# block 1

==> block_1/floorplan.png <==
Pins as bars on the die edge. Tap cells in gray.
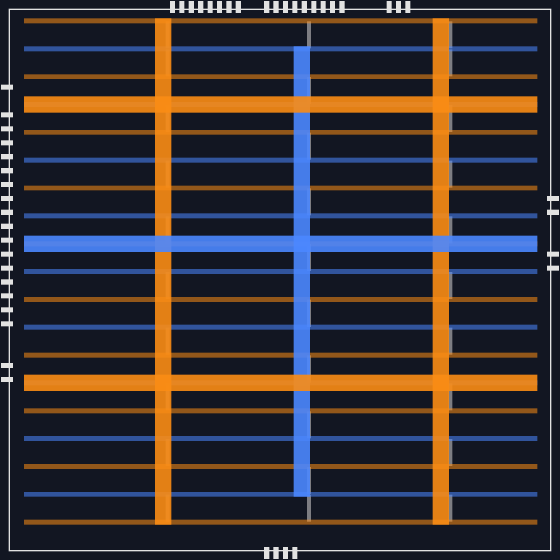

File: src/rtl/brlshft_ctrl.sv
`default_nettype none
// ============================================================================
// Module   : brlshft_ctrl
// Purpose  : Round-robin arbitration and multi-pass sequencing for a shared,
//            external, combinational 4-bit barrel shifter. Each accepted
//            command is applied rpt+1 times, the shifter result feeding back
//            as the next operand; the final value is returned with a
//            one-cycle done pulse tagged with the owning requester.
// Ports    : clk, rst            - clock, synchronous active-high reset
//            req/cmd/data/rpt0,1 - requester command channels
//            gnt0, gnt1          - accept pulses (combinational, IDLE only)
//            sh_l_r/rot/sv1/sv0  - shifter controls, stable through RUN
//            sh_in, sh_out       - shifter operand / result
//            busy, done, done_id - status and completion pulse with owner
//            res                 - result, held until the next done
// Revision : 1.0 - initial release
// ============================================================================
module brlshft_ctrl #(
    parameter int RPT_W = 3
) (
    input  logic             clk,
    input  logic             rst,
    input  logic             req0,
    input  logic             req1,
    input  logic [3:0]       cmd0,
    input  logic [3:0]       cmd1,
    input  logic [3:0]       data0,
    input  logic [3:0]       data1,
    input  logic [RPT_W-1:0] rpt0,
    input  logic [RPT_W-1:0] rpt1,
    output logic             gnt0,
    output logic             gnt1,
    output logic             sh_l_r,
    output logic             sh_rot,
    output logic             sh_sv1,
    output logic             sh_sv0,
    output logic [3:0]       sh_in,
    input  logic [3:0]       sh_out,
    output logic             busy,
    output logic             done,
    output logic             done_id,
    output logic [3:0]       res
);

    localparam logic [1:0] c_S_IDLE = 2'd0;
    localparam logic [1:0] c_S_RUN  = 2'd1;
    localparam logic [1:0] c_S_DONE = 2'd2;

    logic [1:0]       r_state;
    logic [1:0]       w_next;
    logic             r_ptr;
    logic [3:0]       r_acc;
    logic [RPT_W-1:0] r_cnt;
    logic             r_own;
    logic [3:0]       r_res;
    logic             r_done_id;
    logic [3:0]       r_ctrl;
    logic             w_gnt0;
    logic             w_gnt1;
    logic             w_last;

    assign w_last = (r_cnt == '0);

    // State register
    always_ff @(posedge clk) begin
        if (rst) begin
            r_state <= c_S_IDLE;
        end else begin
            r_state <= w_next;
        end
    end

    // Next-state logic
    always_comb begin
        w_next = r_state;
        case (r_state)
            c_S_IDLE: if (w_gnt0 || w_gnt1) w_next = c_S_RUN;
            c_S_RUN:  if (w_last)           w_next = c_S_DONE;
            c_S_DONE:                       w_next = c_S_IDLE;
            default:                        w_next = c_S_IDLE;
        endcase
    end

    // Output logic. Grants are masked by rst so nothing is accepted on an
    // edge that is about to reset the datapath.
    always_comb begin
        w_gnt0 = 1'b0;
        w_gnt1 = 1'b0;
        busy   = 1'b0;
        done   = 1'b0;
        case (r_state)
            c_S_IDLE: begin
                w_gnt0 = !rst && req0 && (!req1 || !r_ptr);
                w_gnt1 = !rst && req1 && (!req0 ||  r_ptr);
            end
            c_S_RUN: begin
                busy = 1'b1;
            end
            c_S_DONE: begin
                busy = 1'b1;
                done = 1'b1;
            end
            default: begin
                busy = 1'b0;
            end
        endcase
    end

    // Datapath: command capture, iterative feedback and result latch.
    always_ff @(posedge clk) begin
        if (rst) begin
            r_ptr     <= 1'b0;
            r_acc     <= 4'd0;
            r_cnt     <= '0;
            r_own     <= 1'b0;
            r_res     <= 4'd0;
            r_done_id <= 1'b0;
            r_ctrl    <= 4'd0;
        end else begin
            case (r_state)
                c_S_IDLE: begin
                    if (w_gnt0) begin
                        r_ctrl <= cmd0;
                        r_acc  <= data0;
                        r_cnt  <= rpt0;
                        r_own  <= 1'b0;
                        r_ptr  <= 1'b1;
                    end else if (w_gnt1) begin
                        r_ctrl <= cmd1;
                        r_acc  <= data1;
                        r_cnt  <= rpt1;
                        r_own  <= 1'b1;
                        r_ptr  <= 1'b0;
                    end
                end
                c_S_RUN: begin
                    r_acc <= sh_out;
                    // The final pass result goes straight into res so that it
                    // changes exactly on entry to DONE.
                    if (w_last) begin
                        r_res     <= sh_out;
                        r_done_id <= r_own;
                    end else begin
                        r_cnt <= r_cnt - 1'b1;
                    end
                end
                default: begin
                    r_acc <= r_acc;
                end
            endcase
        end
    end

    assign gnt0    = w_gnt0;
    assign gnt1    = w_gnt1;
    assign sh_l_r  = r_ctrl[3];
    assign sh_rot  = r_ctrl[2];
    assign sh_sv1  = r_ctrl[1];
    assign sh_sv0  = r_ctrl[0];
    assign sh_in   = r_acc;
    assign res     = r_res;
    assign done_id = r_done_id;

endmodule
`default_nettype wire

File: config.mk
export PLATFORM = sky130hd
export DESIGN_NAME = brlshft_ctrl
export DESIGN_NICKNAME = d
export VERILOG_FILES = /design/src/rtl/brlshft_ctrl.sv
export SDC_FILE = /design/constraint.sdc
export NUM_CORES = 1
export LEC_CHECK = 0
export ABC_CLOCK_PERIOD_IN_PS = 2550
export CORE_UTILIZATION = 41
export CTS_CLUSTER_DIAMETER = 200
export CTS_CLUSTER_SIZE = 16
export DETAILED_ROUTE_END_ITERATION = 16
export PLACE_DENSITY = 0.79
export RECOVER_POWER = 50
export SETUP_SLACK_MARGIN = 0.02
export SLEW_MARGIN = 15
export SYNTH_ARGS = -nofsm -noshare
export SYNTH_HDL_FRONTEND = slang
export SYNTH_SLANG_ARGS = --single-unit
File: constraint.sdc
create_clock -name clk -period 2.55 [get_ports clk]
set_clock_uncertainty 0.2 [all_clocks]
set_input_delay 0.51 -clock clk [delete_from_list [all_inputs] [get_ports clk]]
set_output_delay 0.51 -clock clk [all_outputs]
set_load 0.005 [all_outputs]
# block 2

==> config.mk <==
export PLATFORM = sky130hd
export DESIGN_NAME = tpu_host_sequencer
export DESIGN_NICKNAME = d
export VERILOG_FILES = /design/src/rtl/tpu_pkg.sv /design/src/rtl/tpu_result_buf.sv /design/src/rtl/tpu_host_sequencer.sv
export SDC_FILE = /design/constraint.sdc
export NUM_CORES = 1
export LEC_CHECK = 0
export ABC_AREA = 1
export CORE_MARGIN = 2
export CORE_UTILIZATION = 51
export DETAILED_ROUTE_END_ITERATION = 7
export PLACE_DENSITY = 0.72
export SYNTH_ARGS = -nofsm -noshare
export SYNTH_HDL_FRONTEND = slang
export SYNTH_HIERARCHICAL = 1
export SYNTH_SLANG_ARGS = --single-unit
==> constraint.sdc <==
create_clock -name clk -period 3.9 [get_ports clk]
set_input_delay 0.585 -clock clk [delete_from_list [all_inputs] [get_ports clk]]
set_output_delay 0.585 -clock clk [all_outputs]
set_load 0.01 [all_outputs]
==> src/rtl/tpu_pkg.sv <==
// Shared definitions for the TPU host sequencer: FSM states, header layout, sizes.
package tpu_pkg;

    typedef enum logic [2:0] {
        IDLE      = 3'd0,
        LOAD      = 3'd1,
        WAIT_DONE = 3'd2,
        CAPTURE   = 3'd3,
        DRAIN     = 3'd4
    } state_t;

    localparam int HDR_TRANSPOSE_BIT    = 0;
    localparam int HDR_ACTIVATION_BIT   = 1;
    localparam int MATRIX_BYTES         = 8;
    localparam int DEFAULT_RESULT_BYTES = 8;

endpackage

==> src/rtl/tpu_result_buf.sv <==
// Result byte register file with independent write/read pointers and a pointer clear.
// Write lands on the next edge; rd_data is combinational from the read pointer.
module tpu_result_buf #(
    parameter  int DEPTH = 8,
    localparam int PW    = (DEPTH > 1) ? $clog2(DEPTH) : 1
) (
    input  logic          clk,
    input  logic          rst_n,
    input  logic          clr,
    input  logic          wr_en,
    input  logic [7:0]    wr_data,
    input  logic          rd_adv,
    output logic [7:0]    rd_data,
    output logic [PW-1:0] wr_ptr,
    output logic [PW-1:0] rd_ptr
);

    logic [7:0] mem [DEPTH];

    always_ff @(posedge clk or negedge rst_n) begin
        if (!rst_n) begin
            wr_ptr <= '0;
            rd_ptr <= '0;
        end else if (clr) begin
            wr_ptr <= '0;
            rd_ptr <= '0;
        end else begin
            if (wr_en)  wr_ptr <= wr_ptr + PW'(1);
            if (rd_adv) rd_ptr <= rd_ptr + PW'(1);
        end
    end

    // Storage is deliberately left out of reset; pointers gate what is read.
    always_ff @(posedge clk) begin
        if (wr_en) mem[wr_ptr] <= wr_data;
    end

    assign rd_data = mem[rd_ptr];

endmodule

==> src/rtl/tpu_host_sequencer.sv <==
// Host-side sequencer: header + 8 matrix bytes to the TPU, wait for done, capture and drain results.
// Load bytes reach the TPU one cycle after acceptance; s_ready only in IDLE/LOAD, drain stalls on m_ready.
module tpu_host_sequencer
    import tpu_pkg::*;
#(
    parameter int TIMEOUT_CYCLES = 255,
    parameter int RESULT_BYTES   = DEFAULT_RESULT_BYTES
) (
    input  logic       clk,
    input  logic       rst_n,
    input  logic [7:0] s_data,
    input  logic       s_valid,
    output logic       s_ready,
    output logic [7:0] m_data,
    output logic       m_valid,
    input  logic       m_ready,
    output logic [7:0] tpu_data,
    output logic       tpu_load_en,
    output logic       tpu_transpose,
    output logic       tpu_activation,
    input  logic [7:0] tpu_out,
    input  logic       tpu_done,
    output logic       busy,
    output logic       timeout_err
);

    localparam int CW = $clog2(MATRIX_BYTES);
    localparam int TW = $clog2(TIMEOUT_CYCLES + 1);
    localparam int PW = (RESULT_BYTES > 1) ? $clog2(RESULT_BYTES) : 1;

    localparam logic [CW-1:0] CNT_LAST = CW'(MATRIX_BYTES - 1);
    localparam logic [TW-1:0] TMO_LAST = TW'(TIMEOUT_CYCLES - 1);
    localparam logic [PW-1:0] PTR_LAST = PW'(RESULT_BYTES - 1);

    state_t        state, state_nxt;
    logic [CW-1:0] byte_cnt;
    logic [TW-1:0] tmo_cnt;
    logic          hdr_acc, load_acc, buf_wr, tmo_hit, m_xfer;
    logic [7:0]    rd_data;
    logic [PW-1:0] wr_ptr, rd_ptr;

    // Gated by rst_n so the host sees no ready while reset is held.
    assign s_ready = rst_n && ((state == IDLE) || (state == LOAD));
    assign busy    = (state != IDLE);
    assign m_valid = (state == DRAIN);
    assign m_data  = (state == DRAIN) ? rd_data : 8'h00;

    always_ff @(posedge clk or negedge rst_n) begin
        if (!rst_n) state <= IDLE;
        else        state <= state_nxt;
    end

    always_comb begin
        state_nxt = state;
        hdr_acc   = 1'b0;
        load_acc  = 1'b0;
        buf_wr    = 1'b0;
        tmo_hit   = 1'b0;
        m_xfer    = 1'b0;
        case (state)
            IDLE: begin
                if (s_valid && s_ready) begin
                    hdr_acc   = 1'b1;
                    state_nxt = LOAD;
                end
            end
            LOAD: begin
                if (s_valid && s_ready) begin
                    load_acc = 1'b1;
                    if (byte_cnt == CNT_LAST) state_nxt = WAIT_DONE;
                end
            end
            WAIT_DONE: begin
                // Done is tested first so it wins on the terminal-count cycle.
                if (tpu_done) begin
                    buf_wr    = 1'b1;
                    state_nxt = CAPTURE;
                end else if (tmo_cnt == TMO_LAST) begin
                    tmo_hit   = 1'b1;
                    state_nxt = IDLE;
                end
            end
            CAPTURE: begin
                buf_wr = 1'b1;
                if (wr_ptr == PTR_LAST) state_nxt = DRAIN;
            end
            DRAIN: begin
                if (m_ready) begin
                    m_xfer = 1'b1;
                    if (rd_ptr == PTR_LAST) state_nxt = IDLE;
                end
            end
            default: state_nxt = IDLE;
        endcase
    end

    always_ff @(posedge clk or negedge rst_n) begin
        if (!rst_n) begin
            byte_cnt       <= '0;
            tmo_cnt        <= '0;
            tpu_data       <= 8'h00;
            tpu_load_en    <= 1'b0;
            tpu_transpose  <= 1'b0;
            tpu_activation <= 1'b0;
            timeout_err    <= 1'b0;
        end else begin
            tpu_load_en <= load_acc;
            if (hdr_acc) begin
                byte_cnt       <= '0;
                tpu_transpose  <= s_data[HDR_TRANSPOSE_BIT];
                tpu_activation <= s_data[HDR_ACTIVATION_BIT];
                timeout_err    <= 1'b0;
            end
            if (load_acc) begin
                tpu_data <= s_data;
                byte_cnt <= byte_cnt + CW'(1);
            end
            if (load_acc && (byte_cnt == CNT_LAST)) tmo_cnt <= '0;
            else if (state == WAIT_DONE)            tmo_cnt <= tmo_cnt + TW'(1);
            if (tmo_hit) timeout_err <= 1'b1;
        end
    end

    tpu_result_buf #(
        .DEPTH (RESULT_BYTES)
    ) u_result_buf (
        .clk     (clk),
        .rst_n   (rst_n),
        .clr     (hdr_acc),
        .wr_en   (buf_wr),
        .wr_data (tpu_out),
        .rd_adv  (m_xfer),
        .rd_data (rd_data),
        .wr_ptr  (wr_ptr),
        .rd_ptr  (rd_ptr)
    );

endmodule

# block 3

File: src/rtl/io_pkg.sv
// io_pkg: register offsets, status/command bit positions and FSM states for mmio_io_ctrl
package io_pkg;
    localparam logic [1:0] KB_STAT = 2'd0, KB_DATA = 2'd1, TTY_STAT = 2'd2, TTY_DATA = 2'd3;
    localparam int RX_NONEMPTY_BIT = 0, RX_FULL_BIT = 1;
    localparam int TX_NOT_FULL_BIT = 0, TX_DROP_BIT = 1, TX_EMPTY_BIT = 2;
    localparam int CMD_FLUSH_BIT = 0, CMD_DROP_CLR_BIT = 1;
    typedef enum logic [1:0] {K_IDLE, K_CAPT, K_ACK, K_WAIT} kb_state_t;
    typedef enum logic [1:0] {T_IDLE, T_SEND, T_WAIT} tty_state_t;
endpackage

File: src/rtl/mmio_io_ctrl_if.sv
// mmio_io_ctrl_if: CPU memory-port signals seen by the I/O window
interface mmio_io_ctrl_if;
    logic [31:0] addr;
    logic [7:0]  data_in;
    logic [7:0]  data_out;
    logic        RAM_use;
    logic        RAM_read;
    logic        RAM_write;
    logic        io_hit;
    modport master (output addr, data_in, RAM_use, RAM_read, RAM_write, input data_out, io_hit);
    modport slave  (input addr, data_in, RAM_use, RAM_read, RAM_write, output data_out, io_hit);
endinterface

File: src/rtl/sync_fifo.sv
// sync_fifo: single-clock FIFO with count; flush beats push/pop, push into a full FIFO needs a pop
module sync_fifo #(
    parameter int WIDTH = 7,
    parameter int DEPTH = 4,
    localparam int AW = $clog2(DEPTH)
) (
    input  logic             clk,
    input  logic             reset,
    input  logic             push,
    input  logic             pop,
    input  logic             flush,
    input  logic [WIDTH-1:0] din,
    output logic [WIDTH-1:0] head,
    output logic             empty,
    output logic             full,
    output logic [AW:0]      count
);
    logic [WIDTH-1:0] mem [DEPTH];
    logic [AW-1:0] rd_ptr, wr_ptr;
    logic do_push, do_pop;
    assign empty   = count == '0;
    assign full    = count == (AW+1)'(DEPTH);
    assign do_pop  = pop & !empty;
    assign do_push = push & (!full | do_pop);
    assign head    = mem[rd_ptr];
    always_ff @(posedge clk) begin
        if (reset | flush) begin
            rd_ptr <= '0;
            wr_ptr <= '0;
            count  <= '0;
        end else begin
            if (do_push) begin
                mem[wr_ptr] <= din;
                wr_ptr      <= wr_ptr + 1'b1;
            end
            if (do_pop) rd_ptr <= rd_ptr + 1'b1;
            count <= count + (AW+1)'(do_push) - (AW+1)'(do_pop);
        end
    end
endmodule

File: src/rtl/mmio_io_ctrl.sv
// mmio_io_ctrl: 16-byte I/O window bridging the CPU bus to a keyboard and a TTY through FIFOs
module mmio_io_ctrl
    import io_pkg::*;
#(
    parameter logic [31:0] BASE_ADDR  = 32'h00fffe00,
    parameter int          FIFO_DEPTH = 4
) (
    input  logic                 clk,
    input  logic                 reset,
    mmio_io_ctrl_if.slave        bus,
    input  logic                 KB_status,
    input  logic [6:0]           KB_data,
    output logic                 KB_read_en,
    output logic                 KB_clear,
    input  logic                 TTY_ready,
    output logic [6:0]           TTY_data,
    output logic                 TTY_en,
    output logic                 TTY_clear
);
    localparam int CW = $clog2(FIFO_DEPTH) + 1;
    kb_state_t  k_state;
    tty_state_t t_state;
    logic access, access_q, first, rd, wr, drop;
    logic [1:0] sel;
    logic [7:0] kb_stat, tty_stat, rd_val;
    logic rx_push, rx_pop, rx_empty, rx_full, tx_push, tx_pop, tx_flush, tx_empty, tx_full;
    logic [6:0] rx_head, tx_head;
    logic [CW-1:0] rx_count, tx_count;
    logic unused;
    assign unused = &{1'b0, bus.addr[1:0], bus.data_in[7], rx_count, tx_count};
    assign bus.io_hit = bus.addr[31:4] == BASE_ADDR[31:4];
    assign access = bus.RAM_use & bus.io_hit & (bus.RAM_read | bus.RAM_write);
    // Side effects only on the leading cycle so a held strobe acts once
    assign first = access & !access_q;
    assign rd    = first & bus.RAM_read;
    assign wr    = first & bus.RAM_write & !bus.RAM_read;
    assign sel   = bus.addr[3:2];
    assign rx_push  = k_state == K_CAPT;
    assign rx_pop   = rd & sel == KB_DATA;
    assign tx_push  = wr & sel == TTY_DATA & !tx_full;
    assign tx_pop   = t_state == T_SEND;
    assign tx_flush = wr & sel == TTY_STAT & bus.data_in[CMD_FLUSH_BIT];
    always_comb begin
        kb_stat  = '0;
        tty_stat = '0;
        kb_stat[RX_NONEMPTY_BIT]  = !rx_empty;
        kb_stat[RX_FULL_BIT]      = rx_full;
        tty_stat[TX_NOT_FULL_BIT] = !tx_full;
        tty_stat[TX_DROP_BIT]     = drop;
        tty_stat[TX_EMPTY_BIT]    = tx_empty;
        rd_val = sel == KB_STAT  ? kb_stat :
                 sel == KB_DATA  ? (rx_empty ? 8'h00 : {1'b0, rx_head}) :
                 sel == TTY_STAT ? tty_stat : 8'h00;
    end
    sync_fifo #(.WIDTH(7), .DEPTH(FIFO_DEPTH)) u_rx (
        .clk(clk), .reset(reset), .push(rx_push), .pop(rx_pop), .flush(1'b0), .din(KB_data),
        .head(rx_head), .empty(rx_empty), .full(rx_full), .count(rx_count));
    sync_fifo #(.WIDTH(7), .DEPTH(FIFO_DEPTH)) u_tx (
        .clk(clk), .reset(reset), .push(tx_push), .pop(tx_pop), .flush(tx_flush), .din(bus.data_in[6:0]),
        .head(tx_head), .empty(tx_empty), .full(tx_full), .count(tx_count));
    always_ff @(posedge clk) begin
        if (reset) begin
            access_q     <= 1'b0;
            bus.data_out <= '0;
            drop         <= 1'b0;
            TTY_clear    <= 1'b0;
            k_state      <= K_IDLE;
            KB_read_en   <= 1'b0;
            KB_clear     <= 1'b0;
            t_state      <= T_IDLE;
            TTY_en       <= 1'b0;
            TTY_data     <= '0;
        end else begin
            access_q   <= access;
            TTY_clear  <= tx_flush;
            KB_read_en <= 1'b0;
            KB_clear   <= 1'b0;
            TTY_en     <= 1'b0;
            if (rd) bus.data_out <= rd_val;
            if (wr & sel == TTY_DATA & tx_full) drop <= 1'b1;
            else if (wr & sel == TTY_STAT & bus.data_in[CMD_DROP_CLR_BIT]) drop <= 1'b0;
            case (k_state)
                K_IDLE: if (KB_status & !rx_full) begin
                    k_state    <= K_CAPT;
                    KB_read_en <= 1'b1;
                end
                K_CAPT: begin
                    k_state  <= K_ACK;
                    KB_clear <= 1'b1;
                end
                K_ACK:   k_state <= K_WAIT;
                default: if (!KB_status) k_state <= K_IDLE;
            endcase
            // A flush aborts the handshake and must not launch a stale head
            if (tx_flush) t_state <= T_IDLE;
            else case (t_state)
                T_IDLE: if (!tx_empty & TTY_ready) begin
                    t_state  <= T_SEND;
                    TTY_en   <= 1'b1;
                    TTY_data <= tx_head;
                end
                T_SEND:  t_state <= T_WAIT;
                default: if (!TTY_ready) t_state <= T_IDLE;
            endcase
        end
    end
endmodule

File: src/flat_wrapper.sv
// flat-port wrapper written by rule: the top's interface ports become plain ports
module mmio_io_ctrl_flat import io_pkg::*;
#(
    parameter logic [31:0] BASE_ADDR  = 32'h00fffe00,
    parameter int          FIFO_DEPTH = 4
)
  (clk, reset, KB_status, KB_data, KB_read_en, KB_clear, TTY_ready, TTY_data, TTY_en, TTY_clear, bus_addr, bus_data_in, bus_RAM_use, bus_RAM_read, bus_RAM_write, bus_data_out, bus_io_hit);
  mmio_io_ctrl_if bus_i ();
  input  logic clk;
  input  logic reset;
  input  logic KB_status;
  input  logic [6:0] KB_data;
  output logic KB_read_en;
  output logic KB_clear;
  input  logic TTY_ready;
  output logic [6:0] TTY_data;
  output logic TTY_en;
  output logic TTY_clear;
  input wire logic [$bits(bus_i.addr)-1:0] bus_addr;
  input wire logic [$bits(bus_i.data_in)-1:0] bus_data_in;
  input wire logic [$bits(bus_i.RAM_use)-1:0] bus_RAM_use;
  input wire logic [$bits(bus_i.RAM_read)-1:0] bus_RAM_read;
  input wire logic [$bits(bus_i.RAM_write)-1:0] bus_RAM_write;
  output wire logic [$bits(bus_i.data_out)-1:0] bus_data_out;
  output wire logic [$bits(bus_i.io_hit)-1:0] bus_io_hit;
  assign bus_i.addr = bus_addr;
  assign bus_i.data_in = bus_data_in;
  assign bus_i.RAM_use = bus_RAM_use;
  assign bus_i.RAM_read = bus_RAM_read;
  assign bus_i.RAM_write = bus_RAM_write;
  assign bus_data_out = bus_i.data_out;
  assign bus_io_hit = bus_i.io_hit;
  mmio_io_ctrl #(.BASE_ADDR(BASE_ADDR), .FIFO_DEPTH(FIFO_DEPTH)) u_core (.clk(clk), .reset(reset), .bus(bus_i), .KB_status(KB_status), .KB_data(KB_data), .KB_read_en(KB_read_en), .KB_clear(KB_clear), .TTY_ready(TTY_ready), .TTY_data(TTY_data), .TTY_en(TTY_en), .TTY_clear(TTY_clear));
endmodule
File: config.mk
export PLATFORM = sky130hd
export DESIGN_NAME = mmio_io_ctrl_flat
export DESIGN_NICKNAME = d
export VERILOG_FILES = /design/src/rtl/io_pkg.sv /design/src/rtl/mmio_io_ctrl_if.sv /design/src/rtl/sync_fifo.sv /design/src/rtl/mmio_io_ctrl.sv /design/src/flat_wrapper.sv
export SDC_FILE = /design/constraint.sdc
export NUM_CORES = 1
export LEC_CHECK = 0
export ABC_AREA = 0
export CAP_MARGIN = 20
export CELL_PAD_IN_SITES_DETAIL_PLACEMENT = 0
export CELL_PAD_IN_SITES_GLOBAL_PLACEMENT = 1
export CORE_MARGIN = 3
export CORE_UTILIZATION = 45
export CTS_CLUSTER_DIAMETER = 200
export DETAILED_ROUTE_END_ITERATION = 8
export GPL_TIMING_DRIVEN = 0
export PLACE_DENSITY_LB_ADDON = 0.1
export SYNTH_ARGS = -nofsm -noshare
export SYNTH_HDL_FRONTEND = slang
export SYNTH_SLANG_ARGS = --single-unit
File: constraint.sdc
create_clock -name clk -period 10.45 [get_ports clk]
set_input_delay 2.09 -clock clk [delete_from_list [all_inputs] [get_ports clk]]
set_output_delay 2.09 -clock clk [all_outputs]
set_load 0.005 [all_outputs]
==> block_2/floorplan.png <==
Pins as bars on the die edge. Tap cells in gray.
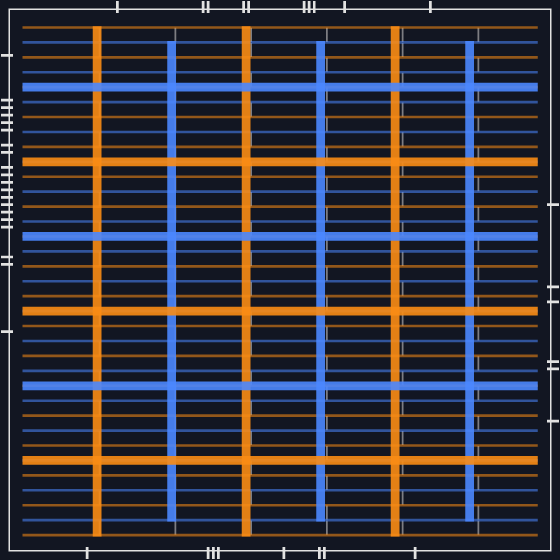
legend:
  blue:
    net: VDD
  orange:
    net: VSS
met1 rails: 35
met4 straps: 6
met5 straps: 6
tap cells: 108
signal pins: 44
die y size: 98.38 µm
Peak VDD IR: 0.3221 mV

==> flow_summary_export.csv, block 2 <==
group,metric,value,unit
logic_synthesis,synthCells,498,
worst_setup_path,crit_end,"m_data[6]",
layout,nFillCells,764,
logic_synthesis,netlist_logic_family_top,"simple AND/OR/NAND/NOR gates",
placed_design,portBuffers,43,
pwr,clkPwrFrac,0.189,
worst_setup_path,cp_data_required_time,3310,ps
floorplan,die_area,9679,µm²
worst_hold_path,hp-class,"reg -> reg",
logic_synthesis,mux_area_frac,0,
global_routing,met2_usage,0.3271,
sta,tns,0,ps
layout,clock_area_frac,0.03405,
detailed_routing,drt-initial-drc-count,272,
global_routing,busiest_layer,"met2",
logic_synthesis,top_area_cell,"edfxtp_1",
logic_synthesis,ys_cells,498,
pwr,seqPwrFrac,0.461,
pwr,p_int,1.949,mW
sta,slew-limit-headroom,0.4723,
worst_setup_path,reg2reg_slack,1530,ps
placed_design,dp_hpwl,6552,µm
run_status,outcome,"completed",
layout,final_cells,654,
worst_hold_path,min_from,"tpu_data[2]$_DFFE_PN0P_",
sta,hold-worst-slack,478.3,ps
logic_synthesis,syn_area,4543,µm²
detailed_routing,route.met3.wl,573,µm
clock_network,clk_path_buf_depth,2,
layout,flops,96,
sta,max_clock_freq,325.1,MHz
worst_setup_path,crit_type,"reg -> out",
pwr,pg_seq,1.46,mW
global_routing,grt_pass1_wl,15750,µm
logic_synthesis,synthMostInstantiatedCell,"nand2_1",
worst_setup_path,cp-startpoint,"u_result_buf/rd_ptr[1]$_DFFE_PN0P_",
detailed_routing,wl,9564,µm
layout,buffer_area_frac,0.08597,
layout,multi_input_comb_cells,295,
[block 2: worst max-delay path: stages, from the launching register on]
cell and delay [ps]:
dfrtp_1 680, inv_4 320, nand3_1 140, nand2_1 80, nand2_1 50, nand2_1 90
inv_1 40, nor2_1 150, clkdlybuf4s50_1 580
[block 2: placed cells by master (no fill, tap or decap), types with 6 or more instances in the layout]
master and count:
nand2_2 10, inv_1 88, nand3_1 42, nand2_1 165, dfrtp_1 32, clkbuf_8 9
clkdlybuf4s50_1 43, edfxtp_1 64, ha_1 6, nor2_1 40
[block 2: logic make-up after synthesis]
kind of cell / count (synthesis)
AOI/OAI and AO/OA: 17
and+or+nand+nor: 267
adders and majority gates: 6
buffers and inverters: 107
xor gates and xnor gates: 5
DFF: 96
[block 2: state kept, by name, indices dropped and copies added (netlist names)]
name,flops
tpu_activation,1
tpu_data,8
u_result_buf/rd_ptr,3
state,3
byte_cnt,3
u_result_buf/wr_ptr,3
tmo_cnt,8
u_result_buf/mem,64
timeout_err,1
tpu_load_en,1
tpu_transpose,1
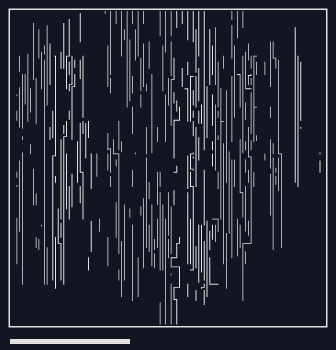
(block_1/m2.png)
Bar = 20 µm.
longest straight run: 37.4 µm
share of all routed wire: 53%
wire length on this layer: 1590 µm
nets with wire on the layer: 185
main direction: vertical
Vias: 1106
met2 GRT Util: 0.4304
wirelength, routed: 2977 µm

==> block_1/clock_wires.png <==
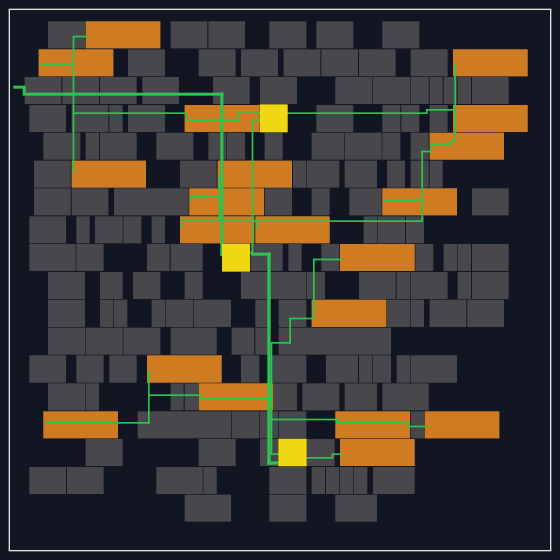
legend:
  green:
    item: clock wires
    length: 266 µm
  yellow:
    item: clock-net drivers
    count: 3
  orange:
    item: flip-flops
    count: 20
flops lie: spread over the die
clock-net power: 267 µW
clk latency of the worst-skew pair: 320 ps
Clk network pwr share: 0.167

About block_1/floorplan.png:
legend:
  orange:
    net: VSS
  blue:
    net: VDD
met4 straps: 3
met5 straps: 3
rows: 18
tap cells: 30

==> flow_summary_export.csv, block 1 <==
group,metric,value,unit
placed_design,dp_hpwl,2255,µm
sta,tns,0,ps
clock_network,ctsRootBufferMaster,"clkbuf_4",
global_routing,grt_max_degree,21,
placed_design,dp.cells,199,
floorplan,core_area,2455,µm²
detailed_routing,first_pass_iters,4,
run,maxCapViolations,0,
run_status,outcome,"completed",
logic_synthesis,edf_count,0,
layout,n_antenna_cell,0,
logic_synthesis,syn_area,1056,µm²
worst_setup_path,endpoint_kind,"output port",
worst_setup_path,worst_path_max_delay_cell,"dlygate4sd3_1",
logic_synthesis,ys_types,30,
worst_hold_path,hp-class,"reg -> reg",
pwr,p_per_area,966.8,nW/µm²
layout,layout-drive-gt1-share,0.1272,
pwr,total_power,1.598,mW
clock_network,clkTransAtPathRegs,130,ps
## block 1: per-layer routing
layer	global-route usage	wire, µm
met1	0.2474	1247
met2	0.4304	1585
met3	0.03188	83
met4	0.1140	60
met5	0	0
## block 1: area by class of cell
class | count | area share
clock buffers | 3 | 0.01363
flip-flops and latches | 20 | 0.2422
clock inverters | 1 | 0.01817
multi-input cells | 88 | 0.3694
inverters | 6 | 0.01363
well taps | 30 | 0.02271
repair buffers | 55 | 0.3202
## block 1: power groups by stage
stage                     Sequential (mW)  Clock, mW  Combinational, mW
after floorplan                     0.473          0              0.511
after global placement              0.475          0              0.806
after detailed placement            0.479          0              0.835
after CTS                           0.476      0.269              0.872
after global routing                0.484      0.287              0.940
final                               0.477      0.267              0.854
## block 1: synthesized netlist by cell type (all sizes together), types with 2 or more instances
master,n,share of area
a222oi,4,0.038
dfxtp,20,0.38
nand2,12,0.045
nand3,5,0.024
inv,6,0.021
o32ai,2,0.017
ha,6,0.071
nor2,15,0.053
mux2i,7,0.066
o21ba,2,0.019
buf,6,0.034
o21ai,6,0.028
mux2,2,0.021
nor2b,3,0.018
o21a,2,0.014
nor3,3,0.014
a32oi,4,0.033
a21oi,9,0.043
a211oi,2,0.026
==> block_3/floorplan.png <==
Pins as bars on the die edge. Tap cells in gray.
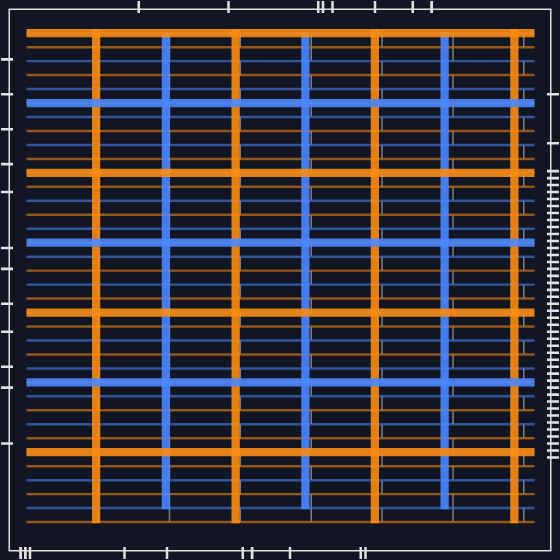
legend:
  blue:
    net: VDD
  orange:
    net: VSS
rows: 35
met5 straps: 7
met1 rails: 36
signal pins: 74

==> block_3/clock_wires.png <==
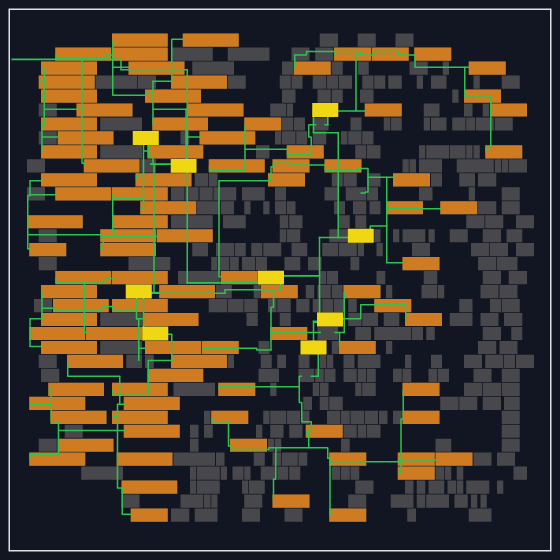
legend:
  green:
    item: clock wires
    length: 1070 µm
  orange:
    item: flip-flops
    count: 96
  yellow:
    item: clock-net drivers
    count: 9
flops lie: spread over the die
routed clock nets: 10
clock skew: 15.65 ps
clk latency of the worst-skew pair: 360 ps
clock-net power: 228 µW
Clk network pwr share: 0.292

==> flow_summary_export.csv, block 3 <==
group,metric,value,unit
worst_setup_path,cp_cell_sequence,"clkdlybuf4s50_1, or4_4, or4_1, clkbuf_2, buf_4, nor2_1, clkdlybuf4s50_1",
run_status,outcome,"completed",
logic_synthesis,top_area_cell,"edfxtp_1",
sta,drv_slew,0,
pwr,p_int,567.4,µW
pwr,power_frac_comb,0.158,
layout,reg.largest.list,"u_core.u_rx.mem (28), u_core.u_tx.mem (28)",
pwr,pg_seq,429,µW
logic_synthesis,syn_avg_cell_area,12.43,µm²
sta,slew-limit-headroom,0.4033,
layout,nFillCells,798,
logic_synthesis,top_cell_area_share,0.3801,
worst_setup_path,crit_arrival,4640,ps
logic_synthesis,top_cells_by_area,"edfxtp_1 (38%), dfxtp_1 (18%), mux4_2 (7.1%)",
sta,period_minus_slack,6733,ps
placed_design,dp.cells,556,
[block 3: worst paths after layout]
path | to | slack [ps]
setup / recovery | bus_io_hit | 3720
hold / removal | u_core.bus.data_out[6]$_SDFFE_PP0P_ | 490
setup reg to reg | u_core.u_tx.count[2]$_SDFF_PP0_ | 7400
hold reg to reg | u_core.bus.data_out[6]$_SDFFE_PP0P_ | 490
[block 3: through the flow]
stage | hold slack [ps] | setup slack (ps)
floorplan | 465.8 | 4811
global placement | 459.1 | 3739
detailed placement | 474.5 | 3728
CTS | 489.6 | 3712
global route | 517.5 | 3598
finish | 486.7 | 3717
[block 3: logic make-up (layout without fill, tap and decap cells)]
kind of cell    Yosys count  count (layout)  synth area share
fa+ha+maj                17              17           0.05147
buf+inv                  38             127           0.03478
flops                    96              96            0.5611
mux                      17              17           0.07834
compound gates           74              74            0.1092
simple gates            107             107            0.1524
xor+xnor                  6               6           0.01188
other cells               1               1         0.0008476
[block 3: area by class of cell]
type,count,area share
buffer,25,0.01917
clock buffer,9,0.02259
clock inverter,7,0.01141
inverter,13,0.008900
multi-input combinational,222,0.3261
sequential,96,0.4528
tap,129,0.02944
timing repair buffer,73,0.1296

==> screenshots <==
Cell outlines without signal wires.
picture 1
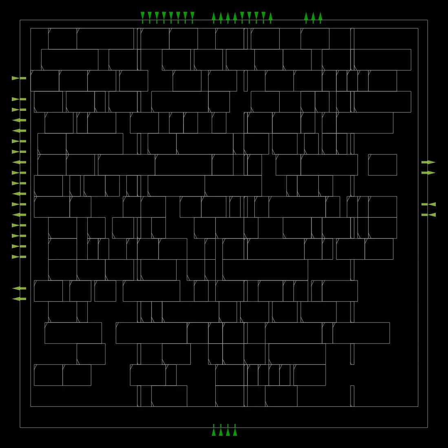
picture 2
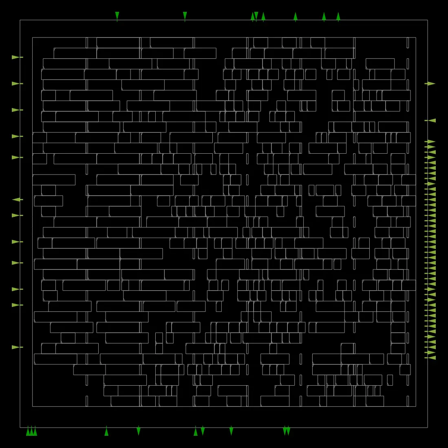
picture 3
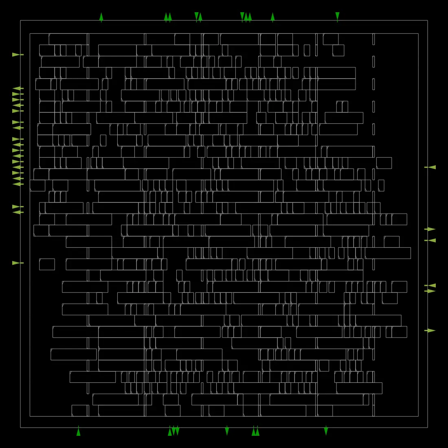
block 3 -> picture 2
block 2 -> picture 3
block 1 -> picture 1
Of these, fewest cells: picture 1
Of these, fewest sequential cells: picture 1


# block 4

$ cat src/rtl/alu_adder_arbiter_pkg.sv
// ============================================================================
// Module : alu_arb_pkg
// Brief  : Shared FSM encoding and default sizes for the adder arbiter.
// Rev    : 1.0  initial release
// ============================================================================
`default_nettype none

package alu_arb_pkg;

    localparam int DEF_WIDTH   = 8;
    localparam int DEF_NUM_REQ = 4;

    typedef enum logic [1:0] {
        ST_IDLE  = 2'd0,
        ST_ISSUE = 2'd1,
        ST_RESP  = 2'd2
    } state_e;

endpackage

`default_nettype wire

$ cat src/rtl/alu_adder_arbiter_if.sv
// ============================================================================
// Module : alu_arb_if
// Brief  : Request/response bundle between requesters and the adder arbiter.
//          Carries rsp_ovf only when ALU_ARB_OVF_EN is defined.
// Rev    : 1.0  initial release
// ============================================================================
`default_nettype none

interface alu_arb_if #(
    parameter int NUM_REQ = 4,
    parameter int WIDTH   = 8,
    parameter int ID_W    = $clog2(NUM_REQ)
) ();
    logic [NUM_REQ-1:0]       req_valid;
    logic [NUM_REQ-1:0]       req_ready;
    logic [NUM_REQ*WIDTH-1:0] req_a;
    logic [NUM_REQ*WIDTH-1:0] req_b;
    logic [NUM_REQ-1:0]       req_cin;
    logic                     rsp_valid;
    logic                     rsp_ready;
    logic [ID_W-1:0]          rsp_id;
    logic [WIDTH-1:0]         rsp_sum;
    logic                     rsp_cout;
`ifdef ALU_ARB_OVF_EN
    logic                     rsp_ovf;
`endif

    modport master (
        output req_valid, req_a, req_b, req_cin, rsp_ready,
        input  req_ready, rsp_valid, rsp_id, rsp_sum, rsp_cout
`ifdef ALU_ARB_OVF_EN
        , input rsp_ovf
`endif
    );

    modport slave (
        input  req_valid, req_a, req_b, req_cin, rsp_ready,
        output req_ready, rsp_valid, rsp_id, rsp_sum, rsp_cout
`ifdef ALU_ARB_OVF_EN
        , output rsp_ovf
`endif
    );
endinterface

`default_nettype wire

$ cat src/rtl/alu_adder_arbiter_rr_arbiter.sv
// ============================================================================
// Module : rr_arbiter
// Brief  : Combinational round-robin pick: first request at or after ptr,
//          wrapping to the lowest request when none lies above ptr.
// Rev    : 1.0  initial release
// ============================================================================
`default_nettype none

module rr_arbiter #(
    parameter int NUM_REQ = 4,
    parameter int ID_W    = $clog2(NUM_REQ)
) (
    input  logic [NUM_REQ-1:0] req,
    input  logic [ID_W-1:0]    ptr,
    output logic [NUM_REQ-1:0] grant,
    output logic [ID_W-1:0]    grant_idx
);

    logic [NUM_REQ-1:0] w_mask;
    logic [NUM_REQ-1:0] w_sel;

    always_comb begin
        w_mask = '0;
        for (int i = 0; i < NUM_REQ; i++) begin
            w_mask[i] = (i >= int'(ptr));
        end
        w_sel = ((req & w_mask) != '0) ? (req & w_mask) : req;

        // Scan high to low so the lowest set bit of w_sel wins.
        grant     = '0;
        grant_idx = '0;
        for (int i = NUM_REQ - 1; i >= 0; i--) begin
            if (w_sel[i]) begin
                grant     = '0;
                grant[i]  = 1'b1;
                grant_idx = ID_W'(i);
            end
        end
    end

endmodule

`default_nettype wire

$ cat src/rtl/alu_adder_arbiter.sv
// ============================================================================
// Module : alu_adder_arbiter
// Brief  : Round-robin sharing of one external adder among NUM_REQ requesters.
//          Optional signed-overflow flag enabled by ALU_ARB_OVF_EN.
// Rev    : 1.0  initial release
// ============================================================================
`default_nettype none

module alu_adder_arbiter
    import alu_arb_pkg::*;
#(
    parameter int NUM_REQ       = DEF_NUM_REQ,
    parameter int WIDTH         = DEF_WIDTH,
    parameter int ID_W          = $clog2(NUM_REQ),
    parameter int SETTLE_CYCLES = 1
) (
    input  logic             clk,
    input  logic             rst,
    alu_arb_if.slave         bus,
    output logic [WIDTH-1:0] add_a,
    output logic [WIDTH-1:0] add_b,
    output logic             add_cin,
    input  logic [WIDTH-1:0] add_sum,
    input  logic             add_cout,
    output logic             busy
);

    localparam int CNT_W = 4;

    state_e             state_q, state_d;
    logic [ID_W-1:0]    rr_ptr_q, rr_ptr_d;
    logic [CNT_W-1:0]   cnt_q, cnt_d;
    logic [WIDTH-1:0]   add_a_q, add_a_d;
    logic [WIDTH-1:0]   add_b_q, add_b_d;
    logic               add_cin_q, add_cin_d;
    logic               rsp_valid_q, rsp_valid_d;
    logic [ID_W-1:0]    rsp_id_q, rsp_id_d;
    logic [WIDTH-1:0]   rsp_sum_q, rsp_sum_d;
    logic               rsp_cout_q, rsp_cout_d;
`ifdef ALU_ARB_OVF_EN
    logic               rsp_ovf_q, rsp_ovf_d;
`endif

    logic [NUM_REQ-1:0] w_grant;
    logic [ID_W-1:0]    w_grant_idx;

    rr_arbiter #(
        .NUM_REQ (NUM_REQ),
        .ID_W    (ID_W)
    ) u_rr_arbiter (
        .req       (bus.req_valid),
        .ptr       (rr_ptr_q),
        .grant     (w_grant),
        .grant_idx (w_grant_idx)
    );

    always_comb begin
        state_d     = state_q;
        rr_ptr_d    = rr_ptr_q;
        cnt_d       = cnt_q;
        add_a_d     = add_a_q;
        add_b_d     = add_b_q;
        add_cin_d   = add_cin_q;
        rsp_valid_d = rsp_valid_q;
        rsp_id_d    = rsp_id_q;
        rsp_sum_d   = rsp_sum_q;
        rsp_cout_d  = rsp_cout_q;
`ifdef ALU_ARB_OVF_EN
        rsp_ovf_d   = rsp_ovf_q;
`endif
        case (state_q)
            ST_IDLE: begin
                if (bus.req_valid != '0) begin
                    add_a_d   = bus.req_a[int'(w_grant_idx)*WIDTH +: WIDTH];
                    add_b_d   = bus.req_b[int'(w_grant_idx)*WIDTH +: WIDTH];
                    add_cin_d = bus.req_cin[w_grant_idx];
                    rsp_id_d  = w_grant_idx;
                    cnt_d     = CNT_W'(SETTLE_CYCLES - 1);
                    state_d   = ST_ISSUE;
                end
            end
            ST_ISSUE: begin
                if (cnt_q == '0) begin
                    rsp_sum_d   = add_sum;
                    rsp_cout_d  = add_cout;
`ifdef ALU_ARB_OVF_EN
                    rsp_ovf_d   = (add_a_q[WIDTH-1] == add_b_q[WIDTH-1]) &&
                                  (add_sum[WIDTH-1] != add_a_q[WIDTH-1]);
`endif
                    rsp_valid_d = 1'b1;
                    state_d     = ST_RESP;
                end else begin
                    cnt_d = cnt_q - CNT_W'(1);
                end
            end
            ST_RESP: begin
                if (rsp_valid_q && bus.rsp_ready) begin
                    rsp_valid_d = 1'b0;
                    rr_ptr_d    = (rsp_id_q == ID_W'(NUM_REQ - 1)) ? '0
                                                                   : rsp_id_q + ID_W'(1);
                    state_d     = ST_IDLE;
                end
            end
            default: state_d = ST_IDLE;
        endcase
    end

    always_ff @(posedge clk or posedge rst) begin
        if (rst) begin
            state_q     <= ST_IDLE;
            rr_ptr_q    <= '0;
            cnt_q       <= '0;
            add_a_q     <= '0;
            add_b_q     <= '0;
            add_cin_q   <= 1'b0;
            rsp_valid_q <= 1'b0;
            rsp_id_q    <= '0;
            rsp_sum_q   <= '0;
            rsp_cout_q  <= 1'b0;
`ifdef ALU_ARB_OVF_EN
            rsp_ovf_q   <= 1'b0;
`endif
        end else begin
            state_q     <= state_d;
            rr_ptr_q    <= rr_ptr_d;
            cnt_q       <= cnt_d;
            add_a_q     <= add_a_d;
            add_b_q     <= add_b_d;
            add_cin_q   <= add_cin_d;
            rsp_valid_q <= rsp_valid_d;
            rsp_id_q    <= rsp_id_d;
            rsp_sum_q   <= rsp_sum_d;
            rsp_cout_q  <= rsp_cout_d;
`ifdef ALU_ARB_OVF_EN
            rsp_ovf_q   <= rsp_ovf_d;
`endif
        end
    end

    // Grant is an accept strobe, so it must vanish the moment reset asserts.
    assign bus.req_ready = (state_q == ST_IDLE && !rst) ? w_grant : '0;
    assign bus.rsp_valid = rsp_valid_q;
    assign bus.rsp_id    = rsp_id_q;
    assign bus.rsp_sum   = rsp_sum_q;
    assign bus.rsp_cout  = rsp_cout_q;
`ifdef ALU_ARB_OVF_EN
    assign bus.rsp_ovf   = rsp_ovf_q;
`endif
    assign add_a   = add_a_q;
    assign add_b   = add_b_q;
    assign add_cin = add_cin_q;
    assign busy    = (state_q != ST_IDLE);

endmodule

`default_nettype wire

$ cat src/flat_wrapper.sv
// flat-port wrapper written by rule: the top's interface ports become plain ports
module alu_adder_arbiter_flat import alu_arb_pkg::*;
#(
    parameter int NUM_REQ       = DEF_NUM_REQ,
    parameter int WIDTH         = DEF_WIDTH,
    parameter int ID_W          = $clog2(NUM_REQ),
    parameter int SETTLE_CYCLES = 1
)
  (clk, rst, add_a, add_b, add_cin, add_sum, add_cout, busy, bus_req_valid, bus_req_a, bus_req_b, bus_req_cin, bus_rsp_ready, bus_req_ready, bus_rsp_valid, bus_rsp_id, bus_rsp_sum, bus_rsp_cout);
  alu_arb_if #(.NUM_REQ(NUM_REQ), .WIDTH(WIDTH), .ID_W(ID_W)) bus_i ();
  input  logic clk;
  input  logic rst;
  output logic [WIDTH-1:0] add_a;
  output logic [WIDTH-1:0] add_b;
  output logic add_cin;
  input  logic [WIDTH-1:0] add_sum;
  input  logic add_cout;
  output logic busy;
  input wire logic [$bits(bus_i.req_valid)-1:0] bus_req_valid;
  input wire logic [$bits(bus_i.req_a)-1:0] bus_req_a;
  input wire logic [$bits(bus_i.req_b)-1:0] bus_req_b;
  input wire logic [$bits(bus_i.req_cin)-1:0] bus_req_cin;
  input wire logic [$bits(bus_i.rsp_ready)-1:0] bus_rsp_ready;
  output wire logic [$bits(bus_i.req_ready)-1:0] bus_req_ready;
  output wire logic [$bits(bus_i.rsp_valid)-1:0] bus_rsp_valid;
  output wire logic [$bits(bus_i.rsp_id)-1:0] bus_rsp_id;
  output wire logic [$bits(bus_i.rsp_sum)-1:0] bus_rsp_sum;
  output wire logic [$bits(bus_i.rsp_cout)-1:0] bus_rsp_cout;
  assign bus_i.req_valid = bus_req_valid;
  assign bus_i.req_a = bus_req_a;
  assign bus_i.req_b = bus_req_b;
  assign bus_i.req_cin = bus_req_cin;
  assign bus_i.rsp_ready = bus_rsp_ready;
  assign bus_req_ready = bus_i.req_ready;
  assign bus_rsp_valid = bus_i.rsp_valid;
  assign bus_rsp_id = bus_i.rsp_id;
  assign bus_rsp_sum = bus_i.rsp_sum;
  assign bus_rsp_cout = bus_i.rsp_cout;
  alu_adder_arbiter #(.NUM_REQ(NUM_REQ), .WIDTH(WIDTH), .ID_W(ID_W), .SETTLE_CYCLES(SETTLE_CYCLES)) u_core (.clk(clk), .rst(rst), .bus(bus_i), .add_a(add_a), .add_b(add_b), .add_cin(add_cin), .add_sum(add_sum), .add_cout(add_cout), .busy(busy));
endmodule
$ cat config.mk
export PLATFORM = sky130hd
export DESIGN_NAME = alu_adder_arbiter_flat
export DESIGN_NICKNAME = d
export VERILOG_FILES = /design/src/rtl/alu_adder_arbiter_pkg.sv /design/src/rtl/alu_adder_arbiter_if.sv /design/src/rtl/alu_adder_arbiter_rr_arbiter.sv /design/src/rtl/alu_adder_arbiter.sv /design/src/flat_wrapper.sv
export SDC_FILE = /design/constraint.sdc
export NUM_CORES = 1
export LEC_CHECK = 0
export ABC_AREA = 0
export CAP_MARGIN = 10
export CELL_PAD_IN_SITES_DETAIL_PLACEMENT = 0
export CELL_PAD_IN_SITES_GLOBAL_PLACEMENT = 1
export CORE_ASPECT_RATIO = 0.8
export CORE_UTILIZATION = 30
export DETAILED_ROUTE_END_ITERATION = 10
export GPL_TIMING_DRIVEN = 1
export HOLD_SLACK_MARGIN = 0.12
export PLACE_DENSITY_LB_ADDON = 0.1
export SLEW_MARGIN = 20
export SYNTH_ARGS = -nofsm -noshare
export SYNTH_HDL_FRONTEND = slang
export SYNTH_SLANG_ARGS = --single-unit
$ cat constraint.sdc
create_clock -name clk -period 4.38 [get_ports clk]
set_clock_uncertainty 0.15 [all_clocks]
set_input_delay 1.314 -clock clk [delete_from_list [all_inputs] [get_ports clk]]
set_output_delay 1.314 -clock clk [all_outputs]
set_load 0.01 [all_outputs]
# block 5

### src/rtl/cpu_ctrl_pkg.sv
// Shared types and constants for the CPU stepping-clock generator.
// Holds the FSM state encoding, the step counter width and a small
// helper used to size the shared FSM counter.
package cpu_ctrl_pkg;

  localparam int STEP_CNT_W = 16;

  // RUN exists in the encoding in every build so debug tooling sees one
  // stable state map; it is only reachable with auto-run compiled in.
  typedef enum logic [2:0] {
    IDLE         = 3'd0,
    PRESS_WAIT   = 3'd1,
    PULSE        = 3'd2,
    HELD         = 3'd3,
    RELEASE_WAIT = 3'd4,
    RUN          = 3'd5
  } state_t;

  function automatic int max3(input int a, input int b, input int c);
    int m;
    m = a;
    if (b > m) m = b;
    if (c > m) m = c;
    return m;
  endfunction

endpackage

### src/rtl/step_clk_gen_if.sv
// Signal bundle between the front panel / CPU side and step_clk_gen.
// master = front panel side (drives raw button and run switch),
// slave  = step_clk_gen.
// There is no valid/ready handshake here: btn_step and run are raw level
// inputs sampled every clk, and clkin_out/step_cnt/busy are registered
// level outputs that are valid every cycle. The *_dbg signals expose the
// FSM state and the synchronized inputs for observation only.
interface step_clk_gen_if;
  import cpu_ctrl_pkg::*;

  logic                  btn_step;
  logic                  run;
  logic                  clkin_out;
  logic [STEP_CNT_W-1:0] step_cnt;
  logic                  busy;
  state_t                state_dbg;
  logic                  btn_sync_dbg;
  logic                  run_sync_dbg;

  modport master (
    output btn_step,
    output run,
    input  clkin_out,
    input  step_cnt,
    input  busy,
    input  state_dbg,
    input  btn_sync_dbg,
    input  run_sync_dbg
  );

  modport slave (
    input  btn_step,
    input  run,
    output clkin_out,
    output step_cnt,
    output busy,
    output state_dbg,
    output btn_sync_dbg,
    output run_sync_dbg
  );

endinterface

### src/rtl/step_clk_gen_sync_2ff.sv
// Two-flop synchronizer for one asynchronous level input.
// Both flops clear to 0 on the asynchronous active-low reset.
module sync_2ff (
  input  logic clk_i,
  input  logic rst_ni,
  input  logic d_i,
  output logic q_o
);

  logic meta_q;
  logic sync_q;

  // Shift the raw input through two flops to settle metastability.
  always_ff @(posedge clk_i or negedge rst_ni) begin
    if (!rst_ni) begin
      meta_q <= 1'b0;
      sync_q <= 1'b0;
    end else begin
      meta_q <= d_i;
      sync_q <= meta_q;
    end
  end

  assign q_o = sync_q;

endmodule

### src/rtl/step_clk_gen.sv
// CPU stepping clock generator: one debounced push-button press gives one
// PULSE_CYCLES-wide registered high pulse on clkin_out and bumps step_cnt.
// Optional free-running mode is compiled in with STEP_CLK_GEN_AUTO_RUN_EN;
// without it the run input is synchronized but only visible on debug.
module step_clk_gen
  import cpu_ctrl_pkg::*;
#(
  parameter int DEBOUNCE_CYCLES = 1000000,
  parameter int PULSE_CYCLES    = 4,
  parameter int RUN_DIV         = 50000000
) (
  input  logic           clk,
  input  logic           reset,
  step_clk_gen_if.slave  bus
);

  // One counter is shared by every state, so size it for the longest count.
  localparam int MAX_CNT = max3(DEBOUNCE_CYCLES, PULSE_CYCLES, RUN_DIV);
  localparam int CW      = (MAX_CNT > 2) ? $clog2(MAX_CNT) : 1;

  localparam logic [CW-1:0] DB_LAST = CW'(DEBOUNCE_CYCLES - 1);
  localparam logic [CW-1:0] PL_LAST = CW'(PULSE_CYCLES - 1);
`ifdef STEP_CLK_GEN_AUTO_RUN_EN
  localparam logic [CW-1:0] PL_LEN   = CW'(PULSE_CYCLES);
  localparam logic [CW-1:0] RUN_LAST = CW'(RUN_DIV - 1);
`endif

  logic btn_sync;
  logic run_sync;

  sync_2ff u_btn_sync (
    .clk_i  (clk),
    .rst_ni (reset),
    .d_i    (bus.btn_step),
    .q_o    (btn_sync)
  );

  sync_2ff u_run_sync (
    .clk_i  (clk),
    .rst_ni (reset),
    .d_i    (bus.run),
    .q_o    (run_sync)
  );

  state_t                state_q, state_d;
  logic [CW-1:0]         cnt_q, cnt_d;
  logic [CW-1:0]         cnt_inc;
  logic                  clkin_q, clkin_d;
  logic [STEP_CNT_W-1:0] step_cnt_q;
  logic                  step_inc;

  assign cnt_inc = cnt_q + CW'(1);

  // Next-state, shared counter and pulse output decode.
  always_comb begin
    state_d = state_q;
    cnt_d   = cnt_q;
    clkin_d = 1'b0;
    unique case (state_q)
      IDLE: begin
`ifdef STEP_CLK_GEN_AUTO_RUN_EN
        if (run_sync)      state_d = RUN;
        else if (btn_sync) state_d = PRESS_WAIT;
`else
        if (btn_sync) state_d = PRESS_WAIT;
`endif
      end
      PRESS_WAIT: begin
        if (!btn_sync)              state_d = IDLE;
        else if (cnt_q == DB_LAST)  state_d = PULSE;
        else                        cnt_d   = cnt_inc;
      end
      PULSE: begin
        if (cnt_q == PL_LAST) state_d = HELD;
        else                  cnt_d   = cnt_inc;
      end
      HELD: begin
        if (!btn_sync) state_d = RELEASE_WAIT;
      end
      RELEASE_WAIT: begin
        if (btn_sync)               state_d = HELD;
        else if (cnt_q == DB_LAST)  state_d = IDLE;
        else                        cnt_d   = cnt_inc;
      end
`ifdef STEP_CLK_GEN_AUTO_RUN_EN
      // cnt is the period phase; a pulse is driven while phase < PULSE_CYCLES,
      // so it appears one cycle after entry and once per RUN_DIV cycles.
      // Dropping run only leaves once no pulse is in flight.
      RUN: begin
        if (!run_sync && !(clkin_q && (cnt_q < PL_LEN))) begin
          state_d = HELD;
        end else begin
          cnt_d   = (cnt_q == RUN_LAST) ? '0 : cnt_inc;
          clkin_d = (cnt_q < PL_LEN);
        end
      end
`endif
      default: state_d = IDLE;
    endcase
    if (state_d != state_q) cnt_d = '0;
    if (state_d == PULSE)   clkin_d = 1'b1;
  end

  // A step is counted on every rising edge of the registered step clock.
  assign step_inc = clkin_d & ~clkin_q;

  // FSM state, shared counter and the registered step clock.
  always_ff @(posedge clk or negedge reset) begin
    if (!reset) begin
      state_q <= IDLE;
      cnt_q   <= '0;
      clkin_q <= 1'b0;
    end else begin
      state_q <= state_d;
      cnt_q   <= cnt_d;
      clkin_q <= clkin_d;
    end
  end

  // Step counter, free-wrapping at 16 bits.
  always_ff @(posedge clk or negedge reset) begin
    if (!reset) begin
      step_cnt_q <= '0;
    end else if (step_inc) begin
      step_cnt_q <= step_cnt_q + STEP_CNT_W'(1);
    end
  end

  assign bus.clkin_out    = clkin_q;
  assign bus.step_cnt     = step_cnt_q;
  assign bus.busy         = (state_q != IDLE);
  assign bus.state_dbg    = state_q;
  assign bus.btn_sync_dbg = btn_sync;
  assign bus.run_sync_dbg = run_sync;

endmodule

### src/flat_wrapper.sv
// flat-port wrapper written by rule: the top's interface ports become plain ports
module step_clk_gen_flat import cpu_ctrl_pkg::*;
#(
  parameter int DEBOUNCE_CYCLES = 1000000,
  parameter int PULSE_CYCLES    = 4,
  parameter int RUN_DIV         = 50000000
)
  (clk, reset, bus_btn_step, bus_run, bus_clkin_out, bus_step_cnt, bus_busy, bus_state_dbg, bus_btn_sync_dbg, bus_run_sync_dbg);
  step_clk_gen_if bus_i ();
  input  logic clk;
  input  logic reset;
  input wire logic [$bits(bus_i.btn_step)-1:0] bus_btn_step;
  input wire logic [$bits(bus_i.run)-1:0] bus_run;
  output wire logic [$bits(bus_i.clkin_out)-1:0] bus_clkin_out;
  output wire logic [$bits(bus_i.step_cnt)-1:0] bus_step_cnt;
  output wire logic [$bits(bus_i.busy)-1:0] bus_busy;
  output wire logic [$bits(bus_i.state_dbg)-1:0] bus_state_dbg;
  output wire logic [$bits(bus_i.btn_sync_dbg)-1:0] bus_btn_sync_dbg;
  output wire logic [$bits(bus_i.run_sync_dbg)-1:0] bus_run_sync_dbg;
  assign bus_i.btn_step = bus_btn_step;
  assign bus_i.run = bus_run;
  assign bus_clkin_out = bus_i.clkin_out;
  assign bus_step_cnt = bus_i.step_cnt;
  assign bus_busy = bus_i.busy;
  assign bus_state_dbg = bus_i.state_dbg;
  assign bus_btn_sync_dbg = bus_i.btn_sync_dbg;
  assign bus_run_sync_dbg = bus_i.run_sync_dbg;
  step_clk_gen #(.DEBOUNCE_CYCLES(DEBOUNCE_CYCLES), .PULSE_CYCLES(PULSE_CYCLES), .RUN_DIV(RUN_DIV)) u_core (.clk(clk), .reset(reset), .bus(bus_i));
endmodule
### config.mk
export PLATFORM = sky130hd
export DESIGN_NAME = step_clk_gen_flat
export DESIGN_NICKNAME = d
export VERILOG_FILES = /design/src/rtl/cpu_ctrl_pkg.sv /design/src/rtl/step_clk_gen_if.sv /design/src/rtl/step_clk_gen_sync_2ff.sv /design/src/rtl/step_clk_gen.sv /design/src/flat_wrapper.sv
export SDC_FILE = /design/constraint.sdc
export NUM_CORES = 1
export LEC_CHECK = 0
export ABC_AREA = 1
export CORE_UTILIZATION = 60
export DETAILED_ROUTE_END_ITERATION = 12
export HOLD_SLACK_MARGIN = 0.1
export PLACE_DENSITY = 0.82
export SETUP_SLACK_MARGIN = 0.4
export SLEW_MARGIN = 20
export SYNTH_ARGS = -nofsm -noshare
export SYNTH_HDL_FRONTEND = slang
export SYNTH_SLANG_ARGS = --single-unit
### constraint.sdc
create_clock -name clk -period 4.1 [get_ports clk]
set_input_delay 0.615 -clock clk [delete_from_list [all_inputs] [get_ports clk]]
set_output_delay 0.615 -clock clk [all_outputs]
set_load 0.005 [all_outputs]
# block 6

File: src/rtl/multicycle_controller.sv
// Moore-style control FSM for a multicycle RV32 subset datapath (lw/sw/R/I/beq/jal).
// Optional illegal-opcode trap state enabled by MULTICYCLE_CONTROLLER_ILLEGAL_TRAP_EN.
module multicycle_controller #(
    parameter int unsigned FETCH_WAIT_CYCLES = 0
) (
    input  logic       i_clk,
    input  logic       i_rst_n,
    input  logic [6:0] i_opcode,
    input  logic [2:0] i_funct3,
    input  logic       i_funct7b5,
    input  logic       i_zeroFlag,
    output logic       o_pcWrite,
    output logic       o_memWrite,
    output logic       o_irWrite,
    output logic       o_regWrite,
    output logic       o_adrSrc,
    output logic [1:0] o_resultSrc,
    output logic [1:0] o_aluSrcA,
    output logic [1:0] o_aluSrcB,
    output logic [1:0] o_immSrc,
    output logic [3:0] o_aluLogicOperation
`ifdef MULTICYCLE_CONTROLLER_ILLEGAL_TRAP_EN
    ,
    output logic       o_illegal
`endif
);

    localparam logic [3:0] ALU_ADD = 4'b0000;
    localparam logic [3:0] ALU_SUB = 4'b1000;
    localparam logic [3:0] ALU_XOR = 4'b0100;
    localparam logic [3:0] ALU_OR  = 4'b0110;
    localparam logic [3:0] ALU_AND = 4'b0111;

    localparam logic [6:0] OP_LW  = 7'b0000011;
    localparam logic [6:0] OP_SW  = 7'b0100011;
    localparam logic [6:0] OP_R   = 7'b0110011;
    localparam logic [6:0] OP_I   = 7'b0010011;
    localparam logic [6:0] OP_BEQ = 7'b1100011;
    localparam logic [6:0] OP_JAL = 7'b1101111;

    localparam logic [3:0] FETCH_LAST = FETCH_WAIT_CYCLES[3:0];

    typedef enum logic [3:0] {
        S_FETCH, S_DECODE, S_MEMADR, S_MEMREAD, S_MEMWB, S_MEMWRITE,
        S_EXECUTER, S_EXECUTEI, S_ALUWB, S_BEQ, S_JAL
`ifdef MULTICYCLE_CONTROLLER_ILLEGAL_TRAP_EN
        , S_ERROR
`endif
    } state_t;

    state_t     state_q, state_d, cur;
    logic [3:0] cnt_q, cnt_d;
    logic       pc_we, mem_we, ir_we, reg_we;

    // funct7b5 only selects SUB for register-register ops
    function automatic logic [3:0] alu_dec(input logic [2:0] f3, input logic sub_ok);
        case (f3)
            3'b000:  return sub_ok ? ALU_SUB : ALU_ADD;
            3'b100:  return ALU_XOR;
            3'b110:  return ALU_OR;
            3'b111:  return ALU_AND;
            default: return ALU_ADD;
        endcase
    endfunction

    always_ff @(posedge i_clk) begin
        if (!i_rst_n) begin
            state_q <= S_FETCH;
            cnt_q   <= '0;
        end else begin
            state_q <= state_d;
            cnt_q   <= cnt_d;
        end
    end

    // While reset is low, decode as FETCH so selects are stable and nothing mid-flight leaks out
    assign cur = i_rst_n ? state_q : S_FETCH;

    always_comb begin
        state_d             = state_q;
        cnt_d               = '0;
        pc_we               = 1'b0;
        mem_we              = 1'b0;
        ir_we               = 1'b0;
        reg_we              = 1'b0;
        o_adrSrc            = 1'b0;
        o_resultSrc         = 2'b00;
        o_aluSrcA           = 2'b00;
        o_aluSrcB           = 2'b00;
        o_aluLogicOperation = ALU_ADD;
        case (cur)
            S_FETCH: begin
                o_aluSrcB   = 2'b10;
                o_resultSrc = 2'b10;
                if (cnt_q == FETCH_LAST) begin
                    ir_we   = 1'b1;
                    pc_we   = 1'b1;
                    state_d = S_DECODE;
                end else begin
                    cnt_d = cnt_q + 4'd1;
                end
            end
            S_DECODE: begin
                o_aluSrcA = 2'b01;
                o_aluSrcB = 2'b01;
                case (i_opcode)
                    OP_LW, OP_SW: state_d = S_MEMADR;
                    OP_R:         state_d = S_EXECUTER;
                    OP_I:         state_d = S_EXECUTEI;
                    OP_BEQ:       state_d = S_BEQ;
                    OP_JAL:       state_d = S_JAL;
`ifdef MULTICYCLE_CONTROLLER_ILLEGAL_TRAP_EN
                    default:      state_d = S_ERROR;
`else
                    default:      state_d = S_FETCH;
`endif
                endcase
            end
            S_MEMADR: begin
                o_aluSrcA = 2'b10;
                o_aluSrcB = 2'b01;
                state_d   = (i_opcode == OP_LW) ? S_MEMREAD : S_MEMWRITE;
            end
            S_MEMREAD: begin
                o_adrSrc = 1'b1;
                state_d  = S_MEMWB;
            end
            S_MEMWB: begin
                o_resultSrc = 2'b01;
                reg_we      = 1'b1;
                state_d     = S_FETCH;
            end
            S_MEMWRITE: begin
                o_adrSrc = 1'b1;
                mem_we   = 1'b1;
                state_d  = S_FETCH;
            end
            S_EXECUTER: begin
                o_aluSrcA           = 2'b10;
                o_aluLogicOperation = alu_dec(i_funct3, i_funct7b5);
                state_d             = S_ALUWB;
            end
            S_EXECUTEI: begin
                o_aluSrcA           = 2'b10;
                o_aluSrcB           = 2'b01;
                o_aluLogicOperation = alu_dec(i_funct3, 1'b0);
                state_d             = S_ALUWB;
            end
            S_ALUWB: begin
                reg_we  = 1'b1;
                state_d = S_FETCH;
            end
            S_BEQ: begin
                o_aluSrcA           = 2'b10;
                o_aluLogicOperation = ALU_SUB;
                pc_we               = i_zeroFlag;
                state_d             = S_FETCH;
            end
            S_JAL: begin
                o_aluSrcA = 2'b01;
                o_aluSrcB = 2'b10;
                pc_we     = 1'b1;
                state_d   = S_ALUWB;
            end
`ifdef MULTICYCLE_CONTROLLER_ILLEGAL_TRAP_EN
            S_ERROR: state_d = S_ERROR;
`endif
            default: state_d = S_FETCH;
        endcase
    end

    always_comb begin
        case (i_opcode)
            OP_SW:   o_immSrc = 2'b01;
            OP_BEQ:  o_immSrc = 2'b10;
            OP_JAL:  o_immSrc = 2'b11;
            default: o_immSrc = 2'b00;
        endcase
    end

    assign o_pcWrite  = pc_we  & i_rst_n;
    assign o_memWrite = mem_we & i_rst_n;
    assign o_irWrite  = ir_we  & i_rst_n;
    assign o_regWrite = reg_we & i_rst_n;

`ifdef MULTICYCLE_CONTROLLER_ILLEGAL_TRAP_EN
    assign o_illegal = (cur == S_ERROR);
`endif

endmodule

File: config.mk
export PLATFORM = sky130hd
export DESIGN_NAME = multicycle_controller
export DESIGN_NICKNAME = d
export VERILOG_FILES = /design/src/rtl/multicycle_controller.sv
export SDC_FILE = /design/constraint.sdc
export NUM_CORES = 1
export LEC_CHECK = 0
export CAP_MARGIN = 20
export CORE_MARGIN = 3
export CORE_UTILIZATION = 45
export DETAILED_ROUTE_END_ITERATION = 8
export PLACE_DENSITY = 0.94
export SLEW_MARGIN = 10
export SYNTH_ARGS = -nofsm -noshare
export SYNTH_HDL_FRONTEND = slang
export SYNTH_SLANG_ARGS = --single-unit
File: constraint.sdc
create_clock -name i_clk -period 5.1 [get_ports i_clk]
set_input_delay 0.765 -clock i_clk [delete_from_list [all_inputs] [get_ports i_clk]]
set_output_delay 0.765 -clock i_clk [all_outputs]
set_load 0.005 [all_outputs]
==> block_4/m2.png <==
Bar = 20 µm.
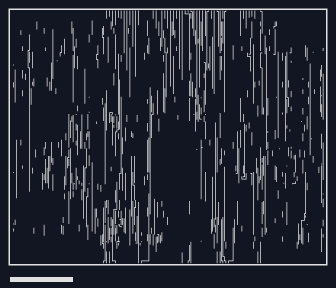
nets with wire on the layer: 358
wire length on this layer: 2790 µm
longest straight run: 40.1 µm
share of all routed wire: 43%
main direction: vertical
wirelength, routed: 6455 µm
Vias: 2068
met2 GRT Util: 0.2497

==> flow_summary_export.csv, block 4 <==
group,metric,value,unit
placed_design,placed_area,3598,µm²
floorplan,fp_util,0.3105,
logic_synthesis,syn_area,2306,µm²
worst_setup_path,cp_data_required_time,2920,ps
logic_synthesis,ys.flops,37,
floorplan,die_area,8043,µm²
layout,lay_top_count,"clkdlybuf4s50_1",
logic_synthesis,syn_avg_cell_area,11.09,µm²
layout,final_cells,436,
layout,fin_util,0.4961,
clock_network,cts_buffers,5,
logic_synthesis,flop_cell,"dfrtp_1",
clock_network,clk_path_buf_depth,2,
logic_synthesis,synth_seq_share,0.4015,
logic_synthesis,top_cells_by_area,"dfrtp_1 (40%), mux2i_1 (15%), o2bb2ai_1 (6.5%)",
floorplan,dieHeight,80.42,µm
floorplan,core_area,7427,µm²
run_status,outcome,"completed",
clock_network,post_cts_buffers,0,
global_routing,antenna_found_initial,0,
logic_synthesis,synth.cellmix.xorXnorShare,0,
clock_network,cts_hold_buffers,0,
worst_hold_path,hp-class,"reg -> reg",
worst_setup_path,cp-startpoint,"bus_req_valid[1]",
worst_setup_path,reg2reg_depth,6,
worst_setup_path,crit_arrival,2810,ps
sta,hold-worst-slack,358.8,ps
run,warnings,29,
clock_network,cts_resized,5,
worst_setup_path,path_common_cell,"buf_4",
worst_setup_path,cp_num_buf_inv,4,
logic_synthesis,ys_types,42,
logic_synthesis,ys_sh_adder,0.03256,
logic_synthesis,top_area_cell,"dfrtp_1",
clock_network,cts_max_level,2,
sta,rsz0062_at_grt,"no",
sta,setup_viol,0,
logic_synthesis,async_flop_share,1.000,
logic_synthesis,synth.net_count,298,
logic_synthesis,edf_count,0,
worst_setup_path,crit_end,"bus_req_ready[0]",
==> block 4: state kept, by name, indices dropped and copies added, names as in the netlist <==
signal                cells
u_core.state_q            2
u_core.add_cin            1
u_core.bus.rsp_cout       1
u_core.bus.rsp_sum        8
u_core.add_b              8
u_core.rr_ptr_q           2
u_core.bus.rsp_id         2
u_core.cnt_q              4
u_core.add_a              8
u_core.bus.rsp_valid      1
==> block 4: layout make-up <==
class | instances | area, µm²
clock buffers | 6 | 72.57
clock inverters | 2 | 10.01
fillers | 689 | 3742
inverters | 9 | 33.78
multi-input cells | 149 | 1254
flip-flops and latches | 37 | 925.9
well taps | 105 | 131.4
repair buffers | 128 | 1257
==> block 4: power by group <==
| group | switching (mW) | internal (mW) | total [mW] |
|---|---|---|---|
| clock network | 0.123 | 0.110 | 0.233 |
| logic | 0.587 | 0.684 | 1.27 |
| registers | 0.117 | 0.507 | 0.624 |
| total | 0.827 | 1.30 | 2.13 |
==> block 4: routing by layer <==
layer,vias to the layer above,track usage,part of all wire
met5,-,0,0
met4,0,0.03913,0.0095
met3,8,0.04265,0.082
met2,84,0.2497,0.43
met1,960,0.2256,0.48
li1,1016,-,-
==> block_5/placed.png <==
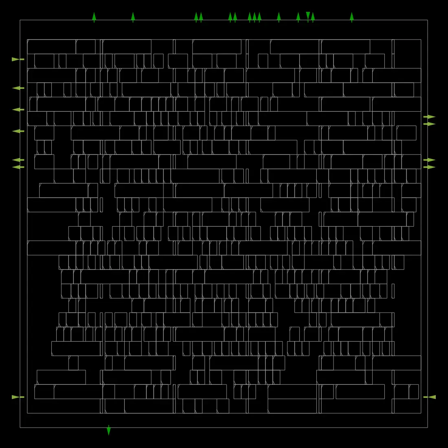
row cnt: 26
fillcell total: 444
post-layout util: 0.7094

==> flow_summary_export.csv, block 5 <==
group,metric,value,unit
run_status,outcome,"completed",
global_routing,grt.total_usage,0.2716,
pwr,p_leak,1.758,nW
sta,slew-limit-headroom,0.5642,
sta,finalWorstSetupSlack,1954,ps
sta,tightest_slew,653.8,ps
worst_hold_path,hp-class,"reg -> reg",
sta,skew,12.50,ps
logic_synthesis,syn_area,3388,µm²
logic_synthesis,syn_avg_cell_area,7.148,µm²
logic_synthesis,ys_top_cells_by_count,"nand2_1 (134), nand3_1 (61), inv_1 (52)",
logic_synthesis,edf_count,0,
worst_setup_path,max_stage_delay,420,ps
layout,regMostFlops,"u_core.cnt_q",
layout,sh_comb_area,0.4853,
logic_synthesis,flop_cell,"dfrtp_1",
logic_synthesis,synth.cellmix.xorXnorShare,0.03619,
logic_synthesis,synthSimpleGateAreaFrac,0.4745,
floorplan,die_x,77.15,µm
clock_network,clk_path_buf_depth,2,
detailed_routing,met2WireLength,3606,µm
detailed_routing,ant_nets,0,
layout,largest_reg_flops,26,
clock_network,ctsRootBufferMaster,"clkbuf_8",
-- block 5: final timing paths --
kind / start / endpoint / slack [ps] / cells past startpoint
setup / recovery: u_core.cnt_q[0]$_DFFE_PN0P_ / u_core.cnt_q[20]$_DFFE_PN0P_ / 1950 / 9
hold / removal: u_core.u_run_sync.meta_q$_DFF_PN0_ / u_core.u_run_sync.q_o$_DFF_PN0_ / 360 / 0
setup reg to reg: u_core.cnt_q[0]$_DFFE_PN0P_ / u_core.cnt_q[20]$_DFFE_PN0P_ / 1950 / 9
hold reg to reg: u_core.u_run_sync.meta_q$_DFF_PN0_ / u_core.u_run_sync.q_o$_DFF_PN0_ / 360 / 0
max in group asynchronous: reset / u_core.cnt_q[23]$_DFFE_PN0P_ / 3250 / 2
min in group asynchronous: reset / u_core.cnt_q[5]$_DFFE_PN0P_ / 390 / 2
-- block 5: worst reg2reg max path, cell delays in order, from the launching register on --
cell and delay (ps):
dfrtp_1 420, ha_1 260, nand3_1 190, nor2_1 270
nand4_1 270, nor3_1 300, nand3_1 110, nand2_1 80
nand2_1 60, nor2_2 90
==> block_6/clock_wires.png <==
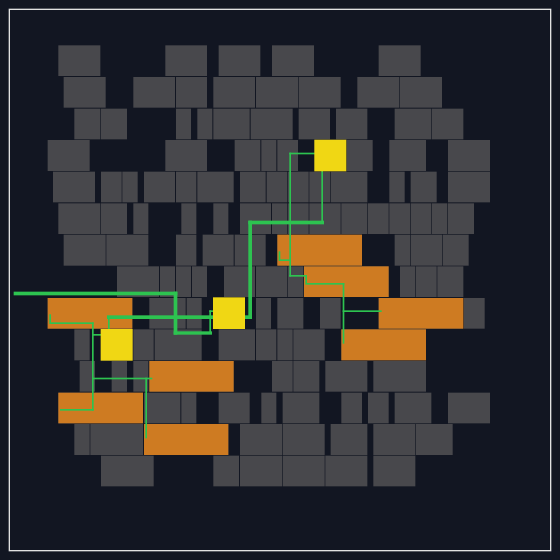
legend:
  orange:
    item: flip-flops
    count: 8
  green:
    item: clock wires
    length: 114 µm
  yellow:
    item: clock-net drivers
    count: 3
routed clock nets: 4
clock-net power: 48.2 µW
Clk network pwr share: 0.320
clk latency of the worst-skew pair: 250 ps

==> flow_summary_export.csv, block 6 <==
group,metric,value,unit
pwr,sw_frac_of_total,0.2559,
detailed_routing,route.met3.wl,94,µm
worst_setup_path,reg2reg_slack,3570,ps
pwr,p_per_area,143.4,nW/µm²
sta,max_clock_freq,292.2,MHz
worst_setup_path,crit_arrival,2660,ps
run_status,outcome,"completed",
logic_synthesis,syn_avg_cell_area,7.042,µm²
global_routing,grt_util_met1,0.2153,
logic_synthesis,edf_count,0,
sta,tightest_slew,578.5,ps
worst_setup_path,critPathMaxFanout,3,
placed_design,dp_hpwl,1343,µm
worst_setup_path,reg2reg_depth,4,
detailed_routing,vias_per_cell,5.626,
sta,slew-limit-headroom,0.6138,
detailed_routing,met2WireLength,885,µm
worst_hold_path,hold_path_end,"cnt_q[0]$_SDFF_PP0_",
detailed_routing,drcViolationCount,0,
global_routing,busiest_layer,"met2",
pwr,seqPwrFrac,0.437,
pwr,power_frac_comb,0.244,
pwr,maxPowerGroup,"registers",
global_routing,grt_pass1_wl,2773,µm
logic_synthesis,synth_warnings,0,
worst_hold_path,min_from,"cnt_q[0]$_SDFF_PP0_",
logic_synthesis,synthMostInstantiatedCell,"nor2_1",
-- block 6: layout make-up --
cell class              count  area (µm²)
multi-input cells          85       530.5
well taps                  16       20.02
fillers                   131       471.7
inverters                   5       18.77
flip-flops and latches      8       160.2
repair buffers             30       300.3
clock buffers               3       22.52
-- block 6: worst max path at each step --
stage	to	slack, ps	cells after the start
detailed placement	o_aluLogicOperation[3]	1670	5
CTS	o_aluLogicOperation[3]	1670	5
global placement	o_aluLogicOperation[3]	1740	5
global route	o_resultSrc[0]	1510	5
floorplan	o_aluLogicOperation[3]	2700	3
finish	o_aluLogicOperation[3]	1680	5
-- block 6: through the flow --
step / power, mW / utilization / setup slack [ps] / hold slack [ps]
after floorplan: 0.08250 / - / 2699 / 430.0
after global placement: 0.1026 / 0.6757 / 1738 / 444.0
after detailed placement: 0.1037 / 0.6757 / 1669 / 452.5
after CTS: 0.1526 / 0.6905 / 1669 / 464.5
after global routing: 0.1578 / 0.6905 / 1510 / 489.7
final: 0.1509 / 0.6905 / 1678 / 462.7
-- block 6: flip-flops by register name, summed over array words and instances, names as in the netlist --
signal   count
cnt_q        4
state_q      4

# block 7

==> block_7/class_map.png <==
Bar = 50 µm. Fill, decap, tap and diode cells in gray.
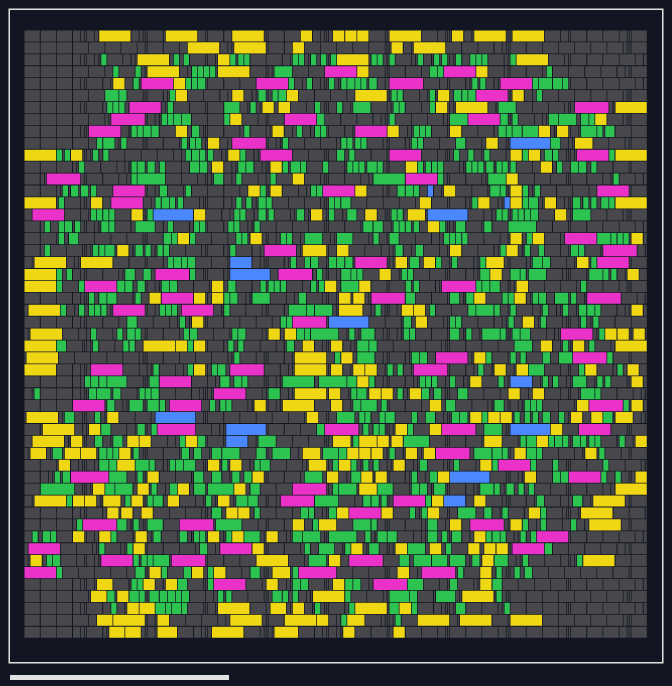

===== src/rtl/multicycle_sequencer_pkg.sv =====
// Shared control types for the multi-cycle RV64 sequencer: selects, trap causes,
// sequencer states, opcode classes and the opcode classifier.
package multicycle_sequencer_pkg;

    typedef enum logic {ALU_SRC_REG = 1'b0, ALU_SRC_IMM = 1'b1} Alu_Src_t;
    typedef enum logic {REG_SRC_ALU = 1'b0, REG_SRC_MEM = 1'b1} Reg_Src_t;

    typedef enum logic [1:0] {
        TRAP_NONE    = 2'b00,
        TRAP_ILLEGAL = 2'b01,
        TRAP_TIMEOUT = 2'b10
    } Trap_Cause_t;

    typedef enum logic [2:0] {
        FETCH     = 3'd0,
        DECODE    = 3'd1,
        EXECUTE   = 3'd2,
        MEM       = 3'd3,
        WRITEBACK = 3'd4,
        HALT      = 3'd5,
        TRAP      = 3'd6
    } Seq_State_t;

    typedef enum logic [2:0] {
        CLS_NONE   = 3'd0,
        CLS_R      = 3'd1,
        CLS_I      = 3'd2,
        CLS_LOAD   = 3'd3,
        CLS_STORE  = 3'd4,
        CLS_BRANCH = 3'd5
    } Op_Class_t;

    localparam logic [6:0] OPC_R      = 7'b0110011;
    localparam logic [6:0] OPC_I      = 7'b0010011;
    localparam logic [6:0] OPC_LOAD   = 7'b0000011;
    localparam logic [6:0] OPC_STORE  = 7'b0100011;
    localparam logic [6:0] OPC_BRANCH = 7'b1100011;

    typedef struct packed {
        logic      legal;
        Op_Class_t cls;
        Alu_Src_t  alu_src;
        Reg_Src_t  reg_src;
    } Decode_t;

    function automatic Decode_t decode_opcode(input logic [6:0] opc);
        Decode_t d;
        d.legal   = 1'b1;
        d.cls     = CLS_NONE;
        d.alu_src = ALU_SRC_REG;
        d.reg_src = REG_SRC_ALU;
        case (opc)
            OPC_R:      d.cls = CLS_R;
            OPC_I:      begin d.cls = CLS_I;     d.alu_src = ALU_SRC_IMM; end
            OPC_LOAD:   begin d.cls = CLS_LOAD;  d.alu_src = ALU_SRC_IMM; d.reg_src = REG_SRC_MEM; end
            OPC_STORE:  begin d.cls = CLS_STORE; d.alu_src = ALU_SRC_IMM; end
            OPC_BRANCH: d.cls = CLS_BRANCH;
            default:    d.legal = 1'b0;
        endcase
        return d;
    endfunction

endpackage


===== src/rtl/multicycle_sequencer_timeout_counter.sv =====
// Counts consecutive stalled memory-wait cycles; expired_out pulses on the
// MEM_TIMEOUT-th stalled cycle.
module seq_timeout_counter
    import multicycle_sequencer_pkg::*;
#(
    parameter int MEM_TIMEOUT = 16
) (
    input  logic clk_in,
    input  logic reset,
    input  logic enable_in,
    input  logic clear_in,
    output logic expired_out
);

    localparam int CW = (MEM_TIMEOUT > 2) ? $clog2(MEM_TIMEOUT) : 1;
    localparam logic [CW-1:0] LAST = CW'(MEM_TIMEOUT - 1);

    logic [CW-1:0] count_q;

    assign expired_out = enable_in && (count_q == LAST);

    // Stall-cycle counter, saturating at LAST while the sequencer leaves for TRAP.
    always_ff @(posedge clk_in) begin
        if (reset) begin
            count_q <= '0;
        end else if (clear_in || !enable_in) begin
            count_q <= '0;
        end else if (!expired_out) begin
            count_q <= count_q + CW'(1);
        end else begin
            count_q <= count_q;
        end
    end

endmodule


===== src/rtl/multicycle_sequencer.sv =====
// Multi-cycle control sequencer: steps FETCH/DECODE/EXECUTE/MEM/WRITEBACK,
// handshakes with both memories, traps on illegal opcodes or bus timeouts.
module multicycle_sequencer
    import multicycle_sequencer_pkg::*;
#(
    parameter int MEM_TIMEOUT = 16,
    parameter int CNT_WIDTH   = 64
) (
    input  logic                 clk_in,
    input  logic                 reset,
    input  logic [6:0]           opcode_in,
    input  logic                 branch_cond_in,
    input  logic                 halt_req_in,
    input  logic                 imem_ready_in,
    input  logic                 dmem_ready_in,
    output logic                 imem_req_out,
    output logic                 ir_load_en_out,
    output logic                 pc_write_en_out,
    output logic                 pc_src_out,
    output Alu_Src_t             alu_src_out,
    output Reg_Src_t             reg_src_out,
    output logic                 reg_write_en_out,
    output logic                 mem_read_en_out,
    output logic                 mem_write_en_out,
    output logic                 halted_out,
    output Trap_Cause_t          trap_cause_out,
    output logic [CNT_WIDTH-1:0] instret_out
);

    Seq_State_t           state_q;
    Op_Class_t            cls_q;
    Alu_Src_t             alu_src_q;
    Reg_Src_t             reg_src_q;
    Trap_Cause_t          trap_cause_q;
    logic [CNT_WIDTH-1:0] instret_q;

    Decode_t    dec_s;
    Seq_State_t next_fetch_s;
    logic       waiting_s;
    logic       ready_s;
    logic       expired_s;

    assign dec_s        = decode_opcode(opcode_in);
    // Halt is honoured only at instruction boundaries, i.e. on the way into FETCH.
    assign next_fetch_s = halt_req_in ? HALT : FETCH;
    assign waiting_s    = (state_q == FETCH) || (state_q == MEM);
    assign ready_s      = (state_q == FETCH) ? imem_ready_in : dmem_ready_in;

    seq_timeout_counter #(
        .MEM_TIMEOUT (MEM_TIMEOUT)
    ) u_timeout (
        .clk_in      (clk_in),
        .reset       (reset),
        .enable_in   (waiting_s && !ready_s),
        .clear_in    (!waiting_s || ready_s),
        .expired_out (expired_s)
    );

    // Sequencer state, latched decode results, trap cause and retire counter.
    always_ff @(posedge clk_in) begin
        if (reset) begin
            state_q      <= FETCH;
            cls_q        <= CLS_NONE;
            alu_src_q    <= ALU_SRC_REG;
            reg_src_q    <= REG_SRC_ALU;
            trap_cause_q <= TRAP_NONE;
            instret_q    <= '0;
        end else begin
            if (pc_write_en_out) begin
                instret_q <= instret_q + CNT_WIDTH'(1);
            end else begin
                instret_q <= instret_q;
            end
            case (state_q)
                FETCH: begin
                    if (imem_ready_in) begin
                        state_q <= DECODE;
                    end else if (expired_s) begin
                        state_q      <= TRAP;
                        trap_cause_q <= TRAP_TIMEOUT;
                    end else begin
                        state_q <= FETCH;
                    end
                end
                DECODE: begin
                    if (dec_s.legal) begin
                        cls_q     <= dec_s.cls;
                        alu_src_q <= dec_s.alu_src;
                        reg_src_q <= dec_s.reg_src;
                        state_q   <= EXECUTE;
                    end else begin
                        state_q      <= TRAP;
                        trap_cause_q <= TRAP_ILLEGAL;
                    end
                end
                EXECUTE: begin
                    case (cls_q)
                        CLS_R, CLS_I:         state_q <= WRITEBACK;
                        CLS_LOAD, CLS_STORE:  state_q <= MEM;
                        CLS_BRANCH:           state_q <= next_fetch_s;
                        default:              state_q <= FETCH;
                    endcase
                end
                MEM: begin
                    if (dmem_ready_in) begin
                        state_q <= (cls_q == CLS_LOAD) ? WRITEBACK : next_fetch_s;
                    end else if (expired_s) begin
                        state_q      <= TRAP;
                        trap_cause_q <= TRAP_TIMEOUT;
                    end else begin
                        state_q <= MEM;
                    end
                end
                WRITEBACK: state_q <= next_fetch_s;
                HALT:      state_q <= halt_req_in ? HALT : FETCH;
                TRAP:      state_q <= TRAP;
                default:   state_q <= FETCH;
            endcase
        end
    end

    // Moore enables from the registered state, ANDed with ready/branch where gated;
    // everything is forced to its idle value while reset is asserted.
    always_comb begin
        imem_req_out     = 1'b0;
        ir_load_en_out   = 1'b0;
        pc_write_en_out  = 1'b0;
        pc_src_out       = 1'b0;
        reg_write_en_out = 1'b0;
        mem_read_en_out  = 1'b0;
        mem_write_en_out = 1'b0;
        halted_out       = 1'b0;
        alu_src_out      = ALU_SRC_REG;
        reg_src_out      = REG_SRC_ALU;
        trap_cause_out   = TRAP_NONE;
        instret_out      = '0;
        if (reset) begin
            instret_out = '0;
        end else begin
            alu_src_out    = alu_src_q;
            reg_src_out    = reg_src_q;
            trap_cause_out = trap_cause_q;
            instret_out    = instret_q;
            case (state_q)
                FETCH: begin
                    imem_req_out   = 1'b1;
                    ir_load_en_out = imem_ready_in;
                end
                EXECUTE: begin
                    if (cls_q == CLS_BRANCH) begin
                        pc_write_en_out = 1'b1;
                        pc_src_out      = branch_cond_in;
                    end else begin
                        pc_write_en_out = 1'b0;
                    end
                end
                MEM: begin
                    mem_read_en_out  = (cls_q == CLS_LOAD);
                    mem_write_en_out = (cls_q == CLS_STORE);
                    pc_write_en_out  = (cls_q == CLS_STORE) && dmem_ready_in;
                end
                WRITEBACK: begin
                    reg_write_en_out = 1'b1;
                    pc_write_en_out  = 1'b1;
                end
                HALT, TRAP: halted_out = 1'b1;
                default:    halted_out = 1'b0;
            endcase
        end
    end

endmodule


===== config.mk =====
export PLATFORM = sky130hd
export DESIGN_NAME = multicycle_sequencer
export DESIGN_NICKNAME = d
export VERILOG_FILES = /design/src/rtl/multicycle_sequencer_pkg.sv /design/src/rtl/multicycle_sequencer_timeout_counter.sv /design/src/rtl/multicycle_sequencer.sv
export SDC_FILE = /design/constraint.sdc
export NUM_CORES = 1
export LEC_CHECK = 0
export ABC_AREA = 1
export CAP_MARGIN = 10
export CELL_PAD_IN_SITES_DETAIL_PLACEMENT = 0
export CELL_PAD_IN_SITES_GLOBAL_PLACEMENT = 2
export CORE_MARGIN = 3
export CORE_UTILIZATION = 25
export DETAILED_ROUTE_END_ITERATION = 10
export GPL_ROUTABILITY_DRIVEN = 0
export HOLD_SLACK_MARGIN = 0.15
export PLACE_DENSITY_LB_ADDON = 0.1
export SYNTH_ARGS = -nofsm -noshare
export SYNTH_HDL_FRONTEND = slang
export SYNTH_SLANG_ARGS = --single-unit
export TNS_END_PERCENT = 5

===== constraint.sdc =====
create_clock -name clk_in -period 1.5 [get_ports clk_in]
set_input_delay 0.225 -clock clk_in [delete_from_list [all_inputs] [get_ports clk_in]]
set_output_delay 0.225 -clock clk_in [all_outputs]
set_load 0.05 [all_outputs]

# block 8

<file path="config.mk">
export PLATFORM = sky130hd
export DESIGN_NAME = bit_scan_unit
export DESIGN_NICKNAME = d
export VERILOG_FILES = /design/src/rtl/bit_scan_unit.sv
export SDC_FILE = /design/constraint.sdc
export NUM_CORES = 1
export LEC_CHECK = 0
export CAP_MARGIN = 5
export CORE_MARGIN = 2
export CORE_UTILIZATION = 48
export DETAILED_ROUTE_END_ITERATION = 6
export PLACE_DENSITY = 0.76
export REMOVE_ABC_BUFFERS = 1
export SYNTH_ARGS = -nofsm -noshare
export SYNTH_HDL_FRONTEND = slang
export SYNTH_SLANG_ARGS = --single-unit
</file>
<file path="constraint.sdc">
create_clock -name clock -period 2.7 [get_ports clock]
set_input_delay 0.405 -clock clock [delete_from_list [all_inputs] [get_ports clock]]
set_output_delay 0.405 -clock clock [all_outputs]
set_load 0.01 [all_outputs]
</file>
<file path="src/rtl/bit_scan_unit.sv">
// Bit scan unit: iterative find-first-one / find-last-one over a 32-bit word, one nibble per cycle.
// Define BIT_SCAN_EARLY_EXIT_EN to finish on the first hit; otherwise every scan takes 8 cycles.
module bit_scan_unit (
  input  logic        clock,
  input  logic        reset,
  input  logic        start,
  input  logic        control,
  input  logic [31:0] operantA,
  output logic        busy,
  output logic        done,
  output logic [31:0] result,
  output logic [1:0]  fsm_state
);

  typedef enum logic [1:0] {
    IDLE = 2'd0,
    SCAN = 2'd1,
    DONE = 2'd2
  } state_t;

  state_t      state;
  state_t      state_nxt;
  logic [31:0] op_q;
  logic        mode_q;
  logic [2:0]  ptr_q;
  logic        hit_q;
  logic [5:0]  hit_val_q;
  logic [5:0]  res_q;

  logic [3:0]  nib;
  logic [1:0]  pos;
  logic        nib_hit;
  logic [5:0]  nib_val;
  logic        last_nib;
  logic        accept;
  logic        scan_end;
  logic [5:0]  first_val;

  // Handshake: start is taken on a rising edge only when busy=0 (IDLE or DONE);
  // done is a one-cycle strobe and result is valid from that cycle until the next done.
  assign nib      = op_q[{ptr_q, 2'b00} +: 4];
  assign nib_hit  = |nib;
  assign nib_val  = {1'b0, ptr_q, pos} + 6'd1;
  assign last_nib = mode_q ? (ptr_q == 3'd0) : (ptr_q == 3'd7);

  always_comb begin
    pos = 2'd0;
    if (!mode_q) begin
      if (nib[0])      pos = 2'd0;
      else if (nib[1]) pos = 2'd1;
      else if (nib[2]) pos = 2'd2;
      else             pos = 2'd3;
    end else begin
      if (nib[3])      pos = 2'd3;
      else if (nib[2]) pos = 2'd2;
      else if (nib[1]) pos = 2'd1;
      else             pos = 2'd0;
    end
  end

  // An earlier hit always wins; the current nibble only counts if nothing was found yet.
  assign first_val = hit_q ? hit_val_q : (nib_hit ? nib_val : 6'd0);
  assign accept    = start && ((state == IDLE) || (state == DONE));

  always_comb begin
    state_nxt = state;
    scan_end  = 1'b0;
    case (state)
      IDLE: begin
        if (start) state_nxt = SCAN;
      end
      SCAN: begin
`ifdef BIT_SCAN_EARLY_EXIT_EN
        scan_end = nib_hit || last_nib;
`else
        scan_end = last_nib;
`endif
        if (scan_end) state_nxt = DONE;
      end
      DONE: begin
        state_nxt = start ? SCAN : IDLE;
      end
      default: state_nxt = IDLE;
    endcase
  end

  always_ff @(posedge clock) begin
    if (!reset) state <= IDLE;
    else        state <= state_nxt;
  end

  always_ff @(posedge clock) begin
    if (!reset) begin
      op_q      <= 32'd0;
      mode_q    <= 1'b0;
      ptr_q     <= 3'd0;
      hit_q     <= 1'b0;
      hit_val_q <= 6'd0;
      res_q     <= 6'd0;
    end else if (accept) begin
      op_q      <= operantA;
      mode_q    <= control;
      ptr_q     <= control ? 3'd7 : 3'd0;
      hit_q     <= 1'b0;
      hit_val_q <= 6'd0;
    end else if (state == SCAN) begin
      ptr_q <= mode_q ? ptr_q - 3'd1 : ptr_q + 3'd1;
      if (!hit_q && nib_hit) begin
        hit_q     <= 1'b1;
        hit_val_q <= nib_val;
      end
      if (scan_end) res_q <= first_val;
    end
  end

  assign busy      = (state == SCAN);
  assign done      = (state == DONE);
  assign result    = {26'd0, res_q};
  assign fsm_state = state;

endmodule

</file>
# block 9

File: src/rtl/signed_shift_mult_param.sv
// signed_shift_mult_param
//   Sequential signed multiplier for WIDTH-bit two's-complement operands.
//   The operand magnitudes are multiplied shift-add style, one multiplier bit
//   per clock. The sign is then reapplied, the product is rescaled by an
//   arithmetic right shift of FRAC, and the result is saturated or wrapped to
//   WIDTH bits.
//
//   state | meaning
//   IDLE  | waiting for start, busy=0
//   RUN   | WIDTH shift-add steps on the magnitudes
//   FIX   | sign, rescale, range reduce; pulse done
//
// Ports:
//   clk     rising-edge clock
//   rst     asynchronous active-high reset
//   start   request, sampled only while busy=0
//   sat_en  1 = saturate on overflow, 0 = wrap (latched at start)
//   a, b    signed operands (latched at start)
//   busy    operation in flight
//   done    one-cycle pulse when c/ovf update
//   c       signed result, held until the next done
//   ovf     rescaled product did not fit in WIDTH bits
module signed_shift_mult_param #(
  parameter int WIDTH = 8,
  parameter int FRAC  = 0
) (
  input  logic             clk,
  input  logic             rst,
  input  logic             start,
  input  logic             sat_en,
  input  logic [WIDTH-1:0] a,
  input  logic [WIDTH-1:0] b,
  output logic             busy,
  output logic             done,
  output logic [WIDTH-1:0] c,
  output logic             ovf
);

  localparam int CW = $clog2(WIDTH + 1);
  localparam int PW = 2 * WIDTH;

  typedef enum logic [1:0] {S_IDLE, S_RUN, S_FIX} state_t;

  state_t            state_q, state_d;
  logic [PW-1:0]     acc_q, acc_d;
  logic [PW-1:0]     ma_q, ma_d;
  logic [WIDTH-1:0]  mb_q, mb_d;
  logic [CW-1:0]     cnt_q, cnt_d;
  logic              neg_q, neg_d;
  logic              sat_q, sat_d;
  logic              busy_q, busy_d;
  logic              done_q, done_d;
  logic              ovf_q, ovf_d;
  logic [WIDTH-1:0]  c_q, c_d;

  logic [WIDTH-1:0]  abs_a, abs_b;
  logic [PW-1:0]     prod;
  logic signed [PW-1:0] scaled;
  logic              fits;
  logic [WIDTH-1:0]  sat_val;

  // |-2^(WIDTH-1)| wraps back to 2^(WIDTH-1), which is correct as unsigned.
  assign abs_a = a[WIDTH-1] ? (~a + WIDTH'(1)) : a;
  assign abs_b = b[WIDTH-1] ? (~b + WIDTH'(1)) : b;

  assign prod   = neg_q ? (~acc_q + PW'(1)) : acc_q;
  assign scaled = $signed(prod) >>> FRAC;

  // In range exactly when the bits from WIDTH-1 upward are a pure sign run.
  assign fits    = (&scaled[PW-1:WIDTH-1]) | ~(|scaled[PW-1:WIDTH-1]);
  assign sat_val = scaled[PW-1] ? {1'b1, {(WIDTH-1){1'b0}}}
                                : {1'b0, {(WIDTH-1){1'b1}}};

  always_comb begin
    state_d = state_q;
    acc_d   = acc_q;
    ma_d    = ma_q;
    mb_d    = mb_q;
    cnt_d   = cnt_q;
    neg_d   = neg_q;
    sat_d   = sat_q;
    busy_d  = busy_q;
    done_d  = 1'b0;
    ovf_d   = ovf_q;
    c_d     = c_q;
    case (state_q)
      S_IDLE: begin
        if (start) begin
          ma_d    = {{WIDTH{1'b0}}, abs_a};
          mb_d    = abs_b;
          neg_d   = a[WIDTH-1] ^ b[WIDTH-1];
          sat_d   = sat_en;
          acc_d   = '0;
          cnt_d   = '0;
          busy_d  = 1'b1;
          state_d = S_RUN;
        end
      end
      S_RUN: begin
        // ma is pre-shifted and mb consumed LSB first, so bit cnt of the
        // multiplier always sits in mb_q[0].
        if (mb_q[0]) acc_d = acc_q + ma_q;
        ma_d  = ma_q << 1;
        mb_d  = mb_q >> 1;
        cnt_d = cnt_q + CW'(1);
        if (cnt_q == CW'(WIDTH - 1)) state_d = S_FIX;
      end
      S_FIX: begin
        if (fits) begin
          c_d   = scaled[WIDTH-1:0];
          ovf_d = 1'b0;
        end else begin
          c_d   = sat_q ? sat_val : scaled[WIDTH-1:0];
          ovf_d = 1'b1;
        end
        done_d  = 1'b1;
        busy_d  = 1'b0;
        state_d = S_IDLE;
      end
      default: state_d = S_IDLE;
    endcase
  end

  always_ff @(posedge clk or posedge rst) begin
    if (rst) begin
      state_q <= S_IDLE;
      acc_q   <= '0;
      ma_q    <= '0;
      mb_q    <= '0;
      cnt_q   <= '0;
      neg_q   <= 1'b0;
      sat_q   <= 1'b0;
      busy_q  <= 1'b0;
      done_q  <= 1'b0;
      ovf_q   <= 1'b0;
      c_q     <= '0;
    end else begin
      state_q <= state_d;
      acc_q   <= acc_d;
      ma_q    <= ma_d;
      mb_q    <= mb_d;
      cnt_q   <= cnt_d;
      neg_q   <= neg_d;
      sat_q   <= sat_d;
      busy_q  <= busy_d;
      done_q  <= done_d;
      ovf_q   <= ovf_d;
      c_q     <= c_d;
    end
  end

  assign busy = busy_q;
  assign done = done_q;
  assign c    = c_q;
  assign ovf  = ovf_q;

endmodule

File: config.mk
export PLATFORM = sky130hd
export DESIGN_NAME = signed_shift_mult_param
export DESIGN_NICKNAME = d
export VERILOG_FILES = /design/src/rtl/signed_shift_mult_param.sv
export SDC_FILE = /design/constraint.sdc
export NUM_CORES = 1
export LEC_CHECK = 0
export CAP_MARGIN = 20
export CORE_MARGIN = 2
export CORE_UTILIZATION = 31
export DETAILED_ROUTE_END_ITERATION = 10
export PLACE_DENSITY = 0.46
export SYNTH_ARGS = -nofsm -noshare
export SYNTH_HDL_FRONTEND = slang
export SYNTH_SLANG_ARGS = --single-unit
File: constraint.sdc
create_clock -name clk -period 7.89 [get_ports clk]
set_clock_uncertainty 0.2 [all_clocks]
set_input_delay 2.367 -clock clk [delete_from_list [all_inputs] [get_ports clk]]
set_output_delay 2.367 -clock clk [all_outputs]
set_load 0.01 [all_outputs]
==> block_7/m2.png <==
Bar = 50 µm.
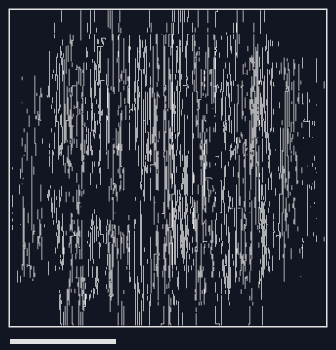
longest straight run: 59.8 µm
nets with wire on the layer: 934
main direction: vertical
wire length on this layer: 9060 µm
share of all routed wire: 47%
wirelength, routed: 19380 µm
met2 GRT Util: 0.2919
Vias: 6234

About block_7/class_map.png:
legend:
  green:
    class: remaining logic cells
    cells: 777
    share_of_their_area: 44%
  yellow:
    class: remaining buffers and delay cells
    cells: 309
    share_of_their_area: 35%
  magenta:
    class: registers
    cells: 78
    share_of_their_area: 18%
  blue:
    class: clock drivers and dummy loads
    cells: 15
    share_of_their_area: 3.2%
post-layout util: 0.4729
Finished Cell Area: 9325 µm²
fraction of area in registers: 0.1724
Core ar.: 19720 µm²
row cnt: 51

==> flow_summary_export.csv, block 7 <==
group,metric,value,unit
pwr,p_clk,2.19,mW
worst_setup_path,critPathMaxFanout,3,
floorplan,tap_cells,265,
detailed_routing,first_pass_iters,5,
layout,buffers,309,
pwr,p_leak,3.804,nW
logic_synthesis,ys.flops,78,
run_status,violations,"setup timing",
worst_setup_path,reg2reg_depth,12,
sta,drv_slew,0,
global_routing,grt_max_degree,34,
logic_synthesis,ys_top_cells_by_count,"nor2_1 (218), nand2_1 (178), inv_1 (133)",
pwr,seqPwrFrac,0.423,
pwr,p_int,3.707,mW
layout,area.combinational,3441,µm²
floorplan,die_x,148.7,µm
logic_synthesis,edf_count,0,
clock_network,cts_resized,109,
placed_design,place_ws,-422.0,ps
pwr,clkPwrFrac,0.439,
detailed_routing,wire_per_inst,13.42,µm
layout,nNonClkInverters,135,
clock_network,clk-insertion-delay-late,340,ps
sta,tightest_slew,552.8,ps
pwr,sw_frac_of_total,0.2579,
clock_network,cts_buffers,9,
detailed_routing,ant_nets,0,
worst_setup_path,cp-startpoint,"state_q[2]$_SDFF_PP0_",
global_routing,antenna_found_initial,0,
worst_hold_path,hp-class,"in -> reg",
logic_synthesis,flop_cell,"dfxtp_1",
sta,setup_viol,73,
worst_setup_path,cp_data_required_time,1270,ps
pwr,power_frac_comb,0.138,
layout,n_antenna_cell,0,
sta,finalWorstSetupSlack,-298.2,ps
global_routing,grt_pass1_wl,30990,µm
layout,nFillCells,2002,
layout,buffer_area_frac,0.3369,
clock_network,ctsRootBufferMaster,"clkbuf_16",
detailed_routing,drcViolationCount,0,
placed_design,dp_hpwl,15250,µm
run_status,outcome,"complete, but fails checks",
worst_setup_path,path_common_cell,"nor2_4",
worst_setup_path,reg2reg_slack,-280,ps
-- block 7: registers in the layout (all words and copies together) (netlist names) --
register and cells:
alu_src_q 1, cls_q 3, instret_q 64, reg_src_q 1, state_q 3, trap_cause_q 2, u_timeout.count_q 4
-- block 7: kinds of logic (layout without fill, tap and decap cells) --
kind of cell,after synthesis,count (layout),share of synthesized area
buffers and inverters,156,459,0.1214
flip-flops,78,78,0.3066
adder cells (fa/ha/maj),2,2,0.004913
XOR/XNOR,12,12,0.02064
AND/OR/NAND/NOR,551,552,0.4668
AND-OR/OR-AND,76,76,0.07961
-- block 7: metal layers --
metal  track usage  wire length, µm
met5             0                0
met4       0.04111              223
met3       0.03169              660
met2        0.2919             9058
met1        0.2403             9440
-- block 7: worst max-delay path, delay by kind of cell, from the launching register on --
kind                   cells  cell delay [ps]
AND/OR/NAND/NOR            5              510
buffers and inverters      3              380
flip-flops                 1              330
-- block 7: stage by stage --
step	power [mW]	TNS [ps]	hold slack [ps]	cells
floorplan	2.426	-16420	395.4	875
global placement	2.744	-18720	442.2	1410
detailed placement	2.741	-19680	445.3	1410
CTS	5.038	-9483	363.1	1435
global route	5.207	-17970	254.4	1444
finish	4.995	-8915	246.7	1444
==> block_8/clock_wires.png <==
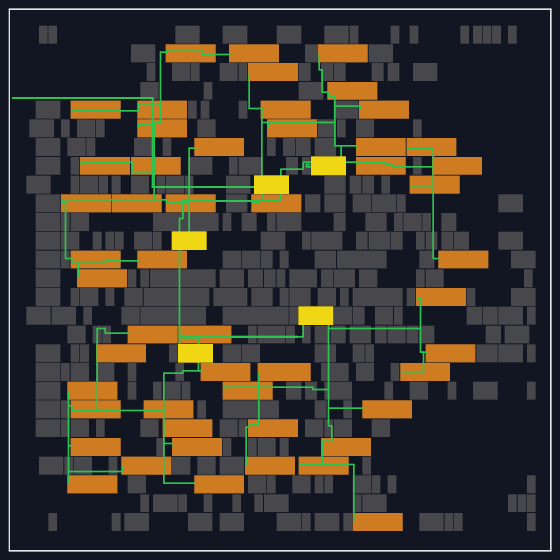
legend:
  yellow:
    item: clock-net drivers
    count: 5
  green:
    item: clock wires
    length: 535 µm
  orange:
    item: flip-flops
    count: 51
flops lie: spread over the die
routed clock nets: 6
Clk network pwr share: 0.255
clock skew: 4.020 ps
clock-net power: 412 µW
clk latency of the worst-skew pair: 290 ps

==> block_8/class_map.png <==
Bar = 20 µm. Fill, decap, tap and diode cells in gray.
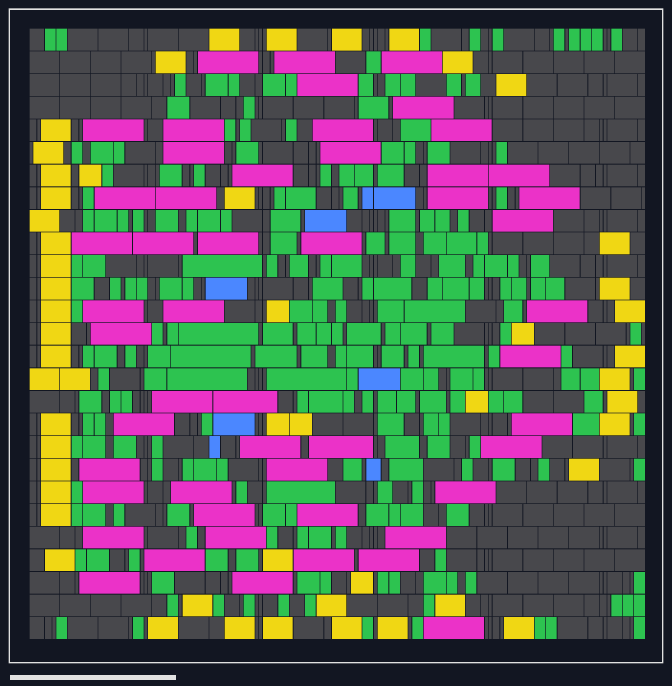
legend:
  green:
    class: remaining logic cells
    cells: 232
    share_of_their_area: 47%
  yellow:
    class: remaining buffers and delay cells
    cells: 52
    share_of_their_area: 17%
  magenta:
    class: registers
    cells: 51
    share_of_their_area: 34%
  blue:
    class: clock drivers and dummy loads
    cells: 8
    share_of_their_area: 2.7%

==> flow_summary_export.csv, block 8 <==
group,metric,value,unit
logic_synthesis,edf_count,0,
worst_setup_path,max_stage_delay,580,ps
floorplan,fp_util,0.4882,
floorplan,die_area,6143,µm²
logic_synthesis,flop_cell,"dfxtp_1",
logic_synthesis,ys_area,2655,µm²
worst_setup_path,cp_data_required_time,2880,ps
pwr,p_comb,373,µW
layout,nNetsFinal,380,
detailed_routing,met2WireLength,2450,µm
worst_setup_path,endpoint_kind,"register",
worst_setup_path,reg2reg_depth,10,
clock_network,clk_path_buf_depth,2,
worst_setup_path,path_depth,10,
clock_network,clock-sinks,51,
run_status,outcome,"completed",
global_routing,grt_util_met1,0.2051,
clock_network,cts_resized,0,
global_routing,grt_pass1_wl,8280,µm
pwr,p_leak,1.200,nW
pwr,sw_frac_of_total,0.2836,
pwr,seqPwrFrac,0.514,
global_routing,busiest_layer,"met2",
worst_setup_path,critPathMaxFanout,3,
clock_network,cts_tree,"built",
detailed_routing,dr.max_layer_used,"met4",
clock_network,cts_buffers,5,
sta,drv_slew,0,
run,warnings,25,
logic_synthesis,synthMostInstantiatedCell,"nand2_1",
logic_synthesis,top_cell_area_share,0.3845,
layout,final_cells,415,
logic_synthesis,async_flop_share,0,
sta,hold_viol_final,0,
clock_network,cts_max_level,2,
logic_synthesis,top_cells_by_area,"dfxtp_1 (38%), nand2_1 (10%), a21boi_0 (9.9%)",
pwr,ir_worst_vdd,0.2661,mV
logic_synthesis,ys_top_cells_by_count,"nand2_1 (74), dfxtp_1 (51), a21boi_0 (35)",
block 8: path summary, 6_finish.rpt:
path | startpoint | endpoint | slack [ps]
max | ptr_q[0]$_SDFFE_PN0P_ | res_q[4]$_SDFFE_PN0P_ | 270
min | op_q[3]$_SDFFE_PN0P_ | op_q[3]$_SDFFE_PN0P_ | 460
max reg2reg | ptr_q[0]$_SDFFE_PN0P_ | res_q[4]$_SDFFE_PN0P_ | 270
min reg2reg | op_q[3]$_SDFFE_PN0P_ | op_q[3]$_SDFFE_PN0P_ | 460
block 8: cell families after synthesis:
kind of cell / share of synthesized area
compound gates: 0.1824
other cells: 0.001412
fa+ha+maj: 0.01225
flops: 0.3845
mux: 0.1103
simple gates: 0.1734
buf+inv: 0.1225
xor+xnor: 0.01320
block 8: sequential cells by signal, indices dropped and copies added, names as in the netlist:
signal / count
fsm_state: 2
op_q: 32
res_q: 6
hit_val_q: 6
mode_q: 1
hit_q: 1
ptr_q: 3
block 8: layout make-up:
type	instances	area [µm²]
inverter	5	18.77
clock buffer	7	76.32
sequential	51	1023
timing repair buffer	52	503.0
clock inverter	1	5.005
tap	72	90.09
multi-input combinational	227	1405
fill	518	2317
==> block_9/m2.png <==
Bar = 20 µm.
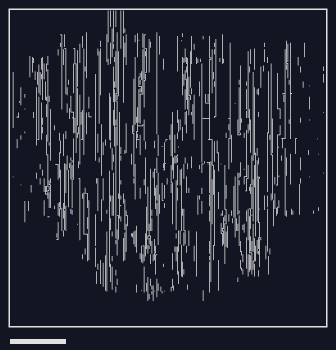
nets with wire on the layer: 359
main direction: vertical
share of all routed wire: 47%
wire length on this layer: 4210 µm

==> flow_summary_export.csv, block 9 <==
group,metric,value,unit
run_status,outcome,"completed",
worst_setup_path,cp_data_required_time,7900,ps
layout,n_antenna_cell,0,
floorplan,core_area,11520,µm²
pwr,ir_worst_vdd,0.1323,mV
layout,buffers,34,
layout,layout-drive-gt1-share,0.06561,
worst_setup_path,cp_cell_sequence,"clkdlybuf4s50_1, nor3b_1, nor2_1, a221o_1",
sta,setup_viol,0,
floorplan,tap_cells,143,
worst_setup_path,crit_arrival,4400,ps
worst_setup_path,reg2reg_depth,7,
sta,tightest_slew,883.5,ps
clock_network,clock-sinks,59,
clock_network,cts_tree,"built",
-- block 9: critical path, delay by kind of cell --
family          cells  cell delay [ps]
compound gates      1              380
buf+inv             1              490
simple gates        2             1160
-- block 9: cells in the final DEF (no fill, tap or decap), types with 7 or more instances in the layout --
cell type / instances
clkbuf_16: 9
a21oi_1: 12
nor3_1: 8
clkdlybuf4s50_1: 30
o21ai_0: 35
a21o_1: 9
nand3_1: 14
ha_1: 20
a22oi_1: 9
nor2_1: 24
inv_1: 12
xor2_1: 19
xnor2_1: 12
dfrtp_1: 59
nand2_1: 59
a22o_1: 8
o31ai_1: 7
-- block 9: metrics by stage --
stage	setup slack (ps)	util	hold WS, ps	total power, mW	std cells
final	3503	0.3816	272.9	1.787	585
after global routing	3175	0.3816	310.9	1.955	585
after CTS	3461	0.3809	277.7	1.811	584
after detailed placement	3126	0.3571	265.0	1.436	568
after global placement	3115	0.3571	260.1	1.422	568
after floorplan	3867	-	248.4	1.195	414
-- block 9: flip-flops by register name, summed over array words and instances (netlist names) --
register  cells
ma_q         16
sat_q         1
mb_q          8
cnt_q         4
state_q       2
c             8
ovf           1
neg_q         1
busy          1
acc_q        16
done          1

# block 10

$ cat config.mk
export PLATFORM = sky130hd
export DESIGN_NAME = tl_arbiter_flat
export DESIGN_NICKNAME = d
export VERILOG_FILES = /design/src/rtl/tl_arb_pkg.sv /design/src/rtl/tilelink.sv /design/src/rtl/tl_arb_pick.sv /design/src/rtl/tl_arbiter.sv /design/src/flat_wrapper.sv
export SDC_FILE = /design/constraint.sdc
export NUM_CORES = 1
export LEC_CHECK = 0
export CAP_MARGIN = 40
export CORE_AREA = 2 2 138 140
export DETAILED_ROUTE_END_ITERATION = 8
export DIE_AREA = 0 0 140 142
export PLACE_DENSITY = 0.47
export SLEW_MARGIN = 20
export SYNTH_ARGS = -nofsm -noshare
export SYNTH_HDL_FRONTEND = slang
export SYNTH_SLANG_ARGS = --single-unit
$ cat constraint.sdc
create_clock -name clk -period 3.1 [get_ports clk]
set_input_delay 0.93 -clock clk [delete_from_list [all_inputs] [get_ports clk]]
set_output_delay 0.93 -clock clk [all_outputs]
set_load 0.01 [all_outputs]
$ cat src/rtl/tl_arb_pkg.sv
// Shared types and constants for the two-to-one TileLink-UL arbiter.
package tl_arb_pkg;

    // Source IDs carried on the memory-side A channel
    localparam int unsigned SRC_W = 1;
    localparam logic [SRC_W-1:0] SRC_IF = 1'b0;
    localparam logic [SRC_W-1:0] SRC_MA = 1'b1;

    typedef enum logic {
        OWN_IF = 1'b0,
        OWN_MA = 1'b1
    } owner_t;

    typedef enum logic [1:0] {
        IDLE = 2'd0,
        REQ  = 2'd1,
        RESP = 2'd2
    } arb_state_t;

    // Source ID presented on mem_bus for a given owner
    function automatic logic [SRC_W-1:0] owner_src(input owner_t own);
        return (own == OWN_MA) ? SRC_MA : SRC_IF;
    endfunction

endpackage

$ cat src/rtl/tilelink.sv
// TileLink-UL channel bundle (A and D channels only).
interface tilelink;
    import tl_arb_pkg::*;

    logic                 a_valid;
    logic                 a_ready;
    logic [2:0]           a_opcode;
    logic [1:0]           a_size;
    logic [SRC_W-1:0]     a_source;
    logic [31:0]          a_address;
    logic [31:0]          a_data;
    logic [3:0]           a_mask;

    logic                 d_valid;
    logic                 d_ready;
    logic [2:0]           d_opcode;
    logic [1:0]           d_size;
    logic [SRC_W-1:0]     d_source;
    logic [31:0]          d_data;
    logic                 d_denied;

    modport master (
        output a_valid, a_opcode, a_size, a_source, a_address, a_data, a_mask, d_ready,
        input  a_ready, d_valid, d_opcode, d_size, d_source, d_data, d_denied
    );

    modport slave (
        input  a_valid, a_opcode, a_size, a_source, a_address, a_data, a_mask, d_ready,
        output a_ready, d_valid, d_opcode, d_size, d_source, d_data, d_denied
    );

endinterface

$ cat src/rtl/tl_arb_pick.sv
// Priority picker: memory-access beats fetch. With TL_ARB_FAIR_EN defined, a
// saturating counter of MA grants taken while IF waited forces an IF grant at
// FAIR_LIMIT.
module tl_arb_pick
    import tl_arb_pkg::*;
#(
    parameter int unsigned FAIR_LIMIT = 4
) (
    input  logic   clk,
    input  logic   rst_n,
    input  logic   if_elig,
    input  logic   ma_elig,
    input  logic   grant,
    output owner_t win
);

`ifdef TL_ARB_FAIR_EN
    localparam int unsigned CNT_W = (FAIR_LIMIT > 0) ? $clog2(FAIR_LIMIT + 1) : 1;
    localparam logic [CNT_W-1:0] CNT_MAX = CNT_W'(FAIR_LIMIT);

    logic [CNT_W-1:0] cnt_q, cnt_d;
    logic             force_if;

    // Winner selection and counter next-state
    always_comb begin
        force_if = if_elig && ma_elig && (cnt_q == CNT_MAX);
        win      = (ma_elig && !force_if) ? OWN_MA : OWN_IF;
        cnt_d    = cnt_q;
        if (grant) begin
            if (win == OWN_MA && if_elig) begin
                if (cnt_q != CNT_MAX) begin
                    cnt_d = cnt_q + 1'b1;
                end
            end else begin
                // Any IF grant, or an MA grant with IF idle, ends the starvation run
                cnt_d = '0;
            end
        end
    end

    // Fairness counter register
    always_ff @(posedge clk or negedge rst_n) begin
        if (!rst_n) begin
            cnt_q <= '0;
        end else begin
            cnt_q <= cnt_d;
        end
    end
`else
    logic unused_ok;

    // Strict MA priority; IF may starve
    always_comb begin
        win       = ma_elig ? OWN_MA : OWN_IF;
        unused_ok = ^{clk, rst_n, grant, if_elig};
    end
`endif

endmodule

$ cat src/rtl/tl_arbiter.sv
// Two-to-one TileLink-UL arbiter (fetch vs. memory-access) with one outstanding
// transaction. Optional fairness: define TL_ARB_FAIR_EN.
module tl_arbiter
    import tl_arb_pkg::*;
#(
    parameter int unsigned FAIR_LIMIT = 4
) (
    input  logic   clk,
    input  logic   rst_n,
    input  logic   if_request,
    tilelink.slave if_bus,
    input  logic   ma_request,
    tilelink.slave ma_bus,
    tilelink.master mem_bus,
    output logic   busy,
    output logic   err
);

    arb_state_t state_q, state_d;
    owner_t     owner_q, owner_d;
    owner_t     win;
    owner_t     sel;
    logic       err_q, err_d;
    logic       if_elig, ma_elig, any_elig, grant;
    logic       sel_a_valid, sel_d_ready;
    logic       a_valid_o, a_ready_o, d_valid_o, d_ready_o;
    logic       unused_ok;

    assign if_elig  = if_request & if_bus.a_valid;
    assign ma_elig  = ma_request & ma_bus.a_valid;
    assign any_elig = if_elig | ma_elig;
    assign grant    = (state_q == IDLE) & any_elig;

    tl_arb_pick #(
        .FAIR_LIMIT (FAIR_LIMIT)
    ) u_pick (
        .clk     (clk),
        .rst_n   (rst_n),
        .if_elig (if_elig),
        .ma_elig (ma_elig),
        .grant   (grant),
        .win     (win)
    );

    // Upstream a_source is replaced by the owner ID
    assign unused_ok = ^{if_bus.a_source, ma_bus.a_source};

    // A-channel source select: live winner in IDLE, locked owner afterwards
    always_comb begin
        sel         = (state_q == IDLE) ? win : owner_q;
        sel_a_valid = (sel == OWN_MA) ? ma_bus.a_valid : if_bus.a_valid;
        sel_d_ready = (owner_q == OWN_MA) ? ma_bus.d_ready : if_bus.d_ready;

        mem_bus.a_opcode  = (sel == OWN_MA) ? ma_bus.a_opcode  : if_bus.a_opcode;
        mem_bus.a_size    = (sel == OWN_MA) ? ma_bus.a_size    : if_bus.a_size;
        mem_bus.a_address = (sel == OWN_MA) ? ma_bus.a_address : if_bus.a_address;
        mem_bus.a_data    = (sel == OWN_MA) ? ma_bus.a_data    : if_bus.a_data;
        mem_bus.a_mask    = (sel == OWN_MA) ? ma_bus.a_mask    : if_bus.a_mask;
        mem_bus.a_source  = owner_src(sel);
    end

    // FSM next-state and handshake strobes
    always_comb begin
        state_d   = state_q;
        owner_d   = owner_q;
        err_d     = err_q;
        a_valid_o = 1'b0;
        a_ready_o = 1'b0;
        d_valid_o = 1'b0;
        d_ready_o = 1'b0;
        unique case (state_q)
            IDLE: begin
                if (any_elig) begin
                    a_valid_o = 1'b1;
                    a_ready_o = mem_bus.a_ready;
                    owner_d   = win;
                    state_d   = mem_bus.a_ready ? RESP : REQ;
                end
            end
            REQ: begin
                // Owner locked; a dropped request is ignored until A fires
                a_valid_o = sel_a_valid;
                a_ready_o = mem_bus.a_ready;
                if (sel_a_valid && mem_bus.a_ready) begin
                    state_d = RESP;
                end
            end
            RESP: begin
                d_valid_o = mem_bus.d_valid;
                d_ready_o = sel_d_ready;
                if (mem_bus.d_valid && sel_d_ready) begin
                    state_d = IDLE;
                    if (mem_bus.d_source != owner_src(owner_q)) begin
                        err_d = 1'b1;
                    end
                end
            end
            default: state_d = IDLE;
        endcase
    end

    // Route handshakes to the selected master; all forced low while in reset
    always_comb begin
        mem_bus.a_valid = rst_n & a_valid_o;
        mem_bus.d_ready = rst_n & d_ready_o;
        if_bus.a_ready  = rst_n & a_ready_o & (sel == OWN_IF);
        ma_bus.a_ready  = rst_n & a_ready_o & (sel == OWN_MA);
        if_bus.d_valid  = rst_n & d_valid_o & (owner_q == OWN_IF);
        ma_bus.d_valid  = rst_n & d_valid_o & (owner_q == OWN_MA);

        if_bus.d_opcode = mem_bus.d_opcode;
        if_bus.d_size   = mem_bus.d_size;
        if_bus.d_source = mem_bus.d_source;
        if_bus.d_data   = mem_bus.d_data;
        if_bus.d_denied = mem_bus.d_denied;
        ma_bus.d_opcode = mem_bus.d_opcode;
        ma_bus.d_size   = mem_bus.d_size;
        ma_bus.d_source = mem_bus.d_source;
        ma_bus.d_data   = mem_bus.d_data;
        ma_bus.d_denied = mem_bus.d_denied;
    end

    // State, owner latch and sticky error
    always_ff @(posedge clk or negedge rst_n) begin
        if (!rst_n) begin
            state_q <= IDLE;
            owner_q <= OWN_IF;
            err_q   <= 1'b0;
        end else begin
            state_q <= state_d;
            owner_q <= owner_d;
            err_q   <= err_d;
        end
    end

    assign busy = (state_q != IDLE);
    assign err  = err_q;

endmodule

$ cat src/flat_wrapper.sv
// flat-port wrapper written by rule: the top's interface ports become plain ports
module tl_arbiter_flat import tl_arb_pkg::*;
#(
    parameter int unsigned FAIR_LIMIT = 4
)
  (clk, rst_n, if_request, ma_request, busy, err, if_bus_a_valid, if_bus_a_opcode, if_bus_a_size, if_bus_a_source, if_bus_a_address, if_bus_a_data, if_bus_a_mask, if_bus_d_ready, if_bus_a_ready, if_bus_d_valid, if_bus_d_opcode, if_bus_d_size, if_bus_d_source, if_bus_d_data, if_bus_d_denied, ma_bus_a_valid, ma_bus_a_opcode, ma_bus_a_size, ma_bus_a_source, ma_bus_a_address, ma_bus_a_data, ma_bus_a_mask, ma_bus_d_ready, ma_bus_a_ready, ma_bus_d_valid, ma_bus_d_opcode, ma_bus_d_size, ma_bus_d_source, ma_bus_d_data, ma_bus_d_denied, mem_bus_a_valid, mem_bus_a_opcode, mem_bus_a_size, mem_bus_a_source, mem_bus_a_address, mem_bus_a_data, mem_bus_a_mask, mem_bus_d_ready, mem_bus_a_ready, mem_bus_d_valid, mem_bus_d_opcode, mem_bus_d_size, mem_bus_d_source, mem_bus_d_data, mem_bus_d_denied);
  tilelink if_bus_i ();
  tilelink ma_bus_i ();
  tilelink mem_bus_i ();
  input  logic clk;
  input  logic rst_n;
  input  logic if_request;
  input  logic ma_request;
  output logic busy;
  output logic err;
  input wire logic [$bits(if_bus_i.a_valid)-1:0] if_bus_a_valid;
  input wire logic [$bits(if_bus_i.a_opcode)-1:0] if_bus_a_opcode;
  input wire logic [$bits(if_bus_i.a_size)-1:0] if_bus_a_size;
  input wire logic [$bits(if_bus_i.a_source)-1:0] if_bus_a_source;
  input wire logic [$bits(if_bus_i.a_address)-1:0] if_bus_a_address;
  input wire logic [$bits(if_bus_i.a_data)-1:0] if_bus_a_data;
  input wire logic [$bits(if_bus_i.a_mask)-1:0] if_bus_a_mask;
  input wire logic [$bits(if_bus_i.d_ready)-1:0] if_bus_d_ready;
  output wire logic [$bits(if_bus_i.a_ready)-1:0] if_bus_a_ready;
  output wire logic [$bits(if_bus_i.d_valid)-1:0] if_bus_d_valid;
  output wire logic [$bits(if_bus_i.d_opcode)-1:0] if_bus_d_opcode;
  output wire logic [$bits(if_bus_i.d_size)-1:0] if_bus_d_size;
  output wire logic [$bits(if_bus_i.d_source)-1:0] if_bus_d_source;
  output wire logic [$bits(if_bus_i.d_data)-1:0] if_bus_d_data;
  output wire logic [$bits(if_bus_i.d_denied)-1:0] if_bus_d_denied;
  input wire logic [$bits(ma_bus_i.a_valid)-1:0] ma_bus_a_valid;
  input wire logic [$bits(ma_bus_i.a_opcode)-1:0] ma_bus_a_opcode;
  input wire logic [$bits(ma_bus_i.a_size)-1:0] ma_bus_a_size;
  input wire logic [$bits(ma_bus_i.a_source)-1:0] ma_bus_a_source;
  input wire logic [$bits(ma_bus_i.a_address)-1:0] ma_bus_a_address;
  input wire logic [$bits(ma_bus_i.a_data)-1:0] ma_bus_a_data;
  input wire logic [$bits(ma_bus_i.a_mask)-1:0] ma_bus_a_mask;
  input wire logic [$bits(ma_bus_i.d_ready)-1:0] ma_bus_d_ready;
  output wire logic [$bits(ma_bus_i.a_ready)-1:0] ma_bus_a_ready;
  output wire logic [$bits(ma_bus_i.d_valid)-1:0] ma_bus_d_valid;
  output wire logic [$bits(ma_bus_i.d_opcode)-1:0] ma_bus_d_opcode;
  output wire logic [$bits(ma_bus_i.d_size)-1:0] ma_bus_d_size;
  output wire logic [$bits(ma_bus_i.d_source)-1:0] ma_bus_d_source;
  output wire logic [$bits(ma_bus_i.d_data)-1:0] ma_bus_d_data;
  output wire logic [$bits(ma_bus_i.d_denied)-1:0] ma_bus_d_denied;
  output wire logic [$bits(mem_bus_i.a_valid)-1:0] mem_bus_a_valid;
  output wire logic [$bits(mem_bus_i.a_opcode)-1:0] mem_bus_a_opcode;
  output wire logic [$bits(mem_bus_i.a_size)-1:0] mem_bus_a_size;
  output wire logic [$bits(mem_bus_i.a_source)-1:0] mem_bus_a_source;
  output wire logic [$bits(mem_bus_i.a_address)-1:0] mem_bus_a_address;
  output wire logic [$bits(mem_bus_i.a_data)-1:0] mem_bus_a_data;
  output wire logic [$bits(mem_bus_i.a_mask)-1:0] mem_bus_a_mask;
  output wire logic [$bits(mem_bus_i.d_ready)-1:0] mem_bus_d_ready;
  input wire logic [$bits(mem_bus_i.a_ready)-1:0] mem_bus_a_ready;
  input wire logic [$bits(mem_bus_i.d_valid)-1:0] mem_bus_d_valid;
  input wire logic [$bits(mem_bus_i.d_opcode)-1:0] mem_bus_d_opcode;
  input wire logic [$bits(mem_bus_i.d_size)-1:0] mem_bus_d_size;
  input wire logic [$bits(mem_bus_i.d_source)-1:0] mem_bus_d_source;
  input wire logic [$bits(mem_bus_i.d_data)-1:0] mem_bus_d_data;
  input wire logic [$bits(mem_bus_i.d_denied)-1:0] mem_bus_d_denied;
  assign if_bus_i.a_valid = if_bus_a_valid;
  assign if_bus_i.a_opcode = if_bus_a_opcode;
  assign if_bus_i.a_size = if_bus_a_size;
  assign if_bus_i.a_source = if_bus_a_source;
  assign if_bus_i.a_address = if_bus_a_address;
  assign if_bus_i.a_data = if_bus_a_data;
  assign if_bus_i.a_mask = if_bus_a_mask;
  assign if_bus_i.d_ready = if_bus_d_ready;
  assign if_bus_a_ready = if_bus_i.a_ready;
  assign if_bus_d_valid = if_bus_i.d_valid;
  assign if_bus_d_opcode = if_bus_i.d_opcode;
  assign if_bus_d_size = if_bus_i.d_size;
  assign if_bus_d_source = if_bus_i.d_source;
  assign if_bus_d_data = if_bus_i.d_data;
  assign if_bus_d_denied = if_bus_i.d_denied;
  assign ma_bus_i.a_valid = ma_bus_a_valid;
  assign ma_bus_i.a_opcode = ma_bus_a_opcode;
  assign ma_bus_i.a_size = ma_bus_a_size;
  assign ma_bus_i.a_source = ma_bus_a_source;
  assign ma_bus_i.a_address = ma_bus_a_address;
  assign ma_bus_i.a_data = ma_bus_a_data;
  assign ma_bus_i.a_mask = ma_bus_a_mask;
  assign ma_bus_i.d_ready = ma_bus_d_ready;
  assign ma_bus_a_ready = ma_bus_i.a_ready;
  assign ma_bus_d_valid = ma_bus_i.d_valid;
  assign ma_bus_d_opcode = ma_bus_i.d_opcode;
  assign ma_bus_d_size = ma_bus_i.d_size;
  assign ma_bus_d_source = ma_bus_i.d_source;
  assign ma_bus_d_data = ma_bus_i.d_data;
  assign ma_bus_d_denied = ma_bus_i.d_denied;
  assign mem_bus_a_valid = mem_bus_i.a_valid;
  assign mem_bus_a_opcode = mem_bus_i.a_opcode;
  assign mem_bus_a_size = mem_bus_i.a_size;
  assign mem_bus_a_source = mem_bus_i.a_source;
  assign mem_bus_a_address = mem_bus_i.a_address;
  assign mem_bus_a_data = mem_bus_i.a_data;
  assign mem_bus_a_mask = mem_bus_i.a_mask;
  assign mem_bus_d_ready = mem_bus_i.d_ready;
  assign mem_bus_i.a_ready = mem_bus_a_ready;
  assign mem_bus_i.d_valid = mem_bus_d_valid;
  assign mem_bus_i.d_opcode = mem_bus_d_opcode;
  assign mem_bus_i.d_size = mem_bus_d_size;
  assign mem_bus_i.d_source = mem_bus_d_source;
  assign mem_bus_i.d_data = mem_bus_d_data;
  assign mem_bus_i.d_denied = mem_bus_d_denied;
  tl_arbiter #(.FAIR_LIMIT(FAIR_LIMIT)) u_core (.clk(clk), .rst_n(rst_n), .if_request(if_request), .if_bus(if_bus_i), .ma_request(ma_request), .ma_bus(ma_bus_i), .mem_bus(mem_bus_i), .busy(busy), .err(err));
endmodule
==> block_10/placed.png <==
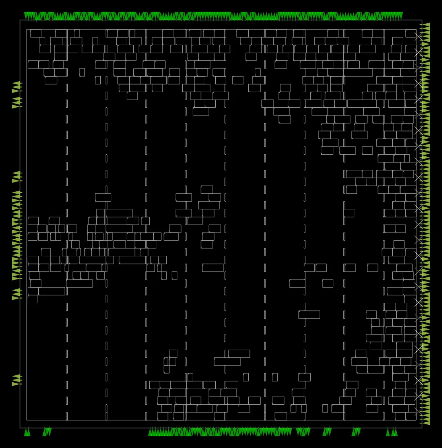
Final Instance Count excl. Fillers: 631
fraction of area in registers: 0.02152

==> block_10/clock_wires.png <==
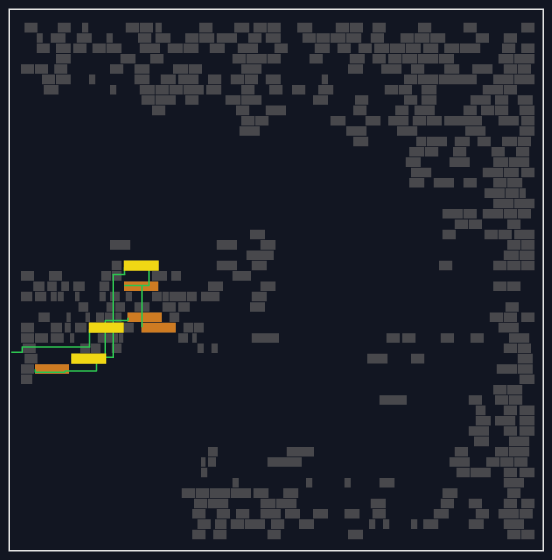
legend:
  green:
    item: clock wires
    length: 123 µm
  yellow:
    item: clock-net drivers
    count: 3
  orange:
    item: flip-flops
    count: 4
routed clock nets: 4
flops lie: west

==> flow_summary_export.csv <==
group,metric,value,unit
run_status,outcome,"complete, but fails checks",
run_status,violations,"DRC, setup timing",
sta,rsz0062_at_grt,"yes",
floorplan,fp_util,0.1026,
logic_synthesis,flop_cell,"dfrtp_1",
global_routing,grt_pass1_wl,15480,µm
detailed_routing,vias,2178,
sta,max_clock_freq,312.3,MHz
sta,slew-limit-headroom,0.6571,
logic_synthesis,syn_avg_cell_area,9.519,µm²
floorplan,dieHeight,142,µm
pwr,p_comb,3.85,mW
layout,area_growth,145.5,%
pwr,ir_worst_vdd,0.2439,mV
pwr,p_int,2.644,mW
pwr,power.switching,1.497,mW
logic_synthesis,synth_warnings,0,
global_routing,grt.total_usage,0.1017,
pwr,p_clk,205,µW
detailed_routing,ant_nets,0,
layout,nFillCells,1964,
logic_synthesis,synth.cellmix.xorXnorShare,0.004624,
worst_setup_path,worstReg2RegEnd,"u_core.owner_q$_DFFE_PN0N_",
detailed_routing,vias_per_cell,3.452,
logic_synthesis,ys_top_cells_by_count,"buf_4 (78), mux2_2 (47), mux2_4 (26)",
floorplan,core_area,18460,µm²
detailed_routing,drt-initial-drc-count,103,
placed_design,gp_congestion,0.7330,
pwr,seqPwrFrac,0.022,
logic_synthesis,top_cells_by_area,"buf_4 (31%), mux2_2 (28%), mux2_4 (21%)",
logic_synthesis,synthMostInstantiatedCell,"buf_4",
run,warnings,30,
worst_hold_path,min_path_cells,2,
layout,nNetsFinal,596,
clock_network,clock-sinks,4,
floorplan,boundaryPins,357,
pwr,sw_frac_of_total,0.3614,
sta,hold_viol_final,0,
pwr,total_power,4.140,mW
global_routing,antenna_found_initial,0,
logic_synthesis,top_area_cell,"buf_4",
global_routing,grt_pass1_vias,2383,
placed_design,placed_area,4066,µm²
clock_network,cts_hold_buffers,0,
sta,tightest_slew,510.9,ps
placed_design,portBuffers,240,
sta,skew,3.479,ps
layout,lay_top_cells,"clkdlybuf4s50_1 (154), buf_6 (76), mux2_4 (55)",
worst_setup_path,crit_type,"in -> out",
worst_setup_path,reg2reg_depth,7,
floorplan,die_x,140,µm
pwr,clkPwrFrac,0.049,
sta,finalWorstSetupSlack,-102.4,ps
logic_synthesis,ys_types,31,
worst_setup_path,critPathMaxFanout,6,
worst_setup_path,endpoint_kind,"output port",
logic_synthesis,edf_count,0,
clock_network,clk_path_buf_depth,2,
layout,n_antenna_cell,0,
worst_hold_path,hold_path_end,"u_core.err$_DFFE_PN0P_",
pwr,p_leak,2.083,nW
clock_network,cts_tree,"built",
floorplan,fp-row-count,50,
sta,setup_viol,17,
logic_synthesis,synth.net_count,396,
detailed_routing,wl,11310,µm
clock_network,clkTransAtPathRegs,30,ps
detailed_routing,drcViolationCount,25,
per-layer routing:
layer  track usage  routed length [µm]  vias to the layer above
li1              -                   -                     1012
met1        0.1222                4500                     1000
met2        0.1830                5597                      158
met3       0.03600                1175                        8
met4      0.006911                  39                        0
met5             0                   0                        -
per-stage QoR:
step	util	std cells
floorplan	-	199
global placement	0.2203	598
detailed placement	0.2203	598
CTS	0.2502	638
global route	0.2520	631
finish	0.2520	631
registers in the layout, summed over array words and instances (netlist names):
register and count:
u_core.err 1, u_core.owner_q 1, u_core.state_q 2
area by class of cell:
class                           count  area [µm²]  share of cell area
Multi-Input combinational cell    105        1265              0.2720
Sequential cell                     4       100.1             0.02152
Tap cell                          234       292.8             0.06295
Clock buffer                        3       75.07             0.01614
Inverter                            1       3.754           0.0008071
Timing Repair Buffer              284        2914              0.6266
worst max-delay path: stages:
cell and delay, ps:
buf_6 90, and4bb_1 220, nand2b_4 180, buf_12 150
buf_8 130, buf_6 120, mux2_4 320, buf_6 130
timing repair:
item                       4_1_cts  5_1_grt
gates resized                  401       62
setup endpoints to repair       80       75
pin swaps                        4        1
setup buffers                   33        7
cloned                           7        1


## Gallery

Supply network.
Pins as bars on the die edge. Tap cells in gray.
Plate I
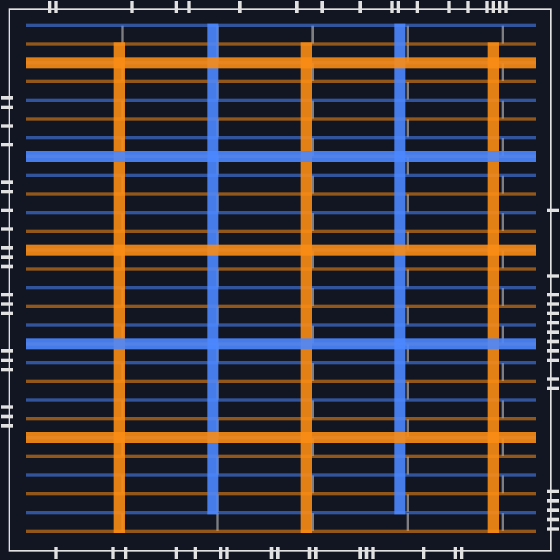
Plate II
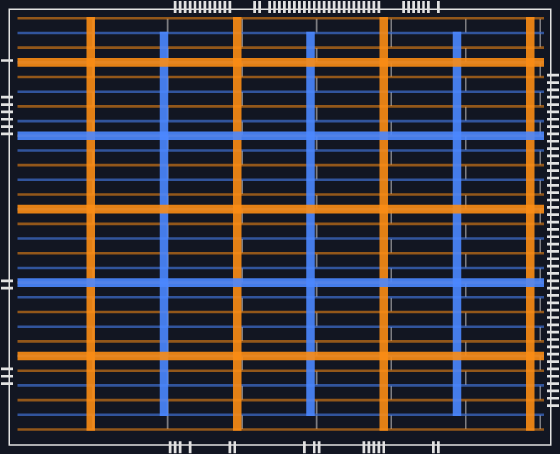
Plate III
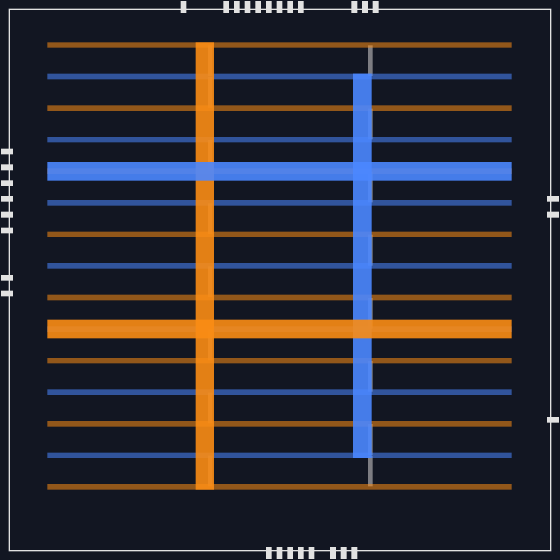
Plate IV
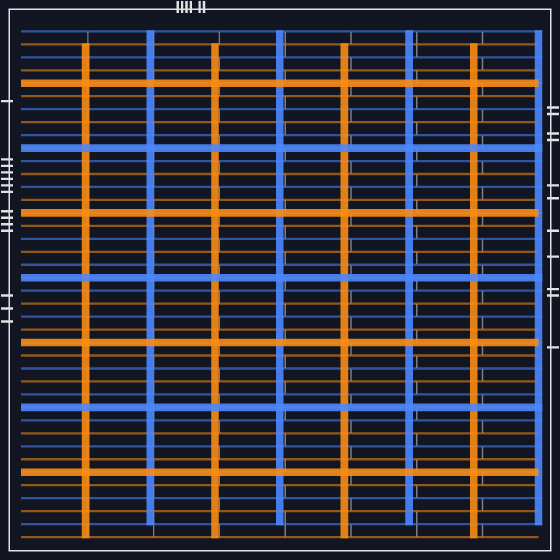
Plate V
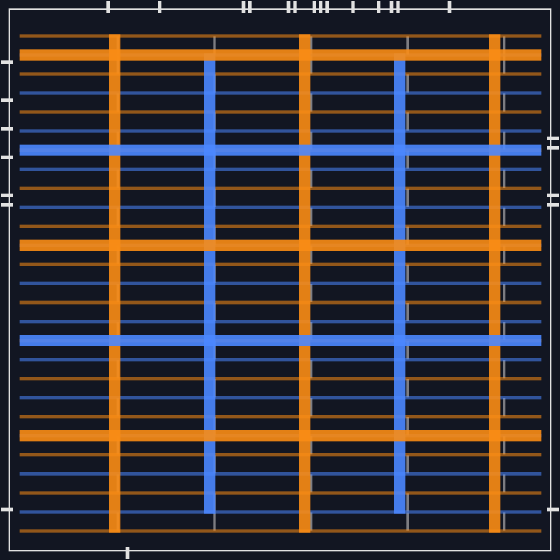
Plate VI
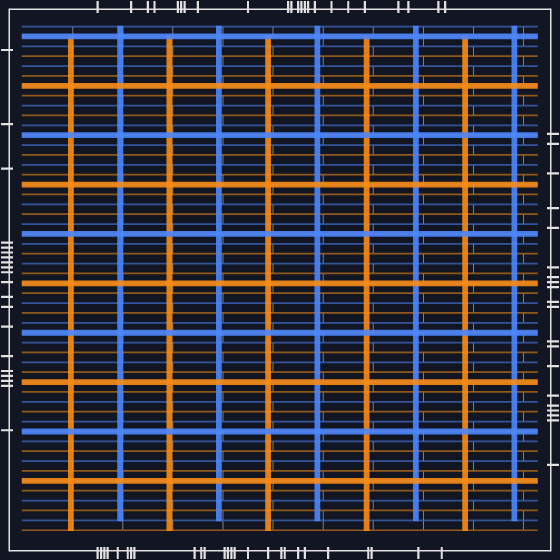
- smallest die: Plate III
Plate VI: block 7
Plate IV: block 9
Plate V: block 5
Plate I: block 8
Plate III: block 6
Plate II: block 4

Key to Plate VI:
legend:
  orange:
    net: VSS
  blue:
    net: VDD
rows: 51
met5 straps: 10


==> notes/layouts.md <==
Pictures saved along the way, in no particular order.

M2 wires.
shot_01.png
Bar = 20 µm.
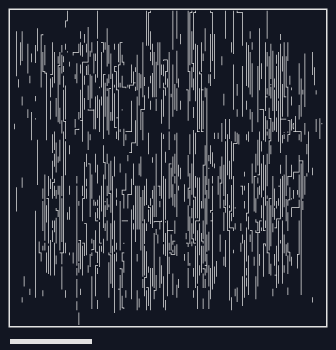
shot_02.png
Bar = 10 µm.
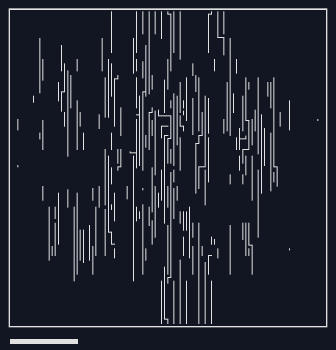
shot_03.png
Bar = 20 µm.
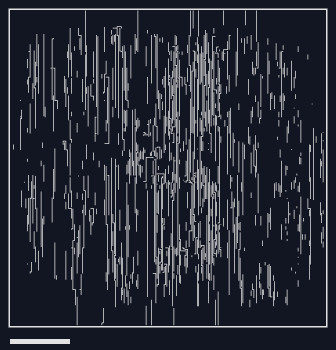
shot_04.png
Bar = 50 µm.
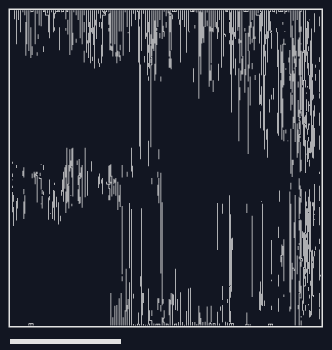
shot_05.png
Bar = 20 µm.
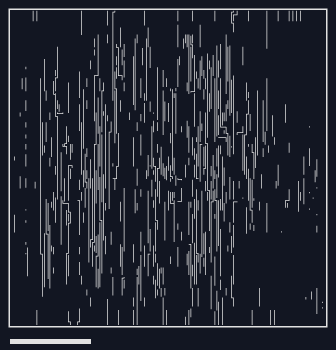
shot_06.png
Bar = 20 µm.
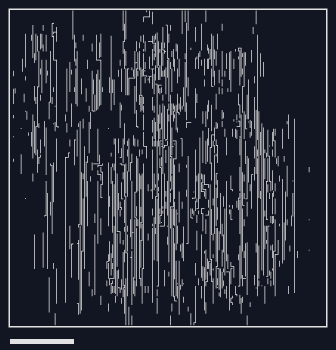
- largest die: shot_04.png
- smallest die: shot_02.png
- shot_06.png = block 2
- shot_01.png = block 5
- shot_04.png = block 10
- shot_03.png = block 3
- shot_05.png = block 8
- shot_02.png = block 6

Key to shot_06.png:
nets with wire on the layer: 418
share of all routed wire: 48%
wire length on this layer: 4590 µm
main direction: vertical

Power and IR drop assume default switching activity.
